# block 1

**config.mk**
```make
export PLATFORM = sky130hd
export DESIGN_NAME = conv_layer_param
export DESIGN_NICKNAME = d
export VERILOG_FILES = /design/src/rtl/conv_layer_param.sv
export SDC_FILE = /design/constraint.sdc
export NUM_CORES = 1
export LEC_CHECK = 0
export CORE_ASPECT_RATIO = 1.75
export CORE_MARGIN = 8
export CORE_UTILIZATION = 54
export DETAILED_ROUTE_END_ITERATION = 7
export PLACE_DENSITY = 0.83
export SLEW_MARGIN = 20
export SYNTH_ARGS = -nofsm -noshare
export SYNTH_HDL_FRONTEND = slang
export SYNTH_SLANG_ARGS = --single-unit
```
**constraint.sdc**
```tcl
create_clock -name clk -period 5.7 [get_ports clk]
set_input_delay 1.425 -clock clk [delete_from_list [all_inputs] [get_ports clk]]
set_output_delay 1.425 -clock clk [all_outputs]
set_load 0.02 [all_outputs]
```
**src/rtl/conv_layer_param.sv**
```systemverilog
// conv_layer_param
//   Streaming K x K convolution window accumulator with a result FIFO.
//   Each Start cycle supplies one unsigned pixel / signed weight pair. After
//   K*K pairs the window sum, with an optional ReLU clamp, is pushed into a
//   DEPTH-entry FIFO. ReadEn pops the FIFO into a registered output.
//
// Ports
//   clk          single clock, rising edge
//   rst          synchronous active-high reset
//   Start        qualifies Image/Filter this cycle
//   Image        unsigned pixel (PIX_W)
//   Filter       signed weight (WGT_W)
//   Clear        aborts the partial window (FIFO untouched)
//   ReadEn       pop request
//   ConvResult   signed popped result (ACC_W), registered
//   ResultValid  ConvResult updated this cycle
//   Full/Empty   FIFO status, combinational from Count
//   Count        stored entries
//   Overflow     sticky: a completed window was dropped
module conv_layer_param #(
  parameter int PIX_W = 4,
  parameter int WGT_W = 4,
  parameter int K     = 3,
  parameter int DEPTH = 8,
  parameter int RELU  = 0,
  localparam int ACC_W = PIX_W + WGT_W + 1 + $clog2(K * K),
  localparam int CNT_W = $clog2(DEPTH + 1)
) (
  input  logic                    clk,
  input  logic                    rst,
  input  logic                    Start,
  input  logic [PIX_W-1:0]        Image,
  input  logic [WGT_W-1:0]        Filter,
  input  logic                    Clear,
  input  logic                    ReadEn,
  output logic signed [ACC_W-1:0] ConvResult,
  output logic                    ResultValid,
  output logic                    Full,
  output logic                    Empty,
  output logic [CNT_W-1:0]        Count,
  output logic                    Overflow
);

  localparam int TAPS  = K * K;
  localparam int TAP_W = (TAPS > 1) ? $clog2(TAPS) : 1;
  localparam int PTR_W = (DEPTH > 1) ? $clog2(DEPTH) : 1;
  localparam logic [TAP_W-1:0] LAST_TAP = TAP_W'(TAPS - 1);
  localparam logic [PTR_W-1:0] LAST_PTR = PTR_W'(DEPTH - 1);

  function automatic logic signed [ACC_W-1:0] relu_clamp(input logic signed [ACC_W-1:0] x);
    if ((RELU != 0) && (x < 0)) return '0;
    return x;
  endfunction

  function automatic logic [PTR_W-1:0] ptr_next(input logic [PTR_W-1:0] p);
    // Explicit wrap so a non power-of-two DEPTH still cycles correctly.
    if (p == LAST_PTR) return '0;
    return p + PTR_W'(1);
  endfunction

  logic [TAP_W-1:0]        tap_p0;
  logic signed [ACC_W-1:0] acc_p0;
  logic signed [ACC_W-1:0] mem [DEPTH];
  logic [PTR_W-1:0]        wr_ptr, rd_ptr;

  logic signed [ACC_W-1:0] pix_ext, wgt_ext, prod, sum;
  logic                    take, win_done, pop, do_push;

  // ---- stage p0: multiply-accumulate (combinational feed into acc_p0) ----
  always_comb begin
    pix_ext  = {{(ACC_W-PIX_W){1'b0}}, Image};
    wgt_ext  = {{(ACC_W-WGT_W){Filter[WGT_W-1]}}, Filter};
    prod     = pix_ext * wgt_ext;
    // Tap 0 starts a fresh window, so the stale accumulator is ignored.
    sum      = ((tap_p0 == '0) ? '0 : acc_p0) + prod;
    take     = Start && !Clear;
    win_done = take && (tap_p0 == LAST_TAP);
    pop      = ReadEn && (Count != '0);
    // A full FIFO still accepts a push when the same cycle frees a slot.
    do_push  = win_done && ((Count != CNT_W'(DEPTH)) || pop);
  end

  always_ff @(posedge clk) begin
    if (rst) begin
      tap_p0 <= '0;
      acc_p0 <= '0;
    end else if (Clear) begin
      tap_p0 <= '0;
      acc_p0 <= '0;
    end else if (take) begin
      acc_p0 <= sum;
      tap_p0 <= win_done ? '0 : tap_p0 + TAP_W'(1);
    end
  end

  // ---- stage p1: result FIFO and registered output ----
  always_ff @(posedge clk) begin
    if (do_push) mem[wr_ptr] <= relu_clamp(sum);
  end

  always_ff @(posedge clk) begin
    if (rst) begin
      wr_ptr      <= '0;
      rd_ptr      <= '0;
      Count       <= '0;
      ConvResult  <= '0;
      ResultValid <= 1'b0;
      Overflow    <= 1'b0;
    end else begin
      ResultValid <= pop;
      if (pop) begin
        // Reads the pre-write contents, so a same-slot push never reads through.
        ConvResult <= mem[rd_ptr];
        rd_ptr     <= ptr_next(rd_ptr);
      end
      if (do_push) wr_ptr <= ptr_next(wr_ptr);
      if (win_done && !do_push) Overflow <= 1'b1;
      case ({do_push, pop})
        2'b10:   Count <= Count + CNT_W'(1);
        2'b01:   Count <= Count - CNT_W'(1);
        default: Count <= Count;
      endcase
    end
  end

  assign Full  = (Count == CNT_W'(DEPTH));
  assign Empty = (Count == '0);

endmodule
```
**Block 1: a small window of the routed layout**

Region (6, 105) to (46, 145) um. Cells in grey, sequential cells in the stronger grey; small squares are vias.
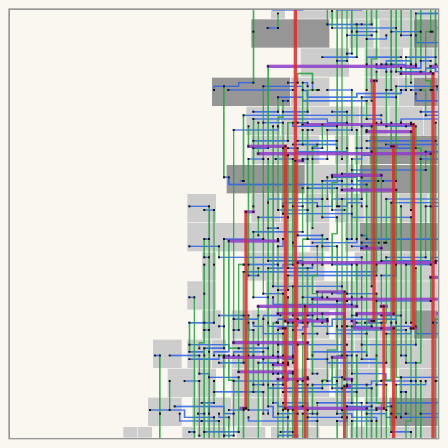
Key: met4 = red; met2 = green; met1 = blue; met3 = purple
82 logic cells have their middle in the window. Sequential cells in the window: 7. Most frequent: buf_4 (10), nand2_1 (8), dfxtp_1 (5). Netlist names of flops here include `acc_p0` (4), `mem` (2).

==> design notes <==
The endpoint identified for the worst register-to-register timing path is acc_p0[10]$_SDFFE_PP0P_. Per the Yosys statistics, synthesis produced 527 cells. The share of flip-flops with an asynchronous set or reset after synthesis works out to 0. The number of setup buffers added after CTS is 2.

The flow ran to the end, and the final reports show no timing, DRC or antenna violations. A synthesized cell averages 13.3 sq um. Looking at the VDD voltage map, the peak drop is 0.000174 V. Looking at the max-slew report, the worst-margin pin has a slew of 1.05 ns.

Per the OpenROAD floorplan log, the width of the die is 102 um. The instance count after placement with tap cells included came out at 764. Number of global-route vias before repair: 5066. The critical path ends at acc_p0[10]$_SDFFE_PP0P_. With the clock-pin slew of the registers on the worst-case setup and hold paths at 0.06 ns, the aggregate negative setup slack is 0 ns. The simple-gate share of the synthesized area was 0.103; the final critical-path required period was 5.62 ns. Proportion of power drawn by flip-flops and latches: 0.404.
**Block 1: clock nets**

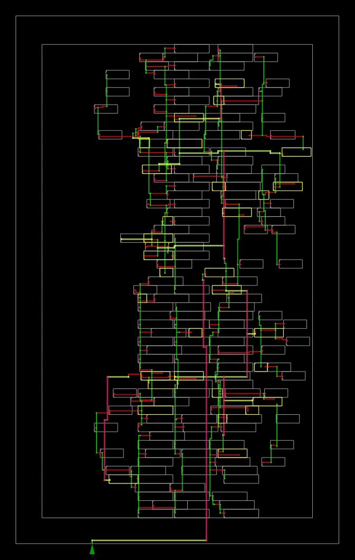
Final Skew: 0.00773 ns
Clock group: 0.00114 W
CTS Buf Count: 17

[area by class of cell]
cell class | instances | area (sq um) | share of cell area
sequential | 146 | 3970 | 0.456
clock buffer | 17 | 425 | 0.0489
multi-input combinational | 335 | 3070 | 0.353
clock inverter | 15 | 184 | 0.0212
tap | 171 | 214 | 0.0246
timing repair buffer | 90 | 741 | 0.0852
inverter | 25 | 93.8 | 0.0108
[metal layers]
layer / vias up / track usage / share of wire
li1: 2158 / - / -
met1: 2330 / 0.178 / 0.33
met2: 179 / 0.358 / 0.57
met3: 70 / 0.0376 / 0.050
met4: 0 / 0.118 / 0.051
met5: - / 0 / 0

# block 2

[src/rtl/hazard_ctrl.sv]
// Pipeline hazard controller: load-use, branch-in-ID and mult/div interlocks,
// squash control for taken branches, mult/div busy tracking and a stall counter.
module hazard_ctrl #(
   parameter int unsigned MD_LAT = 8
) (
   input  logic        CLK,
   input  logic        RST_N,
   input  logic [4:0]  ID_RS,
   input  logic [4:0]  ID_RT,
   input  logic        ID_UsesRS,
   input  logic        ID_UsesRT,
   input  logic        ID_Branch,
   input  logic        ID_MulDiv,
   input  logic        ID_ReadsHILO,
   input  logic        BranchTaken,
   input  logic [4:0]  EX_WriteReg,
   input  logic        EX_RegWrite,
   input  logic        EX_MemtoReg,
   input  logic [4:0]  EX_MEM_WriteReg,
   input  logic        EX_MEM_RegWrite,
   input  logic        EX_MEM_MemtoReg,
   output logic        PC_Stall,
   output logic        IF_ID_Stall,
   output logic        ID_EX_Bubble,
   output logic        IF_ID_Flush,
   output logic        MD_Start,
   output logic        MD_Busy,
   output logic [15:0] STALL_CNT
);

   typedef enum logic [0:0] {
      MD_IDLE,
      MD_BUSY
   } mdState_t;

   localparam logic [4:0] MdLoad = 5'(MD_LAT);

   logic [4:0]  mdCnt;
   logic [15:0] stallCnt;
   mdState_t    mdState;

   logic        loadUseHaz;
   logic        branchHaz;
   logic        mdHaz;
   logic        stallRaw;
   logic        mdStartRaw;
   logic        memLoadWe;

   // Register 0 is hardwired, so a write to it never creates a dependency.
   function automatic logic regMatch(input logic [4:0] src, input logic [4:0] dst,
                                     input logic we);
      return (src == dst) && we && (dst != 5'd0);
   endfunction

   always_comb begin
      mdState    = (mdCnt != '0) ? MD_BUSY : MD_IDLE;
      memLoadWe  = EX_MEM_RegWrite && EX_MEM_MemtoReg;

      loadUseHaz = EX_MemtoReg &&
                   ((ID_UsesRS && regMatch(ID_RS, EX_WriteReg, EX_RegWrite)) ||
                    (ID_UsesRT && regMatch(ID_RT, EX_WriteReg, EX_RegWrite)));

      branchHaz  = ID_Branch &&
                   ((ID_UsesRS && (regMatch(ID_RS, EX_WriteReg, EX_RegWrite) ||
                                   regMatch(ID_RS, EX_MEM_WriteReg, memLoadWe))) ||
                    (ID_UsesRT && (regMatch(ID_RT, EX_WriteReg, EX_RegWrite) ||
                                   regMatch(ID_RT, EX_MEM_WriteReg, memLoadWe))));

      mdHaz      = (mdState == MD_BUSY) && (ID_MulDiv || ID_ReadsHILO);
      stallRaw   = loadUseHaz || branchHaz || mdHaz;
      mdStartRaw = ID_MulDiv && !stallRaw;
   end

   // Combinational outputs are qualified by reset so they read 0 while it is held.
   assign PC_Stall     = RST_N && stallRaw;
   assign IF_ID_Stall  = RST_N && stallRaw;
   assign ID_EX_Bubble = RST_N && stallRaw;
   assign IF_ID_Flush  = RST_N && BranchTaken && !stallRaw;
   assign MD_Start     = RST_N && mdStartRaw;
   assign MD_Busy      = (mdState == MD_BUSY);
   assign STALL_CNT    = stallCnt;

   always_ff @(posedge CLK or negedge RST_N) begin
      if (!RST_N) begin
         mdCnt    <= '0;
         stallCnt <= '0;
      end else begin
         if (mdStartRaw) begin
            mdCnt <= MdLoad;
         end else begin
            case (mdState)
               MD_BUSY: mdCnt <= mdCnt - 5'd1;
               default: mdCnt <= mdCnt;
            endcase
         end

         if (stallRaw && (stallCnt != '1)) begin
            stallCnt <= stallCnt + 16'd1;
         end
      end
   end

endmodule

[config.mk]
export PLATFORM = sky130hd
export DESIGN_NAME = hazard_ctrl
export DESIGN_NICKNAME = d
export VERILOG_FILES = /design/src/rtl/hazard_ctrl.sv
export SDC_FILE = /design/constraint.sdc
export NUM_CORES = 1
export LEC_CHECK = 0
export CAP_MARGIN = 20
export CORE_MARGIN = 4
export CORE_UTILIZATION = 38
export CTS_BUF_LIST = sky130_fd_sc_hd__clkbuf_2 sky130_fd_sc_hd__clkbuf_4 sky130_fd_sc_hd__clkbuf_8
export DETAILED_ROUTE_END_ITERATION = 7
export PLACE_DENSITY = 0.79
export SLEW_MARGIN = 30
export SYNTH_ARGS = -nofsm -noshare
export SYNTH_HDL_FRONTEND = slang
export SYNTH_SLANG_ARGS = --single-unit
[constraint.sdc]
create_clock -name CLK -period 2.32 [get_ports CLK]
set_input_delay 0.464 -clock CLK [delete_from_list [all_inputs] [get_ports CLK]]
set_output_delay 0.464 -clock CLK [all_outputs]
set_load 0.01 [all_outputs]
==> design notes <==
The insertion delay of the later-clocked pin in the worst-skew pair is 0.31 ns. For the proportion of power drawn by flip-flops and latches, the log shows 0.371. For reference, the critical path is captured by IF_ID_Flush.

The run gives 0.709 as the worst-case headroom to the max-slew limit. The run gives 2 as the setup violation total in the final timing report. The cell family contributing the most delay on the critical path is simple AND/OR/NAND/NOR gates. The synthesis report lists the Yosys warning total as 0. The detailed-route vias per instance is 5.31, and the initial antenna violation count is 0.

The final reports fail on negative setup slack. The mean routed wirelength per cell works out to 15.9 um. The hold-critical path depth came out at 1. The run gives 2980 um for the detailed placement HPWL.

The switching power share of the total came out at 0.380. The flow ran to the end, but the final reports show violations. The total standard cell area after synthesis was 1370 sq um; the setup slack after layout was -0.0251 ns.

Per the hold report, the tightest min-delay path originates at STALL_CNT[6]$_DFFE_PN0P_. The register with the most flip-flops in the layout has 16 of them. The largest incremental delay on the critical path is 0.40 ns, and the worst setup timing slack at the placement stage is -0.707 ns.
## power groups by stage
stage          Clock, W  Combinational, W  Sequential, W
2_1_floorplan         0          0.000413       0.000697
3_3_place_gp          0          0.000877       0.000665
3_5_place_dp          0          0.000905       0.000672
4_1_cts        0.000185          0.000913       0.000671
5_1_grt        0.000205           0.00104       0.000707
6_report       0.000184          0.000956       0.000674
## cells by family after synthesis
kind of cell,count (synthesis)
and+or+nand+nor,59
adders and majority gates,2
DFF,21
xor gates and xnor gates,34
muxes,2
AOI/OAI and AO/OA,12
buffers and inverters,8
**Block 2: clock nets**

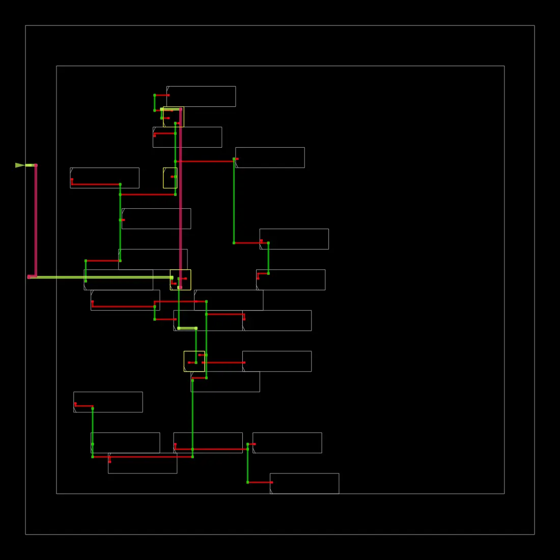
clk sinks: 21
Clock group: 0.000184 W

**Block 2: sequential cells grouped by signal name**

Scale bar: 20 um. Other cells in grey.
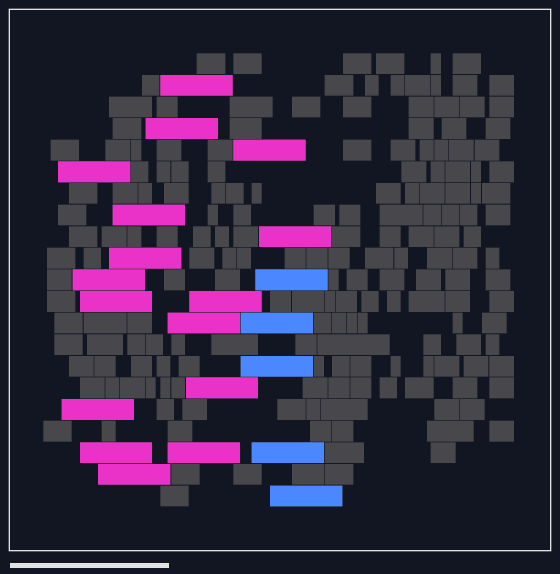
Key: `mdCnt` = blue [placed flops 5]; `STALL_CNT` = magenta [placed flops 16]
proportion of cell area occupied by registers: 0.257
Sequential Area: 526 sq um
final standard cell utilization of the core: 0.599


# block 3

`src/rtl/seq_controller_p.sv`:
```
// Fetch/execute sequencer for the accumulator CPU with memory-ready stalls, timeout, sticky halt.
// Optional single-step gating of INST_ADDR is enabled by defining SEQ_CTRL_STEP_EN.
module seq_controller_p #(
  parameter int unsigned OPCODE_W = 3,
  parameter int unsigned WAIT_MAX = 15
) (
  input  logic                clk,
  input  logic                rst,
  input  logic [OPCODE_W-1:0] opcode,
  input  logic                zero,
  input  logic                mem_ready,
  input  logic                run,
  input  logic                step,
  output logic                mem_rd,
  output logic                load_ir,
  output logic                halt,
  output logic                inc_pc,
  output logic                load_ac,
  output logic                load_pc,
  output logic                mem_wr,
  output logic                bus_err,
  output logic                illegal,
  output logic [3:0]          phase
);

  typedef enum logic [3:0] {
    INST_ADDR  = 4'd0,
    INST_FETCH = 4'd1,
    INST_LOAD  = 4'd2,
    IDLE       = 4'd3,
    OP_ADDR    = 4'd4,
    OP_FETCH   = 4'd5,
    ALU_OP     = 4'd6,
    STORE      = 4'd7,
    HALTED     = 4'd8,
    ERROR      = 4'd9
  } state_t;

  state_t     state, state_nx;
  logic [7:0] wait_cnt;
  logic       op_hlt, op_skz, op_jmp, op_sto, op_alu, op_illegal, stall_pt;

  // Illegal opcodes match none of the decodes below, so they fall through as NOPs.
  assign op_hlt = (opcode == OPCODE_W'(0));
  assign op_skz = (opcode == OPCODE_W'(1));
  assign op_sto = (opcode == OPCODE_W'(6));
  assign op_jmp = (opcode == OPCODE_W'(7));
  assign op_alu = (opcode == OPCODE_W'(2)) || (opcode == OPCODE_W'(3)) ||
                  (opcode == OPCODE_W'(4)) || (opcode == OPCODE_W'(5));

  generate
    if (OPCODE_W > 3) begin : g_wide_op
      assign op_illegal = |opcode[OPCODE_W-1:3];
    end else begin : g_narrow_op
      assign op_illegal = 1'b0;
    end
  endgenerate

`ifndef SEQ_CTRL_STEP_EN
  logic unused_step;
  assign unused_step = step;
`endif

  assign stall_pt = (state == INST_FETCH) || (state == OP_FETCH && op_alu) ||
                    (state == STORE && op_sto);

  always_ff @(posedge clk) begin
    if (rst) begin
      state    <= INST_ADDR;
      wait_cnt <= '0;
    end else begin
      state <= state_nx;
      if (state_nx != state)
        wait_cnt <= '0;
      else if (stall_pt && !mem_ready)
        wait_cnt <= wait_cnt + 8'd1;
    end
  end

  always_comb begin
    state_nx = state;
    case (state)
      INST_ADDR: begin
`ifdef SEQ_CTRL_STEP_EN
        if (step) state_nx = INST_FETCH;
`else
        state_nx = INST_FETCH;
`endif
      end
      INST_FETCH: state_nx = INST_LOAD;
      INST_LOAD:  state_nx = IDLE;
      IDLE:       state_nx = OP_ADDR;
      OP_ADDR:    state_nx = op_hlt ? HALTED : OP_FETCH;
      OP_FETCH:   state_nx = ALU_OP;
      ALU_OP:     state_nx = STORE;
      STORE:      state_nx = INST_ADDR;
      HALTED:     if (run) state_nx = INST_ADDR;
      ERROR:      state_nx = ERROR;
      default:    state_nx = INST_ADDR;
    endcase
    // An unfinished memory access overrides the normal sequence: hold, or give up.
    if (stall_pt && !mem_ready)
      state_nx = (wait_cnt == 8'(WAIT_MAX)) ? ERROR : state;
  end

  always_comb begin
    mem_rd  = 1'b0;
    load_ir = 1'b0;
    halt    = 1'b0;
    inc_pc  = 1'b0;
    load_ac = 1'b0;
    load_pc = 1'b0;
    mem_wr  = 1'b0;
    bus_err = 1'b0;
    illegal = 1'b0;
    case (state)
      INST_FETCH: mem_rd = 1'b1;
      INST_LOAD, IDLE: begin
        mem_rd  = 1'b1;
        load_ir = 1'b1;
      end
      OP_ADDR: begin
        inc_pc  = 1'b1;
        halt    = op_hlt;
        illegal = op_illegal;
      end
      OP_FETCH: mem_rd = op_alu;
      ALU_OP: begin
        mem_rd  = op_alu;
        load_ac = op_alu;
        inc_pc  = op_skz && zero;
        load_pc = op_jmp;
      end
      STORE: begin
        mem_rd  = op_alu;
        load_ac = op_alu;
        inc_pc  = op_jmp;
        load_pc = op_jmp;
        mem_wr  = op_sto;
      end
      HALTED: halt = 1'b1;
      ERROR: begin
        halt    = 1'b1;
        bus_err = 1'b1;
      end
      default: ;
    endcase
  end

  assign phase = state;

endmodule

```
`config.mk`:
```
export PLATFORM = sky130hd
export DESIGN_NAME = seq_controller_p
export DESIGN_NICKNAME = d
export VERILOG_FILES = /design/src/rtl/seq_controller_p.sv
export SDC_FILE = /design/constraint.sdc
export NUM_CORES = 1
export LEC_CHECK = 0
export CAP_MARGIN = 20
export CORE_AREA = 2 2 49 51
export DETAILED_ROUTE_END_ITERATION = 16
export DIE_AREA = 0 0 51 53
export PLACE_DENSITY = 0.72
export SLEW_MARGIN = 5
export SYNTH_ARGS = -nofsm -noshare
export SYNTH_HDL_FRONTEND = slang
export SYNTH_SLANG_ARGS = --single-unit
```
`constraint.sdc`:
```
create_clock -name clk -period 1.7 [get_ports clk]
set_input_delay 0.17 -clock clk [delete_from_list [all_inputs] [get_ports clk]]
set_output_delay 0.17 -clock clk [all_outputs]
set_load 0.01 [all_outputs]
```
==> design notes <==
With the total global routing overflow at 0, the proportion of power drawn by flip-flops and latches is 0.387. Entering global routing, the biggest net connects 14 pins. The switching power share of the total is 0.328. The last timing report of the flow puts the setup violation total at 4. The run finished, with violations left. Clock tree synthesis found a total of 12 sinks. The synthesized-area fraction occupied by ao, oa, aoi and oai cells is 0.269. After routing, the total negative slack on setup checks comes to -0.0834 ns. The xor-xnor portion of the synthesized cell area is 0.0881, and the setup slack after layout is -0.0385 ns. The required time at the worst endpoint is listed as 1.89 ns.

The logs give 0.000806 W for the overall power of the completed layout and 22 for the boundary pin count. Post-synthesis, Yosys gives the total cell area as 895 sq um. The run gives 0.268 for the relative area of non-clock buffer cells in the final design. Between clock sinks in the finished design, the worst skew comes to 0.00177 ns. Leaving out the clock tree, the finished layout contains an inverter count of 5.

The final reports fail on negative setup slack.
worst max-delay path, stage by stage, from the launching register on:
cell and delay [ns]:
sky130_fd_sc_hd__dfxtp_4 0.37, sky130_fd_sc_hd__or2_4 0.24, sky130_fd_sc_hd__a2111oi_4 0.42, sky130_fd_sc_hd__buf_4 0.22, sky130_fd_sc_hd__o211ai_1 0.11, sky130_fd_sc_hd__xor2_1 0.16, sky130_fd_sc_hd__nor3_1 0.16
**Block 3: sequential cells grouped by signal name**

Scale bar: 20 um. Other cells in grey.
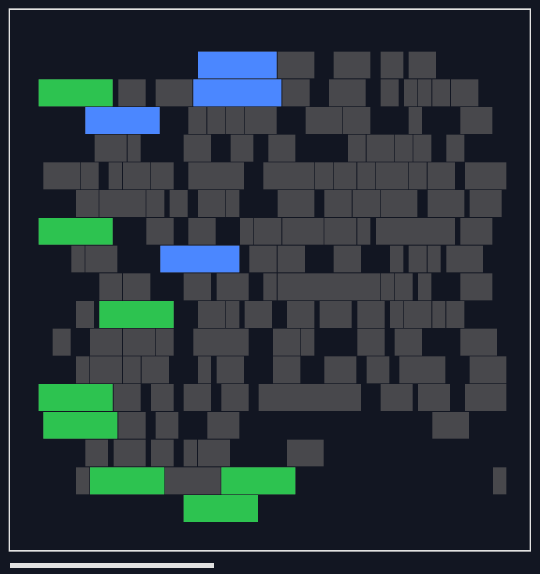
Key: `phase` = blue [placed flops 4, where top middle]; `wait_cnt` = green [placed flops 8]


# block 4

**Block 4: wiring by layer**

Only two layers are drawn.
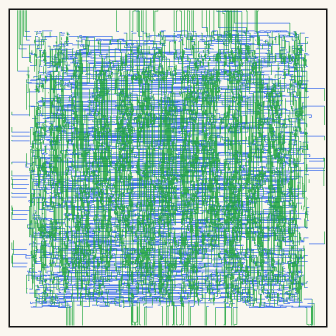
**Block 4: a small window of the routed layout**

Region (29, 128) to (69, 168) um. Cells in grey, sequential cells in the stronger grey; small squares are vias.
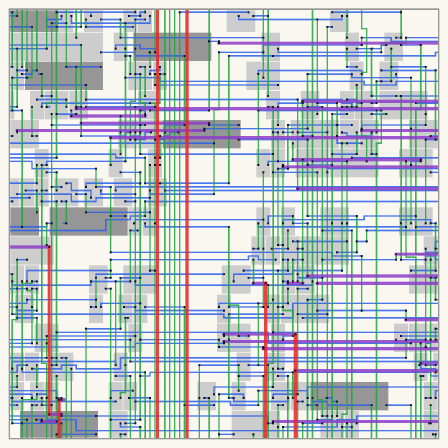
===== src/rtl/perip_timecmp.sv =====
// perip_timecmp: 64-bit timer compare with one-shot/periodic events, level irq and missed-event count
module perip_timecmp #(
  parameter int DW = 32
) (
  input  logic          clk,
  input  logic          rst,
  input  logic          ena,
  input  logic          rw,
  input  logic [31:0]   addr,
  input  logic [DW-1:0] wdata,
  output logic [DW-1:0] rdata,
  input  logic [63:0]   time_i,
  output logic          irq
);
  logic [63:0] cmp, time_q;
  logic [DW-1:0] lo_shadow, period, missed, rd_val;
  logic [2:0] sel;
  logic en, ie, periodic, pending, match_q;
  logic wr, rd, match, evt, clr;
  always_comb begin
    sel = addr[4:2];
    wr = ena && rw;
    rd = ena && !rw;
    match = en && (time_q >= cmp);
    evt = match && (periodic || !match_q);
    clr = wr && sel == 3'd4 && wdata[0];
    rd_val = sel == 3'd0 ? cmp[31:0] :
             sel == 3'd1 ? cmp[63:32] :
             sel == 3'd2 ? {29'b0, periodic, ie, en} :
             sel == 3'd3 ? period :
             sel == 3'd4 ? {31'b0, pending} :
             sel == 3'd5 ? missed : '0;
  end
  // Bus writes take priority over reload and missed-count increments in the same cycle.
  always_ff @(posedge clk) begin
    if (rst) begin
      cmp <= '1;
      lo_shadow <= '1;
      {periodic, ie, en} <= '0;
      period <= '0;
      pending <= 1'b0;
      missed <= '0;
      time_q <= '0;
      match_q <= 1'b0;
      rdata <= '0;
      irq <= 1'b0;
    end else begin
      time_q <= time_i;
      match_q <= match;
      irq <= pending && ie;
      if (rd) rdata <= rd_val;
      if (wr && sel == 3'd0) lo_shadow <= wdata;
      if (wr && sel == 3'd1) cmp <= {wdata, lo_shadow};
      else if (evt && periodic) cmp <= cmp + {32'b0, period};
      if (wr && sel == 3'd2) {periodic, ie, en} <= wdata[2:0];
      if (wr && sel == 3'd3) period <= wdata;
      if (evt) pending <= 1'b1;
      else if (clr) pending <= 1'b0;
      if (wr && sel == 3'd5) missed <= '0;
      else if (evt && pending && !clr && missed != '1) missed <= missed + 32'd1;
    end
  end
endmodule


===== config.mk =====
export PLATFORM = sky130hd
export DESIGN_NAME = perip_timecmp
export DESIGN_NICKNAME = d
export VERILOG_FILES = /design/src/rtl/perip_timecmp.sv
export SDC_FILE = /design/constraint.sdc
export NUM_CORES = 1
export LEC_CHECK = 0
export ABC_AREA = 1
export CAP_MARGIN = 20
export CORE_MARGIN = 10
export CORE_UTILIZATION = 50
export CTS_CLUSTER_DIAMETER = 150
export DETAILED_ROUTE_END_ITERATION = 16
export GPL_TIMING_DRIVEN = 0
export PLACE_DENSITY = 0.72
export SLEW_MARGIN = 20
export SYNTH_ARGS = -nofsm -noshare
export SYNTH_HDL_FRONTEND = slang
export SYNTH_SLANG_ARGS = --single-unit

===== constraint.sdc =====
create_clock -name clk -period 4.3 [get_ports clk]
set_input_delay 0.645 -clock clk [delete_from_list [all_inputs] [get_ports clk]]
set_output_delay 0.645 -clock clk [all_outputs]
set_load 0.02 [all_outputs]

==> design notes <==
In this run the tool buffered the top-level ports with 134 buffer cells. TritonCTS built the clock tree. With the initial antenna violation count at 1, the proportion of layout cells with a drive suffix above 1 is 0.0477. The simple-gate share of the synthesized area is 0.315.

The final design was reported to hold multi-input combinational gates totalling 1660. The number of vias in the routed layout was 17010. For the sequential area share after synthesis, the log shows 0.334. The buffer depth of the longest clock path was 3. The run finished with clean final reports. The final critical-path share of the clock period is 0.785. Root buffer selected by CTS: sky130_fd_sc_hd__clkbuf_16. The worst reg-to-reg path cell count is 17. The floorplan report lists the tap cell count as 396.

With the flip-flop and latch count after synthesis at 262, the instance tally after logic synthesis is 2346. The final antenna diode tally reported by the flow is 0. The most frequently used library cell after synthesis is sky130_fd_sc_hd__nand2_1. For reference, the critical path is captured by cmp[41]$_SDFFE_PP1P_.

The library cell used most frequently in the layout, excluding fill and tap cells, is sky130_fd_sc_hd__nand2_1. In the routed design, unresolved DRC markers number 0. In the final layout, excluding clock inverters the inverter count is 339. The logs give 0.0550 for the global-route met3 utilization and 38800 sq um for the total die size. The height of the die is 197 um. The tools report the element type at the critical path end as a register. In this run the cell area of the synthesized design comes to 15700 sq um.
## Picture notes: 'wiring by layer' of block 4
Key: met1 = blue [wire length 26.6 mm]; met2 = green [wire length 29.9 mm]

## Picture notes: 'a small window of the routed layout' of block 4
Key: met2 = green; met1 = blue; met4 = red; met3 = purple
Most frequent: nand2_1 (27), nor2_1 (13), a21oi_1 (11). 111 logic cells have their middle in the window. Sequential cells in the window: 7. Netlist names of flops here include `cmp` (6), `lo_shadow` (1).

## through the flow
stage	worst slack, ns	hold WS [ns]	total power (W)	util	instance area (sq um)
final	0.923	0.471	0.00646	0.602	18500
after CTS	1.07	0.468	0.00642	0.602	18500
after floorplan	2.09	0.427	0.00336	-	15700
after global routing	0.868	0.495	0.00665	0.602	18500
after global placement	0.850	0.457	0.00387	0.570	17500
after detailed placement	0.843	0.459	0.00388	0.570	17500
## power by group
| group | switching [W] | internal, W |
|---|---|---|
| sequential | 0.0000693 | 0.00251 |
| clock | 0.00111 | 0.00147 |
| combinational | 0.000869 | 0.000433 |

# block 5

===== src/rtl/game_pkg.sv =====
// Shared definitions for the game-step tick path: defaults and the mode encoding.
package game_pkg;

  localparam int unsigned DEBOUNCE_DEFAULT = 250000;
  localparam int unsigned TICK_W_DEFAULT   = 16;
  localparam int unsigned DIV_W            = 4;

  typedef enum logic {
    MODE_AUTO,
    MODE_MANUAL
  } mode_e;

endpackage


===== src/rtl/game_tick_gen_if.sv =====
// Board-side signals of the game-step generator: switch, key, frame sync in; tick, count, mode out.
interface game_tick_gen_if #(
  parameter int unsigned TICK_W = 16
);

  logic              sw_mode_in;
  logic              key_step_n_in;
  logic              frame_sync_in;
  logic              tick_out;
  logic [TICK_W-1:0] tick_count_out;
  logic              manual_mode_out;

  modport master (
    output sw_mode_in,
    output key_step_n_in,
    output frame_sync_in,
    input  tick_out,
    input  tick_count_out,
    input  manual_mode_out
  );

  modport slave (
    input  sw_mode_in,
    input  key_step_n_in,
    input  frame_sync_in,
    output tick_out,
    output tick_count_out,
    output manual_mode_out
  );

endinterface


===== src/rtl/game_tick_gen_key_debouncer.sv =====
// Active-low push-button conditioner: 2-FF synchronizer, stable-level counter, one-cycle press pulse.
module key_debouncer
  import game_pkg::*;
#(
  parameter int unsigned DEBOUNCE_CYCLES = DEBOUNCE_DEFAULT,
  parameter int unsigned CNT_W           = 18
) (
  input  logic clk,
  input  logic rst,
  input  logic key_n_in,
  output logic press_out
);

  localparam logic [CNT_W-1:0] CNT_LAST = CNT_W'(DEBOUNCE_CYCLES - 1);

  logic             key_s1;
  logic             key_s2;
  logic             key_db;
  logic [1:0]       warm;
  logic             armed;
  logic [CNT_W-1:0] cnt;

  always_ff @(posedge clk) begin
    if (rst) begin
      key_s1    <= 1'b1;
      key_s2    <= 1'b1;
      key_db    <= 1'b1;
      warm      <= '0;
      armed     <= 1'b0;
      cnt       <= '0;
      press_out <= 1'b0;
    end else begin
      key_s1    <= key_n_in;
      key_s2    <= key_s1;
      warm      <= {warm[0], 1'b1};
      press_out <= 1'b0;
      // A key held low through reset must be seen released (past the reset-filled
      // synchronizer) before any press counts.
      if (warm[1] && key_s2) begin
        armed <= 1'b1;
      end
      if (key_s2 == key_db) begin
        cnt <= '0;
      end else if (cnt == CNT_LAST) begin
        key_db    <= key_s2;
        cnt       <= '0;
        press_out <= armed && !key_s2;
      end else begin
        cnt <= cnt + CNT_W'(1);
      end
    end
  end

endmodule


===== src/rtl/game_tick_gen.sv =====
// Game-step enable generator: frame-sync driven ticks in auto mode, debounced key presses in manual.
module game_tick_gen
  import game_pkg::*;
#(
  parameter int unsigned DEBOUNCE_CYCLES = DEBOUNCE_DEFAULT,
  parameter int unsigned CNT_W           = 18,
  parameter int unsigned FRAME_DIV       = 1,
  parameter int unsigned TICK_W          = TICK_W_DEFAULT
) (
  input  logic           clk,
  input  logic           rst,
  game_tick_gen_if.slave bus
);

  localparam logic [DIV_W-1:0] DIV_LAST = DIV_W'(FRAME_DIV - 1);

  logic              sw_s1;
  logic              sw_s2;
  logic              frame_dly;
  logic              frame_edge;
  logic              press;
  mode_e             state;
  logic [DIV_W-1:0]  div;
  logic              tick;
  logic [TICK_W-1:0] tick_count;

  key_debouncer #(
    .DEBOUNCE_CYCLES (DEBOUNCE_CYCLES),
    .CNT_W           (CNT_W)
  ) u_key (
    .clk       (clk),
    .rst       (rst),
    .key_n_in  (bus.key_step_n_in),
    .press_out (press)
  );

  assign frame_edge = bus.frame_sync_in & ~frame_dly;

  always_ff @(posedge clk) begin
    if (rst) begin
      sw_s1      <= 1'b0;
      sw_s2      <= 1'b0;
      frame_dly  <= 1'b0;
      state      <= MODE_AUTO;
      div        <= '0;
      tick       <= 1'b0;
      tick_count <= '0;
    end else begin
      sw_s1     <= bus.sw_mode_in;
      sw_s2     <= sw_s1;
      frame_dly <= bus.frame_sync_in;
      tick      <= 1'b0;
      case (state)
        MODE_AUTO: begin
          if (sw_s2) begin
            state <= MODE_MANUAL;
            div   <= '0;
          end else if (frame_edge) begin
            if (div == DIV_LAST) begin
              div        <= '0;
              tick       <= 1'b1;
              tick_count <= tick_count + TICK_W'(1);
            end else begin
              div <= div + DIV_W'(1);
            end
          end
        end
        MODE_MANUAL: begin
          div <= '0;
          if (!sw_s2) begin
            state <= MODE_AUTO;
          end else if (press) begin
            tick       <= 1'b1;
            tick_count <= tick_count + TICK_W'(1);
          end
        end
        default: begin
          state <= MODE_AUTO;
          div   <= '0;
        end
      endcase
    end
  end

  assign bus.tick_out        = tick;
  assign bus.tick_count_out  = tick_count;
  assign bus.manual_mode_out = (state == MODE_MANUAL);

endmodule


===== src/flat_wrapper.sv =====
// flat-port wrapper written by rule: the top's interface ports become plain ports
module game_tick_gen_flat import game_pkg::*;
#(
  parameter int unsigned DEBOUNCE_CYCLES = DEBOUNCE_DEFAULT,
  parameter int unsigned CNT_W           = 18,
  parameter int unsigned FRAME_DIV       = 1,
  parameter int unsigned TICK_W          = TICK_W_DEFAULT
)
  (clk, rst, bus_sw_mode_in, bus_key_step_n_in, bus_frame_sync_in, bus_tick_out, bus_tick_count_out, bus_manual_mode_out);
  game_tick_gen_if #(.TICK_W(TICK_W)) bus_i ();
  input  logic clk;
  input  logic rst;
  input wire logic [$bits(bus_i.sw_mode_in)-1:0] bus_sw_mode_in;
  input wire logic [$bits(bus_i.key_step_n_in)-1:0] bus_key_step_n_in;
  input wire logic [$bits(bus_i.frame_sync_in)-1:0] bus_frame_sync_in;
  output wire logic [$bits(bus_i.tick_out)-1:0] bus_tick_out;
  output wire logic [$bits(bus_i.tick_count_out)-1:0] bus_tick_count_out;
  output wire logic [$bits(bus_i.manual_mode_out)-1:0] bus_manual_mode_out;
  assign bus_i.sw_mode_in = bus_sw_mode_in;
  assign bus_i.key_step_n_in = bus_key_step_n_in;
  assign bus_i.frame_sync_in = bus_frame_sync_in;
  assign bus_tick_out = bus_i.tick_out;
  assign bus_tick_count_out = bus_i.tick_count_out;
  assign bus_manual_mode_out = bus_i.manual_mode_out;
  game_tick_gen #(.DEBOUNCE_CYCLES(DEBOUNCE_CYCLES), .CNT_W(CNT_W), .FRAME_DIV(FRAME_DIV), .TICK_W(TICK_W)) u_core (.clk(clk), .rst(rst), .bus(bus_i));
endmodule

===== config.mk =====
export PLATFORM = sky130hd
export DESIGN_NAME = game_tick_gen_flat
export DESIGN_NICKNAME = d
export VERILOG_FILES = /design/src/rtl/game_pkg.sv /design/src/rtl/game_tick_gen_if.sv /design/src/rtl/game_tick_gen_key_debouncer.sv /design/src/rtl/game_tick_gen.sv /design/src/flat_wrapper.sv
export SDC_FILE = /design/constraint.sdc
export NUM_CORES = 1
export LEC_CHECK = 0
export CAP_MARGIN = 25
export CORE_MARGIN = 2
export CORE_UTILIZATION = 58
export CTS_BUF_LIST = sky130_fd_sc_hd__clkbuf_2
export CTS_CLUSTER_DIAMETER = 80
export DETAILED_ROUTE_END_ITERATION = 12
export PLACE_DENSITY = 0.82
export SYNTH_ARGS = -nofsm -noshare
export SYNTH_HDL_FRONTEND = slang
export SYNTH_HIERARCHICAL = 1
export SYNTH_SLANG_ARGS = --single-unit

===== constraint.sdc =====
create_clock -name clk -period 2.4 [get_ports clk]
set_input_delay 0.36 -clock clk [delete_from_list [all_inputs] [get_ports clk]]
set_output_delay 0.36 -clock clk [all_outputs]
set_load 0.02 [all_outputs]

**Block 5: a small window of the routed layout**

Region (0, 25) to (40, 65) um. Cells in grey, sequential cells in the stronger grey; small squares are vias.
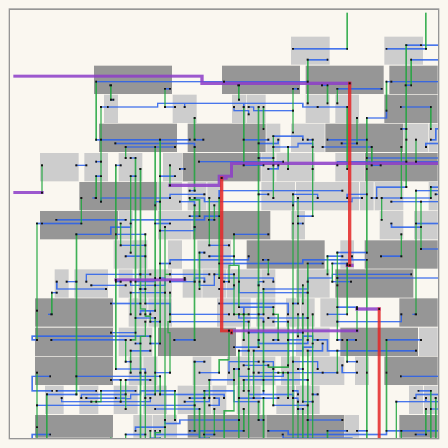
Key: met4 = red; met1 = blue; met2 = green; met3 = purple
Netlist names of flops here include `u_core/u_key/cnt` (12), `u_core/u_key/warm` (2). Most frequent: dfxtp_1 (25), nor2_1 (17). Sequential cells in the window: 25. 102 logic cells have their middle in the window.

**Block 5: sequential cells grouped by signal name**

Scale bar: 20 um. Other sequential cells in the stronger grey, the rest of the logic in the fainter grey.
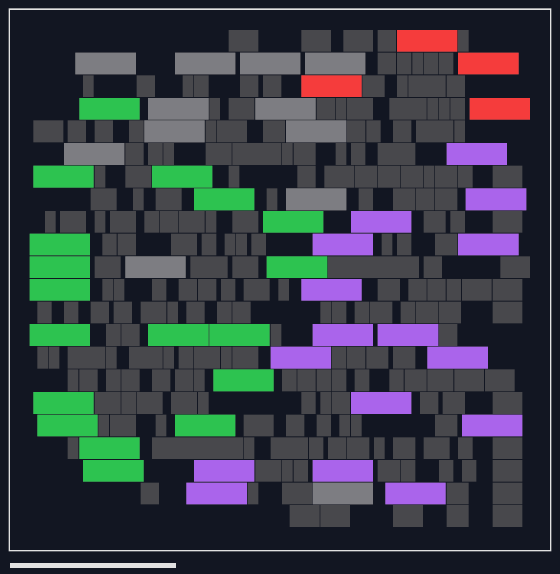
Key: `u_core/bus.tick_count_out` = purple [placed flops 16]; `u_core/u_key/cnt` = green [placed flops 18]; `u_core/div` = red [placed flops 4, where top right]
Another 12 sequential cells are not coloured.
Flop+latch power: 0.000852 W
final standard cell utilization of the core: 0.698
Sequential Area: 1000 sq um

==> design notes <==
The run gives 5 for the worst reg-to-reg path cell count. The run gives 0.0733 for the xor-xnor portion of the synthesized cell area. The relative area of non-clock buffer cells in the final design is 0.0995.

The simple-gate share of the synthesized area works out to 0.297. The run gives 0.597 as the starting density of the core. The number of cells reported by Yosys stat comes to 239. The share of flip-flops with an asynchronous set or reset after synthesis is 0, and the total global routing overflow is 0. Using the TritonRoute via totals, the vias-per-cell ratio works out to 5.63. The run finished with clean final reports. The launch point of the worst min-delay path is recorded as u_core/sw_s1$_SDFF_PP0_.

The mean instance size in the synthesized netlist came out at 9.00 sq um. The synthesized-area fraction occupied by ao, oa, aoi and oai cells works out to 0.101. The area of the core region is 3610 sq um, and the synthesized net count is 248.

With the register fraction of the total cell area at 0.398, the proportion of netlist area held by the largest area contributor is 0.465. TritonCTS built the clock tree. In the final layout, the clock buffer count is 5.

In this run the register-to-register setup slack is 0.37 ns. The fraction of the mapped netlist area in adder cells came out at 0.0233. The repair_antennas step left the layout with diodes totalling 0. Grouping non-sequential cells by family puts the most area in simple AND/OR/NAND/NOR gates. The run gives 0 for the count of maximum capacitance violations. In this run, CTS created clock tree buffers numbering 5. Count of buffers added by post-CTS timing repair for setup: 0. The top cell class by occupied area is logic gates.
layer usage:
layer	share of wire	wire length, um
met1	0.48	1900
met2	0.46	1800
met3	0.040	157
met4	0.016	62
met5	0	0
report_power, final:
part	total, W	leakage [nW]	switching (W)	internal (W)
clock network	0.000538	0.0506	0.000261	0.000277
logic	0.0000709	0.337	0.0000397	0.0000312
registers	0.000852	0.405	0.00000756	0.000845
total	0.00146	0.793	0.000308	0.00115
kinds of logic after synthesis:
group                      Yosys count
adders and majority gates            4
DFF                                 50
AOI/OAI and AO/OA                   36
xor gates and xnor gates            18
and+or+nand+nor                    114
muxes                                2
buffers and inverters               15

# block 6

**Block 6: wiring by layer**

Only two layers are drawn.
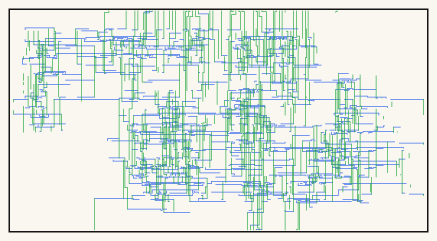
**Block 6: clock nets**

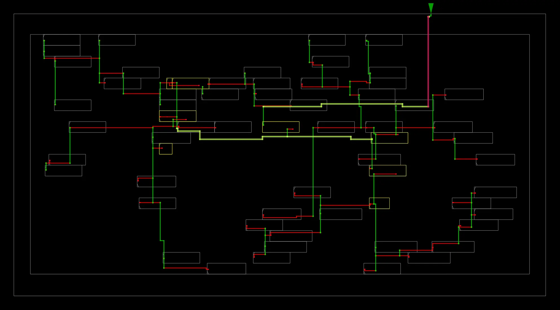
[src/rtl/gcd_pkg.sv]
// Shared types and defaults for the gcd requester and its timeout timer.
package gcd_pkg;

    localparam int GCD_DEFAULT_WIDTH   = 8;
    localparam int GCD_DEFAULT_TIMEOUT = 2**GCD_DEFAULT_WIDTH + 8;

    typedef enum logic [1:0] {
        REQ_IDLE,
        REQ_ISSUE,
        REQ_WAIT,
        REQ_DONE
    } gcd_req_state_t;

endpackage

[src/rtl/gcd_req_timer.sv]
// Saturating WAIT-cycle timer; flags the last allowed WAIT cycle.
module gcd_req_timer
    import gcd_pkg::*;
#(
    parameter int TIMEOUT_CYCLES = GCD_DEFAULT_TIMEOUT
) (
    input  logic i_clk,
    input  logic i_reset_n,
    input  logic i_clear,
    input  logic i_enable,
    output logic o_terminal
);

    localparam int TW = $clog2(TIMEOUT_CYCLES + 1);

    logic [TW-1:0] r_count;

    // Holds at TIMEOUT_CYCLES so a stalled enable can never wrap back to a live count.
    always_ff @(posedge i_clk or negedge i_reset_n) begin
        if (!i_reset_n) begin
            r_count <= '0;
        end else if (i_clear) begin
            r_count <= '0;
        end else if (i_enable && (r_count != TW'(TIMEOUT_CYCLES))) begin
            r_count <= r_count + TW'(1);
        end
    end

    assign o_terminal = (r_count == TW'(TIMEOUT_CYCLES - 1));

endmodule

[src/rtl/gcd_requester.sv]
// Initiator for a gcd core: issues one operand pair at a time, waits for the
// core's completion edge or a timeout, then hands the result downstream.
module gcd_requester
    import gcd_pkg::*;
#(
    parameter int WIDTH          = GCD_DEFAULT_WIDTH,
    parameter int TIMEOUT_CYCLES = 2**WIDTH + 8,
    parameter int CNT_WIDTH      = 16
) (
    input  logic                 clk_i,
    input  logic                 reset_ni,
    input  logic                 req_valid_i,
    output logic                 req_ready_o,
    input  logic [WIDTH-1:0]     req_a_i,
    input  logic [WIDTH-1:0]     req_b_i,
    output logic                 core_valid_o,
    output logic [WIDTH-1:0]     core_a_o,
    output logic [WIDTH-1:0]     core_b_o,
    input  logic                 core_valid_i,
    input  logic [WIDTH-1:0]     core_gcd_i,
    output logic                 rsp_valid_o,
    input  logic                 rsp_ready_i,
    output logic [WIDTH-1:0]     rsp_gcd_o,
    output logic                 rsp_timeout_o,
    output logic [CNT_WIDTH-1:0] txn_count_o
);

    gcd_req_state_t       r_state;
    logic                 r_core_valid;
    logic [WIDTH-1:0]     r_core_a;
    logic [WIDTH-1:0]     r_core_b;
    logic                 r_core_valid_prev;
    logic                 r_rsp_valid;
    logic [WIDTH-1:0]     r_rsp_gcd;
    logic                 r_rsp_timeout;
    logic [CNT_WIDTH-1:0] r_txn_count;

    logic w_req_fire;
    logic w_rsp_fire;
    logic w_core_edge;
    logic w_timer_clear;
    logic w_timer_enable;
    logic w_timer_terminal;

    assign req_ready_o    = (r_state == REQ_IDLE) && reset_ni;
    assign w_req_fire     = req_valid_i && req_ready_o;
    assign w_rsp_fire     = r_rsp_valid && rsp_ready_i;
    assign w_core_edge    = core_valid_i && !r_core_valid_prev;
    assign w_timer_clear  = (r_state == REQ_ISSUE);
    assign w_timer_enable = (r_state == REQ_WAIT);

    gcd_req_timer #(
        .TIMEOUT_CYCLES (TIMEOUT_CYCLES)
    ) u_timer (
        .i_clk      (clk_i),
        .i_reset_n  (reset_ni),
        .i_clear    (w_timer_clear),
        .i_enable   (w_timer_enable),
        .o_terminal (w_timer_terminal)
    );

    // The core's valid stays high from its last result, so only a fresh rising edge counts.
    always_ff @(posedge clk_i or negedge reset_ni) begin
        if (!reset_ni) begin
            r_core_valid_prev <= 1'b0;
        end else begin
            r_core_valid_prev <= core_valid_i;
        end
    end

    always_ff @(posedge clk_i or negedge reset_ni) begin
        if (!reset_ni) begin
            r_state       <= REQ_IDLE;
            r_core_valid  <= 1'b0;
            r_core_a      <= '0;
            r_core_b      <= '0;
            r_rsp_valid   <= 1'b0;
            r_rsp_gcd     <= '0;
            r_rsp_timeout <= 1'b0;
            r_txn_count   <= '0;
        end else begin
            r_core_valid <= 1'b0;
            case (r_state)
                REQ_IDLE: begin
                    if (w_req_fire) begin
                        r_core_a     <= req_a_i;
                        r_core_b     <= req_b_i;
                        r_core_valid <= 1'b1;
                        r_state      <= REQ_ISSUE;
                    end
                end
                REQ_ISSUE: begin
                    r_state <= REQ_WAIT;
                end
                REQ_WAIT: begin
                    // A result arriving on the terminal cycle still beats the timeout.
                    if (w_core_edge) begin
                        r_rsp_gcd     <= core_gcd_i;
                        r_rsp_timeout <= 1'b0;
                        r_rsp_valid   <= 1'b1;
                        r_state       <= REQ_DONE;
                    end else if (w_timer_terminal) begin
                        r_rsp_gcd     <= '0;
                        r_rsp_timeout <= 1'b1;
                        r_rsp_valid   <= 1'b1;
                        r_state       <= REQ_DONE;
                    end
                end
                REQ_DONE: begin
                    if (w_rsp_fire) begin
                        r_rsp_valid <= 1'b0;
                        r_txn_count <= r_txn_count + CNT_WIDTH'(1);
                        r_state     <= REQ_IDLE;
                    end
                end
                default: begin
                    r_state <= REQ_IDLE;
                end
            endcase
        end
    end

    assign core_valid_o  = r_core_valid;
    assign core_a_o      = r_core_a;
    assign core_b_o      = r_core_b;
    assign rsp_valid_o   = r_rsp_valid;
    assign rsp_gcd_o     = r_rsp_gcd;
    assign rsp_timeout_o = r_rsp_timeout;
    assign txn_count_o   = r_txn_count;

endmodule

[config.mk]
export PLATFORM = sky130hd
export DESIGN_NAME = gcd_requester
export DESIGN_NICKNAME = d
export VERILOG_FILES = /design/src/rtl/gcd_pkg.sv /design/src/rtl/gcd_req_timer.sv /design/src/rtl/gcd_requester.sv
export SDC_FILE = /design/constraint.sdc
export NUM_CORES = 1
export LEC_CHECK = 0
export ABC_AREA = 1
export CAP_MARGIN = 15
export CORE_ASPECT_RATIO = 0.5
export CORE_MARGIN = 4
export CORE_UTILIZATION = 35
export CTS_CLUSTER_DIAMETER = 40
export DETAILED_ROUTE_END_ITERATION = 6
export DONT_BUFFER_PORTS = 1
export GPL_ROUTABILITY_DRIVEN = 0
export PLACE_DENSITY = 0.57
export SLEW_MARGIN = 20
export SYNTH_ARGS = -nofsm -noshare
export SYNTH_HDL_FRONTEND = slang
export SYNTH_SLANG_ARGS = --single-unit
[constraint.sdc]
create_clock -name clk_i -period 1.5 [get_ports clk_i]
set_clock_uncertainty 0.05 [all_clocks]
set_input_delay 0.15 -clock clk_i [delete_from_list [all_inputs] [get_ports clk_i]]
set_output_delay 0.15 -clock clk_i [all_outputs]
set_load 0.1 [all_outputs]
==> design notes <==
The post-synthesis mux area share was 0. The timing report attributes the biggest portion of critical-path delay to flip-flops. With the power drawn by the combinational cells at 0.00544 W, the final tally of hold violations is 55. Ranked by instance count, the synthesized netlist is headed by 135 x sky130_fd_sc_hd__nand2_1, 55 x sky130_fd_sc_hd__dfrtp_1, 34 x sky130_fd_sc_hd__inv_1, 26 x sky130_fd_sc_hd__nand3_1, 21 x sky130_fd_sc_hd__nor2_1. Yosys attributes the largest share of cell area to sky130_fd_sc_hd__dfrtp_1 50%, sky130_fd_sc_hd__nand2_1 19%, sky130_fd_sc_hd__nand3_1 4.8%. The most used logic cell in the final layout is sky130_fd_sc_hd__nand2_1. The final standard cell count with taps included and fillers excluded came out at 531. In this run the number of H-tree levels came out at 2. The run finished, with violations left.

In this run the cell area measured after placement is 3300 sq um. The final reports fail on negative hold slack. Per the detail_route report, routed wire per instance is 12.3 um. The first detailed-routing pass ran for 5 iterations.

The tools report the final worst hold slack as -0.496 ns.
About 'wiring by layer' of block 6:
Key: met2 = green [wire length 3430 um]; met1 = blue [wire length 2780 um]

About 'clock nets' of block 6:
sequential cell count: 55
clk sinks: 55
number of clock buffers in the layout: 7
CTS Buf Count: 5

layout make-up:
type / count / area [sq um]
clock buffers: 7 / 143
clock inverters: 1 / 8.76
fillers: 678 / 3590
inverters: 39 / 156
multi-input cells: 238 / 1310
flip-flops and latches: 55 / 1420
well taps: 108 / 135
repair buffers: 83 / 698
state kept, by name (all words and copies together), names as in the netlist:
signal / count
txn_count_o: 16
u_timer.r_count: 9
core_a_o: 8
core_b_o: 8
rsp_gcd_o: 8
r_state: 2
core_valid_o: 1
r_core_valid_prev: 1
rsp_timeout_o: 1
rsp_valid_o: 1

# block 7

## config.mk

```make
export PLATFORM = sky130hd
export DESIGN_NAME = pdm_mic_capture_flat
export DESIGN_NICKNAME = d
export VERILOG_FILES = /design/src/rtl/pdm_mic_capture_pkg.sv /design/src/rtl/pdm_mic_capture_if.sv /design/src/rtl/pdm_mic_capture_sync_fifo.sv /design/src/rtl/pdm_mic_capture.sv /design/src/flat_wrapper.sv
export SDC_FILE = /design/constraint.sdc
export NUM_CORES = 1
export LEC_CHECK = 0
export CORE_UTILIZATION = 58
export CTS_BUF_LIST = sky130_fd_sc_hd__clkbuf_8
export CTS_CLUSTER_DIAMETER = 150
export CTS_CLUSTER_SIZE = 40
export DETAILED_ROUTE_END_ITERATION = 12
export PLACE_DENSITY_LB_ADDON = 0.05
export SLEW_MARGIN = 25
export SYNTH_ARGS = -nofsm -noshare
export SYNTH_HDL_FRONTEND = slang
export SYNTH_SLANG_ARGS = --single-unit
```

## constraint.sdc

```tcl
create_clock -name clk_25MHZ -period 2.9 [get_ports clk_25MHZ]
set_clock_uncertainty 0.2 [all_clocks]
set_input_delay 0.29 -clock clk_25MHZ [delete_from_list [all_inputs] [get_ports clk_25MHZ]]
set_output_delay 0.29 -clock clk_25MHZ [all_outputs]
set_load 0.1 [all_outputs]
```

## src/rtl/pdm_mic_capture_pkg.sv

```systemverilog
// Shared audio definitions for the PDM capture path and the playback chain.
package pdm_mic_capture_pkg;

    // 8-bit unsigned audio sample, same format the playback path consumes
    typedef logic [7:0] audio_sample_t;

    localparam int unsigned MIC_CLK_DIV_DEFAULT       = 12;
    localparam int unsigned PDM_DECIM_DEFAULT         = 256;
    localparam int unsigned SAMPLE_FIFO_DEPTH_DEFAULT = 16;

    // Clamp a scaled ones-count to the 8-bit sample range
    function automatic audio_sample_t sat_sample(input logic [16:0] v);
        return (v > 17'd255) ? 8'hFF : v[7:0];
    endfunction

endpackage

```

## src/rtl/pdm_mic_capture_if.sv

```systemverilog
// Sample stream handshake between the capture block and its consumer.
interface pdm_mic_capture_if;
    import pdm_mic_capture_pkg::*;

    audio_sample_t sample_out;
    logic          sample_valid;
    logic          sample_ready;

    // Producer side (capture block)
    modport master (
        output sample_out,
        output sample_valid,
        input  sample_ready
    );

    // Consumer side (recorder / loopback)
    modport slave (
        input  sample_out,
        input  sample_valid,
        output sample_ready
    );

endinterface

```

## src/rtl/pdm_mic_capture_sync_fifo.sv

```systemverilog
// Generic single-clock FIFO with combinational head read.
module sync_fifo #(
    parameter int unsigned WIDTH = 8,
    parameter int unsigned DEPTH = 16
) (
    input  logic             clk,
    input  logic             rst,
    input  logic             push,
    input  logic             pop,
    input  logic [WIDTH-1:0] din,
    output logic [WIDTH-1:0] dout,
    output logic             full,
    output logic             empty
);

    localparam int unsigned AW = (DEPTH > 1) ? $clog2(DEPTH) : 1;
    localparam int unsigned CW = $clog2(DEPTH + 1);
    localparam logic [AW-1:0] PTR_LAST = AW'(DEPTH - 1);
    localparam logic [CW-1:0] CNT_FULL = CW'(DEPTH);

    logic [WIDTH-1:0] mem_q [DEPTH];
    logic [AW-1:0]    wr_ptr_q, wr_ptr_d;
    logic [AW-1:0]    rd_ptr_q, rd_ptr_d;
    logic [CW-1:0]    count_q, count_d;
    logic             do_push;
    logic             do_pop;

    assign full  = (count_q == CNT_FULL);
    assign empty = (count_q == '0);
    assign dout  = mem_q[rd_ptr_q];

    // A push into a full FIFO still succeeds when the head leaves in the same edge
    always_comb begin
        do_pop   = pop && !empty;
        do_push  = push && (!full || do_pop);
        wr_ptr_d = wr_ptr_q;
        rd_ptr_d = rd_ptr_q;
        count_d  = count_q;
        if (do_push) begin
            wr_ptr_d = (wr_ptr_q == PTR_LAST) ? '0 : wr_ptr_q + 1'b1;
        end
        if (do_pop) begin
            rd_ptr_d = (rd_ptr_q == PTR_LAST) ? '0 : rd_ptr_q + 1'b1;
        end
        if (do_push && !do_pop) begin
            count_d = count_q + 1'b1;
        end else if (do_pop && !do_push) begin
            count_d = count_q - 1'b1;
        end
    end

    // Pointer and occupancy registers
    always_ff @(posedge clk) begin
        if (rst) begin
            wr_ptr_q <= '0;
            rd_ptr_q <= '0;
            count_q  <= '0;
        end else begin
            wr_ptr_q <= wr_ptr_d;
            rd_ptr_q <= rd_ptr_d;
            count_q  <= count_d;
        end
    end

    // Storage array, written on accepted pushes only
    always_ff @(posedge clk) begin
        if (do_push) begin
            mem_q[wr_ptr_q] <= din;
        end
    end

endmodule

```

## src/rtl/pdm_mic_capture.sv

```systemverilog
// PDM microphone capture: mic clock divider, input synchronizer, ones-count
// decimator and a sample FIFO drained through a valid/ready handshake.
module pdm_mic_capture
    import pdm_mic_capture_pkg::*;
#(
    parameter int unsigned MIC_CLK_DIV = MIC_CLK_DIV_DEFAULT,
    parameter int unsigned DECIM       = PDM_DECIM_DEFAULT,
    parameter int unsigned FIFO_DEPTH  = SAMPLE_FIFO_DEPTH_DEFAULT
) (
    input  logic              clk_25MHZ,
    input  logic              rst,
    input  logic              en,
    input  logic              mic_data,
    output logic              mic_clk,
    output logic              mic_lr_sel,
    output logic              overflow,
    pdm_mic_capture_if.master smp
);

    localparam int unsigned DW    = $clog2(MIC_CLK_DIV);
    localparam int unsigned BW    = (DECIM > 1) ? $clog2(DECIM) : 1;
    localparam int unsigned SHIFT = 8 - $clog2(DECIM);

    localparam logic [DW-1:0] DIV_LAST = DW'(MIC_CLK_DIV - 1);
    localparam logic [DW-1:0] DIV_HALF = DW'(MIC_CLK_DIV / 2);
    localparam logic [DW-1:0] CAP_AT   = DW'(MIC_CLK_DIV / 2 - 1);
    localparam logic [BW-1:0] BIT_LAST = BW'(DECIM - 1);

    logic [DW-1:0] div_cnt_q, div_cnt_d;
    logic          mic_clk_q, mic_clk_d;
    logic          sync1_q, sync2_q;
    logic [BW-1:0] bit_cnt_q, bit_cnt_d;
    logic [8:0]    ones_cnt_q, ones_cnt_d;
    logic          overflow_q, overflow_d;

    logic          push;
    logic [8:0]    window_sum;
    logic [16:0]   window_scaled;
    audio_sample_t sample_new;

    logic          fifo_full;
    logic          fifo_empty;
    logic          fifo_pop;
    audio_sample_t fifo_dout;

    // Closing sample includes the bit captured in the same cycle
    assign window_sum    = ones_cnt_q + 9'(sync2_q);
    assign window_scaled = 17'(window_sum) << SHIFT;
    assign sample_new    = sat_sample(window_scaled);

    // Divider, capture strobe and window accumulation; en low parks everything at 0
    always_comb begin
        div_cnt_d  = div_cnt_q;
        mic_clk_d  = mic_clk_q;
        bit_cnt_d  = bit_cnt_q;
        ones_cnt_d = ones_cnt_q;
        push       = 1'b0;
        if (!en) begin
            div_cnt_d  = '0;
            mic_clk_d  = 1'b0;
            bit_cnt_d  = '0;
            ones_cnt_d = '0;
        end else begin
            div_cnt_d = (div_cnt_q == DIV_LAST) ? '0 : div_cnt_q + 1'b1;
            mic_clk_d = (div_cnt_q < DIV_HALF);
            if (div_cnt_q == CAP_AT) begin
                if (bit_cnt_q == BIT_LAST) begin
                    bit_cnt_d  = '0;
                    ones_cnt_d = '0;
                    push       = 1'b1;
                end else begin
                    bit_cnt_d  = bit_cnt_q + 1'b1;
                    ones_cnt_d = window_sum;
                end
            end
        end
    end

    assign fifo_pop = !fifo_empty && smp.sample_ready;

    // Drop is flagged only when the FIFO cannot make room in the same edge
    always_comb begin
        overflow_d = overflow_q;
        if (push && fifo_full && !fifo_pop) begin
            overflow_d = 1'b1;
        end
    end

    // Capture-path state registers
    always_ff @(posedge clk_25MHZ) begin
        if (rst) begin
            div_cnt_q  <= '0;
            mic_clk_q  <= 1'b0;
            bit_cnt_q  <= '0;
            ones_cnt_q <= '0;
            overflow_q <= 1'b0;
        end else begin
            div_cnt_q  <= div_cnt_d;
            mic_clk_q  <= mic_clk_d;
            bit_cnt_q  <= bit_cnt_d;
            ones_cnt_q <= ones_cnt_d;
            overflow_q <= overflow_d;
        end
    end

    // Two-flop synchronizer for the asynchronous PDM data
    always_ff @(posedge clk_25MHZ) begin
        if (rst) begin
            sync1_q <= 1'b0;
            sync2_q <= 1'b0;
        end else begin
            sync1_q <= mic_data;
            sync2_q <= sync1_q;
        end
    end

    sync_fifo #(
        .WIDTH (8),
        .DEPTH (FIFO_DEPTH)
    ) u_fifo (
        .clk   (clk_25MHZ),
        .rst   (rst),
        .push  (push),
        .pop   (fifo_pop),
        .din   (sample_new),
        .dout  (fifo_dout),
        .full  (fifo_full),
        .empty (fifo_empty)
    );

    assign mic_clk          = mic_clk_q;
    assign mic_lr_sel       = 1'b0;
    assign overflow         = overflow_q;
    assign smp.sample_out   = fifo_dout;
    assign smp.sample_valid = !fifo_empty;

endmodule
```

## src/flat_wrapper.sv

```systemverilog
// flat-port wrapper written by rule: the top's interface ports become plain ports
module pdm_mic_capture_flat import pdm_mic_capture_pkg::*;
#(
    parameter int unsigned MIC_CLK_DIV = MIC_CLK_DIV_DEFAULT,
    parameter int unsigned DECIM       = PDM_DECIM_DEFAULT,
    parameter int unsigned FIFO_DEPTH  = SAMPLE_FIFO_DEPTH_DEFAULT
)
  (clk_25MHZ, rst, en, mic_data, mic_clk, mic_lr_sel, overflow, smp_sample_out, smp_sample_valid, smp_sample_ready);
  pdm_mic_capture_if smp_i ();
  input  logic clk_25MHZ;
  input  logic rst;
  input  logic en;
  input  logic mic_data;
  output logic mic_clk;
  output logic mic_lr_sel;
  output logic overflow;
  output wire logic [$bits(smp_i.sample_out)-1:0] smp_sample_out;
  output wire logic [$bits(smp_i.sample_valid)-1:0] smp_sample_valid;
  input wire logic [$bits(smp_i.sample_ready)-1:0] smp_sample_ready;
  assign smp_sample_out = smp_i.sample_out;
  assign smp_sample_valid = smp_i.sample_valid;
  assign smp_i.sample_ready = smp_sample_ready;
  pdm_mic_capture #(.MIC_CLK_DIV(MIC_CLK_DIV), .DECIM(DECIM), .FIFO_DEPTH(FIFO_DEPTH)) u_core (.clk_25MHZ(clk_25MHZ), .rst(rst), .en(en), .mic_data(mic_data), .mic_clk(mic_clk), .mic_lr_sel(mic_lr_sel), .overflow(overflow), .smp(smp_i));
endmodule
```

**Block 7: wires at chosen ports, followed through buffers**

Scale bar: 20 um.
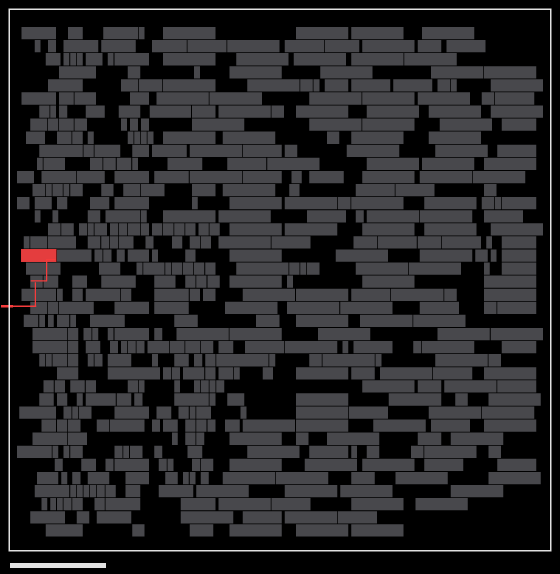
Key: `overflow` = red [bits 1, direction output, edge left, end cells 1, buffers 1, wire 19.2 um]

**Block 7: sequential cells grouped by signal name**

Scale bar: 20 um. Other sequential cells in the stronger grey, the rest of the logic in the fainter grey.
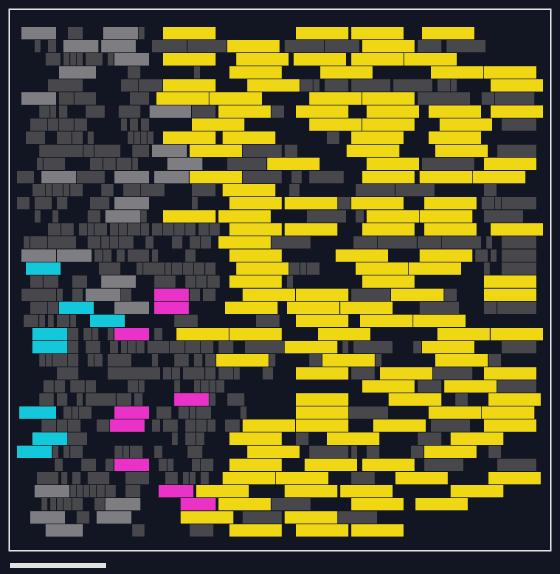
Key: `u_core.u_fifo.mem_q` = yellow [placed flops 128]; `u_core.bit_cnt_q` = cyan [placed flops 8]; `u_core.ones_cnt_q` = magenta [placed flops 9]
final standard cell utilization of the core: 0.683
Flop+latch power: 0.00270 W
Sequential Area: 4690 sq um

==> design notes <==
The checks that failed: design-rule violations. Synthesis produced a netlist with a net count of 484. The logs give a warning total of 31.

The net load switching power is 0.00169 W, and the count of port buffers added during placement is 15. The path category of the worst min-delay check is in -> reg. According to the I/O placement log, the pin count is 17.

Looking at the clock tree report, the H-tree level count equals 4. The run gives 2 for the number of design rule violations left after detail routing. The run finished, with violations left. The power in the clock group is 0.00164 W. Logic depth along the worst register-to-register path is recorded as 9. The logs give 0.0339 ns for the worst setup timing slack at the placement stage and 0 ns for the aggregate negative setup slack. Of the combinational cells, the family taking the most area is multiplexers. The buffering stage count on the worst path with inverters included was 1. The post-route report lists met1 wire length as 5740 um. The clock network area share was 0.0495; the hold buffer count at cts was 0.
**Block 7: wiring by layer**

Only two layers are drawn.
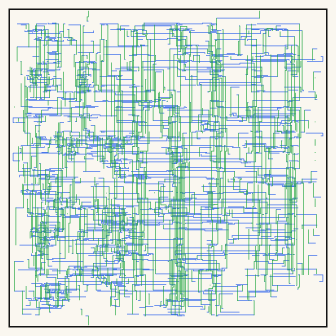
Key: met2 = green [wire length 6480 um]; met1 = blue [wire length 5740 um]
total number of vias: 3956
detailed-route wire length: 13100 um

worst paths after layout:
check	from	to	slack, ns
max reg2reg	u_core.u_fifo.count_q[2]$_SDFFE_PP0P_	u_core.u_fifo.count_q[4]$_SDFFE_PP0P_	0.09
max	u_core.u_fifo.count_q[2]$_SDFFE_PP0P_	u_core.u_fifo.count_q[4]$_SDFFE_PP0P_	0.09
min reg2reg	u_core.div_cnt_q[0]$_SDFF_PP0_	u_core.div_cnt_q[0]$_SDFF_PP0_	0.24
min	mic_data	u_core.sync1_q$_SDFF_PP0_	0.19

# block 8

**Block 8: clock nets**

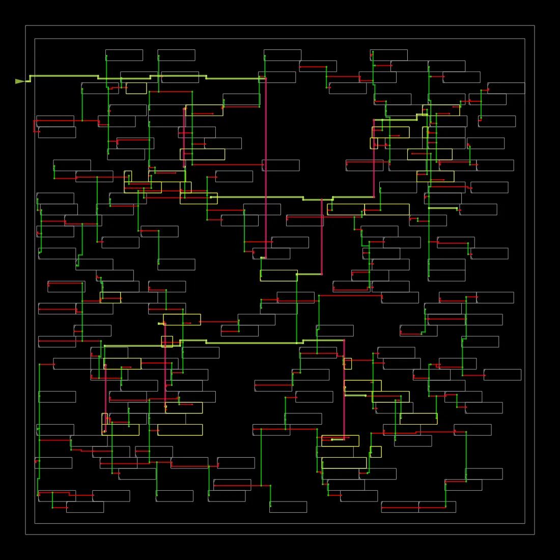
**Block 8: wiring by layer**

Only two layers are drawn.
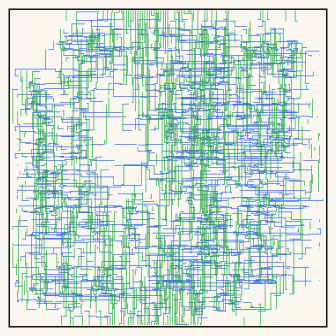
[src/rtl/if_pkg.sv]
// Shared types and constants for the instruction-fetch stage.
// Used by if_skid_buf and if_fetch_unit.
package if_pkg;

  typedef logic [31:0] word_t;

  typedef enum logic [1:0] {
    BOOT  = 2'd0,
    FETCH = 2'd1,
    HOLD  = 2'd2
  } state_t;

  localparam word_t NOP_INSTR     = 32'h0000_0000;
  localparam word_t PC_ALIGN_MASK = 32'hFFFF_FFFC;

  typedef struct packed {
    word_t pc_plus4;
    word_t instr;
  } fetch_pair_t;

  function automatic word_t align_pc(input word_t a);
    return a & PC_ALIGN_MASK;
  endfunction

endpackage

[src/rtl/if_skid_buf.sv]
// One-entry {pc_plus4, instr} buffer that parks a word fetched
// while downstream is stalled.
module if_skid_buf
  import if_pkg::*;
(
  input  logic        Clk,
  input  logic        Rst,
  input  logic        load,
  input  logic        clear,
  input  fetch_pair_t din,
  output fetch_pair_t dout,
  output logic        full
);

  fetch_pair_t data_q;
  logic        full_q;

  // clear wins over load so a redirect always empties the entry
  always_ff @(posedge Clk or posedge Rst) begin
    if (Rst) begin
      data_q <= '0;
      full_q <= 1'b0;
    end else if (clear) begin
      full_q <= 1'b0;
    end else if (load) begin
      data_q <= din;
      full_q <= 1'b1;
    end
  end

  assign dout = data_q;
  assign full = full_q;

endmodule

[src/rtl/if_fetch_unit.sv]
// Instruction-fetch stage: PC, imem handshake, IF/ID output regs.
// IF_DELAY_SLOT_EN selects MIPS-style delayed branches.
module if_fetch_unit
  import if_pkg::*;
#(
  parameter word_t       RESET_PC = 32'h0000_0000,
  parameter int unsigned PC_INC   = 4
) (
  input  logic        Clk,
  input  logic        Rst,
  input  logic        Stall,
  input  logic        Branch_taken,
  input  logic [31:0] Branch_target,
  output logic        imem_req,
  output logic [31:0] imem_addr,
  input  logic        imem_ready,
  input  logic [31:0] imem_rdata,
  output logic [31:0] PCAdder_out,
  output logic [31:0] Instruction_out,
  output logic        Valid_out,
  output logic        IFID_flush
);

  state_t      state_q;
  state_t      state_nx;
  word_t       pc_q;
  word_t       pc_inc;
  word_t       pc_adv;
  word_t       pca_q;
  word_t       instr_q;
  logic        valid_q;
  logic        xfer;
  logic        redir;
  logic        adv_fetch;
  logic        cap_fetch;
  logic        adv_hold;
  logic        idle_fetch;
  logic        skid_full;
  fetch_pair_t skid_dout;

  assign xfer       = imem_req && imem_ready;
  assign pc_inc     = pc_q + word_t'(PC_INC);
  assign adv_fetch  = (state_q == FETCH) && xfer && !Stall;
  assign cap_fetch  = (state_q == FETCH) && xfer && Stall;
  assign adv_hold   = (state_q == HOLD) && skid_full && !Stall;
  assign idle_fetch = (state_q == FETCH) && !xfer && !Stall;

`ifdef IF_DELAY_SLOT_EN
  logic  pend_q;
  word_t pend_pc_q;
  logic  jump;

  assign redir  = 1'b0;
  assign jump   = pend_q && !Branch_taken;
  assign pc_adv = jump ? pend_pc_q : pc_inc;

  // pending target: set/overwritten by a branch, used by the slot
  always_ff @(posedge Clk or posedge Rst) begin
    if (Rst) begin
      pend_q    <= 1'b0;
      pend_pc_q <= RESET_PC;
    end else if (Branch_taken) begin
      pend_q    <= 1'b1;
      pend_pc_q <= align_pc(Branch_target);
    end else if (jump && (adv_fetch || adv_hold)) begin
      pend_q <= 1'b0;
    end
  end
`else
  assign redir  = Branch_taken;
  assign pc_adv = pc_inc;
`endif

  if_skid_buf u_skid (
    .Clk   (Clk),
    .Rst   (Rst),
    .load  (cap_fetch && !redir),
    .clear (redir || adv_hold),
    .din   ('{pc_plus4: pc_inc, instr: imem_rdata}),
    .dout  (skid_dout),
    .full  (skid_full)
  );

  // state register
  always_ff @(posedge Clk or posedge Rst) begin
    if (Rst) state_q <= BOOT;
    else     state_q <= state_nx;
  end

  // next state: redirect overrides everything
  always_comb begin
    state_nx = state_q;
    if (redir) begin
      state_nx = FETCH;
    end else begin
      unique case (state_q)
        BOOT:    state_nx = FETCH;
        FETCH:   if (cap_fetch) state_nx = HOLD;
        HOLD:    if (adv_hold) state_nx = FETCH;
        default: state_nx = BOOT;
      endcase
    end
  end

  // outputs: request only in FETCH, flush straight from redirect
  always_comb begin
    imem_req   = (state_q == FETCH);
    imem_addr  = pc_q;
    IFID_flush = redir && !Rst;
  end

  // PC and IF/ID-facing output registers
  always_ff @(posedge Clk or posedge Rst) begin
    if (Rst) begin
      pc_q    <= RESET_PC;
      pca_q   <= '0;
      instr_q <= NOP_INSTR;
      valid_q <= 1'b0;
    end else if (redir) begin
      pc_q    <= align_pc(Branch_target);
      instr_q <= NOP_INSTR;
      valid_q <= 1'b0;
    end else if (adv_fetch) begin
      pc_q    <= pc_adv;
      pca_q   <= pc_inc;
      instr_q <= imem_rdata;
      valid_q <= 1'b1;
    end else if (adv_hold) begin
      pc_q    <= pc_adv;
      pca_q   <= skid_dout.pc_plus4;
      instr_q <= skid_dout.instr;
      valid_q <= 1'b1;
    end else if (idle_fetch) begin
      instr_q <= NOP_INSTR;
      valid_q <= 1'b0;
    end
  end

  assign PCAdder_out     = pca_q;
  assign Instruction_out = instr_q;
  assign Valid_out       = valid_q;

endmodule

[config.mk]
export PLATFORM = sky130hd
export DESIGN_NAME = if_fetch_unit
export DESIGN_NICKNAME = d
export VERILOG_FILES = /design/src/rtl/if_pkg.sv /design/src/rtl/if_skid_buf.sv /design/src/rtl/if_fetch_unit.sv
export SDC_FILE = /design/constraint.sdc
export NUM_CORES = 1
export LEC_CHECK = 0
export CORE_MARGIN = 2
export CORE_UTILIZATION = 51
export DETAILED_ROUTE_END_ITERATION = 10
export PLACE_DENSITY = 0.8
export SLEW_MARGIN = 20
export SYNTH_ARGS = -nofsm -noshare
export SYNTH_HDL_FRONTEND = slang
export SYNTH_SLANG_ARGS = --single-unit
[constraint.sdc]
create_clock -name Clk -period 7.3 [get_ports Clk]
set_input_delay 1.46 -clock Clk [delete_from_list [all_inputs] [get_ports Clk]]
set_output_delay 1.46 -clock Clk [all_outputs]
set_load 0.02 [all_outputs]
==> design notes <==
The design draws 0.00269 W. The run finished with clean final reports. With the starting density of the core at 0.521, the global routing usage on met2 is 0.379.

Clock network area share: 0.0659. The worst setup path is launched from an input pin. The sequential standard cell area came out at 3950 sq um. The tools report the area used by multi-input combinational logic as 3290 sq um. In the final layout, the fill cell count is 1135.

The share of flip-flops with an asynchronous set or reset after synthesis was 1.00; the proportion of power drawn by flip-flops and latches was 0.426. In the log, the iteration count for the first detailed-route pass is 5. The final critical-path share of the clock period is 0.585. The top cell class by occupied area is sequential cells. Per the placement log, port buffering inserted 161 buffers. After global routing, the most crowded layer is met2.

From bottom edge to top edge, the die measures 126 um. Global-route met3 utilization: 0.0743. The flow measured a signed area growth from synthesis to layout of 30.3%. The TritonCTS buffer count was 17.
## Picture notes: 'clock nets' of block 8
clk sinks: 158
number of clock buffers in the layout: 21

## Picture notes: 'wiring by layer' of block 8
Key: met2 = green [wire length 9040 um]; met1 = blue [wire length 7710 um]
total number of vias: 5975
aggregate global-route resource usage: 0.240
detailed-route wire length: 18400 um
detail-routed net length per standard cell: 16.9 um

==> per-stage QoR <==
step	instance area (sq um)	hold slack [ns]	worst slack [ns]	util
floorplan	7560	0.459	1.58	-
global placement	9190	0.453	3.03	0.634
detailed placement	9190	0.459	3.03	0.634
CTS	9830	0.473	3.02	0.679
global route	9830	0.495	2.97	0.679
finish	9830	0.464	3.03	0.679
==> critical path, stage by stage <==
cell                              delay, ns
sky130_fd_sc_hd__buf_2                 0.53
sky130_fd_sc_hd__nor2b_1               0.20
sky130_fd_sc_hd__clkdlybuf4s50_1       0.61

# block 9

**Block 9: wiring by layer**

Only two layers are drawn.
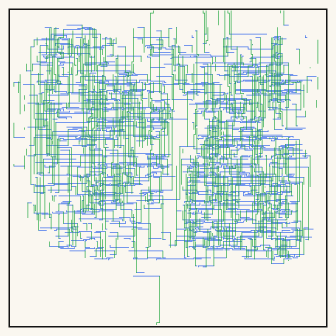
**config.mk**
```make
export PLATFORM = sky130hd
export DESIGN_NAME = calculator
export DESIGN_NICKNAME = d
export VERILOG_FILES = /design/src/rtl/calculator_pkg.sv /design/src/rtl/calculator_seven_seg_decode.sv /design/src/rtl/calculator.sv
export SDC_FILE = /design/constraint.sdc
export NUM_CORES = 1
export LEC_CHECK = 0
export CORE_MARGIN = 2
export CORE_UTILIZATION = 45
export DETAILED_ROUTE_END_ITERATION = 10
export PLACE_DENSITY = 0.69
export SLEW_MARGIN = 10
export SYNTH_ARGS = -nofsm -noshare
export SYNTH_HDL_FRONTEND = slang
export SYNTH_SLANG_ARGS = --single-unit
```
**constraint.sdc**
```tcl
create_clock -name clk -period 4.2 [get_ports clk]
set_input_delay 1.05 -clock clk [delete_from_list [all_inputs] [get_ports clk]]
set_output_delay 1.05 -clock clk [all_outputs]
set_load 0.005 [all_outputs]
```
**src/rtl/calculator_pkg.sv**
```systemverilog
// Shared op encodings, digit codes and segment patterns for the calculator.
package calculator_pkg;

    localparam int NUM_DIGITS = 4;

    localparam logic [2:0] OP_ADD = 3'b000;
    localparam logic [2:0] OP_SUB = 3'b001;
    localparam logic [2:0] OP_MUL = 3'b010;
    localparam logic [2:0] OP_DIV = 3'b011;
    localparam logic [2:0] OP_AND = 3'b100;
    localparam logic [2:0] OP_OR  = 3'b101;
    localparam logic [2:0] OP_XOR = 3'b110;
    localparam logic [2:0] OP_NOT = 3'b111;

    // Codes 0-9 are plain decimal digits; the rest are glyphs.
    localparam logic [3:0] DIG_BLANK = 4'd10;
    localparam logic [3:0] DIG_MINUS = 4'd11;
    localparam logic [3:0] DIG_E     = 4'd12;
    localparam logic [3:0] DIG_R     = 4'd13;

    // Active-low, bit order gfedcba.
    localparam logic [6:0] SEG_0     = 7'b1000000;
    localparam logic [6:0] SEG_1     = 7'b1111001;
    localparam logic [6:0] SEG_2     = 7'b0100100;
    localparam logic [6:0] SEG_3     = 7'b0110000;
    localparam logic [6:0] SEG_4     = 7'b0011001;
    localparam logic [6:0] SEG_5     = 7'b0010010;
    localparam logic [6:0] SEG_6     = 7'b0000010;
    localparam logic [6:0] SEG_7     = 7'b1111000;
    localparam logic [6:0] SEG_8     = 7'b0000000;
    localparam logic [6:0] SEG_9     = 7'b0010000;
    localparam logic [6:0] SEG_BLANK = 7'b1111111;
    localparam logic [6:0] SEG_MINUS = 7'b0111111;
    localparam logic [6:0] SEG_E     = 7'b0000110;
    localparam logic [6:0] SEG_R     = 7'b0101111;

    typedef struct packed {
        logic [7:0] mag;
        logic       neg;
        logic       err;
    } alu_res_t;

endpackage

```
**src/rtl/calculator_seven_seg_decode.sv**
```systemverilog
// Digit code to active-low segment pattern; unknown codes render blank.
module seven_seg_decode
    import calculator_pkg::*;
(
    input  logic [3:0] code,
    output logic [6:0] seg
);

    // Pure lookup.
    always_comb begin
        seg = SEG_BLANK;
        case (code)
            4'd0:      seg = SEG_0;
            4'd1:      seg = SEG_1;
            4'd2:      seg = SEG_2;
            4'd3:      seg = SEG_3;
            4'd4:      seg = SEG_4;
            4'd5:      seg = SEG_5;
            4'd6:      seg = SEG_6;
            4'd7:      seg = SEG_7;
            4'd8:      seg = SEG_8;
            4'd9:      seg = SEG_9;
            DIG_MINUS: seg = SEG_MINUS;
            DIG_E:     seg = SEG_E;
            DIG_R:     seg = SEG_R;
            default:   seg = SEG_BLANK;
        endcase
    end

endmodule

```
**src/rtl/calculator.sv**
```systemverilog
// 4-bit calculator: registered ALU result, BCD split, multiplexed 4-digit scan.
module calculator
    import calculator_pkg::*;
#(
    parameter int REFRESH_CYCLES = 4
) (
    input  logic       clk,
    input  logic       reset,
    input  logic [3:0] A,
    input  logic [3:0] B,
    input  logic [2:0] op,
    output logic [6:0] seg,
    output logic [3:0] digit_select
);

    localparam int CNT_W = (REFRESH_CYCLES > 1) ? $clog2(REFRESH_CYCLES) : 1;

    alu_res_t                        alu_nxt;
    logic [7:0]                      result_bin;
    logic                            neg;
    logic                            err;
    logic [3:0]                      hund, tens, ones;
    logic [NUM_DIGITS-1:0][3:0]      dig_code;
    logic [3:0]                      current_digit;
    logic [6:0]                      seg_nxt;
    logic [CNT_W-1:0]                refresh_cnt;
    logic [1:0]                      digit_idx;

    // Next result from the current switch settings.
    always_comb begin
        alu_nxt = '0;
        case (op)
            OP_ADD: alu_nxt.mag = {4'b0, A} + {4'b0, B};
            OP_SUB: begin
                if (A < B) begin
                    alu_nxt.mag = {4'b0, B - A};
                    alu_nxt.neg = 1'b1;
                end else begin
                    alu_nxt.mag = {4'b0, A - B};
                end
            end
            OP_MUL: alu_nxt.mag = {4'b0, A} * {4'b0, B};
            OP_DIV: begin
                if (B == 4'd0) alu_nxt.err = 1'b1;
                else           alu_nxt.mag = {4'b0, A / B};
            end
            OP_AND: alu_nxt.mag = {4'b0, A & B};
            OP_OR:  alu_nxt.mag = {4'b0, A | B};
            OP_XOR: alu_nxt.mag = {4'b0, A ^ B};
            OP_NOT: alu_nxt.mag = {4'b0, ~A};
            default: alu_nxt = '0;
        endcase
    end

    // Result register, refreshed every clock.
    always_ff @(posedge clk) begin
        if (!reset) begin
            result_bin <= '0;
            neg        <= 1'b0;
            err        <= 1'b0;
        end else begin
            result_bin <= alu_nxt.mag;
            neg        <= alu_nxt.neg;
            err        <= alu_nxt.err;
        end
    end

    // Binary to BCD with leading-zero blanking; error overrides everything.
    always_comb begin
        hund = 4'(result_bin / 8'd100);
        tens = 4'((result_bin % 8'd100) / 8'd10);
        ones = 4'(result_bin % 8'd10);
        if (err) begin
            dig_code[3] = DIG_BLANK;
            dig_code[2] = DIG_E;
            dig_code[1] = DIG_R;
            dig_code[0] = DIG_R;
        end else begin
            dig_code[3] = neg ? DIG_MINUS : DIG_BLANK;
            dig_code[2] = (hund == 4'd0) ? DIG_BLANK : hund;
            dig_code[1] = (hund == 4'd0 && tens == 4'd0) ? DIG_BLANK : tens;
            dig_code[0] = ones;
        end
        current_digit = dig_code[digit_idx];
    end

    seven_seg_decode u_dec (
        .code (current_digit),
        .seg  (seg_nxt)
    );

    // Refresh counter and digit index; index steps when the counter wraps.
    always_ff @(posedge clk) begin
        if (!reset) begin
            refresh_cnt <= '0;
            digit_idx   <= '0;
        end else if (refresh_cnt == CNT_W'(REFRESH_CYCLES - 1)) begin
            refresh_cnt <= '0;
            digit_idx   <= digit_idx + 2'd1;
        end else begin
            refresh_cnt <= refresh_cnt + CNT_W'(1);
        end
    end

    // Anode enable and segments registered together so they switch on one edge.
    always_ff @(posedge clk) begin
        if (!reset) begin
            digit_select <= 4'b1111;
            seg          <= SEG_BLANK;
        end else begin
            digit_select <= ~(4'b0001 << digit_idx);
            seg          <= seg_nxt;
        end
    end

endmodule

```
==> design notes <==
The flow ran to the end, and the final reports show no timing, DRC or antenna violations. The cell sitting at the root of the clock tree is a sky130_fd_sc_hd__clkbuf_8. Cell internal power was estimated by the tool at 0.000620 W. With the post-detailed-routing wire length at 9120 um, the power drawn by the combinational cells is 0.000568 W. The tools report the endpoint of the worst hold path as refresh_cnt[0]$_SDFF_PP0_.

The worst-case register-to-register setup slack came out at 0.70 ns. The tightest min-delay check is of the reg -> reg type. 364 cells are multi-input combinational gates.

Measured along the x axis, the die boundary spans 93.7 um. The chip occupies 8780 sq um. The total standard cell area after synthesis is 3620 sq um. Data arrives at the worst endpoint at 4.21 ns. The proportion of netlist area held by the largest area contributor was 0.180; the global-route wire length before repair was 15400 um. The tools report the distinct cell type count after synthesis as 79.

The run gives -0.672 ns for the worst setup timing slack at the placement stage. The top cell types in the final layout, fill and taps aside, are 50 x sky130_fd_sc_hd__ha_1, 39 x sky130_fd_sc_hd__inv_1, 36 x sky130_fd_sc_hd__buf_4, 33 x sky130_fd_sc_hd__nor2_1, 30 x sky130_fd_sc_hd__nand2_1. TritonCTS built the clock tree. Across all stage logs, warnings added up to 49. The cell area after placement came out at 4040 sq um. result_bin holds more flip-flops than any other register. The slowest stage of the critical path is the sky130_fd_sc_hd__ha_1 cell. The proportion of power drawn by flip-flops and latches came out at 0.296. Detailed routing inserted a total of 3481 vias. The sequential standard cell area was 500 sq um; the final worst hold slack was 0.433 ns. The tools report the starting density of the core as 0.466. The run gives 0.379 as the global routing usage on met2. For reference, the critical path is captured by result_bin[0]$_SDFF_PN0_.
Notes on 'wiring by layer' of block 9 above:
Key: met2 = green [wire length 4570 um]; met1 = blue [wire length 3950 um]

cell families (layout without fill, tap and decap cells):
group	after synthesis	count (layout)	synth area share
and+or+nand+nor	139	139	0.206
AOI/OAI and AO/OA	130	130	0.256
buffers and inverters	70	104	0.0867
adders and majority gates	59	59	0.218
DFF	25	25	0.138
muxes	19	19	0.0539
xor gates and xnor gates	17	17	0.0411

# block 10

**Block 10: wiring by layer**

Only two layers are drawn.
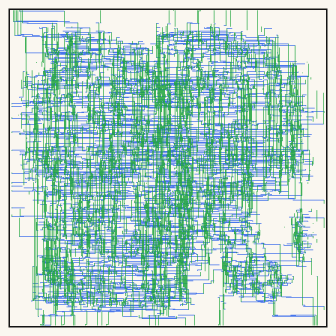
**Block 10: clock nets**

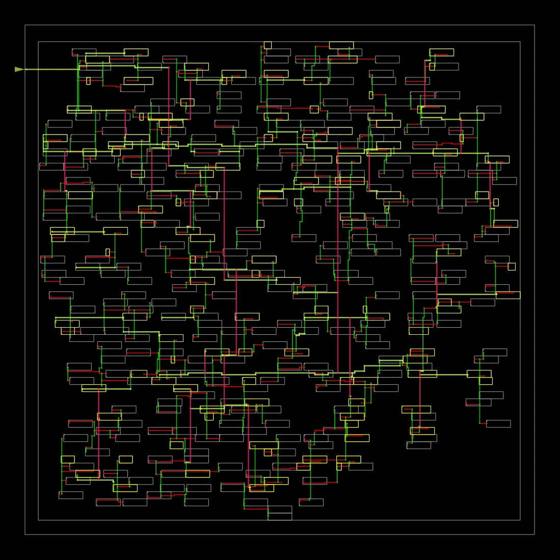
==> src/rtl/ras_stack.sv <==
// ras_stack -- return-address stack for jal/jalr target prediction.
//
// Holds a circular buffer of return addresses, a saturating occupancy
// count and the register number that currently aliases ra. Speculative
// pushes/pops made by instructions later flushed are undone with the
// rollback strobes; popped entries are never erased, so undoing a pop
// brings the old return address back.
//
// Optional feature: define RAS_STATS_EN to add saturating overflow /
// underflow event counters (ovf_cnt, udf_cnt).
//
// Ports:
//   clk, rst_n              clock (rising edge), async active-low reset
//   ras_push, push_addr     push return address
//   ras_pop                 pop top entry
//   ras_rollback_pop_id     undo one push made by the instruction in ID
//   ras_rollback_push_id    undo one pop made by the instruction in ID
//   ras_rollback_push_ex    undo one pop made by the instruction in EX
//   WR_ra_track_en, Rd      load the ra-alias register with Rd
//   top_addr                predicted return address, mem[ptr-1]
//   top_valid               stack non-empty
//   ras_ra_track            register currently aliasing ra
//   ovf_cnt, udf_cnt        (RAS_STATS_EN only) event counters
//
// Strobe semantics: every input is a single-cycle strobe sampled on the
// rising clock edge; there is no back-pressure. Any rollback strobe wins
// over push/pop in the same cycle. All outputs are combinational from
// registered state, so an update shows the cycle after its strobe.
module ras_stack #(
  parameter int DEPTH = 8,
  parameter int AW    = 32,
  localparam int PTR_W = $clog2(DEPTH)
) (
  input  logic          clk,
  input  logic          rst_n,
  input  logic          ras_push,
  input  logic [AW-1:0] push_addr,
  input  logic          ras_pop,
  input  logic          ras_rollback_pop_id,
  input  logic          ras_rollback_push_id,
  input  logic          ras_rollback_push_ex,
  input  logic          WR_ra_track_en,
  input  logic [4:0]    Rd,
`ifdef RAS_STATS_EN
  output logic [15:0]   ovf_cnt,
  output logic [15:0]   udf_cnt,
`endif
  output logic [AW-1:0] top_addr,
  output logic          top_valid,
  output logic [4:0]    ras_ra_track
);

  localparam int CW = PTR_W + 1;  // count spans 0..DEPTH
  localparam logic [CW-1:0] FULL = CW'(DEPTH);

  logic [AW-1:0]    mem_q [DEPTH];
  logic [PTR_W-1:0] ptr_q, ptr_d;
  logic [CW-1:0]    count_q, count_d;
  logic [4:0]       track_q, track_d;

  logic             we;
  logic [PTR_W-1:0] waddr;
  logic [PTR_W-1:0] ptr_m1;
  logic             rollback;
  logic [1:0]       rb_inc;
  logic [CW:0]      cnt_rb;
  logic             ovf_evt, udf_evt;

  assign ptr_m1   = ptr_q - PTR_W'(1);
  assign rollback = ras_rollback_pop_id | ras_rollback_push_id | ras_rollback_push_ex;
  assign rb_inc   = {1'b0, ras_rollback_push_id} + {1'b0, ras_rollback_push_ex};

  always_comb begin
    ptr_d   = ptr_q;
    count_d = count_q;
    track_d = track_q;
    we      = 1'b0;
    waddr   = ptr_q;
    ovf_evt = 1'b0;
    udf_evt = 1'b0;
    cnt_rb  = {1'b0, count_q} + (CW+1)'(rb_inc);

    if (rollback) begin
      // Net delta is -1..+2; ptr wraps modulo DEPTH, count clamps to 0..DEPTH.
      ptr_d = ptr_q + PTR_W'(rb_inc) - PTR_W'(ras_rollback_pop_id);
      if (ras_rollback_pop_id) begin
        cnt_rb = (cnt_rb == '0) ? '0 : cnt_rb - (CW+1)'(1);
      end
      count_d = (cnt_rb > (CW+1)'(DEPTH)) ? FULL : cnt_rb[CW-1:0];
    end else if (ras_push && ras_pop && count_q != '0) begin
      // Coroutine swap: replace the top entry in place.
      we    = 1'b1;
      waddr = ptr_m1;
    end else if (ras_push) begin
      // Full stack silently overwrites the oldest entry (slot at ptr).
      we      = 1'b1;
      ptr_d   = ptr_q + PTR_W'(1);
      count_d = (count_q == FULL) ? FULL : count_q + CW'(1);
      ovf_evt = (count_q == FULL);
    end else if (ras_pop) begin
      if (count_q != '0) begin
        ptr_d   = ptr_m1;
        count_d = count_q - CW'(1);
      end else begin
        udf_evt = 1'b1;
      end
    end

    if (!rollback) begin
      if (ras_push || ras_pop)  track_d = 5'd1;
      else if (WR_ra_track_en)  track_d = Rd;
    end
  end

  always_ff @(posedge clk or negedge rst_n) begin
    if (!rst_n) begin
      ptr_q   <= '0;
      count_q <= '0;
      track_q <= 5'd1;
      for (int i = 0; i < DEPTH; i++) mem_q[i] <= '0;
    end else begin
      ptr_q   <= ptr_d;
      count_q <= count_d;
      track_q <= track_d;
      if (we) mem_q[waddr] <= push_addr;
    end
  end

`ifdef RAS_STATS_EN
  logic [15:0] ovf_q, udf_q;

  // Statistics are observational only: rollbacks never undo them.
  always_ff @(posedge clk or negedge rst_n) begin
    if (!rst_n) begin
      ovf_q <= '0;
      udf_q <= '0;
    end else begin
      if (ovf_evt && ovf_q != 16'hFFFF) ovf_q <= ovf_q + 16'd1;
      if (udf_evt && udf_q != 16'hFFFF) udf_q <= udf_q + 16'd1;
    end
  end

  assign ovf_cnt = ovf_q;
  assign udf_cnt = udf_q;
`else
  logic unused_evt;
  assign unused_evt = ovf_evt ^ udf_evt;
`endif

  assign top_addr     = mem_q[ptr_m1];
  assign top_valid    = (count_q != '0);
  assign ras_ra_track = track_q;

endmodule

==> config.mk <==
export PLATFORM = sky130hd
export DESIGN_NAME = ras_stack
export DESIGN_NICKNAME = d
export VERILOG_FILES = /design/src/rtl/ras_stack.sv
export SDC_FILE = /design/constraint.sdc
export NUM_CORES = 1
export LEC_CHECK = 0
export ABC_AREA = 1
export CAP_MARGIN = 10
export CORE_MARGIN = 5
export CORE_UTILIZATION = 40
export CTS_CLUSTER_DIAMETER = 30
export DETAILED_ROUTE_END_ITERATION = 8
export GPL_TIMING_DRIVEN = 0
export PLACE_DENSITY = 0.57
export SYNTH_ARGS = -nofsm -noshare
export SYNTH_HDL_FRONTEND = slang
export SYNTH_SLANG_ARGS = --single-unit
==> constraint.sdc <==
create_clock -name clk -period 4.3 [get_ports clk]
set_input_delay 0.86 -clock clk [delete_from_list [all_inputs] [get_ports clk]]
set_output_delay 0.86 -clock clk [all_outputs]
set_load 0.02 [all_outputs]
==> design notes <==
The slowest stage of the critical path is the sky130_fd_sc_hd__dfrtp_2 cell. The endpoint identified for the worst register-to-register timing path is mem_q[21]$_DFFE_PN0P_. The simple-gate share of the synthesized area came out at 0.332.

In the final report, the number of hold violations comes to 0. The flow ran to the end, and the final reports show no timing, DRC or antenna violations. Relative area of non-clock buffer cells in the final design: 0.0811. The final critical-path share of the clock period is 0.982. The top flip-flop cell by instance count after synthesis was sky130_fd_sc_hd__dfrtp_1. The count of maximum capacitance violations is 0. The number of buffers and inverters on the critical path is 5.

In the setup report, the worst path falls into the class reg -> out. Looking at the critical path, the highest net fanout was 10. The die boundary width is 194 um, and the multi-input logic cell count is 1335. On the worst setup and hold paths after CTS, the clock-pin slew comes to 0.04 ns. The critical path depth is 9, and the synthesized net count is 1855. The multi-input combinational cells in the finished layout cover a total of 5950 sq um.

Counting plain and timing-repair buffers in the layout gives 221. With the synthesized-area fraction occupied by ao, oa, aoi and oai cells at 0.0884, the starting density of the core is 0.405. The warning total across the stage logs is 32.

The post-synthesis mux area share was 0. In this run the clock root is driven by a sky130_fd_sc_hd__clkbuf_16. Per the OpenROAD power report, leakage power amounts to 8.93 nW.

For the detailed placement HPWL, the log shows 31400 um. The type recorded for the worst min-delay path is in -> async. In this run, post-CTS hold repair placed 0 buffers.

The synthesis stats list as the most numerous cell sky130_fd_sc_hd__nand2_1.
About 'wiring by layer' of block 10:
Key: met1 = blue [wire length 21.4 mm]; met2 = green [wire length 21.2 mm]
aggregate global-route resource usage: 0.251
total number of vias: 13032
detailed-route wire length: 47700 um
detail-routed net length per standard cell: 19.6 um

About 'clock nets' of block 10:
CTS Buf Count: 72
number of clock buffers in the layout: 103
Clock group: 0.00548 W
Final Skew: 0.0317 ns
Clock Latency Late Sink: 0.58 ns

[report_power, final]
group | switching, W | internal, W
clock | 0.00164 | 0.00384
sequential | 0.000490 | 0.00342
combinational | 0.00490 | 0.00236
[per-layer routing]
metal	routed length, um	global-route usage	vias up
met5	0	0	-
met4	1510	0.0935	0
met3	3570	0.0580	101
met2	21200	0.381	501
met1	21400	0.351	6306
li1	-	-	6124

# block 11

**Block 11: wiring by layer**

Only two layers are drawn.
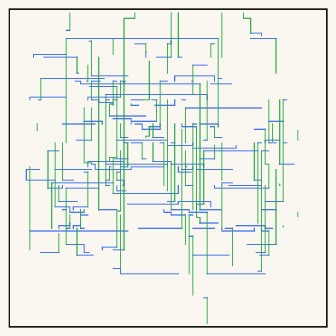
**Block 11: clock nets**

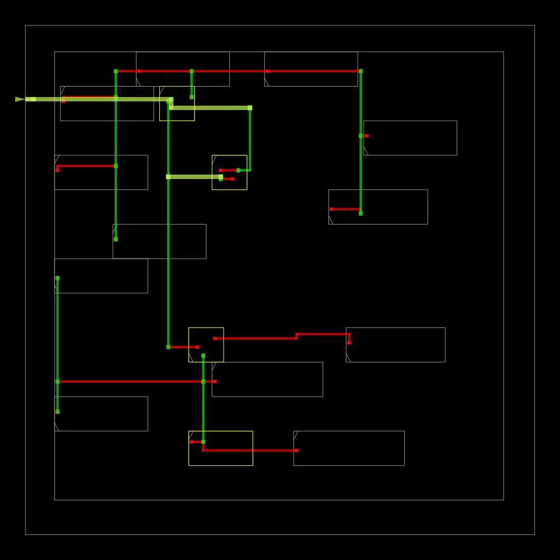
`src/rtl/seq_pkg.sv`:
```
// Shared types and sizing helpers for the datapath sequencer slice.
// State encoding is fixed at 2 bits so the datapath can decode it directly.
package seq_pkg;

  typedef enum logic [1:0] {
    ST_IDLE    = 2'd0,
    ST_LOAD    = 2'd1,
    ST_COMPUTE = 2'd2,
    ST_OUTPUT  = 2'd3
  } state_e;

  localparam int unsigned DEF_NUM_IN      = 8;
  localparam int unsigned DEF_COMP_CYCLES = 4;
  localparam int unsigned DEF_TIMEOUT     = 16;

  // Width that can hold 0..n-1; a count of one still needs a single bit.
  function automatic int unsigned cnt_w(input int unsigned n);
    return (n > 1) ? $clog2(n) : 1;
  endfunction

endpackage

```
`src/rtl/datapath_sequencer_if.sv`:
```
// Handshake and datapath-control bundle between the sequencer and its neighbours.
// master: upstream/downstream/datapath side; slave: the sequencer.
interface datapath_sequencer_if
  import seq_pkg::*;
#(
  parameter int unsigned NUM_IN = DEF_NUM_IN
);

  localparam int unsigned ADDR_W = cnt_w(NUM_IN);

  logic              in_valid;
  logic              in_ready;
  logic              ld_en;
  logic [ADDR_W-1:0] ld_addr;
  logic              acc_clr;
  logic              comp_en;
  logic              out_valid;
  logic              out_ready;
  logic              busy;
  logic              err;

  modport master (
    output in_valid,
    output out_ready,
    input  in_ready,
    input  ld_en,
    input  ld_addr,
    input  acc_clr,
    input  comp_en,
    input  out_valid,
    input  busy,
    input  err
  );

  modport slave (
    input  in_valid,
    input  out_ready,
    output in_ready,
    output ld_en,
    output ld_addr,
    output acc_clr,
    output comp_en,
    output out_valid,
    output busy,
    output err
  );

endinterface

```
`src/rtl/seq_counter.sv`:
```
// Up-counter with synchronous clear (priority over enable) and terminal-count flag.
// tc_c is a decode of the count register, high while the count equals MAX.
module seq_counter #(
  parameter int unsigned WIDTH = 1,
  parameter int unsigned MAX   = 1
) (
  input  logic             clk,
  input  logic             rst_n,
  input  logic             clr,
  input  logic             en,
  output logic [WIDTH-1:0] cnt,
  output logic             tc_c
);

  logic [WIDTH-1:0] cnt_q;
  logic [WIDTH-1:0] cnt_d;

  always_comb begin
    cnt_d = cnt_q;
    if (clr) begin
      cnt_d = '0;
    end else if (en) begin
      cnt_d = cnt_q + WIDTH'(1);
    end
  end

  always_ff @(posedge clk) begin
    if (!rst_n) begin
      cnt_q <= '0;
    end else begin
      cnt_q <= cnt_d;
    end
  end

  assign cnt  = cnt_q;
  assign tc_c = (cnt_q == WIDTH'(MAX));

endmodule

```
`src/rtl/datapath_sequencer.sv`:
```
// Sequences an operand-block load, a fixed-length compute burst and a result handshake.
// Optional LOAD idle-gap timeout enabled by defining SEQ_TIMEOUT_EN.
module datapath_sequencer
  import seq_pkg::*;
#(
  parameter int unsigned NUM_IN      = DEF_NUM_IN,
  parameter int unsigned COMP_CYCLES = DEF_COMP_CYCLES,
  parameter int unsigned TIMEOUT     = DEF_TIMEOUT
) (
  input  logic                 clk,
  input  logic                 rst_n,
  datapath_sequencer_if.slave  bus
);

  localparam int unsigned LD_W = cnt_w(NUM_IN);
  localparam int unsigned CP_W = cnt_w(COMP_CYCLES);

  if (NUM_IN < 2 || NUM_IN > 256 || COMP_CYCLES < 1 || COMP_CYCLES > 256 ||
      TIMEOUT < 2 || TIMEOUT > 1024) begin : g_bad_params
    $error("datapath_sequencer: parameter out of legal range");
  end

  state_e state_q, state_d;

  logic in_ready_q,  in_ready_d;
  logic acc_clr_q,   acc_clr_d;
  logic comp_en_q,   comp_en_d;
  logic out_valid_q, out_valid_d;
  logic busy_q,      busy_d;
  logic err_q,       err_d;

  logic            xfer_c;
  logic            in_load_c;
  logic            in_comp_c;
  logic            ld_tc_c;
  logic            cp_tc_c;
  logic            timeout_c;
  logic [LD_W-1:0] ld_cnt;
  logic [CP_W-1:0] cp_cnt_unused;

  assign xfer_c    = bus.in_valid & in_ready_q;
  assign in_load_c = (state_q == ST_LOAD);
  assign in_comp_c = (state_q == ST_COMPUTE);

  // Load index doubles as the operand buffer write address.
  seq_counter #(
    .WIDTH (LD_W),
    .MAX   (NUM_IN - 1)
  ) u_ld_cnt (
    .clk   (clk),
    .rst_n (rst_n),
    .clr   ((xfer_c & ld_tc_c) | timeout_c),
    .en    (xfer_c),
    .cnt   (ld_cnt),
    .tc_c  (ld_tc_c)
  );

  seq_counter #(
    .WIDTH (CP_W),
    .MAX   (COMP_CYCLES - 1)
  ) u_cp_cnt (
    .clk   (clk),
    .rst_n (rst_n),
    .clr   (in_comp_c & cp_tc_c),
    .en    (in_comp_c),
    .cnt   (cp_cnt_unused),
    .tc_c  (cp_tc_c)
  );

`ifdef SEQ_TIMEOUT_EN
  localparam int unsigned GAP_W = cnt_w(TIMEOUT);

  logic [GAP_W-1:0] gap_cnt_unused;
  logic             gap_tc_c;

  // Timeout fires on the idle cycle that brings the gap count up to TIMEOUT.
  assign timeout_c = in_load_c & ~xfer_c & gap_tc_c;

  seq_counter #(
    .WIDTH (GAP_W),
    .MAX   (TIMEOUT - 1)
  ) u_gap_cnt (
    .clk   (clk),
    .rst_n (rst_n),
    .clr   (~in_load_c | xfer_c | timeout_c),
    .en    (1'b1),
    .cnt   (gap_cnt_unused),
    .tc_c  (gap_tc_c)
  );
`else
  assign timeout_c = 1'b0;
`endif

  // Next state plus the registered output values for the state being entered.
  always_comb begin
    state_d     = state_q;
    in_ready_d  = 1'b1;
    acc_clr_d   = 1'b0;
    comp_en_d   = 1'b0;
    out_valid_d = 1'b0;
    busy_d      = 1'b0;
    err_d       = timeout_c;

    case (state_q)
      ST_IDLE: begin
        if (xfer_c) state_d = ST_LOAD;
      end
      ST_LOAD: begin
        if (xfer_c && ld_tc_c) begin
          state_d = ST_COMPUTE;
        end else if (timeout_c) begin
          state_d = ST_IDLE;
        end
      end
      ST_COMPUTE: begin
        if (cp_tc_c) state_d = ST_OUTPUT;
      end
      ST_OUTPUT: begin
        if (bus.out_ready) state_d = ST_IDLE;
      end
      default: state_d = ST_IDLE;
    endcase

    in_ready_d  = (state_d == ST_IDLE) || (state_d == ST_LOAD);
    comp_en_d   = (state_d == ST_COMPUTE);
    acc_clr_d   = (state_d == ST_COMPUTE) && (state_q != ST_COMPUTE);
    out_valid_d = (state_d == ST_OUTPUT);
    busy_d      = (state_d != ST_IDLE);
  end

  always_ff @(posedge clk) begin
    if (!rst_n) begin
      state_q     <= ST_IDLE;
      in_ready_q  <= 1'b1;
      acc_clr_q   <= 1'b0;
      comp_en_q   <= 1'b0;
      out_valid_q <= 1'b0;
      busy_q      <= 1'b0;
      err_q       <= 1'b0;
    end else begin
      state_q     <= state_d;
      in_ready_q  <= in_ready_d;
      acc_clr_q   <= acc_clr_d;
      comp_en_q   <= comp_en_d;
      out_valid_q <= out_valid_d;
      busy_q      <= busy_d;
      err_q       <= err_d;
    end
  end

  assign bus.in_ready  = in_ready_q;
  assign bus.ld_en     = xfer_c;
  assign bus.ld_addr   = ld_cnt;
  assign bus.acc_clr   = acc_clr_q;
  assign bus.comp_en   = comp_en_q;
  assign bus.out_valid = out_valid_q;
  assign bus.busy      = busy_q;
  assign bus.err       = err_q;

endmodule

```
`src/flat_wrapper.sv`:
```
// flat-port wrapper written by rule: the top's interface ports become plain ports
module datapath_sequencer_flat import seq_pkg::*;
#(
  parameter int unsigned NUM_IN      = DEF_NUM_IN,
  parameter int unsigned COMP_CYCLES = DEF_COMP_CYCLES,
  parameter int unsigned TIMEOUT     = DEF_TIMEOUT
)
  (clk, rst_n, bus_in_valid, bus_out_ready, bus_in_ready, bus_ld_en, bus_ld_addr, bus_acc_clr, bus_comp_en, bus_out_valid, bus_busy, bus_err);
  datapath_sequencer_if #(.NUM_IN(NUM_IN)) bus_i ();
  input  logic clk;
  input  logic rst_n;
  input wire logic [$bits(bus_i.in_valid)-1:0] bus_in_valid;
  input wire logic [$bits(bus_i.out_ready)-1:0] bus_out_ready;
  output wire logic [$bits(bus_i.in_ready)-1:0] bus_in_ready;
  output wire logic [$bits(bus_i.ld_en)-1:0] bus_ld_en;
  output wire logic [$bits(bus_i.ld_addr)-1:0] bus_ld_addr;
  output wire logic [$bits(bus_i.acc_clr)-1:0] bus_acc_clr;
  output wire logic [$bits(bus_i.comp_en)-1:0] bus_comp_en;
  output wire logic [$bits(bus_i.out_valid)-1:0] bus_out_valid;
  output wire logic [$bits(bus_i.busy)-1:0] bus_busy;
  output wire logic [$bits(bus_i.err)-1:0] bus_err;
  assign bus_i.in_valid = bus_in_valid;
  assign bus_i.out_ready = bus_out_ready;
  assign bus_in_ready = bus_i.in_ready;
  assign bus_ld_en = bus_i.ld_en;
  assign bus_ld_addr = bus_i.ld_addr;
  assign bus_acc_clr = bus_i.acc_clr;
  assign bus_comp_en = bus_i.comp_en;
  assign bus_out_valid = bus_i.out_valid;
  assign bus_busy = bus_i.busy;
  assign bus_err = bus_i.err;
  datapath_sequencer #(.NUM_IN(NUM_IN), .COMP_CYCLES(COMP_CYCLES), .TIMEOUT(TIMEOUT)) u_core (.clk(clk), .rst_n(rst_n), .bus(bus_i));
endmodule
```
`config.mk`:
```
export PLATFORM = sky130hd
export DESIGN_NAME = datapath_sequencer_flat
export DESIGN_NICKNAME = d
export VERILOG_FILES = /design/src/rtl/seq_pkg.sv /design/src/rtl/datapath_sequencer_if.sv /design/src/rtl/seq_counter.sv /design/src/rtl/datapath_sequencer.sv /design/src/flat_wrapper.sv
export SDC_FILE = /design/constraint.sdc
export NUM_CORES = 1
export LEC_CHECK = 0
export ABC_AREA = 1
export CORE_MARGIN = 2
export CORE_UTILIZATION = 40
export DETAILED_ROUTE_END_ITERATION = 8
export PLACE_DENSITY = 0.71
export SKIP_CTS_REPAIR_TIMING = 1
export SLEW_MARGIN = 20
export SYNTH_ARGS = -nofsm -noshare
export SYNTH_HDL_FRONTEND = slang
export SYNTH_HIERARCHICAL = 1
export SYNTH_SLANG_ARGS = --single-unit
```
`constraint.sdc`:
```
create_clock -name clk -period 1.2 [get_ports clk]
set_input_delay 0.18 -clock clk [delete_from_list [all_inputs] [get_ports clk]]
set_output_delay 0.18 -clock clk [all_outputs]
set_load 0.03 [all_outputs]
```
==> design notes <==
The design draws 0.000859 W. The sequential power reported by the tool is 0.000424 W. The logs give 1 for the maximum level of the CTS H-tree and 1250 sq um for the area of the core region. Summing over the stages, the warning tally comes to 27. The hold path startpoint is bus_in_valid.

The final max-slew violation count recorded for this run is 0. The tools report the part of the power in combinational logic as 0.141. The endpoint of the worst hold path is u_core/bus.acc_clr$_SDFF_PN0_. The fraction of the mapped netlist area in adder cells was 0.0718; the yosys cell count was 69. The tightest hold path in the finished design has a slack of 0.416 ns.

Per the GRT congestion report, total overflow comes to 0. The buffering stage count on the worst path with inverters included works out to 1. For the buffer depth of the longest clock path, the log shows 2.

The layout overhead on the synthesized area was 53.3%; the met1 usage was 0.175. The die boundary width is 40.2 um. The run finished with clean final reports. The instance count after placement with tap cells included was 97. In the post-synthesis netlist, the cell with the most instances is sky130_fd_sc_hd__nand2_1.

With the xor-xnor portion of the synthesized cell area at 0, the total standard cell area after synthesis is 523 sq um.
Notes on 'wiring by layer' of block 11 above:
Key: met1 = blue [wire length 426 um]; met2 = green [wire length 527 um]
detailed-route wire length: 1000 um
detail-routed net length per standard cell: 9.81 um

Notes on 'clock nets' of block 11 above:
Final Skew: 0.000722 ns
Clock Latency Late Sink: 0.27 ns
number of clock buffers in the layout: 4
clk sinks: 12
Clock group: 0.000314 W

## sequential cells by signal, indices dropped and copies added, names as in the netlist
| register | flops |
|---|---|
| u_core/bus.acc_clr | 1 |
| u_core/bus.comp_en | 1 |
| u_core/bus.busy | 1 |
| u_core/bus.out_valid | 1 |
| u_core/u_ld_cnt/cnt | 3 |
| u_core/state_q | 2 |
| u_core/bus.in_ready | 1 |
| u_core/u_cp_cnt/cnt | 2 |
## area by class of cell
type                    instances  area (sq um)
multi-input cells              41           287
repair buffers                 15           151
well taps                      15          18.8
flip-flops and latches         12           250
clock buffers                   4          36.3
fillers                       106           450
inverters                      15          58.8

# block 12

**Block 12: wiring heat map**

The die is cut into 18 by 18 equal tiles; dark blue is low, red is high, scaled to the fullest tile. Values are wire area over tile area, all layers added.
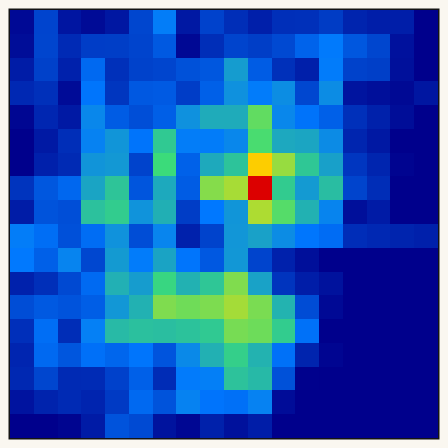
**Block 12: wires at chosen ports, followed through buffers**

Scale bar: 20 um.
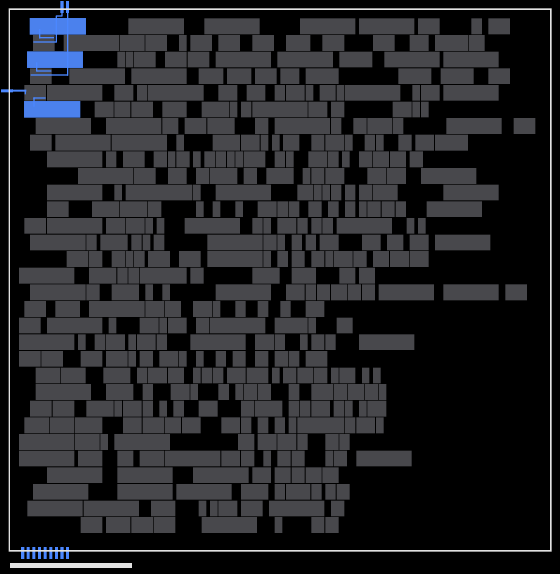
File: config.mk
export PLATFORM = sky130hd
export DESIGN_NAME = vga_capture_flat
export DESIGN_NICKNAME = d
export VERILOG_FILES = /design/src/rtl/vga_capture_if.sv /design/src/rtl/vga_capture.sv /design/src/flat_wrapper.sv
export SDC_FILE = /design/constraint.sdc
export NUM_CORES = 1
export LEC_CHECK = 0
export CAP_MARGIN = 10
export CORE_MARGIN = 1
export CORE_UTILIZATION = 52
export CTS_BUF_LIST = sky130_fd_sc_hd__clkbuf_2
export CTS_CLUSTER_SIZE = 8
export DETAILED_ROUTE_END_ITERATION = 12
export PLACE_DENSITY = 0.8
export SYNTH_ARGS = -nofsm -noshare
export SYNTH_HDL_FRONTEND = slang
export SYNTH_SLANG_ARGS = --single-unit
export TNS_END_PERCENT = 50
File: constraint.sdc
create_clock -name clk -period 5.1 [get_ports clk]
set_input_delay 1.02 -clock clk [delete_from_list [all_inputs] [get_ports clk]]
set_output_delay 1.02 -clock clk [all_outputs]
set_load 0.01 [all_outputs]
File: src/rtl/vga_capture_if.sv
// Link between the VGA timing source and the capture block: sync/colour in, buffer write port and status out.
interface vga_capture_if #(
    parameter int unsigned HSYNC_BITS = 11,
    parameter int unsigned VSYNC_BITS = 11
);
    logic                  vga_hs_i;
    logic                  vga_vs_i;
    logic [11:0]           rgb_i;
    logic                  we_o;
    logic [HSYNC_BITS-1:0] addr_x_o;
    logic [VSYNC_BITS-1:0] addr_y_o;
    logic [1:0]            color_o;
    logic                  locked_o;
    logic                  frame_start_o;
    logic                  err_o;

    modport master (
        output vga_hs_i, vga_vs_i, rgb_i,
        input  we_o, addr_x_o, addr_y_o, color_o, locked_o, frame_start_o, err_o
    );

    modport slave (
        input  vga_hs_i, vga_vs_i, rgb_i,
        output we_o, addr_x_o, addr_y_o, color_o, locked_o, frame_start_o, err_o
    );
endinterface

File: src/rtl/vga_capture.sv
// VGA receive side: recovers pixel position from HS/VS, validates frame timing, locks,
// and writes 2-bit colour codes of active pixels into the video buffer.
module vga_capture #(
    parameter int unsigned HSYNC_BITS  = 11,
    parameter int unsigned VSYNC_BITS  = 11,
    parameter int unsigned HD          = 1280,
    parameter int unsigned HF          = 48,
    parameter int unsigned HR          = 112,
    parameter int unsigned HB          = 248,
    parameter int unsigned VD          = 1024,
    parameter int unsigned VF          = 1,
    parameter int unsigned VR          = 3,
    parameter int unsigned VB          = 38,
    parameter int unsigned LOCK_FRAMES = 2
) (
    input  logic          clk,
    input  logic          arstn,
    vga_capture_if.slave  vga
);

    localparam int unsigned HMAX      = HD + HF + HR + HB - 1;
    localparam int unsigned VMAX      = VD + VF + VR + VB - 1;
    localparam int unsigned GOOD_BITS = $clog2(LOCK_FRAMES + 1);

    localparam logic [HSYNC_BITS-1:0] HMAX_C  = HSYNC_BITS'(HMAX);
    localparam logic [HSYNC_BITS-1:0] HR_C    = HSYNC_BITS'(HR);
    localparam logic [HSYNC_BITS-1:0] HACT_LO = HSYNC_BITS'(HR + HB);
    localparam logic [HSYNC_BITS-1:0] HACT_HI = HSYNC_BITS'(HR + HB + HD - 1);
    localparam logic [VSYNC_BITS-1:0] VMAX_C  = VSYNC_BITS'(VMAX);
    localparam logic [VSYNC_BITS-1:0] VR_C    = VSYNC_BITS'(VR);
    localparam logic [VSYNC_BITS-1:0] VACT_LO = VSYNC_BITS'(VR + VB);
    localparam logic [VSYNC_BITS-1:0] VACT_HI = VSYNC_BITS'(VR + VB + VD - 1);
    localparam logic [GOOD_BITS-1:0]  LOCK_C  = GOOD_BITS'(LOCK_FRAMES);

    localparam logic [1:0] ST_SEARCH = 2'd0;
    localparam logic [1:0] ST_CHECK  = 2'd1;
    localparam logic [1:0] ST_LOCKED = 2'd2;

    localparam logic [1:0] COL_BLACK = 2'd0;
    localparam logic [1:0] COL_WHITE = 2'd1;
    localparam logic [1:0] COL_BLUE  = 2'd2;
    localparam logic [1:0] COL_GREEN = 2'd3;

    // Input synchroniser (s1, s2) plus one history stage for edge detection
    logic        s1_hs, s1_vs, s2_hs, s2_vs, s3_hs, s3_vs;
    logic [11:0] s1_rgb, s2_rgb;

    always_ff @(posedge clk or negedge arstn) begin
        if (!arstn) begin
            s1_hs  <= 1'b0;
            s1_vs  <= 1'b0;
            s1_rgb <= '0;
            s2_hs  <= 1'b0;
            s2_vs  <= 1'b0;
            s2_rgb <= '0;
            s3_hs  <= 1'b0;
            s3_vs  <= 1'b0;
        end else begin
            s1_hs  <= vga.vga_hs_i;
            s1_vs  <= vga.vga_vs_i;
            s1_rgb <= vga.rgb_i;
            s2_hs  <= s1_hs;
            s2_vs  <= s1_vs;
            s2_rgb <= s1_rgb;
            s3_hs  <= s2_hs;
            s3_vs  <= s2_vs;
        end
    end

    logic hrise, hfall, vrise, vfall;

    assign hrise = s2_hs & ~s3_hs;
    assign hfall = ~s2_hs & s3_hs;
    assign vrise = s2_vs & ~s3_vs;
    assign vfall = ~s2_vs & s3_vs;

    // Position counters saturate; runaway lines/frames are caught by the length checks
    logic [HSYNC_BITS-1:0] hcnt, h_inc, h_pos;
    logic [VSYNC_BITS-1:0] vcnt, v_inc, v_pos;

    assign h_inc = (&hcnt) ? hcnt : hcnt + HSYNC_BITS'(1);
    assign v_inc = (&vcnt) ? vcnt : vcnt + VSYNC_BITS'(1);
    assign h_pos = hrise ? '0 : h_inc;
    assign v_pos = vrise ? '0 : (hrise ? v_inc : vcnt);

    always_ff @(posedge clk or negedge arstn) begin
        if (!arstn) begin
            hcnt <= '0;
            vcnt <= '0;
        end else begin
            hcnt <= h_pos;
            vcnt <= v_pos;
        end
    end

    logic active;

    assign active = (h_pos >= HACT_LO) && (h_pos <= HACT_HI) &&
                    (v_pos >= VACT_LO) && (v_pos <= VACT_HI);

    // Timing violations; only acted upon once a frame start has been seen
    logic v_hlen, v_hsync, v_hlong, v_vstart, v_vsync, v_vlong, viol;

    assign v_hlen   = hrise && (hcnt != HMAX_C);
    assign v_hsync  = hfall && (h_pos != HR_C);
    assign v_hlong  = !hrise && (h_pos > HMAX_C);
    assign v_vstart = vrise && ((vcnt != VMAX_C) || !hrise);
    assign v_vsync  = vfall && (v_pos != VR_C);
    assign v_vlong  = v_pos > VMAX_C;
    assign viol     = v_hlen | v_hsync | v_hlong | v_vstart | v_vsync | v_vlong;

    // Colour code from channel MSBs; the generator encodes BLUE on the R nibble
    logic [1:0] color_c;

    always_comb begin
        color_c = COL_BLACK;
        case ({s2_rgb[11], s2_rgb[7], s2_rgb[3]})
            3'b111:  color_c = COL_WHITE;
            3'b100:  color_c = COL_BLUE;
            3'b010:  color_c = COL_GREEN;
            default: color_c = COL_BLACK;
        endcase
    end

    logic unused_rgb_bits;
    assign unused_rgb_bits = ^{s2_rgb[10:8], s2_rgb[6:4], s2_rgb[2:0]};

    logic [1:0]           state_q, state_d;
    logic [GOOD_BITS-1:0] good_q, good_d, good_inc;
    logic                 we_d, fs_d, err_d;

    assign good_inc = good_q + GOOD_BITS'(1);

    always_ff @(posedge clk or negedge arstn) begin
        if (!arstn) begin
            state_q <= ST_SEARCH;
            good_q  <= '0;
        end else begin
            state_q <= state_d;
            good_q  <= good_d;
        end
    end

    // Next state and output decode; a violation always wins over a frame start
    always_comb begin
        state_d = state_q;
        good_d  = good_q;
        we_d    = 1'b0;
        fs_d    = 1'b0;
        err_d   = 1'b0;
        case (state_q)
            ST_SEARCH: begin
                if (vrise && hrise) begin
                    state_d = ST_CHECK;
                    good_d  = '0;
                end
            end
            ST_CHECK: begin
                if (viol) begin
                    state_d = ST_SEARCH;
                    err_d   = 1'b1;
                end else if (vrise) begin
                    good_d = good_inc;
                    if (good_inc == LOCK_C) begin
                        state_d = ST_LOCKED;
                    end
                end
            end
            ST_LOCKED: begin
                if (viol) begin
                    state_d = ST_SEARCH;
                    err_d   = 1'b1;
                end else begin
                    we_d = active;
                    fs_d = vrise;
                end
            end
            default: begin
                state_d = ST_SEARCH;
            end
        endcase
    end

    logic                  we_q, fs_q, err_q, locked_q;
    logic [HSYNC_BITS-1:0] addr_x_q;
    logic [VSYNC_BITS-1:0] addr_y_q;
    logic [1:0]            color_q;

    // Write port registers; address and colour hold between writes
    always_ff @(posedge clk or negedge arstn) begin
        if (!arstn) begin
            we_q     <= 1'b0;
            fs_q     <= 1'b0;
            err_q    <= 1'b0;
            locked_q <= 1'b0;
            addr_x_q <= '0;
            addr_y_q <= '0;
            color_q  <= COL_BLACK;
        end else begin
            we_q     <= we_d;
            fs_q     <= fs_d;
            err_q    <= err_d;
            locked_q <= (state_d == ST_LOCKED);
            if (we_d) begin
                addr_x_q <= h_pos - HACT_LO;
                addr_y_q <= v_pos - VACT_LO;
                color_q  <= color_c;
            end
        end
    end

    assign vga.we_o          = we_q;
    assign vga.addr_x_o      = addr_x_q;
    assign vga.addr_y_o      = addr_y_q;
    assign vga.color_o       = color_q;
    assign vga.locked_o      = locked_q;
    assign vga.frame_start_o = fs_q;
    assign vga.err_o         = err_q;

endmodule

File: src/flat_wrapper.sv
// flat-port wrapper written by rule: the top's interface ports become plain ports
module vga_capture_flat 
#(
    parameter int unsigned HSYNC_BITS  = 11,
    parameter int unsigned VSYNC_BITS  = 11,
    parameter int unsigned HD          = 1280,
    parameter int unsigned HF          = 48,
    parameter int unsigned HR          = 112,
    parameter int unsigned HB          = 248,
    parameter int unsigned VD          = 1024,
    parameter int unsigned VF          = 1,
    parameter int unsigned VR          = 3,
    parameter int unsigned VB          = 38,
    parameter int unsigned LOCK_FRAMES = 2
)
  (clk, arstn, vga_vga_hs_i, vga_vga_vs_i, vga_rgb_i, vga_we_o, vga_addr_x_o, vga_addr_y_o, vga_color_o, vga_locked_o, vga_frame_start_o, vga_err_o);
  vga_capture_if #(.HSYNC_BITS(HSYNC_BITS), .VSYNC_BITS(VSYNC_BITS)) vga_i ();
  input  logic clk;
  input  logic arstn;
  input wire logic [$bits(vga_i.vga_hs_i)-1:0] vga_vga_hs_i;
  input wire logic [$bits(vga_i.vga_vs_i)-1:0] vga_vga_vs_i;
  input wire logic [$bits(vga_i.rgb_i)-1:0] vga_rgb_i;
  output wire logic [$bits(vga_i.we_o)-1:0] vga_we_o;
  output wire logic [$bits(vga_i.addr_x_o)-1:0] vga_addr_x_o;
  output wire logic [$bits(vga_i.addr_y_o)-1:0] vga_addr_y_o;
  output wire logic [$bits(vga_i.color_o)-1:0] vga_color_o;
  output wire logic [$bits(vga_i.locked_o)-1:0] vga_locked_o;
  output wire logic [$bits(vga_i.frame_start_o)-1:0] vga_frame_start_o;
  output wire logic [$bits(vga_i.err_o)-1:0] vga_err_o;
  assign vga_i.vga_hs_i = vga_vga_hs_i;
  assign vga_i.vga_vs_i = vga_vga_vs_i;
  assign vga_i.rgb_i = vga_rgb_i;
  assign vga_we_o = vga_i.we_o;
  assign vga_addr_x_o = vga_i.addr_x_o;
  assign vga_addr_y_o = vga_i.addr_y_o;
  assign vga_color_o = vga_i.color_o;
  assign vga_locked_o = vga_i.locked_o;
  assign vga_frame_start_o = vga_i.frame_start_o;
  assign vga_err_o = vga_i.err_o;
  vga_capture #(.HSYNC_BITS(HSYNC_BITS), .VSYNC_BITS(VSYNC_BITS), .HD(HD), .HF(HF), .HR(HR), .HB(HB), .VD(VD), .VF(VF), .VR(VR), .VB(VB), .LOCK_FRAMES(LOCK_FRAMES)) u_core (.clk(clk), .arstn(arstn), .vga(vga_i));
endmodule
==> design notes <==
The flow ran to the end, and the final reports show no timing, DRC or antenna violations. Per the GRT congestion report, total overflow comes to 0. With the instance count after placement with tap cells included at 503, the area figure in the yosys stat output is 3880 sq um. For the clock share of power, the log shows 0.286. The most used standard cell by instance count after synthesis was sky130_fd_sc_hd__dfrtp_1. Synthesis produced a netlist with a net count of 419. The run gives 0 as the count of buffers added by post-CTS timing repair for setup.

Root buffer selected by CTS: sky130_fd_sc_hd__clkbuf_2. According to the tapcell log, the count of inserted taps is 99. The clock-pin slew of the registers on the worst-case setup and hold paths came out at 0.22 ns. The starting density of the core is 0.537. The tools report the total die size as 7810 sq um. The final timing report lists a hold violation count of 0.

With the final critical-path share of the clock period at 0.856, the sequential area share after synthesis is 0.426. The power report lists the combinational group at 0.000245 W. The sequential standard cell area is 1650 sq um, and the combinational fraction of the cell area is 0.461.

The tools report the maximum clock skew at final layout as 0.0272 ns. Yosys reports that the most numerous cell types are 66 x sky130_fd_sc_hd__dfrtp_1, 26 x sky130_fd_sc_hd__nand2_1, 23 x sky130_fd_sc_hd__nor2_1, 22 x sky130_fd_sc_hd__inv_1, 18 x sky130_fd_sc_hd__xnor2_1. Proportion of netlist area held by the largest area contributor: 0.426.

Counting the fill cells in the layout gives 628. The run gives 0.207 as the part of the power in combinational logic. The routed length on met2 came out at 3760 um.
## Picture notes: 'wiring heat map' of block 12
The fullest tile reaches 0.94. The emptiest ninth of the die: bottom right. The mean over all tiles is 0.17. 5.2% of the tiles are over half the peak. 20% of the tiles are nearly empty. The densest ninth of the die: middle.
total number of vias: 3090
detailed-route wire length: 8300 um
detail-routed net length per standard cell: 16.0 um
aggregate global-route resource usage: 0.227

## Picture notes: 'wires at chosen ports, followed through buffers' of block 12
Key: `vga_rgb_i` = blue [bits 12, direction input, edge 9 bottom, 2 top, 1 left, end cells 3, buffers 3, wire 39.0 um]
count of buffers from port buffering: 34
IO Pins: 44

[logic make-up (layout without fill, tap and decap cells)]
| group | after synthesis | count (layout) | share of synthesized area |
|---|---|---|---|
| AND/OR/NAND/NOR | 127 | 127 | 0.183 |
| AND-OR/OR-AND | 81 | 81 | 0.146 |
| flip-flops | 66 | 66 | 0.426 |
| buffers and inverters | 45 | 78 | 0.0523 |
| multiplexers | 30 | 30 | 0.0916 |
| XOR/XNOR | 22 | 22 | 0.0497 |
| adder cells (fa/ha/maj) | 16 | 16 | 0.0516 |

# block 13

--- config.mk ---
export PLATFORM = sky130hd
export DESIGN_NAME = crp16_exec_stage
export DESIGN_NICKNAME = d
export VERILOG_FILES = /design/src/rtl/crp16_exec_stage_pkg.sv /design/src/rtl/crp16_alu.sv /design/src/rtl/crp16_exec_stage.sv
export SDC_FILE = /design/constraint.sdc
export NUM_CORES = 1
export LEC_CHECK = 0
export CAP_MARGIN = 30
export CORE_ASPECT_RATIO = 1.5
export CORE_MARGIN = 2
export CORE_UTILIZATION = 50
export CTS_CLUSTER_DIAMETER = 120
export CTS_CLUSTER_SIZE = 8
export DETAILED_ROUTE_END_ITERATION = 7
export GPL_ROUTABILITY_DRIVEN = 0
export PLACE_DENSITY_LB_ADDON = 0.15
export SLEW_MARGIN = 10
export SYNTH_ARGS = -nofsm -noshare
export SYNTH_HDL_FRONTEND = slang
export SYNTH_SLANG_ARGS = --single-unit
--- constraint.sdc ---
create_clock -name clock -period 6.1 [get_ports clock]
set_input_delay 1.83 -clock clock [delete_from_list [all_inputs] [get_ports clock]]
set_output_delay 1.83 -clock clock [all_outputs]
set_load 0.005 [all_outputs]
--- src/rtl/crp16_exec_stage_pkg.sv ---
// Shared CRP16 definitions: ALU select codes, flag bit positions and the E1 operation record.
// Both the execute stage and its ALU import this package so the encodings live in one place.
package crp16_exec_stage_pkg;

   localparam int unsigned FLAG_V = 3;
   localparam int unsigned FLAG_C = 2;
   localparam int unsigned FLAG_N = 1;
   localparam int unsigned FLAG_Z = 0;

   // Select codes 0xx0 = add and 0xx1 = sub are decoded from bits 3 and 0 only.
   localparam logic [3:0] SEL_ADD = 4'b0000;
   localparam logic [3:0] SEL_SUB = 4'b0001;
   localparam logic [3:0] SEL_SHL = 4'b1000;
   localparam logic [3:0] SEL_LSR = 4'b1010;
   localparam logic [3:0] SEL_ASR = 4'b1011;
   localparam logic [3:0] SEL_AND = 4'b1100;
   localparam logic [3:0] SEL_OR  = 4'b1101;
   localparam logic [3:0] SEL_NOT = 4'b1110;
   localparam logic [3:0] SEL_XOR = 4'b1111;

   typedef struct packed {
      logic [15:0] x;
      logic [15:0] y;
      logic [3:0]  sel;
      logic [2:0]  dest;
      logic        write;
      logic        set_flags;
   } e1_op_t;

   function automatic logic is_arith(input logic [3:0] sel);
      return ~sel[3];
   endfunction

endpackage

--- src/rtl/crp16_alu.sv ---
// Combinational CRP16 ALU. Produces the result and a candidate {v,c,n,z}; the caller decides which bits load.
// Subtraction is x + ~y + 1, so c is the carry out (1 = no borrow).
module crp16_alu
   import crp16_exec_stage_pkg::*;
(
   input  logic [15:0] x_i,
   input  logic [15:0] y_i,
   input  logic [3:0]  sel_i,
   output logic [15:0] result_o,
   output logic [3:0]  flags_o
);

   logic [15:0] y_eff;
   logic [16:0] sum;
   logic [3:0]  shamt;

   assign y_eff = sel_i[0] ? ~y_i : y_i;
   assign sum   = {1'b0, x_i} + {1'b0, y_eff} + {16'd0, sel_i[0]};
   assign shamt = y_i[3:0];

   always_comb begin
      result_o = sum[15:0];
      if (sel_i[3]) begin
         case (sel_i[2:0])
            3'b000, 3'b001: result_o = x_i << shamt;
            3'b010:         result_o = x_i >> shamt;
            3'b011:         result_o = $unsigned($signed(x_i) >>> shamt);
            3'b100:         result_o = x_i & y_i;
            3'b101:         result_o = x_i | y_i;
            3'b110:         result_o = ~x_i;
            default:        result_o = x_i ^ y_i;
         endcase
      end
   end

   always_comb begin
      flags_o         = '0;
      flags_o[FLAG_V] = (x_i[15] == y_eff[15]) && (sum[15] != x_i[15]);
      flags_o[FLAG_C] = sum[16];
      flags_o[FLAG_N] = result_o[15];
      flags_o[FLAG_Z] = (result_o == 16'd0);
   end

endmodule

--- src/rtl/crp16_exec_stage.sv ---
// CRP16 execute stage: E1 operand register -> ALU -> E2 result register with valid/ready handshakes.
// Flags load alongside E2 so they become visible in the same cycle as the result.
module crp16_exec_stage
   import crp16_exec_stage_pkg::*;
(
   input  logic        clock,
   input  logic        reset,
   input  logic        in_valid,
   output logic        in_ready,
   input  logic [15:0] in_x,
   input  logic [15:0] in_y,
   input  logic [3:0]  in_select,
   input  logic [2:0]  in_dest,
   input  logic        in_write,
   input  logic        in_set_flags,
   input  logic        flush,
   output logic        out_valid,
   input  logic        out_ready,
   output logic [15:0] out_result,
   output logic [2:0]  out_dest,
   output logic        out_write,
   output logic [3:0]  flags
);

   e1_op_t      e1_q, e1_d;
   logic        e1_valid_q, e1_valid_d;
   logic        e2_valid_q, e2_valid_d;
   logic [15:0] e2_result_q, e2_result_d;
   logic [2:0]  e2_dest_q, e2_dest_d;
   logic        e2_write_q, e2_write_d;
   logic [3:0]  flags_q, flags_d;

   logic [15:0] alu_result;
   logic [3:0]  alu_flags;
   logic        e1_adv;
   logic        accept;
   logic        e2_pop;

   crp16_alu u_alu (
      .x_i      (e1_q.x),
      .y_i      (e1_q.y),
      .sel_i    (e1_q.sel),
      .result_o (alu_result),
      .flags_o  (alu_flags)
   );

   assign e1_adv   = e1_valid_q & (~e2_valid_q | out_ready);
   assign in_ready = ~reset & ~flush & (~e1_valid_q | e1_adv);
   assign accept   = in_valid & in_ready;
   assign e2_pop   = e2_valid_q & out_ready;

   always_comb begin
      e1_d        = e1_q;
      e1_valid_d  = e1_valid_q;
      e2_valid_d  = e2_valid_q;
      e2_result_d = e2_result_q;
      e2_dest_d   = e2_dest_q;
      e2_write_d  = e2_write_q;
      flags_d     = flags_q;
      if (flush) begin
         // Flush drops both stages and suppresses the flag update of the E1 operation.
         e1_valid_d = 1'b0;
         e2_valid_d = 1'b0;
      end else begin
         if (e2_pop)
            e2_valid_d = 1'b0;
         if (e1_adv) begin
            e2_valid_d  = 1'b1;
            e2_result_d = alu_result;
            e2_dest_d   = e1_q.dest;
            e2_write_d  = e1_q.write;
            e1_valid_d  = 1'b0;
            if (e1_q.set_flags) begin
               flags_d[FLAG_N] = alu_flags[FLAG_N];
               flags_d[FLAG_Z] = alu_flags[FLAG_Z];
               if (is_arith(e1_q.sel)) begin
                  flags_d[FLAG_V] = alu_flags[FLAG_V];
                  flags_d[FLAG_C] = alu_flags[FLAG_C];
               end
            end
         end
         if (accept) begin
            e1_valid_d     = 1'b1;
            e1_d.x         = in_x;
            e1_d.y         = in_y;
            e1_d.sel       = in_select;
            e1_d.dest      = in_dest;
            e1_d.write     = in_write;
            e1_d.set_flags = in_set_flags;
         end
      end
   end

   always_ff @(posedge clock) begin
      if (reset) begin
         e1_q        <= '0;
         e1_valid_q  <= 1'b0;
         e2_valid_q  <= 1'b0;
         e2_result_q <= '0;
         e2_dest_q   <= '0;
         e2_write_q  <= 1'b0;
         flags_q     <= '0;
      end else begin
         e1_q        <= e1_d;
         e1_valid_q  <= e1_valid_d;
         e2_valid_q  <= e2_valid_d;
         e2_result_q <= e2_result_d;
         e2_dest_q   <= e2_dest_d;
         e2_write_q  <= e2_write_d;
         flags_q     <= flags_d;
      end
   end

   assign out_valid  = e2_valid_q;
   assign out_result = e2_result_q;
   assign out_dest   = e2_dest_q;
   assign out_write  = e2_valid_q & e2_write_q;
   assign flags      = flags_q;

endmodule

**Block 13: sequential cells grouped by signal name**

Scale bar: 20 um. Other sequential cells in the stronger grey, the rest of the logic in the fainter grey.
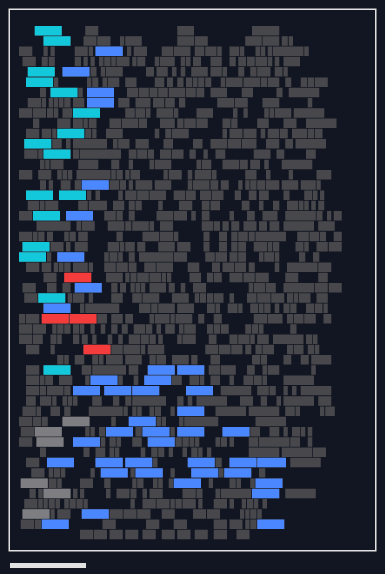
Key: `e1_q` = blue [placed flops 41]; `flags` = red [placed flops 4, where left middle]; `out_result` = cyan [placed flops 16]
Flop+latch power: 0.000480 W
final standard cell utilization of the core: 0.593
proportion of cell area occupied by registers: 0.181
Sequential Area: 1340 sq um

**Block 13: clock nets**

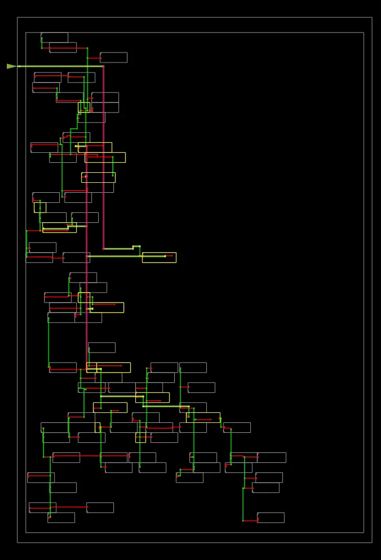
sequential cell count: 67
CTS Buf Count: 9

**Block 13: wires at chosen ports, followed through buffers**

Scale bar: 20 um.
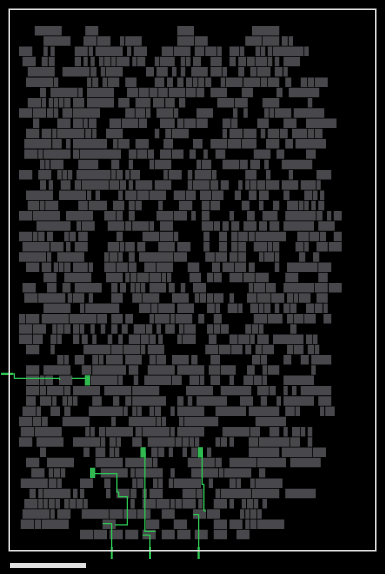
Key: `in_select` = green [bits 4, direction input, edge 3 bottom, 1 left, end cells 4, buffers 4, wire 109 um]

==> design notes <==
The flow ran to the end, and the final reports show no timing, DRC or antenna violations. Wire segments on met3 add up to 1450 um in the final route. The switching component of the power was reported as 0.000365 W. In the synthesized netlist, the number of instances is 831. The net count of the finished layout was 950. Detailed routing placed a total of 10700 um of wire on met2.

The most used standard cell by instance count after synthesis is sky130_fd_sc_hd__nand2_1. Adding up every negative setup slack in the final design gives 0 ns. The run gives 0.319 for the overall fraction of global-route tracks in use. Number of global-route vias before repair: 6449. Sorting the synthesized cells by how often they occur yields 133 x sky130_fd_sc_hd__nand2_1, 77 x sky130_fd_sc_hd__a21oi_1, 67 x sky130_fd_sc_hd__dfxtp_1, 57 x sky130_fd_sc_hd__nor2_1, 53 x sky130_fd_sc_hd__clkbuf_1.

The script reports the combined buffer and inverter count of the critical path as 2. The number of multi-input combinational cells in the layout is 642. In this run the most critical hold path is launched from e1_q[3]$_SDFFE_PP0P_. For the final worst hold slack, the log shows 0.455 ns. The uppermost layer routed is met4.

The yosys warning tally is 0. The number of design rule violations left after detail routing was 0. For reference, the critical path cell chain is clkdlybuf4s50_1 > nor2b_1 > a211oi_1 > clkdlybuf4s50_1.

The flip-flop count of the largest register, all copies and words added is 41.
[worst min-delay path, delay by kind of cell (launching register included)]
kind	cells	cell delay, ns
simple gates	1	0.05
flops	1	0.31
compound gates	1	0.05
[power groups by stage]
| stage | clock [W] | sequential (W) | combinational (W) |
|---|---|---|---|
| global placement | 0 | 0.000488 | 0.000237 |
| floorplan | 0 | 0.000469 | 0.000170 |
| CTS | 0.000523 | 0.000479 | 0.000244 |
| detailed placement | 0 | 0.000488 | 0.000242 |
| global route | 0.000543 | 0.000481 | 0.000270 |
| finish | 0.000520 | 0.000480 | 0.000249 |

# block 14

### config.mk
export PLATFORM = sky130hd
export DESIGN_NAME = instr_decode_stage_flat
export DESIGN_NICKNAME = d
export VERILOG_FILES = /design/src/rtl/instr_decode_stage_pkg.sv /design/src/rtl/instr_decode_stage_if.sv /design/src/rtl/instr_queue.sv /design/src/rtl/instr_decode_stage.sv /design/src/flat_wrapper.sv
export SDC_FILE = /design/constraint.sdc
export NUM_CORES = 1
export LEC_CHECK = 0
export ABC_AREA = 0
export CELL_PAD_IN_SITES_DETAIL_PLACEMENT = 0
export CELL_PAD_IN_SITES_GLOBAL_PLACEMENT = 2
export CORE_AREA = 2 2 93 95
export DETAILED_ROUTE_END_ITERATION = 16
export DIE_AREA = 0 0 95 97
export GPL_TIMING_DRIVEN = 0
export MAX_ROUTING_LAYER = met4
export PLACE_DENSITY = 0.87
export SLEW_MARGIN = 20
export SYNTH_ARGS = -nofsm -noshare
export SYNTH_HDL_FRONTEND = slang
export SYNTH_SLANG_ARGS = --single-unit
### constraint.sdc
create_clock -name clk -period 5.4 [get_ports clk]
set_clock_uncertainty 0.1 [all_clocks]
set_input_delay 1.08 -clock clk [delete_from_list [all_inputs] [get_ports clk]]
set_output_delay 1.08 -clock clk [all_outputs]
set_load 0.02 [all_outputs]
### src/rtl/instr_decode_stage_pkg.sv
// Shared definitions for the decode stage: widths, instruction field
// positions, opcode values, FSM states and the queued entry layout.
package instr_decode_stage_pkg;
  localparam int IW = 18;
  localparam int AW = 8;

  localparam int OP_HI  = 17;
  localparam int OP_LO  = 14;
  localparam int RD_HI  = 13;
  localparam int RD_LO  = 11;
  localparam int RS_HI  = 10;
  localparam int RS_LO  = 8;
  localparam int IMM_HI = 7;
  localparam int IMM_LO = 0;

  localparam logic [3:0] OP_NOP  = 4'h0;
  localparam logic [3:0] OP_ADD  = 4'h1;
  localparam logic [3:0] OP_SUB  = 4'h2;
  localparam logic [3:0] OP_AND  = 4'h3;
  localparam logic [3:0] OP_OR   = 4'h4;
  localparam logic [3:0] OP_LDI  = 4'h5;
  localparam logic [3:0] OP_LD   = 4'h6;
  localparam logic [3:0] OP_ST   = 4'h7;
  localparam logic [3:0] OP_JMP  = 4'h8;
  localparam logic [3:0] OP_BEQ  = 4'h9;
  localparam logic [3:0] OP_BNE  = 4'hA;
  localparam logic [3:0] OP_ADDI = 4'hB;
  localparam logic [3:0] OP_HALT = 4'hF;

  typedef enum logic [1:0] {RUN = 2'd0, DRAIN = 2'd1, HALTED = 2'd2} state_e;

  typedef struct packed {
    logic [AW-1:0] pc;
    logic [IW-1:0] instr;
  } entry_t;
endpackage

### src/rtl/instr_decode_stage_if.sv
// Fetch-side and execute-side signals of the decode stage.
//   slave  : view of the decode stage (takes fetch data, drives decode results)
//   master : view of the surrounding pipeline / testbench
interface instr_decode_stage_if;
  import instr_decode_stage_pkg::*;
  logic          in_valid;
  logic [IW-1:0] in_instr;
  logic [AW-1:0] in_pc;
  logic          in_ready;
  logic          flush;
  logic          out_ready;
  logic          out_valid;
  logic [AW-1:0] out_pc;
  logic [3:0]    out_opcode;
  logic [2:0]    out_rd;
  logic [2:0]    out_rs;
  logic [7:0]    out_imm;
  logic          out_reg_we;
  logic          out_mem_rd;
  logic          out_mem_wr;
  logic          out_branch;
  logic          out_halt;
  logic          out_illegal;
  logic          halted;

  modport slave (
    input  in_valid, in_instr, in_pc, flush, out_ready,
    output in_ready, out_valid, out_pc, out_opcode, out_rd, out_rs, out_imm,
           out_reg_we, out_mem_rd, out_mem_wr, out_branch, out_halt,
           out_illegal, halted
  );
  modport master (
    output in_valid, in_instr, in_pc, flush, out_ready,
    input  in_ready, out_valid, out_pc, out_opcode, out_rd, out_rs, out_imm,
           out_reg_we, out_mem_rd, out_mem_wr, out_branch, out_halt,
           out_illegal, halted
  );
endinterface

### src/rtl/instr_queue.sv
// DEPTH-entry FIFO of {pc, instr}. push/pop must already be qualified by
// the caller; flush empties the queue and overrides push/pop.
// Ports: clk, reset (async low), push, pop, flush, wdata, rdata (head),
// full, empty.
module instr_queue
  import instr_decode_stage_pkg::*;
#(
  parameter int DEPTH = 2
) (
  input  logic   clk,
  input  logic   reset,
  input  logic   push,
  input  logic   pop,
  input  logic   flush,
  input  entry_t wdata,
  output entry_t rdata,
  output logic   full,
  output logic   empty
);
  localparam int PW = $clog2(DEPTH);
  localparam int CW = PW + 1;

  entry_t        mem [DEPTH];
  logic [PW-1:0] wr_ptr, rd_ptr;
  logic [CW-1:0] count;

  assign full  = (count == CW'(DEPTH));
  assign empty = (count == '0);
  assign rdata = mem[rd_ptr];

  // Slots are cleared on reset so an unwritten slot never holds X.
  always_ff @(posedge clk or negedge reset) begin
    if (!reset) begin
      wr_ptr <= '0;
      rd_ptr <= '0;
      count  <= '0;
      for (int i = 0; i < DEPTH; i++) mem[i] <= '0;
    end else if (flush) begin
      wr_ptr <= '0;
      rd_ptr <= '0;
      count  <= '0;
    end else begin
      if (push) begin
        mem[wr_ptr] <= wdata;
        wr_ptr      <= wr_ptr + 1'b1;   // DEPTH is a power of two: wraps
      end
      if (pop) rd_ptr <= rd_ptr + 1'b1;
      case ({push, pop})
        2'b10:   count <= count + 1'b1;
        2'b01:   count <= count - 1'b1;
        default: count <= count;
      endcase
    end
  end
endmodule

### src/rtl/instr_decode_stage.sv
// Decode stage behind fetch: buffers instructions in a small queue, decodes
// the head into fields/control flags, and stops intake after HALT.
// Ports: clk, reset (async low), bus (instr_decode_stage_if.slave) carrying
// the fetch handshake, flush, execute handshake, decode outputs and halted.
module instr_decode_stage
  import instr_decode_stage_pkg::*;
#(
  parameter int DEPTH = 2
) (
  input logic                 clk,
  input logic                 reset,
  instr_decode_stage_if.slave bus
);
  state_e     state, state_nxt;
  entry_t     head;
  logic       full, empty, push, pop;
  logic [3:0] op;

  // in_ready depends only on registered state, never on out_ready.
  assign bus.in_ready  = !full && (state == RUN);
  assign bus.out_valid = !empty && (state != HALTED);
  assign bus.halted    = (state == HALTED);

  assign push = bus.in_valid && bus.in_ready && !bus.flush;
  assign pop  = bus.out_valid && bus.out_ready && !bus.flush;

  instr_queue #(.DEPTH(DEPTH)) u_queue (
    .clk   (clk),
    .reset (reset),
    .push  (push),
    .pop   (pop),
    .flush (bus.flush),
    .wdata ('{pc: bus.in_pc, instr: bus.in_instr}),
    .rdata (head),
    .full  (full),
    .empty (empty)
  );

  always_ff @(posedge clk or negedge reset) begin
    if (!reset) state <= RUN;
    else        state <= state_nxt;
  end

  // Only one HALT can ever be queued: intake stops the cycle after it.
  always_comb begin
    state_nxt = state;
    if (bus.flush) begin
      state_nxt = RUN;
    end else begin
      case (state)
        RUN:     if (push && bus.in_instr[OP_HI:OP_LO] == OP_HALT) state_nxt = DRAIN;
        DRAIN:   if (pop && op == OP_HALT) state_nxt = HALTED;
        default: state_nxt = state;
      endcase
    end
  end

  assign op = head.instr[OP_HI:OP_LO];

  always_comb begin
    bus.out_pc      = '0;
    bus.out_opcode  = '0;
    bus.out_rd      = '0;
    bus.out_rs      = '0;
    bus.out_imm     = '0;
    bus.out_reg_we  = 1'b0;
    bus.out_mem_rd  = 1'b0;
    bus.out_mem_wr  = 1'b0;
    bus.out_branch  = 1'b0;
    bus.out_halt    = 1'b0;
    bus.out_illegal = 1'b0;
    if (bus.out_valid) begin
      bus.out_pc     = head.pc;
      bus.out_opcode = op;
      bus.out_rd     = head.instr[RD_HI:RD_LO];
      bus.out_rs     = head.instr[RS_HI:RS_LO];
      bus.out_imm    = head.instr[IMM_HI:IMM_LO];
      case (op)
        OP_ADD, OP_SUB, OP_AND, OP_OR, OP_LDI, OP_ADDI: bus.out_reg_we = 1'b1;
        OP_LD:  begin bus.out_reg_we = 1'b1; bus.out_mem_rd = 1'b1; end
        OP_ST:  bus.out_mem_wr = 1'b1;
        OP_JMP, OP_BEQ, OP_BNE: bus.out_branch = 1'b1;
        OP_HALT: bus.out_halt = 1'b1;
        4'hC, 4'hD, 4'hE: bus.out_illegal = 1'b1;
        default: ;
      endcase
    end
  end
endmodule

### src/flat_wrapper.sv
// flat-port wrapper written by rule: the top's interface ports become plain ports
module instr_decode_stage_flat import instr_decode_stage_pkg::*;
#(
  parameter int DEPTH = 2
)
  (clk, reset, bus_in_valid, bus_in_instr, bus_in_pc, bus_flush, bus_out_ready, bus_in_ready, bus_out_valid, bus_out_pc, bus_out_opcode, bus_out_rd, bus_out_rs, bus_out_imm, bus_out_reg_we, bus_out_mem_rd, bus_out_mem_wr, bus_out_branch, bus_out_halt, bus_out_illegal, bus_halted);
  instr_decode_stage_if bus_i ();
  input logic clk;
  input logic reset;
  input wire logic [$bits(bus_i.in_valid)-1:0] bus_in_valid;
  input wire logic [$bits(bus_i.in_instr)-1:0] bus_in_instr;
  input wire logic [$bits(bus_i.in_pc)-1:0] bus_in_pc;
  input wire logic [$bits(bus_i.flush)-1:0] bus_flush;
  input wire logic [$bits(bus_i.out_ready)-1:0] bus_out_ready;
  output wire logic [$bits(bus_i.in_ready)-1:0] bus_in_ready;
  output wire logic [$bits(bus_i.out_valid)-1:0] bus_out_valid;
  output wire logic [$bits(bus_i.out_pc)-1:0] bus_out_pc;
  output wire logic [$bits(bus_i.out_opcode)-1:0] bus_out_opcode;
  output wire logic [$bits(bus_i.out_rd)-1:0] bus_out_rd;
  output wire logic [$bits(bus_i.out_rs)-1:0] bus_out_rs;
  output wire logic [$bits(bus_i.out_imm)-1:0] bus_out_imm;
  output wire logic [$bits(bus_i.out_reg_we)-1:0] bus_out_reg_we;
  output wire logic [$bits(bus_i.out_mem_rd)-1:0] bus_out_mem_rd;
  output wire logic [$bits(bus_i.out_mem_wr)-1:0] bus_out_mem_wr;
  output wire logic [$bits(bus_i.out_branch)-1:0] bus_out_branch;
  output wire logic [$bits(bus_i.out_halt)-1:0] bus_out_halt;
  output wire logic [$bits(bus_i.out_illegal)-1:0] bus_out_illegal;
  output wire logic [$bits(bus_i.halted)-1:0] bus_halted;
  assign bus_i.in_valid = bus_in_valid;
  assign bus_i.in_instr = bus_in_instr;
  assign bus_i.in_pc = bus_in_pc;
  assign bus_i.flush = bus_flush;
  assign bus_i.out_ready = bus_out_ready;
  assign bus_in_ready = bus_i.in_ready;
  assign bus_out_valid = bus_i.out_valid;
  assign bus_out_pc = bus_i.out_pc;
  assign bus_out_opcode = bus_i.out_opcode;
  assign bus_out_rd = bus_i.out_rd;
  assign bus_out_rs = bus_i.out_rs;
  assign bus_out_imm = bus_i.out_imm;
  assign bus_out_reg_we = bus_i.out_reg_we;
  assign bus_out_mem_rd = bus_i.out_mem_rd;
  assign bus_out_mem_wr = bus_i.out_mem_wr;
  assign bus_out_branch = bus_i.out_branch;
  assign bus_out_halt = bus_i.out_halt;
  assign bus_out_illegal = bus_i.out_illegal;
  assign bus_halted = bus_i.halted;
  instr_decode_stage #(.DEPTH(DEPTH)) u_core (.clk(clk), .reset(reset), .bus(bus_i));
endmodule
==> design notes <==
In the final design database the tool counted 330 nets. The leakage power in the latest report is 1.67 nW. For the number of design rule violations left after detail routing, the log shows 0. The synthesized-area fraction occupied by ao, oa, aoi and oai cells was 0.0238. Yosys cell count: 223.

For reference, the top cells by area after synthesis are sky130_fd_sc_hd__dfrtp_1 50%, sky130_fd_sc_hd__mux2_2 13%, sky130_fd_sc_hd__mux2_4 10%. Max-cap violations in this run came to 0. The relative area of non-clock buffer cells in the final design was 0.195.

For the overall fraction of global-route tracks in use, the log shows 0.151. Per the log, the first TritonRoute iteration ended with a DRC count of 32. The design draws 0.00178 W. Per the GRT congestion report, total overflow comes to 0. Entering global routing, the biggest net connects 59 pins.

The transition at the pin with the smallest max-transition slack came out at 0.673 ns. The run finished with clean final reports. Global route summary, busiest routing layer listed as met2. The largest incremental delay on the critical path was 0.56 ns. The core region is 8130 sq um.

Sequential standard cell area: 1450 sq um. The number of antenna diodes in the final layout is 0.
## worst max-delay path: cells and delay by family (launching register included)
family	cells	cell delay, ns
AND-OR/OR-AND	1	0.18
AND/OR/NAND/NOR	2	0.33
buffers and inverters	3	1.51
flip-flops	1	0.44
## power by group
group / switching (W) / internal, W / total [W]
Combinational: 0.000307 / 0.000372 / 0.000679
Clock: 0.000170 / 0.000271 / 0.000441
Sequential: 0.0000858 / 0.000575 / 0.000661
## registers in the layout, indices dropped and copies added (netlist names)
signal and cells:
u_core.u_queue.count 2, u_core.state 2, u_core.u_queue.rd_ptr 1, u_core.u_queue.mem 52, u_core.u_queue.wr_ptr 1
**Block 14: clock nets**

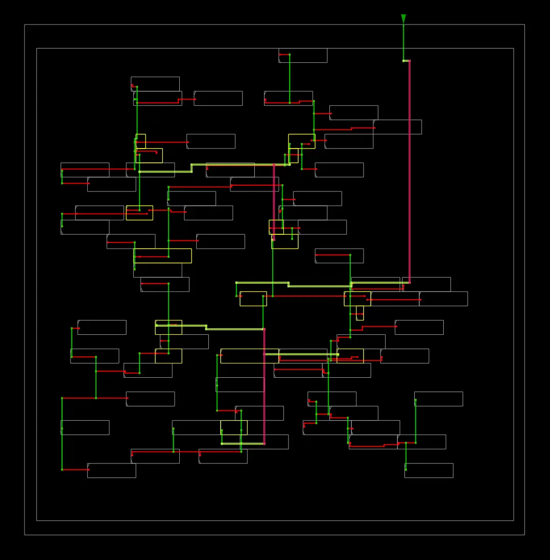
Clock Latency Late Sink: 0.33 ns
CTS Buf Count: 9
Clock group: 0.000441 W


# block 15

**Block 15: wires at chosen ports, followed through buffers**

Scale bar: 50 um.
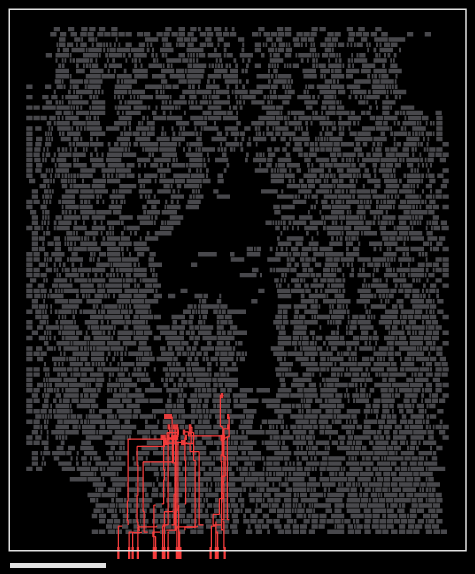
## config.mk

```make
export PLATFORM = sky130hd
export DESIGN_NAME = fb_channel_serializer
export DESIGN_NICKNAME = d
export VERILOG_FILES = /design/src/rtl/fb_pkg.sv /design/src/rtl/fb_lowest_set.sv /design/src/rtl/fb_channel_serializer.sv
export SDC_FILE = /design/constraint.sdc
export NUM_CORES = 1
export LEC_CHECK = 0
export CAP_MARGIN = 20
export CORE_ASPECT_RATIO = 1.2
export CORE_MARGIN = 8
export CORE_UTILIZATION = 40
export DETAILED_ROUTE_END_ITERATION = 8
export PLACE_DENSITY = 0.67
export SLEW_MARGIN = 5
export SYNTH_ARGS = -nofsm -noshare
export SYNTH_HDL_FRONTEND = slang
export SYNTH_HIERARCHICAL = 1
export SYNTH_SLANG_ARGS = --single-unit
```

## constraint.sdc

```tcl
create_clock -name clock -period 3.1 [get_ports clock]
set_clock_uncertainty 0.1 [all_clocks]
set_input_delay 0.31 -clock clock [delete_from_list [all_inputs] [get_ports clock]]
set_output_delay 0.31 -clock clock [all_outputs]
set_load 0.005 [all_outputs]
```

## src/rtl/fb_pkg.sv

```systemverilog
// Shared types and constants for the filter-bank output path.
package fb_pkg;

    localparam int FB_NCH = 16;
    localparam int FB_DW  = 33;

    typedef logic signed [FB_DW-1:0]         fb_word_t;
    typedef logic [$clog2(FB_NCH)-1:0]       fb_chan_t;

    typedef enum logic {
        IDLE = 1'b0,
        SEND = 1'b1
    } fb_ser_state_e;

endpackage

```

## src/rtl/fb_lowest_set.sv

```systemverilog
// Combinational priority encoder: index of the lowest set bit, plus
// "any bit set" and "exactly one bit set" flags.
module fb_lowest_set
    import fb_pkg::*;
#(
    parameter int N = FB_NCH,
    parameter int W = $clog2(N)
) (
    input  logic [N-1:0] vec,
    output logic [W-1:0] idx,
    output logic         any,
    output logic         onehot_only
);

    // Scanning downward leaves the lowest set bit as the final assignment.
    always_comb begin
        idx = '0;
        for (int i = N - 1; i >= 0; i--) begin
            if (vec[i]) idx = W'(i);
        end
    end

    assign any         = |vec;
    assign onehot_only = any & ~(|(vec & (vec - N'(1))));

endmodule

```

## src/rtl/fb_channel_serializer.sv

```systemverilog
// Snapshots the 16 filter-bank outputs on each sample strobe and streams the
// enabled channels lowest-first. Optional macro FB_SER_OVERRUN_CNT_EN adds a
// saturating dropped-strobe counter port.
module fb_channel_serializer
    import fb_pkg::*;
#(
    parameter int NCH = FB_NCH,
    parameter int DW  = FB_DW,
    parameter int CW  = $clog2(NCH)
) (
    input  logic                 clock,
    input  logic                 reset,
    input  logic                 sample_strobe,
    input  logic signed [DW-1:0] filter_out [NCH-1:0],
    input  logic [NCH-1:0]       chan_mask,
    output logic signed [DW-1:0] out_data,
    output logic [CW-1:0]        out_chan,
    output logic                 out_valid,
    input  logic                 out_ready,
    output logic                 out_last,
    output logic                 busy,
    output logic                 overrun
`ifdef FB_SER_OVERRUN_CNT_EN
    ,
    output logic [15:0]          overrun_cnt
`endif
);

    fb_ser_state_e        state, state_next;
    logic signed [DW-1:0] snap [NCH-1:0];
    logic [NCH-1:0]       rem_mask;
    logic [CW-1:0]        low_idx;
    logic                 rem_any;
    logic                 rem_last;
    logic                 handshake;
    logic                 final_hs;
    logic                 take;
    logic                 drop;

    fb_lowest_set #(.N(NCH), .W(CW)) u_lowest (
        .vec         (rem_mask),
        .idx         (low_idx),
        .any         (rem_any),
        .onehot_only (rem_last)
    );

    // A strobe landing on the final handshake starts the next frame directly.
    assign handshake = out_valid & out_ready;
    assign final_hs  = handshake & rem_last;
    assign take      = sample_strobe & ((state == IDLE) | final_hs);
    assign drop      = sample_strobe & (state == SEND) & ~final_hs;

    always_ff @(posedge clock) begin
        if (reset) state <= IDLE;
        else       state <= state_next;
    end

    always_comb begin
        state_next = state;
        case (state)
            IDLE: if (take && chan_mask != '0) state_next = SEND;
            SEND: if (final_hs) state_next = (take && chan_mask != '0) ? SEND : IDLE;
            default: state_next = IDLE;
        endcase
    end

    always_comb begin
        busy      = (state == SEND);
        out_valid = busy & rem_any;
        out_last  = busy & rem_last;
        out_chan  = busy ? low_idx : '0;
        out_data  = busy ? snap[low_idx] : '0;
    end

    always_ff @(posedge clock) begin
        if (reset) begin
            rem_mask <= '0;
            overrun  <= 1'b0;
            for (int i = 0; i < NCH; i++) snap[i] <= '0;
        end else begin
            overrun <= drop;
            if (take) begin
                snap     <= filter_out;
                rem_mask <= chan_mask;
            end else if (handshake) begin
                rem_mask[low_idx] <= 1'b0;
            end
        end
    end

`ifdef FB_SER_OVERRUN_CNT_EN
    always_ff @(posedge clock) begin
        if (reset)                          overrun_cnt <= '0;
        else if (drop && overrun_cnt != '1) overrun_cnt <= overrun_cnt + 16'd1;
    end
`endif

endmodule

```

==> design notes <==
The flow ran to the end, but the final reports show violations. The final reports fail on negative setup slack. For reference, the final report shows the hold violation count at 0.

The run gives 11000 sq um for the sequential standard cell area. The first global-routing pass estimated 140000 um of wire. The setup slack after layout is -0.682 ns. The clock network area share was 0.0464; the number of iterations in the first detailed-routing pass was 6.

The final critical-path share of the clock period is 1.22, and the instance count after placement with tap cells included is 4126. TritonCTS built the clock tree. According to the cell report, flip-flops and latches in the layout number 546.

Clock share of power: 0.298. For this run, the slowest stage of the critical path takes 0.44 ns. The last timing report of the flow puts the setup violation total at 577.
Notes on 'wires at chosen ports, followed through buffers' of block 15 above:
Key: `chan_mask` = red [bits 16, direction input, edge bottom, end cells 20, buffers 16, wire 1210 um]

==> logic make-up after synthesis <==
| kind of cell | after synthesis |
|---|---|
| buffers and inverters | 242 |
| multiplexers | 198 |
| flip-flops | 546 |
| AND-OR/OR-AND | 717 |
| XOR/XNOR | 1 |
| AND/OR/NAND/NOR | 1127 |
==> metal layers <==
metal | global-route usage | wire length [um]
met5 | 0 | 0
met4 | 0.117 | 4650
met3 | 0.0473 | 7610
met2 | 0.482 | 52900
met1 | 0.322 | 41700

# block 16

File: src/rtl/lcd_timebase.sv
// Microsecond/millisecond timebase, power-on settle flag and one-channel
// microsecond delay timer for the LCD command sequencer.
module lcd_timebase #(
  parameter int CLK_FREQ_HZ = 100000000,
  parameter int POR_MS      = 40,
  parameter int DLY_W       = 16
) (
  input  logic             CLK,
  input  logic             RESET,
  output logic             US_TICK,
  output logic             MS_TICK,
  output logic             POR_DONE,
  input  logic             DLY_START,
  input  logic [DLY_W-1:0] DLY_US,
  output logic             DLY_BUSY,
  output logic             DLY_DONE,
  output logic [2:0]       dbg_state
);

  localparam int DIV   = CLK_FREQ_HZ / 1000000;
  localparam int PRE_W = (DIV > 2) ? $clog2(DIV) : 1;

  localparam logic [PRE_W-1:0] PRE_MAX  = PRE_W'(DIV - 1);
  localparam logic [PRE_W-1:0] PRE_ONE  = PRE_W'(1);
  localparam logic [9:0]       MS_MAX   = 10'd999;
  localparam logic [9:0]       CNT_ONE  = 10'd1;
  localparam logic [9:0]       POR_LAST = 10'(POR_MS - 1);
  localparam logic [DLY_W-1:0] REM_ONE  = DLY_W'(1);

  if ((CLK_FREQ_HZ % 1000000) != 0 || DIV < 2) begin : g_bad_clk
    $error("lcd_timebase: CLK_FREQ_HZ/1000000 must be an integer >= 2");
  end
  if (POR_MS < 1 || POR_MS > 1023) begin : g_bad_por
    $error("lcd_timebase: POR_MS must lie in 1..1023");
  end

  typedef enum logic {
    POR_WAIT  = 1'b0,
    POR_READY = 1'b1
  } por_state_t;

  typedef enum logic [1:0] {
    S_IDLE = 2'd0,
    S_RUN  = 2'd1,
    S_DONE = 2'd2
  } dly_state_t;

  logic [PRE_W-1:0] pre;
  logic [9:0]       ms_cnt;
  logic [9:0]       por_cnt;
  logic [DLY_W-1:0] rem;
  por_state_t       por_state;
  dly_state_t       dly_state;
  logic             accept;

  assign dbg_state = {por_state, dly_state};

  // US_TICK and MS_TICK are decided from the same registered prescaler
  // terminal count so the millisecond pulse lands exactly on a microsecond one.
  always_ff @(posedge CLK) begin
    if (RESET) begin
      pre     <= '0;
      ms_cnt  <= '0;
      US_TICK <= 1'b0;
      MS_TICK <= 1'b0;
    end else begin
      US_TICK <= (pre == PRE_MAX);
      MS_TICK <= 1'b0;
      if (pre == PRE_MAX) begin
        pre     <= '0;
        MS_TICK <= (ms_cnt == MS_MAX);
        ms_cnt  <= (ms_cnt == MS_MAX) ? '0 : ms_cnt + CNT_ONE;
      end else begin
        pre <= pre + PRE_ONE;
      end
    end
  end

  always_ff @(posedge CLK) begin
    if (RESET) begin
      por_state <= POR_WAIT;
      por_cnt   <= '0;
      POR_DONE  <= 1'b0;
    end else begin
      unique case (por_state)
        POR_WAIT: begin
          if (MS_TICK) begin
            if (por_cnt == POR_LAST) begin
              por_state <= POR_READY;
              POR_DONE  <= 1'b1;
            end else begin
              por_cnt <= por_cnt + CNT_ONE;
            end
          end
        end
        POR_READY: POR_DONE <= 1'b1;
        default: begin
          por_state <= POR_WAIT;
          POR_DONE  <= 1'b0;
        end
      endcase
    end
  end

  // Handshake: a request is taken only when DLY_START=1, POR_DONE=1 and the
  // timer is idle (DLY_BUSY=0); anything else is dropped, never queued.
  // DLY_BUSY rises the cycle after acceptance and drops together with the
  // single-cycle DLY_DONE pulse; the next request can be taken one cycle later.
  assign accept = DLY_START & POR_DONE & (dly_state == S_IDLE);

  always_ff @(posedge CLK) begin
    if (RESET) begin
      dly_state <= S_IDLE;
      rem       <= '0;
      DLY_BUSY  <= 1'b0;
      DLY_DONE  <= 1'b0;
    end else begin
      DLY_DONE <= 1'b0;
      unique case (dly_state)
        S_IDLE: begin
          if (accept) begin
            rem      <= DLY_US;
            DLY_BUSY <= 1'b1;
            if (DLY_US == '0) begin
              dly_state <= S_DONE;
              DLY_DONE  <= 1'b1;
            end else begin
              dly_state <= S_RUN;
            end
          end
        end
        S_RUN: begin
          if (US_TICK) begin
            rem <= rem - REM_ONE;
            if (rem == REM_ONE) begin
              dly_state <= S_DONE;
              DLY_DONE  <= 1'b1;
            end
          end
        end
        S_DONE: begin
          dly_state <= S_IDLE;
          DLY_BUSY  <= 1'b0;
        end
        default: begin
          dly_state <= S_IDLE;
          DLY_BUSY  <= 1'b0;
        end
      endcase
    end
  end

endmodule
File: config.mk
export PLATFORM = sky130hd
export DESIGN_NAME = lcd_timebase
export DESIGN_NICKNAME = d
export VERILOG_FILES = /design/src/rtl/lcd_timebase.sv
export SDC_FILE = /design/constraint.sdc
export NUM_CORES = 1
export LEC_CHECK = 0
export CAP_MARGIN = 20
export CORE_ASPECT_RATIO = 2
export CORE_MARGIN = 2
export CORE_UTILIZATION = 38
export CTS_CLUSTER_SIZE = 8
export DETAILED_ROUTE_END_ITERATION = 8
export SETUP_SLACK_MARGIN = 0.5
export SLEW_MARGIN = 20
export SYNTH_ARGS = -nofsm -noshare
export SYNTH_HDL_FRONTEND = slang
export SYNTH_SLANG_ARGS = --single-unit
File: constraint.sdc
create_clock -name CLK -period 4.3 [get_ports CLK]
set_input_delay 0.43 -clock CLK [delete_from_list [all_inputs] [get_ports CLK]]
set_output_delay 0.43 -clock CLK [all_outputs]
set_load 0.02 [all_outputs]
**Block 16: a small window of the routed layout**

Region (0, 71) to (40, 111) um. Cells in grey, sequential cells in the stronger grey; small squares are vias.
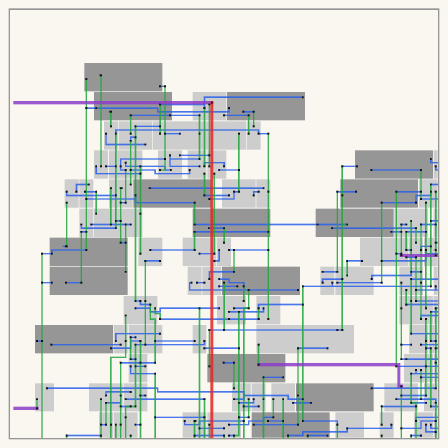
Key: met2 = green; met4 = red; met1 = blue; met3 = purple
71 logic cells have their middle in the window. Most frequent: dfxtp_1 (15), nor2_1 (12), nand3_1 (7). Netlist names of flops here include `pre` (7), `ms_cnt` (3), `por_cnt` (3). Sequential cells in the window: 15.

**Block 16: sequential cells grouped by signal name**

Scale bar: 20 um. Other sequential cells in the stronger grey, the rest of the logic in the fainter grey.
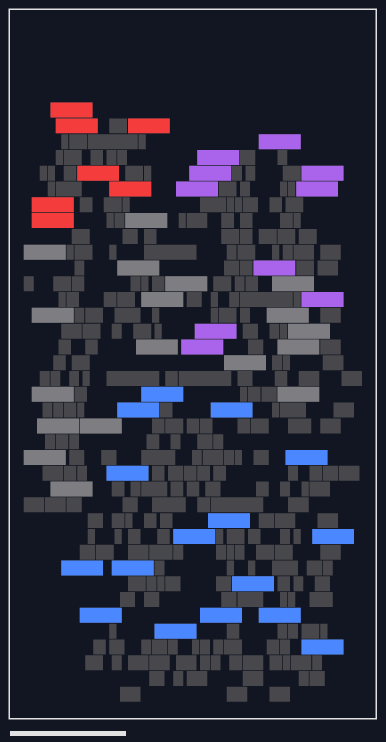
Key: `pre` = red [placed flops 7, where top left]; `rem` = blue [placed flops 16]; `por_cnt` = purple [placed flops 10]
Another 18 sequential cells are not coloured.

==> design notes <==
The critical path goes through inv_1 > ha_1 > or3b_2 > nor3_1 > a31o_2 > o22ai_1. The run gives 0.07 ns for the clock-pin slew of the registers on the worst-case setup and hold paths. The checks that failed: design-rule violations.

Counting distinct cell types in the post-synthesis netlist gives 64. The top flip-flop cell by instance count after synthesis is sky130_fd_sc_hd__dfxtp_1. The buffer depth of the longest clock path was 2. The placer congestion estimate is 0.847, and the overall fraction of global-route tracks in use is 0.166. According to the timing report, the critical path is captured at rem[14]$_SDFFE_PP0P_. For the number of design rule violations left after detail routing, the log shows 1. The proportion of layout cells with a drive suffix above 1 works out to 0.0833. Most used logic cell in the final layout: sky130_fd_sc_hd__dfxtp_1.

After synthesis, the design contains 304 cells according to Yosys. In this run, power in combinational logic comes to 0.0000384 W. For the instance count after placement with tap cells included, the log shows 406. The run finished, with violations left.

STA lists the endpoint of the worst register-to-register path as rem[14]$_SDFFE_PP0P_.
**Block 16: wires at chosen ports, followed through buffers**

Scale bar: 20 um.
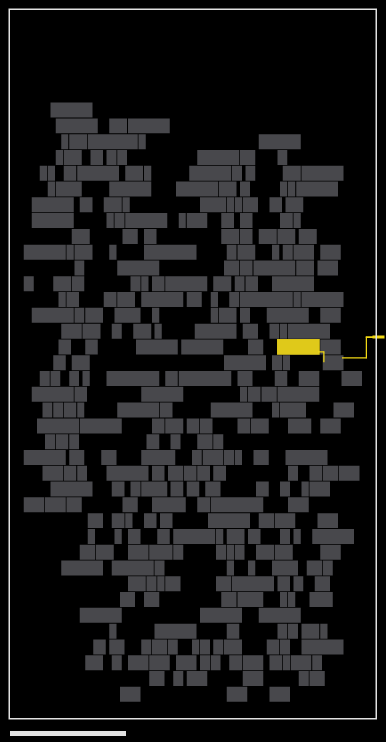
Key: `DLY_DONE` = yellow [bits 1, direction output, edge right, end cells 1, buffers 1, wire 11.5 um]
count of buffers from port buffering: 26
IO Pins: 27

final cells by class:
cell class / instances / area (sq um)
timing repair buffer: 28 / 270
sequential: 51 / 1020
clock buffer: 5 / 125
multi-input combinational: 229 / 1510
fill: 703 / 3740
clock inverter: 3 / 20.0
inverter: 8 / 30.0
tap: 90 / 113
flip-flops by register name, indices dropped and copies added, names as in the netlist:
name	count
rem	16
ms_cnt	10
por_cnt	10
pre	7
dly_state	2
DLY_BUSY	1
DLY_DONE	1
MS_TICK	1
POR_DONE	1
US_TICK	1
por_state	1

# block 17

## src/rtl/serial_adder_ctrl.sv

```systemverilog
// Sequencer for the 1-bit Mealy serial adder: loads two parallel operands, streams them
// LSB-first with one flush cycle for the final carry, and gathers the WIDTH+1-bit sum.
module serial_adder_ctrl #(
    parameter int WIDTH = 8
) (
    input  logic             clock,
    input  logic             reset,
    input  logic             start,
    input  logic [WIDTH-1:0] a,
    input  logic [WIDTH-1:0] b,
    output logic             busy,
    output logic             done,
    output logic [WIDTH:0]   sum,
    output logic             ser_x,
    output logic             ser_y,
    input  logic             ser_s,
    output logic             adder_clr,
    output logic [1:0]       state_dbg
);

    localparam int CW = $clog2(WIDTH + 1);

    typedef enum logic [1:0] {
        IDLE = 2'd0,
        RUN  = 2'd1,
        DONE = 2'd2
    } state_t;

    state_t         state;
    state_t         state_nxt;
    logic [WIDTH-1:0] xsh;
    logic [WIDTH-1:0] ysh;
    logic [CW-1:0]    cnt;

    always_ff @(posedge clock) begin
        if (reset) begin
            state <= IDLE;
        end else begin
            state <= state_nxt;
        end
    end

    always_comb begin
        state_nxt = state;
        case (state)
            IDLE:    if (start) state_nxt = RUN;
            RUN:     if (cnt == CW'(WIDTH)) state_nxt = DONE;
            DONE:    state_nxt = IDLE;
            default: state_nxt = IDLE;
        endcase
    end

    // Operand shifters, bit counter and result collector; sum holds outside RUN.
    always_ff @(posedge clock) begin
        if (reset) begin
            xsh <= '0;
            ysh <= '0;
            cnt <= '0;
            sum <= '0;
        end else begin
            case (state)
                IDLE: begin
                    if (start) begin
                        xsh <= a;
                        ysh <= b;
                        cnt <= '0;
                    end
                end
                RUN: begin
                    sum <= {ser_s, sum[WIDTH:1]};
                    xsh <= {1'b0, xsh[WIDTH-1:1]};
                    ysh <= {1'b0, ysh[WIDTH-1:1]};
                    cnt <= cnt + CW'(1);
                end
                default: ;
            endcase
        end
    end

    // Once the operands are shifted out, xsh/ysh read 0, giving the flush cycle x=y=0.
    always_comb begin
        busy      = 1'b0;
        done      = 1'b0;
        ser_x     = 1'b0;
        ser_y     = 1'b0;
        adder_clr = 1'b1;
        case (state)
            RUN: begin
                busy      = 1'b1;
                adder_clr = 1'b0;
                ser_x     = xsh[0];
                ser_y     = ysh[0];
            end
            DONE: begin
                busy = 1'b1;
                done = 1'b1;
            end
            default: ;
        endcase
    end

    assign state_dbg = state;

endmodule

```

## config.mk

```make
export PLATFORM = sky130hd
export DESIGN_NAME = serial_adder_ctrl
export DESIGN_NICKNAME = d
export VERILOG_FILES = /design/src/rtl/serial_adder_ctrl.sv
export SDC_FILE = /design/constraint.sdc
export NUM_CORES = 1
export LEC_CHECK = 0
export CAP_MARGIN = 20
export CORE_MARGIN = 1
export CORE_UTILIZATION = 49
export DETAILED_ROUTE_END_ITERATION = 10
export HOLD_SLACK_MARGIN = 0.02
export PLACE_DENSITY_LB_ADDON = 0.1
export SYNTH_ARGS = -nofsm -noshare
export SYNTH_HDL_FRONTEND = slang
export SYNTH_SLANG_ARGS = --single-unit
```

## constraint.sdc

```tcl
create_clock -name clock -period 1.84 [get_ports clock]
set_clock_uncertainty 0.2 [all_clocks]
set_input_delay 0.276 -clock clock [delete_from_list [all_inputs] [get_ports clock]]
set_output_delay 0.276 -clock clock [all_outputs]
set_load 0.02 [all_outputs]
```

**Block 17: wiring heat map**

The die is cut into 12 by 12 equal tiles; dark blue is low, red is high, scaled to the fullest tile. Values are wire area over tile area, all layers added.
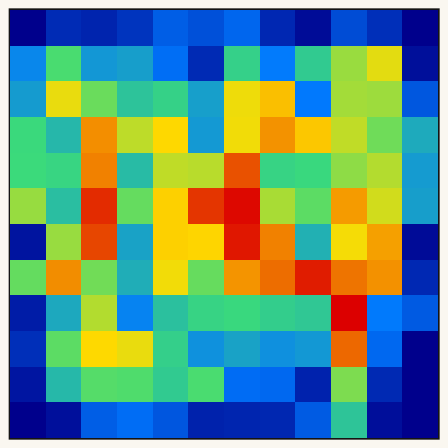
4.2% of the tiles are nearly empty. The densest ninth of the die: middle. 42% of the tiles are over half the peak. The fullest tile reaches 0.34.

**Block 17: sequential cells grouped by signal name**

Scale bar: 20 um. Other sequential cells in the stronger grey, the rest of the logic in the fainter grey.
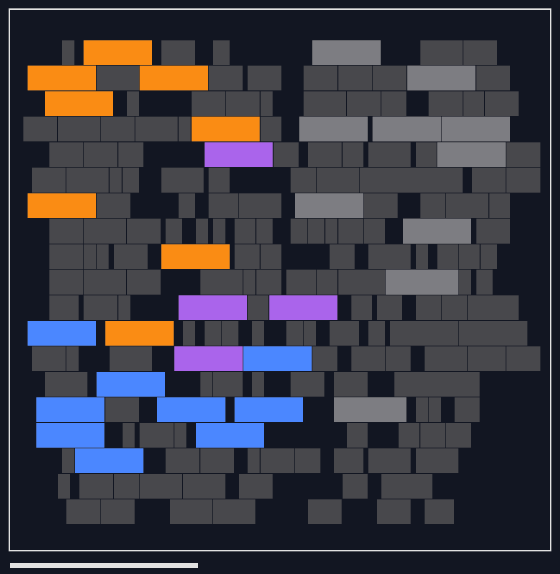
Key: `cnt` = purple [placed flops 4, where middle]; `sum` = blue [placed flops 9]; `xsh` = orange [placed flops 8, where top left]
proportion of cell area occupied by registers: 0.301
Sequential Area: 623 sq um
Flop+latch power: 0.000781 W

**Block 17: wiring by layer**

Only two layers are drawn.
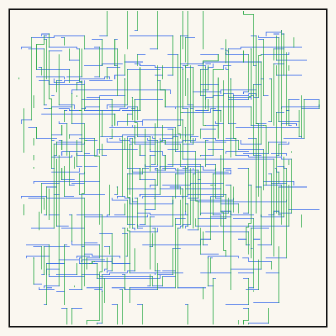
Key: met1 = blue [wire length 1310 um]; met2 = green [wire length 1740 um]

==> design notes <==
The run finished with clean final reports. 36 I/O pins were placed. The flow reported a cell area power density of 919 nW/um^2. The uppermost layer routed was met4. Counting every sink on the clock net gives 31. The total die size is 3320 sq um, and the switching power share of the total is 0.311. The group drawing the most power is registers. The timing report attributes the biggest portion of critical-path delay to buffers and inverters. Overall fraction of global-route tracks in use: 0.214. The launch point of the worst register-to-register path is recorded as state_dbg[1]$_SDFFE_PP0P_. By count the netlist is led by 31 x sky130_fd_sc_hd__dfxtp_1, 25 x sky130_fd_sc_hd__mux2i_1, 24 x sky130_fd_sc_hd__nor2_1, 14 x sky130_fd_sc_hd__a211oi_2, 6 x sky130_fd_sc_hd__ha_1.

The global-route wire length before repair was 5310 um. The internal portion of total power is 0.00131 W. Critical path depth: 4. The registers reported with the highest flop counts are sum: 9 flops, xsh: 8 flops, ysh: 8 flops. Subtracting the final worst setup slack from the clock period gives 1.80 ns.
cell type report:
type,instances,area share
Clock buffer,5,0.0181
Clock inverter,3,0.0211
Inverter,5,0.00906
Multi-Input combinational cell,101,0.401
Sequential cell,31,0.301
Tap cell,31,0.0187
Timing Repair Buffer,49,0.231
per-stage QoR:
step | total power (W) | util | hold WS [ns]
floorplan | 0.00118 | - | 0.223
global placement | 0.00133 | 0.687 | 0.242
detailed placement | 0.00136 | 0.687 | 0.246
CTS | 0.00189 | 0.711 | 0.258
global route | 0.00200 | 0.726 | 0.292
finish | 0.00190 | 0.726 | 0.258

# block 18

## config.mk

```make
export PLATFORM = sky130hd
export DESIGN_NAME = cdb_arbiter
export DESIGN_NICKNAME = d
export VERILOG_FILES = /design/src/rtl/cdb_arbiter_pkg.sv /design/src/rtl/cdb_arbiter_rr_grant.sv /design/src/rtl/cdb_arbiter.sv
export SDC_FILE = /design/constraint.sdc
export NUM_CORES = 1
export LEC_CHECK = 0
export ABC_CLOCK_PERIOD_IN_PS = 3150
export CORE_ASPECT_RATIO = 0.9
export CORE_UTILIZATION = 50
export DETAILED_ROUTE_END_ITERATION = 8
export HOLD_SLACK_MARGIN = 0.12
export PLACE_DENSITY = 0.78
export SETUP_SLACK_MARGIN = 0.2
export SLEW_MARGIN = 15
export SYNTH_ARGS = -nofsm -noshare
export SYNTH_HDL_FRONTEND = slang
export SYNTH_SLANG_ARGS = --single-unit
export TNS_END_PERCENT = 100
```

## constraint.sdc

```tcl
create_clock -name Clock -period 3.15 [get_ports Clock]
set_input_delay 0.7875 -clock Clock [delete_from_list [all_inputs] [get_ports Clock]]
set_output_delay 0.7875 -clock Clock [all_outputs]
set_load 0.01 [all_outputs]
```

## src/rtl/cdb_arbiter_pkg.sv

```systemverilog
// Shared Tomasulo definitions used by the CDB arbiter and the reservation
// stations: result-source count, tag and data widths, the "no producer" tag,
// and a small modulo-increment helper for round-robin pointers.
package cdb_arbiter_pkg;

  localparam int NUM_SRC = 3;   // 0 = add/sub, 1 = logic, 2 = load
  localparam int TAG_W   = 3;   // reservation-station tag width
  localparam int DATA_W  = 16;  // result value width

  // Tag value meaning "operand has no pending producer".
  localparam logic [TAG_W-1:0] NO_TAG = '0;

  // Next index after idx, wrapping from n-1 back to 0.
  function automatic int next_idx(input int idx, input int n);
    return (idx + 1 >= n) ? 0 : idx + 1;
  endfunction

endpackage

```

## src/rtl/cdb_arbiter_rr_grant.sv

```systemverilog
// Round-robin grant selection for the CDB arbiter. Purely combinational.
// Ports:
//   full   : per-source holding-slot occupancy
//   rr_ptr : index at which the priority search starts
//   grant  : one-hot grant to the first full slot at or after rr_ptr
//            (modulo NUM_SRC), or zero when no slot is full
module rr_grant
  import cdb_arbiter_pkg::*;
#(
  parameter int NUM_SRC = cdb_arbiter_pkg::NUM_SRC,
  parameter int PTR_W   = (NUM_SRC > 1) ? $clog2(NUM_SRC) : 1
) (
  input  logic [NUM_SRC-1:0] full,
  input  logic [PTR_W-1:0]   rr_ptr,
  output logic [NUM_SRC-1:0] grant
);

  int   idx;
  logic found;

  always_comb begin
    // NOTE: every variable written here is given a default first, so no
    // path through the block leaves it unassigned and no latch is inferred.
    grant = '0;
    found = 1'b0;
    idx   = 0;
    for (int k = 0; k < NUM_SRC; k++) begin
      idx = (int'(rr_ptr) + k) % NUM_SRC;
      if (full[idx] && !found) begin
        grant[idx] = 1'b1;
        found      = 1'b1;
      end
    end
  end

endmodule

```

## src/rtl/cdb_arbiter.sv

```systemverilog
// Common-data-bus arbiter. Each functional-unit source hands its result into
// a one-entry holding slot; full slots are granted round-robin and the winner
// is broadcast on the registered CDB outputs one cycle later.
// Ports:
//   Clock, Reset : clock and synchronous active-high reset
//   Req          : per-source "result available"
//   Tag_In       : per-source producing tag, source i at [i*TAG_W +: TAG_W]
//   Value_In     : per-source result, source i at [i*DATA_W +: DATA_W]
//   Ready        : per-source "slot can accept this cycle" (empty or draining)
//   Cdb_Valid    : one-cycle broadcast strobe
//   Cdb_Tag      : broadcast tag
//   Cdb_Value    : broadcast value
//   Tag_Error    : sticky, set when a handover carries the no-producer tag
module cdb_arbiter
  import cdb_arbiter_pkg::*;
#(
  parameter int NUM_SRC = cdb_arbiter_pkg::NUM_SRC,
  parameter int TAG_W   = cdb_arbiter_pkg::TAG_W,
  parameter int DATA_W  = cdb_arbiter_pkg::DATA_W
) (
  input  logic                      Clock,
  input  logic                      Reset,
  input  logic [NUM_SRC-1:0]        Req,
  input  logic [NUM_SRC*TAG_W-1:0]  Tag_In,
  input  logic [NUM_SRC*DATA_W-1:0] Value_In,
  output logic [NUM_SRC-1:0]        Ready,
  output logic                      Cdb_Valid,
  output logic [TAG_W-1:0]          Cdb_Tag,
  output logic [DATA_W-1:0]         Cdb_Value,
  output logic                      Tag_Error
);

  localparam int PTR_W = (NUM_SRC > 1) ? $clog2(NUM_SRC) : 1;

  logic [NUM_SRC-1:0] full_q,     full_d;
  logic [TAG_W-1:0]   slot_tag_q [NUM_SRC];
  logic [TAG_W-1:0]   slot_tag_d [NUM_SRC];
  logic [DATA_W-1:0]  slot_val_q [NUM_SRC];
  logic [DATA_W-1:0]  slot_val_d [NUM_SRC];
  logic [PTR_W-1:0]   rr_ptr_q,   rr_ptr_d;
  logic               cdb_valid_q, cdb_valid_d;
  logic [TAG_W-1:0]   cdb_tag_q,  cdb_tag_d;
  logic [DATA_W-1:0]  cdb_value_q, cdb_value_d;
  logic               tag_error_q, tag_error_d;

  logic [NUM_SRC-1:0] grant;
  logic [TAG_W-1:0]   in_tag;

  rr_grant #(
    .NUM_SRC (NUM_SRC),
    .PTR_W   (PTR_W)
  ) u_rr_grant (
    .full   (full_q),
    .rr_ptr (rr_ptr_q),
    .grant  (grant)
  );

  // A slot being drained this cycle can take a new entry at the same edge.
  assign Ready = ~full_q | grant;

  always_comb begin
    full_d      = full_q;
    slot_tag_d  = slot_tag_q;
    slot_val_d  = slot_val_q;
    rr_ptr_d    = rr_ptr_q;
    cdb_valid_d = 1'b0;
    cdb_tag_d   = cdb_tag_q;    // bus holds its last value when idle
    cdb_value_d = cdb_value_q;
    tag_error_d = tag_error_q;
    in_tag      = '0;

    // Drain: at most one grant bit is set.
    for (int i = 0; i < NUM_SRC; i++) begin
      if (grant[i]) begin
        cdb_valid_d = 1'b1;
        cdb_tag_d   = slot_tag_q[i];
        cdb_value_d = slot_val_q[i];
        full_d[i]   = 1'b0;
        rr_ptr_d    = PTR_W'(next_idx(i, NUM_SRC));
      end
    end

    // Fill: evaluated after the drain so a refill of a granted slot wins over
    // its clear, keeping the new entry while the old one is broadcast.
    for (int i = 0; i < NUM_SRC; i++) begin
      if (Req[i] && Ready[i]) begin
        in_tag = Tag_In[i*TAG_W +: TAG_W];
        if (in_tag == TAG_W'(NO_TAG)) begin
          // Consumed but never stored, so it can never reach the bus.
          tag_error_d = 1'b1;
        end else begin
          full_d[i]     = 1'b1;
          slot_tag_d[i] = in_tag;
          slot_val_d[i] = Value_In[i*DATA_W +: DATA_W];
        end
      end
    end
  end

  // NOTE: sequential state uses non-blocking assignments so every flop
  // samples its _d value from before the edge, independent of block order.
  always_ff @(posedge Clock) begin
    if (Reset) begin
      full_q      <= '0;
      rr_ptr_q    <= '0;
      cdb_valid_q <= 1'b0;
      cdb_tag_q   <= '0;
      cdb_value_q <= '0;
      tag_error_q <= 1'b0;
      // NOTE: slot contents are cleared too, not just the Full bits, so the
      // storage never carries a stale entry out of reset.
      for (int i = 0; i < NUM_SRC; i++) begin
        slot_tag_q[i] <= '0;
        slot_val_q[i] <= '0;
      end
    end else begin
      full_q      <= full_d;
      slot_tag_q  <= slot_tag_d;
      slot_val_q  <= slot_val_d;
      rr_ptr_q    <= rr_ptr_d;
      cdb_valid_q <= cdb_valid_d;
      cdb_tag_q   <= cdb_tag_d;
      cdb_value_q <= cdb_value_d;
      tag_error_q <= tag_error_d;
    end
  end

  assign Cdb_Valid = cdb_valid_q;
  assign Cdb_Tag   = cdb_tag_q;
  assign Cdb_Value = cdb_value_q;
  assign Tag_Error = tag_error_q;

endmodule

```

**Block 18: a small window of the routed layout**

Region (4, 45) to (44, 85) um. Cells in grey, sequential cells in the stronger grey; small squares are vias.
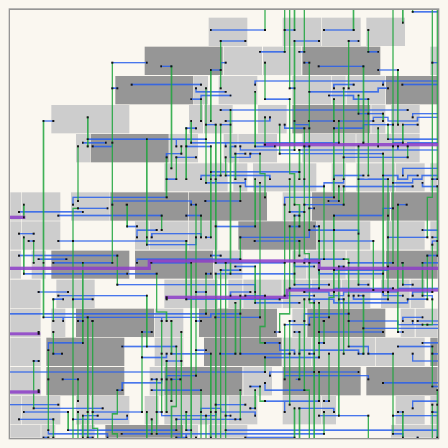
Key: met1 = blue; met2 = green; met3 = purple
99 logic cells have their middle in the window. Most frequent: dfxtp_1 (22), nor2_1 (20), clkdlybuf4s50_1 (15). Sequential cells in the window: 23. Netlist names of flops here include `slot_val_q` (16), `Cdb_Value` (6).

==> design notes <==
The commonest cells after synthesis are 83 x sky130_fd_sc_hd__dfxtp_1, 75 x sky130_fd_sc_hd__nor2_1, 50 x sky130_fd_sc_hd__mux2i_1, 21 x sky130_fd_sc_hd__clkbuf_1, 21 x sky130_fd_sc_hd__nand3b_1. The type recorded for the worst min-delay path is reg -> reg. In the synthesis report, Yosys lists the chip area as 3970 sq um. The run gives 0.129 for the post-synthesis mux area share. The worst-case register-to-register setup slack was 0.47 ns. Among all cell classes, the greatest summed area belongs to logic gates. The run finished with clean final reports. The flip-flop and latch count after synthesis is 83. The hold-critical path depth works out to 1.

The synthesized instance count is 399. Simple-gate share of the synthesized area: 0.153. The run gives 0.355 as the proportion of power drawn by flip-flops and latches. Entering global routing, the biggest net connects 72 pins. The main area contributors are sky130_fd_sc_hd__dfxtp_1 42%, sky130_fd_sc_hd__mux2i_1 13%, sky130_fd_sc_hd__nor2_1 7.1%. In this run, post-CTS repair resized a total of 24 instances.

Yosys stat counts 399 cells in the synthesized netlist. The aggregate negative setup slack was 0 ns; the register fraction of the total cell area was 0.315. With the net load switching power at 0.00139 W, the final critical-path required period is 2.92 ns. The logs give 7620 sq um for the area of the core region and 7 for the count of buffers added by post-CTS timing repair for setup. For the area used by multi-input combinational logic, the log shows 2180 sq um. Most used standard cell by instance count after synthesis: sky130_fd_sc_hd__dfxtp_1.

The met1 usage is 0.319, and the largest fanout on the critical path is 4. The run gives 4950 um for the routed length on met2. The run gives 588 as the final standard cell count with taps included and fillers excluded.

The proportion of netlist area held by the largest area contributor came out at 0.418.
**Block 18: clock nets**

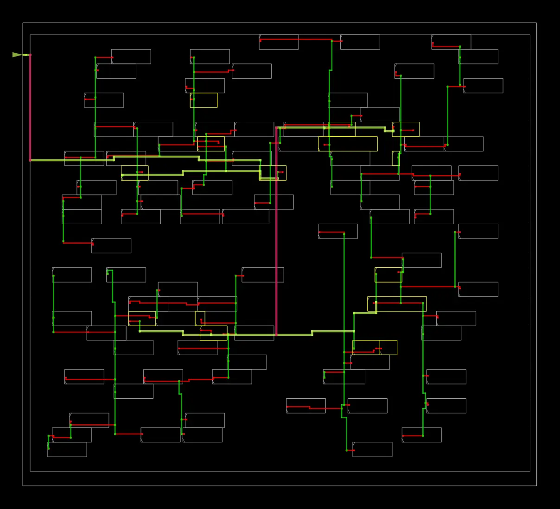
Clock group: 0.000839 W
CTS Buf Count: 9
number of clock buffers in the layout: 11

[critical path, cell delays in order, from the launching register on]
cell and delay (ns):
sky130_fd_sc_hd__dfxtp_4 0.38, sky130_fd_sc_hd__inv_4 0.05, sky130_fd_sc_hd__ha_4 0.17, sky130_fd_sc_hd__mux2i_4 0.20, sky130_fd_sc_hd__a311o_1 0.39, sky130_fd_sc_hd__a32oi_2 0.24, sky130_fd_sc_hd__and2_4 0.20, sky130_fd_sc_hd__nand2_4 0.05
sky130_fd_sc_hd__buf_6 0.11

# block 19

**Block 19: clock nets**

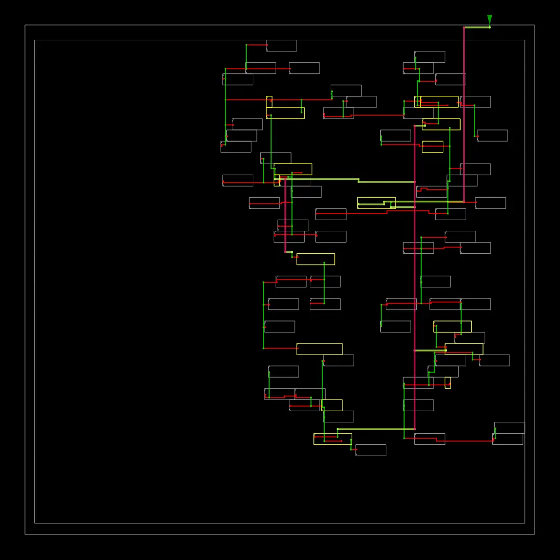
## config.mk

```make
export PLATFORM = sky130hd
export DESIGN_NAME = mac_window_pe
export DESIGN_NICKNAME = d
export VERILOG_FILES = /design/src/rtl/mac_window_pe.sv
export SDC_FILE = /design/constraint.sdc
export NUM_CORES = 1
export LEC_CHECK = 0
export CORE_MARGIN = 2
export CORE_UTILIZATION = 35
export CTS_CLUSTER_SIZE = 25
export DETAILED_ROUTE_END_ITERATION = 10
export PLACE_DENSITY = 0.56
export RECOVER_POWER = 100
export SYNTH_ARGS = -nofsm -noshare
export SYNTH_HDL_FRONTEND = slang
export SYNTH_SLANG_ARGS = --single-unit
```

## constraint.sdc

```tcl
create_clock -name clk -period 5.9 [get_ports clk]
set_input_delay 1.18 -clock clk [delete_from_list [all_inputs] [get_ports clk]]
set_output_delay 1.18 -clock clk [all_outputs]
set_load 0.02 [all_outputs]
```

## src/rtl/mac_window_pe.sv

```systemverilog
// mac_window_pe: pipelined unsigned multiply-accumulate element.
// Accepts TAPS operand pairs per window under valid/ready and presents
// each window sum on a registered, backpressured output.
// Optional build macro: MAC_PE_SATURATE_EN clamps result to all-ones on
// overflow; when undefined the result wraps.
module mac_window_pe #(
    parameter int unsigned DATA_WIDTH = 8,
    parameter int unsigned TAPS       = 9,
    parameter int unsigned ACC_WIDTH  = 20,
    parameter int unsigned RES_WIDTH  = 16
) (
    input  logic                  clk,
    input  logic                  reset,
    input  logic                  in_valid,
    output logic                  in_ready,
    input  logic [DATA_WIDTH-1:0] A,
    input  logic [DATA_WIDTH-1:0] B,
    output logic                  out_valid,
    input  logic                  out_ready,
    output logic [RES_WIDTH-1:0]  result,
    output logic                  overflow
);

    localparam int unsigned PROD_W = 2 * DATA_WIDTH;
    localparam int unsigned CNT_W  = (TAPS > 1) ? $clog2(TAPS) : 1;
    localparam logic [CNT_W-1:0] LAST_TAP = CNT_W'(TAPS - 1);

    logic [CNT_W-1:0]     tap_q, tap_d;
    logic [PROD_W-1:0]    prod_q, prod_d;
    logic                 p_valid_q, p_valid_d;
    logic                 p_last_q, p_last_d;
    logic [ACC_WIDTH-1:0] acc_q, acc_d;
    logic                 out_valid_q, out_valid_d;
    logic [RES_WIDTH-1:0] result_q, result_d;
    logic                 overflow_q, overflow_d;

    logic                 stall;
    logic                 accept;
    logic [ACC_WIDTH-1:0] sum;
    logic                 sum_ovf;
    logic [RES_WIDTH-1:0] sum_res;

    assign stall    = out_valid_q & ~out_ready;
    assign in_ready = ~stall;
    assign accept   = in_valid & in_ready;
    assign sum      = acc_q + ACC_WIDTH'(prod_q);

    // Bits above the result width only exist when the accumulator is wider.
    if (RES_WIDTH < ACC_WIDTH) begin : g_ovf
        assign sum_ovf = |sum[ACC_WIDTH-1:RES_WIDTH];
    end else begin : g_no_ovf
        assign sum_ovf = 1'b0;
    end

    // Reduce the full window sum to the output width (clamp or wrap).
    always_comb begin
`ifdef MAC_PE_SATURATE_EN
        sum_res = sum_ovf ? '1 : sum[RES_WIDTH-1:0];
`else
        sum_res = sum[RES_WIDTH-1:0];
`endif
    end

    // Stage 1: register the product and tap position on each accept.
    always_comb begin
        tap_d     = tap_q;
        prod_d    = prod_q;
        p_valid_d = p_valid_q;
        p_last_d  = p_last_q;
        if (!stall) begin
            if (accept) begin
                prod_d    = PROD_W'(A) * PROD_W'(B);
                p_valid_d = 1'b1;
                p_last_d  = (tap_q == LAST_TAP);
                tap_d     = (tap_q == LAST_TAP) ? '0 : tap_q + CNT_W'(1);
            end else begin
                p_valid_d = 1'b0;
            end
        end
    end

    // Stage 2: accumulate, and on the last tap hand the sum to the output
    // register while clearing the accumulator so the next window starts clean.
    always_comb begin
        acc_d       = acc_q;
        out_valid_d = out_valid_q;
        result_d    = result_q;
        overflow_d  = overflow_q;
        if (p_valid_q && !stall && p_last_q) begin
            result_d    = sum_res;
            overflow_d  = sum_ovf;
            out_valid_d = 1'b1;
            acc_d       = '0;
        end else begin
            if (p_valid_q && !stall) begin
                acc_d = sum;
            end
            if (out_valid_q && out_ready) begin
                out_valid_d = 1'b0;
            end
        end
    end

    // State registers with synchronous reset discarding any partial window.
    always_ff @(posedge clk) begin
        if (reset) begin
            tap_q       <= '0;
            prod_q      <= '0;
            p_valid_q   <= 1'b0;
            p_last_q    <= 1'b0;
            acc_q       <= '0;
            out_valid_q <= 1'b0;
            result_q    <= '0;
            overflow_q  <= 1'b0;
        end else begin
            tap_q       <= tap_d;
            prod_q      <= prod_d;
            p_valid_q   <= p_valid_d;
            p_last_q    <= p_last_d;
            acc_q       <= acc_d;
            out_valid_q <= out_valid_d;
            result_q    <= result_d;
            overflow_q  <= overflow_d;
        end
    end

    assign out_valid = out_valid_q;
    assign result    = result_q;
    assign overflow  = overflow_q;

endmodule
```

==> design notes <==
The type of the setup path with the least slack is in -> reg. The cell family contributing the most delay on the critical path is adder cells. The final antenna diode tally reported by the flow is 0. Per the cell usage report, the commonest logic cells after layout are 107 x sky130_fd_sc_hd__nand2_1, 64 x sky130_fd_sc_hd__inv_1, 60 x sky130_fd_sc_hd__a21oi_1, 60 x sky130_fd_sc_hd__dfxtp_1, 54 x sky130_fd_sc_hd__ha_1.

Looking at the worst setup and hold paths, the clock pins of their registers show a slew of 0.05 ns. Traced cell by cell, the critical path runs through dlygate4sd3_1 > nand2_1 > fa_1 > inv_1 > fa_1 > inv_1 > fa_1 > inv_1 > ha_1 > ha_1 > and2_1 > o21ai_1 > a21boi_0 > or2_2 > a21o_1 > a21oi_1 > xnor2_1 > a211oi_1. The flow ran to the end, and the final reports show no timing, DRC or antenna violations. The detailed router placed 3908 vias in this run. The final layout reports a setup TNS of 0 ns. The starting density of the core was 0.359. TritonCTS built the clock tree. Setup repair after global routing left no endpoint under its margin.

With the count of port buffers added during placement at 38, the number of design rule violations left after detail routing is 0. The power report lists the sequential group at 0.000469 W. The flow inserted 180 tap cells.

The register fraction of the total cell area is 0.206. In this run the maximum-capacitance check reported violations numbering 0. According to the dpl log, the detail-placed design has an HPWL of 8190 um. The slowest cell on the critical path is sky130_fd_sc_hd__dlygate4sd3_1.

By area the synthesized netlist is led by sky130_fd_sc_hd__dfxtp_1 24%, sky130_fd_sc_hd__fa_1 15%, sky130_fd_sc_hd__ha_1 14%. The floorplan step set the die height to 123 um.
About 'clock nets' of block 19:
sequential cell count: 60
CTS Buf Count: 9
Clock group: 0.000521 W

[layer usage]
layer,GRT usage,vias to the layer above,wire length [um]
met5,0,-,0
met4,0.0483,0,133
met3,0.0240,9,289
met2,0.252,50,4740
met1,0.201,1798,5280
li1,-,2051,-
[final timing paths]
check,start,endpoint,cells past startpoint
max reg2reg,prod_q[0]$_SDFFE_PP0P_,overflow$_SDFFE_PP0P_,11
min,result[12]$_SDFFE_PP0P_,result[12]$_SDFFE_PP0P_,2
max,A[4],prod_q[15]$_SDFFE_PP0P_,18
min reg2reg,result[12]$_SDFFE_PP0P_,result[12]$_SDFFE_PP0P_,2

# block 20

===== src/rtl/cnn_rd_fetch.sv =====
// Row fetcher feeding the cnn compute block from one memory read port.
// Requests one row at a time, assembles 128-bit beats into a row buffer, and hands the row over valid/ready.
module cnn_rd_fetch #(
   parameter int ADDR_WIDTH           = 12,
   parameter int MEM_DATA_BUS         = 128,
   parameter int MAX_BYTES_TO_RD      = 20,
   parameter int LOG2_MAX_BYTES_TO_RD = $clog2(MAX_BYTES_TO_RD)
) (
   input  logic                            clk,
   input  logic                            rst,
   input  logic                            start,
   input  logic [ADDR_WIDTH-1:0]           base_addr,
   input  logic [ADDR_WIDTH-1:0]           row_stride,
   input  logic [7:0]                      rows,
   input  logic [LOG2_MAX_BYTES_TO_RD-1:0] row_bytes,
   output logic                            busy,
   output logic                            done,
   output logic [ADDR_WIDTH-1:0]           mem_start_addr,
   output logic [LOG2_MAX_BYTES_TO_RD-1:0] mem_bytes,
   output logic                            mem_rd_req,
   input  logic [MEM_DATA_BUS-1:0]         mem_data,
   input  logic                            mem_data_vld,
   output logic [MAX_BYTES_TO_RD*8-1:0]    row_data,
   output logic                            row_vld,
   input  logic                            row_rdy
);

   localparam int BYTES_PER_BEAT = MEM_DATA_BUS / 8;
   localparam int BEAT_SHIFT     = $clog2(BYTES_PER_BEAT);
   localparam int CNT_W          = LOG2_MAX_BYTES_TO_RD + 1;
   localparam logic [CNT_W-1:0] BEAT_ROUND = CNT_W'(BYTES_PER_BEAT - 1);
   localparam logic [LOG2_MAX_BYTES_TO_RD-1:0] MAX_BYTES = LOG2_MAX_BYTES_TO_RD'(MAX_BYTES_TO_RD);

   typedef enum logic [2:0] {
      IDLE,
      REQ,
      RECV,
      OUT,
      FIN
   } state_t;

   state_t state;
   state_t state_next;

   logic [ADDR_WIDTH-1:0]           addr;
   logic [ADDR_WIDTH-1:0]           stride;
   logic [7:0]                      rows_q;
   logic [7:0]                      row_cnt;
   logic [LOG2_MAX_BYTES_TO_RD-1:0] bytes_q;
   logic [LOG2_MAX_BYTES_TO_RD-1:0] bytes_clamped;
   logic [CNT_W-1:0]                beat_idx;
   logic [CNT_W-1:0]                beats_needed;
   logic [MAX_BYTES_TO_RD*8-1:0]    row_buf;
   logic [MAX_BYTES_TO_RD*8-1:0]    buf_next;
   logic                            capture;
   logic                            last_beat;
   logic                            last_row;
   logic                            degenerate;

   assign mem_start_addr = addr;
   assign mem_bytes      = bytes_q;
   assign row_data       = row_buf;

   always_comb begin
      bytes_clamped = (row_bytes > MAX_BYTES) ? MAX_BYTES : row_bytes;
      beats_needed  = ({1'b0, bytes_q} + BEAT_ROUND) >> BEAT_SHIFT;
      last_beat     = (beat_idx == beats_needed - CNT_W'(1));
      capture       = mem_data_vld && ((state == REQ) || (state == RECV));
      last_row      = ((row_cnt + 8'd1) == rows_q);
      degenerate    = (rows == 8'd0) || (row_bytes == '0);
   end

   // The first beat of a row also clears the bytes of later beats so a short
   // row never shows leftovers from a longer previous row.
   always_comb begin
      buf_next = row_buf;
      if (capture) begin
         for (int k = 0; k < MAX_BYTES_TO_RD; k++) begin
            if (CNT_W'(k / BYTES_PER_BEAT) == beat_idx) begin
               if (LOG2_MAX_BYTES_TO_RD'(k) < bytes_q) begin
                  buf_next[8*k +: 8] = mem_data[8*(k % BYTES_PER_BEAT) +: 8];
               end else begin
                  buf_next[8*k +: 8] = 8'h00;
               end
            end else if ((beat_idx == '0) && (k >= BYTES_PER_BEAT)) begin
               buf_next[8*k +: 8] = 8'h00;
            end
         end
      end
   end

   always_ff @(posedge clk or posedge rst) begin
      if (rst) begin
         state <= IDLE;
      end else begin
         state <= state_next;
      end
   end

   // Outputs decode only the state register, so nothing reaches them
   // combinationally from mem_data_vld or row_rdy.
   always_comb begin
      state_next = state;
      busy       = 1'b0;
      done       = 1'b0;
      mem_rd_req = 1'b0;
      row_vld    = 1'b0;
      case (state)
         IDLE: begin
            if (start) begin
               state_next = degenerate ? FIN : REQ;
            end
         end
         REQ: begin
            busy       = 1'b1;
            mem_rd_req = 1'b1;
            if (capture) begin
               state_next = last_beat ? OUT : RECV;
            end
         end
         RECV: begin
            busy = 1'b1;
            if (capture && last_beat) begin
               state_next = OUT;
            end
         end
         OUT: begin
            busy    = 1'b1;
            row_vld = 1'b1;
            if (row_rdy) begin
               state_next = last_row ? FIN : REQ;
            end
         end
         FIN: begin
            done       = 1'b1;
            state_next = IDLE;
         end
         default: state_next = IDLE;
      endcase
   end

   always_ff @(posedge clk or posedge rst) begin
      if (rst) begin
         addr     <= '0;
         stride   <= '0;
         rows_q   <= '0;
         row_cnt  <= '0;
         bytes_q  <= '0;
         beat_idx <= '0;
         row_buf  <= '0;
      end else begin
         row_buf <= buf_next;
         case (state)
            IDLE: begin
               if (start) begin
                  addr     <= base_addr;
                  stride   <= row_stride;
                  rows_q   <= rows;
                  bytes_q  <= bytes_clamped;
                  row_cnt  <= '0;
                  beat_idx <= '0;
               end
            end
            REQ, RECV: begin
               if (capture) begin
                  beat_idx <= last_beat ? '0 : beat_idx + CNT_W'(1);
               end
            end
            OUT: begin
               if (row_rdy) begin
                  row_cnt <= row_cnt + 8'd1;
                  addr    <= addr + stride;
               end
            end
            default: begin
            end
         endcase
      end
   end

endmodule


===== config.mk =====
export PLATFORM = sky130hd
export DESIGN_NAME = cnn_rd_fetch
export DESIGN_NICKNAME = d
export VERILOG_FILES = /design/src/rtl/cnn_rd_fetch.sv
export SDC_FILE = /design/constraint.sdc
export NUM_CORES = 1
export LEC_CHECK = 0
export ABC_AREA = 1
export CAP_MARGIN = 10
export CORE_ASPECT_RATIO = 1.4
export CORE_MARGIN = 2
export CORE_UTILIZATION = 49
export CTS_CLUSTER_SIZE = 30
export DETAILED_ROUTE_END_ITERATION = 10
export PLACE_DENSITY_LB_ADDON = 0.2
export SYNTH_ARGS = -nofsm -noshare
export SYNTH_HDL_FRONTEND = slang
export SYNTH_SLANG_ARGS = --single-unit
export TNS_END_PERCENT = 1

===== constraint.sdc =====
create_clock -name clk -period 17.8 [get_ports clk]
set_input_delay 2.67 -clock clk [delete_from_list [all_inputs] [get_ports clk]]
set_output_delay 2.67 -clock clk [all_outputs]
set_load 0.005 [all_outputs]

==> design notes <==
The distinct cell type count after synthesis came out at 47. The arrival time of data at the worst endpoint is listed as 5.17 ns. The proportion of layout cells with a drive suffix above 1 was 0.0459.

The type of the setup path with the least slack was in -> reg. Endpoint required time on the critical path: 18.21 ns. The tools report the destination of the worst register-to-register timing path as row_data[1]$_DFFE_PP0P_.

Hold path startpoint: row_data[158]$_DFFE_PP0P_. For the initial antenna violation count, the log shows 1. The post-detailed-routing wire length was 30300 um.

In the synthesis report, Yosys lists the chip area as 10000 sq um. The sequential cells in the finished layout cover a total of 5360 sq um. The residual antenna-violating net count after detailed routing is 0.

For this run, the number of Yosys warnings is 0. After synthesis, the most frequently instantiated cells are 214 x sky130_fd_sc_hd__dfrtp_1, 201 x sky130_fd_sc_hd__nand2_1, 198 x sky130_fd_sc_hd__inv_1, 179 x sky130_fd_sc_hd__nand3_1, 155 x sky130_fd_sc_hd__o21ai_0. The tools report the utilization of the core after routing as 0.717. The worst-case headroom to the max-slew limit was 0.286. The tools report the startpoint of the lowest-slack register-to-register path as beat_idx[0]$_DFFE_PP0P_. The fmax was 210 MHz; the net count of the finished layout was 1696. 712 cells are multi-input combinational gates. The initialized floorplan defines 61 standard-cell rows. The number of global-route vias before repair was 8990. The global routing usage on met2 is 0.485, and the maximum level of the CTS H-tree is 1. The worst path needs 4.75 ns of the cycle, external delays included.

The run finished with clean final reports. For the number of iterations in the first detailed-routing pass, the log shows 5. In the post-synthesis netlist, the cell with the most instances is sky130_fd_sc_hd__dfrtp_1. Most used logic cell in the final layout: sky130_fd_sc_hd__clkdlybuf4s50_1.

The run gives 32 as the count of clock-net buffers in the final layout.
[power by group through the flow]
stage                     combinational (W)  clock (W)  sequential, W
final                               0.00118   0.000460       0.000837
after global routing                0.00130   0.000489       0.000861
after CTS                           0.00119   0.000466       0.000835
after detailed placement            0.00118          0       0.000840
after global placement              0.00115          0       0.000834
after floorplan                    0.000612          0       0.000830
[state kept, by name, indices dropped and copies added, names as in the netlist]
name / flops
mem_start_addr: 12
state: 3
mem_bytes: 5
row_data: 160
row_cnt: 8
rows_q: 8
beat_idx: 6
stride: 12
**Block 20: clock nets**

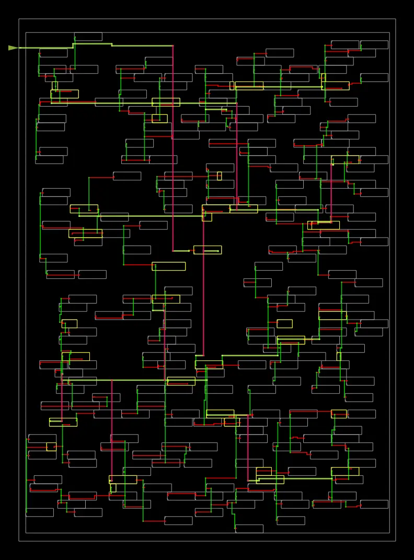
Clock Latency Late Sink: 0.50 ns
CTS Buf Count: 21

**Block 20: wiring by layer**

Only two layers are drawn.
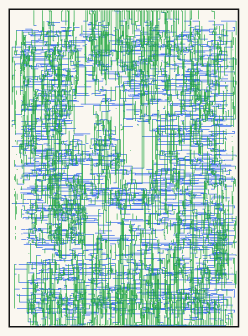
Key: met2 = green [wire length 15300 um]; met1 = blue [wire length 11500 um]


# block 21

### config.mk
export PLATFORM = sky130hd
export DESIGN_NAME = input_debouncer
export DESIGN_NICKNAME = d
export VERILOG_FILES = /design/src/rtl/input_debouncer_pkg.sv /design/src/rtl/debounce_channel.sv /design/src/rtl/input_debouncer.sv
export SDC_FILE = /design/constraint.sdc
export NUM_CORES = 1
export LEC_CHECK = 0
export CAP_MARGIN = 10
export CORE_MARGIN = 5
export CORE_UTILIZATION = 60
export CTS_BUF_LIST = sky130_fd_sc_hd__clkbuf_8
export DETAILED_ROUTE_END_ITERATION = 10
export HOLD_SLACK_MARGIN = 0.1
export PLACE_DENSITY = 0.9
export SYNTH_ARGS = -nofsm -noshare
export SYNTH_HDL_FRONTEND = slang
export SYNTH_SLANG_ARGS = --single-unit
### constraint.sdc
create_clock -name sys_clk -period 2.45 [get_ports sys_clk]
set_input_delay 0.49 -clock sys_clk [delete_from_list [all_inputs] [get_ports sys_clk]]
set_output_delay 0.49 -clock sys_clk [all_outputs]
set_load 0.01 [all_outputs]
### src/rtl/input_debouncer_pkg.sv
// Shared constants and helpers for the pad-input debouncer.
// Defaults assume a 50 MHz sys_clk and a 1 ms sample tick.
package input_debouncer_pkg;

  localparam int DEB_TICK_DIV_50MHZ = 50000;
  localparam int DEB_STABLE_TICKS   = 10;
  localparam int DEB_SYNC_STAGES    = 2;

  localparam int SW_W  = 8;
  localparam int BTN_W = 4;

  typedef enum logic [1:0] {
    EDGE_NONE,
    EDGE_RISE,
    EDGE_FALL
  } edge_e;

  // Counter width for a 0..n-1 range, never narrower than one bit.
  function automatic int cnt_width(input int n);
    return ($clog2(n) < 1) ? 1 : $clog2(n);
  endfunction

endpackage

### src/rtl/debounce_channel.sv
// One input bit: synchroniser, tick-qualified stability counter,
// registered clean level and one-cycle edge pulses.
module debounce_channel
  import input_debouncer_pkg::*;
#(
  parameter int SYNC_STAGES  = DEB_SYNC_STAGES,
  parameter int STABLE_TICKS = DEB_STABLE_TICKS
) (
  input  logic sys_clk,
  input  logic sys_rst,
  input  logic tick,
  input  logic raw,
  output logic level,
  output logic press_pulse,
  output logic release_pulse
);

  localparam int             CW     = cnt_width(STABLE_TICKS);
  localparam logic [CW-1:0]  C_LAST = CW'(STABLE_TICKS - 1);

  logic [SYNC_STAGES-1:0] r_sync;
  logic [CW-1:0]          r_cnt;
  logic [CW-1:0]          w_cnt_next;
  logic                   r_level;
  logic                   w_level_next;
  logic                   r_press;
  logic                   r_release;
  logic                   w_s;
  edge_e                  w_edge;

  assign w_s = r_sync[SYNC_STAGES-1];

  // Any return to the current level discards the partial count.
  always_comb begin
    w_cnt_next   = r_cnt;
    w_level_next = r_level;
    w_edge       = EDGE_NONE;
    if (w_s == r_level) begin
      w_cnt_next = '0;
    end else if (tick) begin
      if (r_cnt == C_LAST) begin
        w_cnt_next   = '0;
        w_level_next = w_s;
        w_edge       = w_s ? EDGE_RISE : EDGE_FALL;
      end else begin
        w_cnt_next = r_cnt + CW'(1);
      end
    end
  end

  always_ff @(posedge sys_clk) begin
    if (sys_rst) begin
      r_sync    <= '0;
      r_cnt     <= '0;
      r_level   <= 1'b0;
      r_press   <= 1'b0;
      r_release <= 1'b0;
    end else begin
      r_sync    <= {r_sync[SYNC_STAGES-2:0], raw};
      r_cnt     <= w_cnt_next;
      r_level   <= w_level_next;
      r_press   <= (w_edge == EDGE_RISE);
      r_release <= (w_edge == EDGE_FALL);
    end
  end

  assign level         = r_level;
  assign press_pulse   = r_press;
  assign release_pulse = r_release;

endmodule

### src/rtl/input_debouncer.sv
// Debounces 8 switches and 4 buttons in the sys_clk domain using one
// shared sample-tick prescaler; buttons also get press/release pulses.
module input_debouncer
  import input_debouncer_pkg::*;
#(
  parameter int SYNC_STAGES  = DEB_SYNC_STAGES,
  parameter int TICK_DIV     = DEB_TICK_DIV_50MHZ,
  parameter int STABLE_TICKS = DEB_STABLE_TICKS
) (
  input  logic             sys_clk,
  input  logic             sys_rst,
  input  logic [SW_W-1:0]  raw_sw,
  input  logic [BTN_W-1:0] raw_btn,
  output logic [SW_W-1:0]  sw,
  output logic [BTN_W-1:0] btn,
  output logic [BTN_W-1:0] btn_press,
  output logic [BTN_W-1:0] btn_release
);

  localparam int            DW       = cnt_width(TICK_DIV);
  localparam logic [DW-1:0] DIV_LAST = DW'(TICK_DIV - 1);

  logic [DW-1:0]   r_div_cnt;
  logic            w_tick;
  logic [SW_W-1:0] w_sw_press;
  logic [SW_W-1:0] w_sw_release;
  logic            w_unused_pulses;

  // With TICK_DIV=1 the count is pinned at 0 and the tick is always high.
  assign w_tick = (r_div_cnt == DIV_LAST);

  always_ff @(posedge sys_clk) begin
    if (sys_rst || w_tick) begin
      r_div_cnt <= '0;
    end else begin
      r_div_cnt <= r_div_cnt + DW'(1);
    end
  end

  genvar gi;
  generate
    for (gi = 0; gi < SW_W; gi++) begin : g_sw
      debounce_channel #(
        .SYNC_STAGES  (SYNC_STAGES),
        .STABLE_TICKS (STABLE_TICKS)
      ) u_ch (
        .sys_clk       (sys_clk),
        .sys_rst       (sys_rst),
        .tick          (w_tick),
        .raw           (raw_sw[gi]),
        .level         (sw[gi]),
        .press_pulse   (w_sw_press[gi]),
        .release_pulse (w_sw_release[gi])
      );
    end
    for (gi = 0; gi < BTN_W; gi++) begin : g_btn
      debounce_channel #(
        .SYNC_STAGES  (SYNC_STAGES),
        .STABLE_TICKS (STABLE_TICKS)
      ) u_ch (
        .sys_clk       (sys_clk),
        .sys_rst       (sys_rst),
        .tick          (w_tick),
        .raw           (raw_btn[gi]),
        .level         (btn[gi]),
        .press_pulse   (btn_press[gi]),
        .release_pulse (btn_release[gi])
      );
    end
  endgenerate

  // Switch channels have no pulse consumers.
  assign w_unused_pulses = ^{w_sw_press, w_sw_release};

endmodule
==> design notes <==
Looking at the critical path, the single cell with the biggest stage delay is sky130_fd_sc_hd__dfxtp_1. According to the I/O placement log, the pin count is 34. The type of the setup path with the least slack was reg -> reg. The largest incremental delay on the critical path was 0.45 ns.

Looking at the clock tree report, the H-tree level count equals 3. The run gives 5 for the worst reg-to-reg path cell count. Height of the die: 101 um.

The final layout contains 572 nets. The largest fanout on the critical path came out at 6. Setup repair after global routing left no endpoint under its margin. Derived from the worst setup path, the maximum achievable clock frequency is 486 MHz.

The first global-routing pass estimated 16400 um of wire. In the routed layout, each cell is associated on average with a via count of 5.71. The flow ran to the end, and the final reports show no timing, DRC or antenna violations. The endpoint required time on the critical path was 2.74 ns.
layer usage:
layer,up-vias,GRT usage
met4,0,0.0964
met2,68,0.349
met3,15,0.0388
li1,1890,-
met5,-,0
met1,1837,0.238
placed cells by master (no fill, tap or decap), drive strengths merged, types with 8 or more instances in the layout:
master / n
dfxtp: 108
nor2: 54
nor2b: 40
nand2: 33
clkdlybuf4s50: 32
inv: 28
o21ai: 24
xnor2: 23
nand3: 22
a21oi: 21
mux2i: 20
nand4: 19
and4: 13
nand2b: 13
nand4b: 12
buf: 12
xor2: 11
nor4: 11
or3: 10
clkbuf: 9
nor3b: 8
a31oi: 8
**Block 21: sequential cells grouped by signal name**

Scale bar: 20 um. Other sequential cells in the stronger grey, the rest of the logic in the fainter grey.
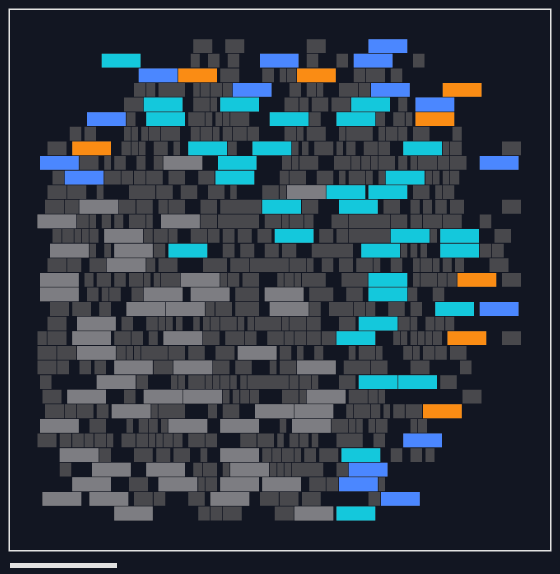
Key: `g_sw.u_ch.level` = orange [placed flops 8]; `g_sw.u_ch.r_cnt` = cyan [placed flops 32]; `g_sw.u_ch.r_sync` = blue [placed flops 16, where spread over the die]



==> gallery <==
Wires at chosen ports, followed through buffers.
shot_01.png
Scale bar: 20 um.
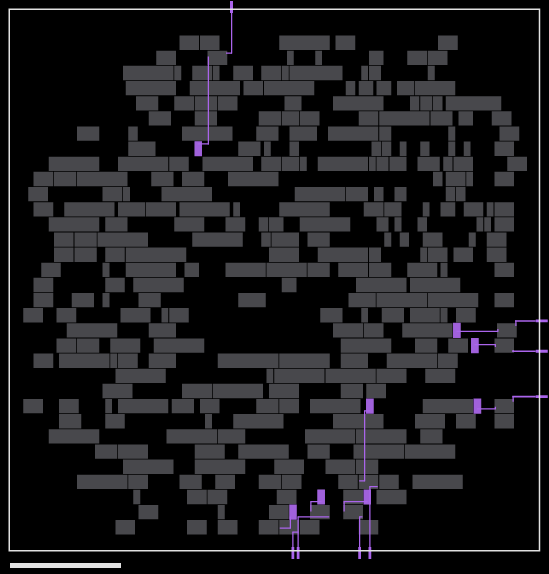
shot_02.png
Scale bar: 50 um.
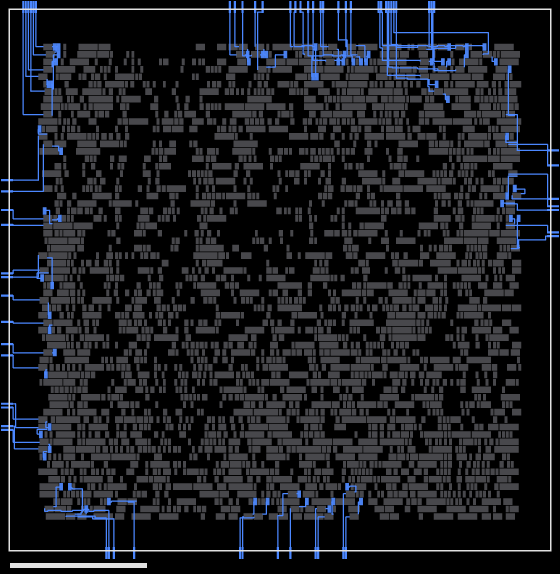
shot_03.png
Scale bar: 20 um.
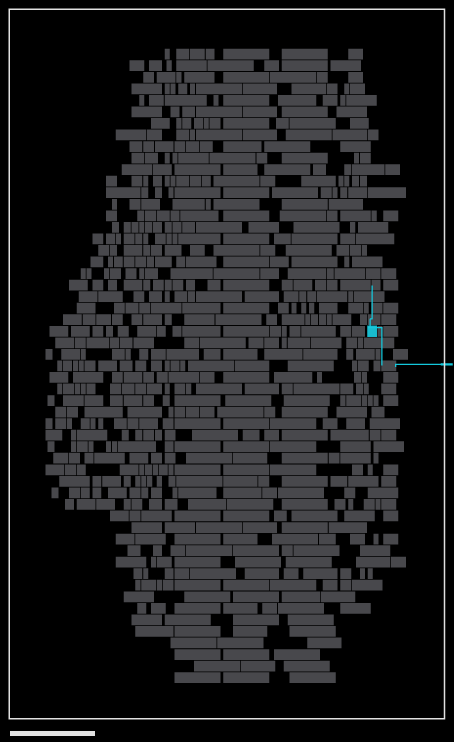
shot_04.png
Scale bar: 20 um.
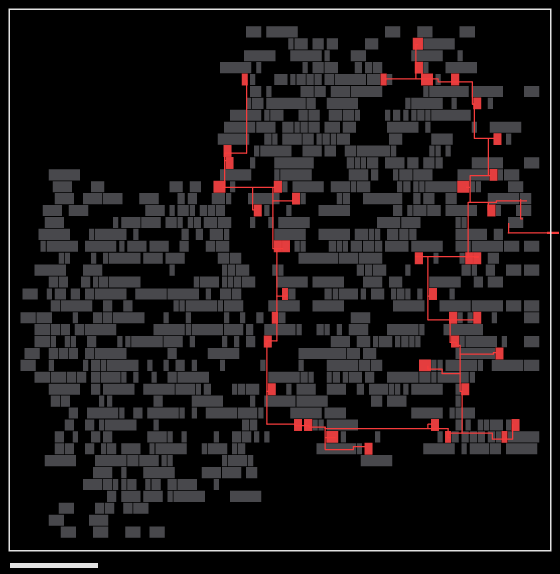
shot_05.png
Scale bar: 20 um.
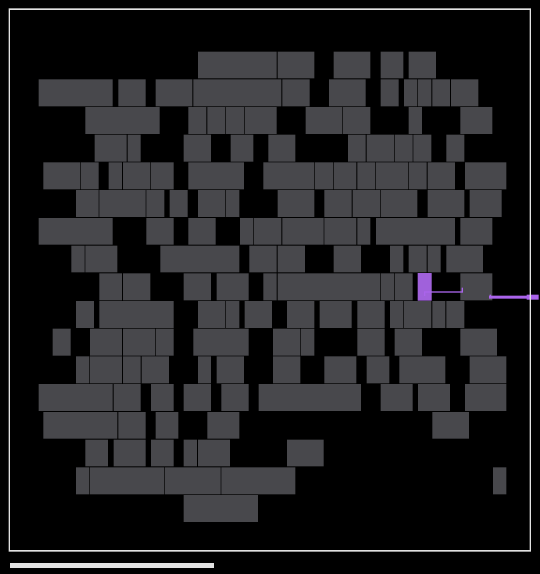
shot_06.png
Scale bar: 20 um.
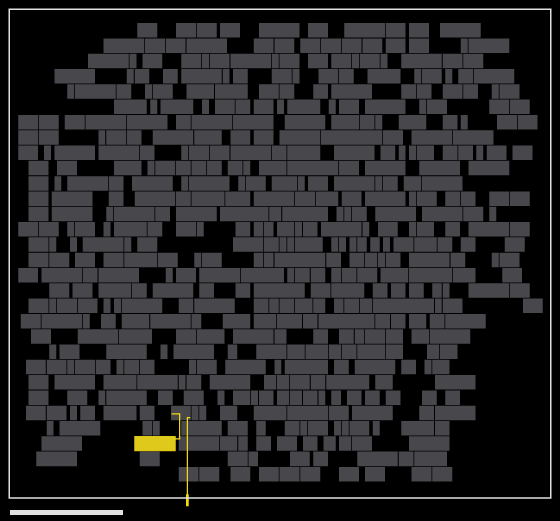
- block 1 = shot_03.png
- block 4 = shot_02.png
- block 19 = shot_04.png
- block 14 = shot_01.png
- block 3 = shot_05.png
- block 18 = shot_06.png
- smallest die: shot_05.png

Key to shot_04.png:
Key: `reset` = red [bits 1, direction input, edge right, end cells 41, buffers 2, wire 398 um]


==> gallery <==
A small window of the routed layout.
panel A
Region (5, 55) to (45, 95) um. Cells in grey, sequential cells in the stronger grey; small squares are vias.
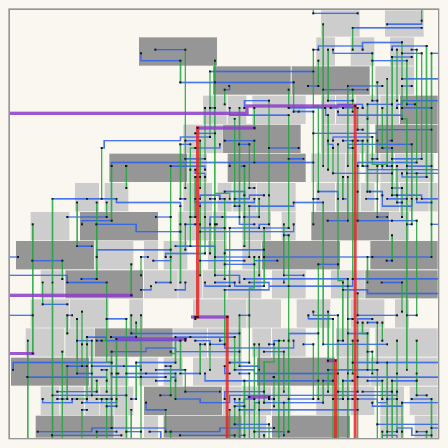
panel B
Region (8, 64) to (48, 104) um. Cells in grey, sequential cells in the stronger grey; small squares are vias.
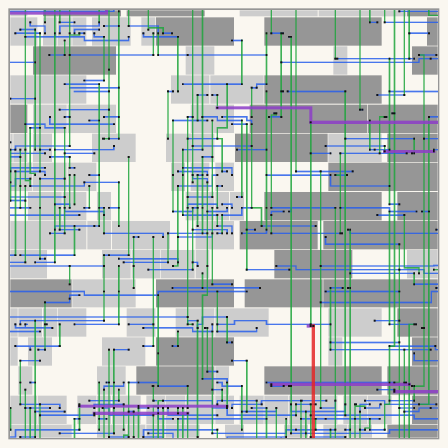
panel C
Region (11, 72) to (51, 112) um. Cells in grey, sequential cells in the stronger grey; small squares are vias.
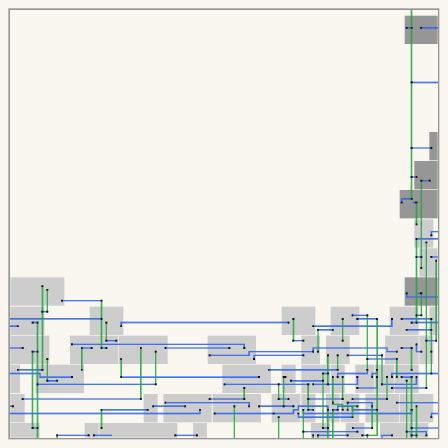
panel D
Region (0, 28) to (40, 68) um. Cells in grey, sequential cells in the stronger grey; small squares are vias.
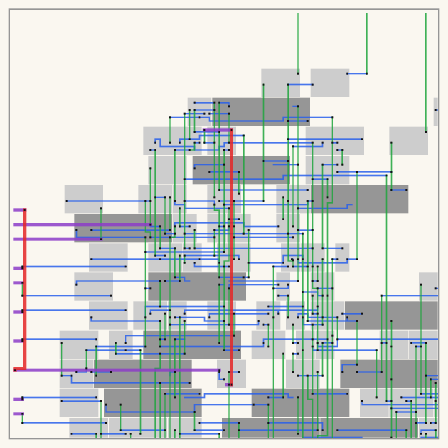
panel E
Region (2, 46) to (42, 86) um. Cells in grey, sequential cells in the stronger grey; small squares are vias.
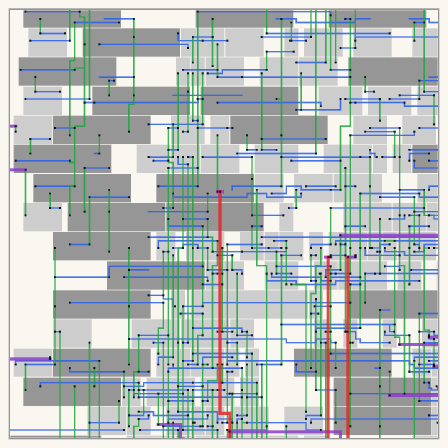
panel F
Region (11, 74) to (51, 114) um. Cells in grey, sequential cells in the stronger grey; small squares are vias.
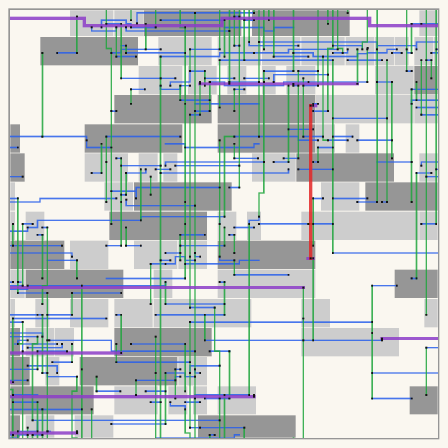
Block 12 is panel E.
Block 2 is panel D.
Block 8 is panel F.
Block 19 is panel C.
Block 21 is panel A.
Block 7 is panel B.

No activity file was given, so power comes from the tool's default toggle rates.
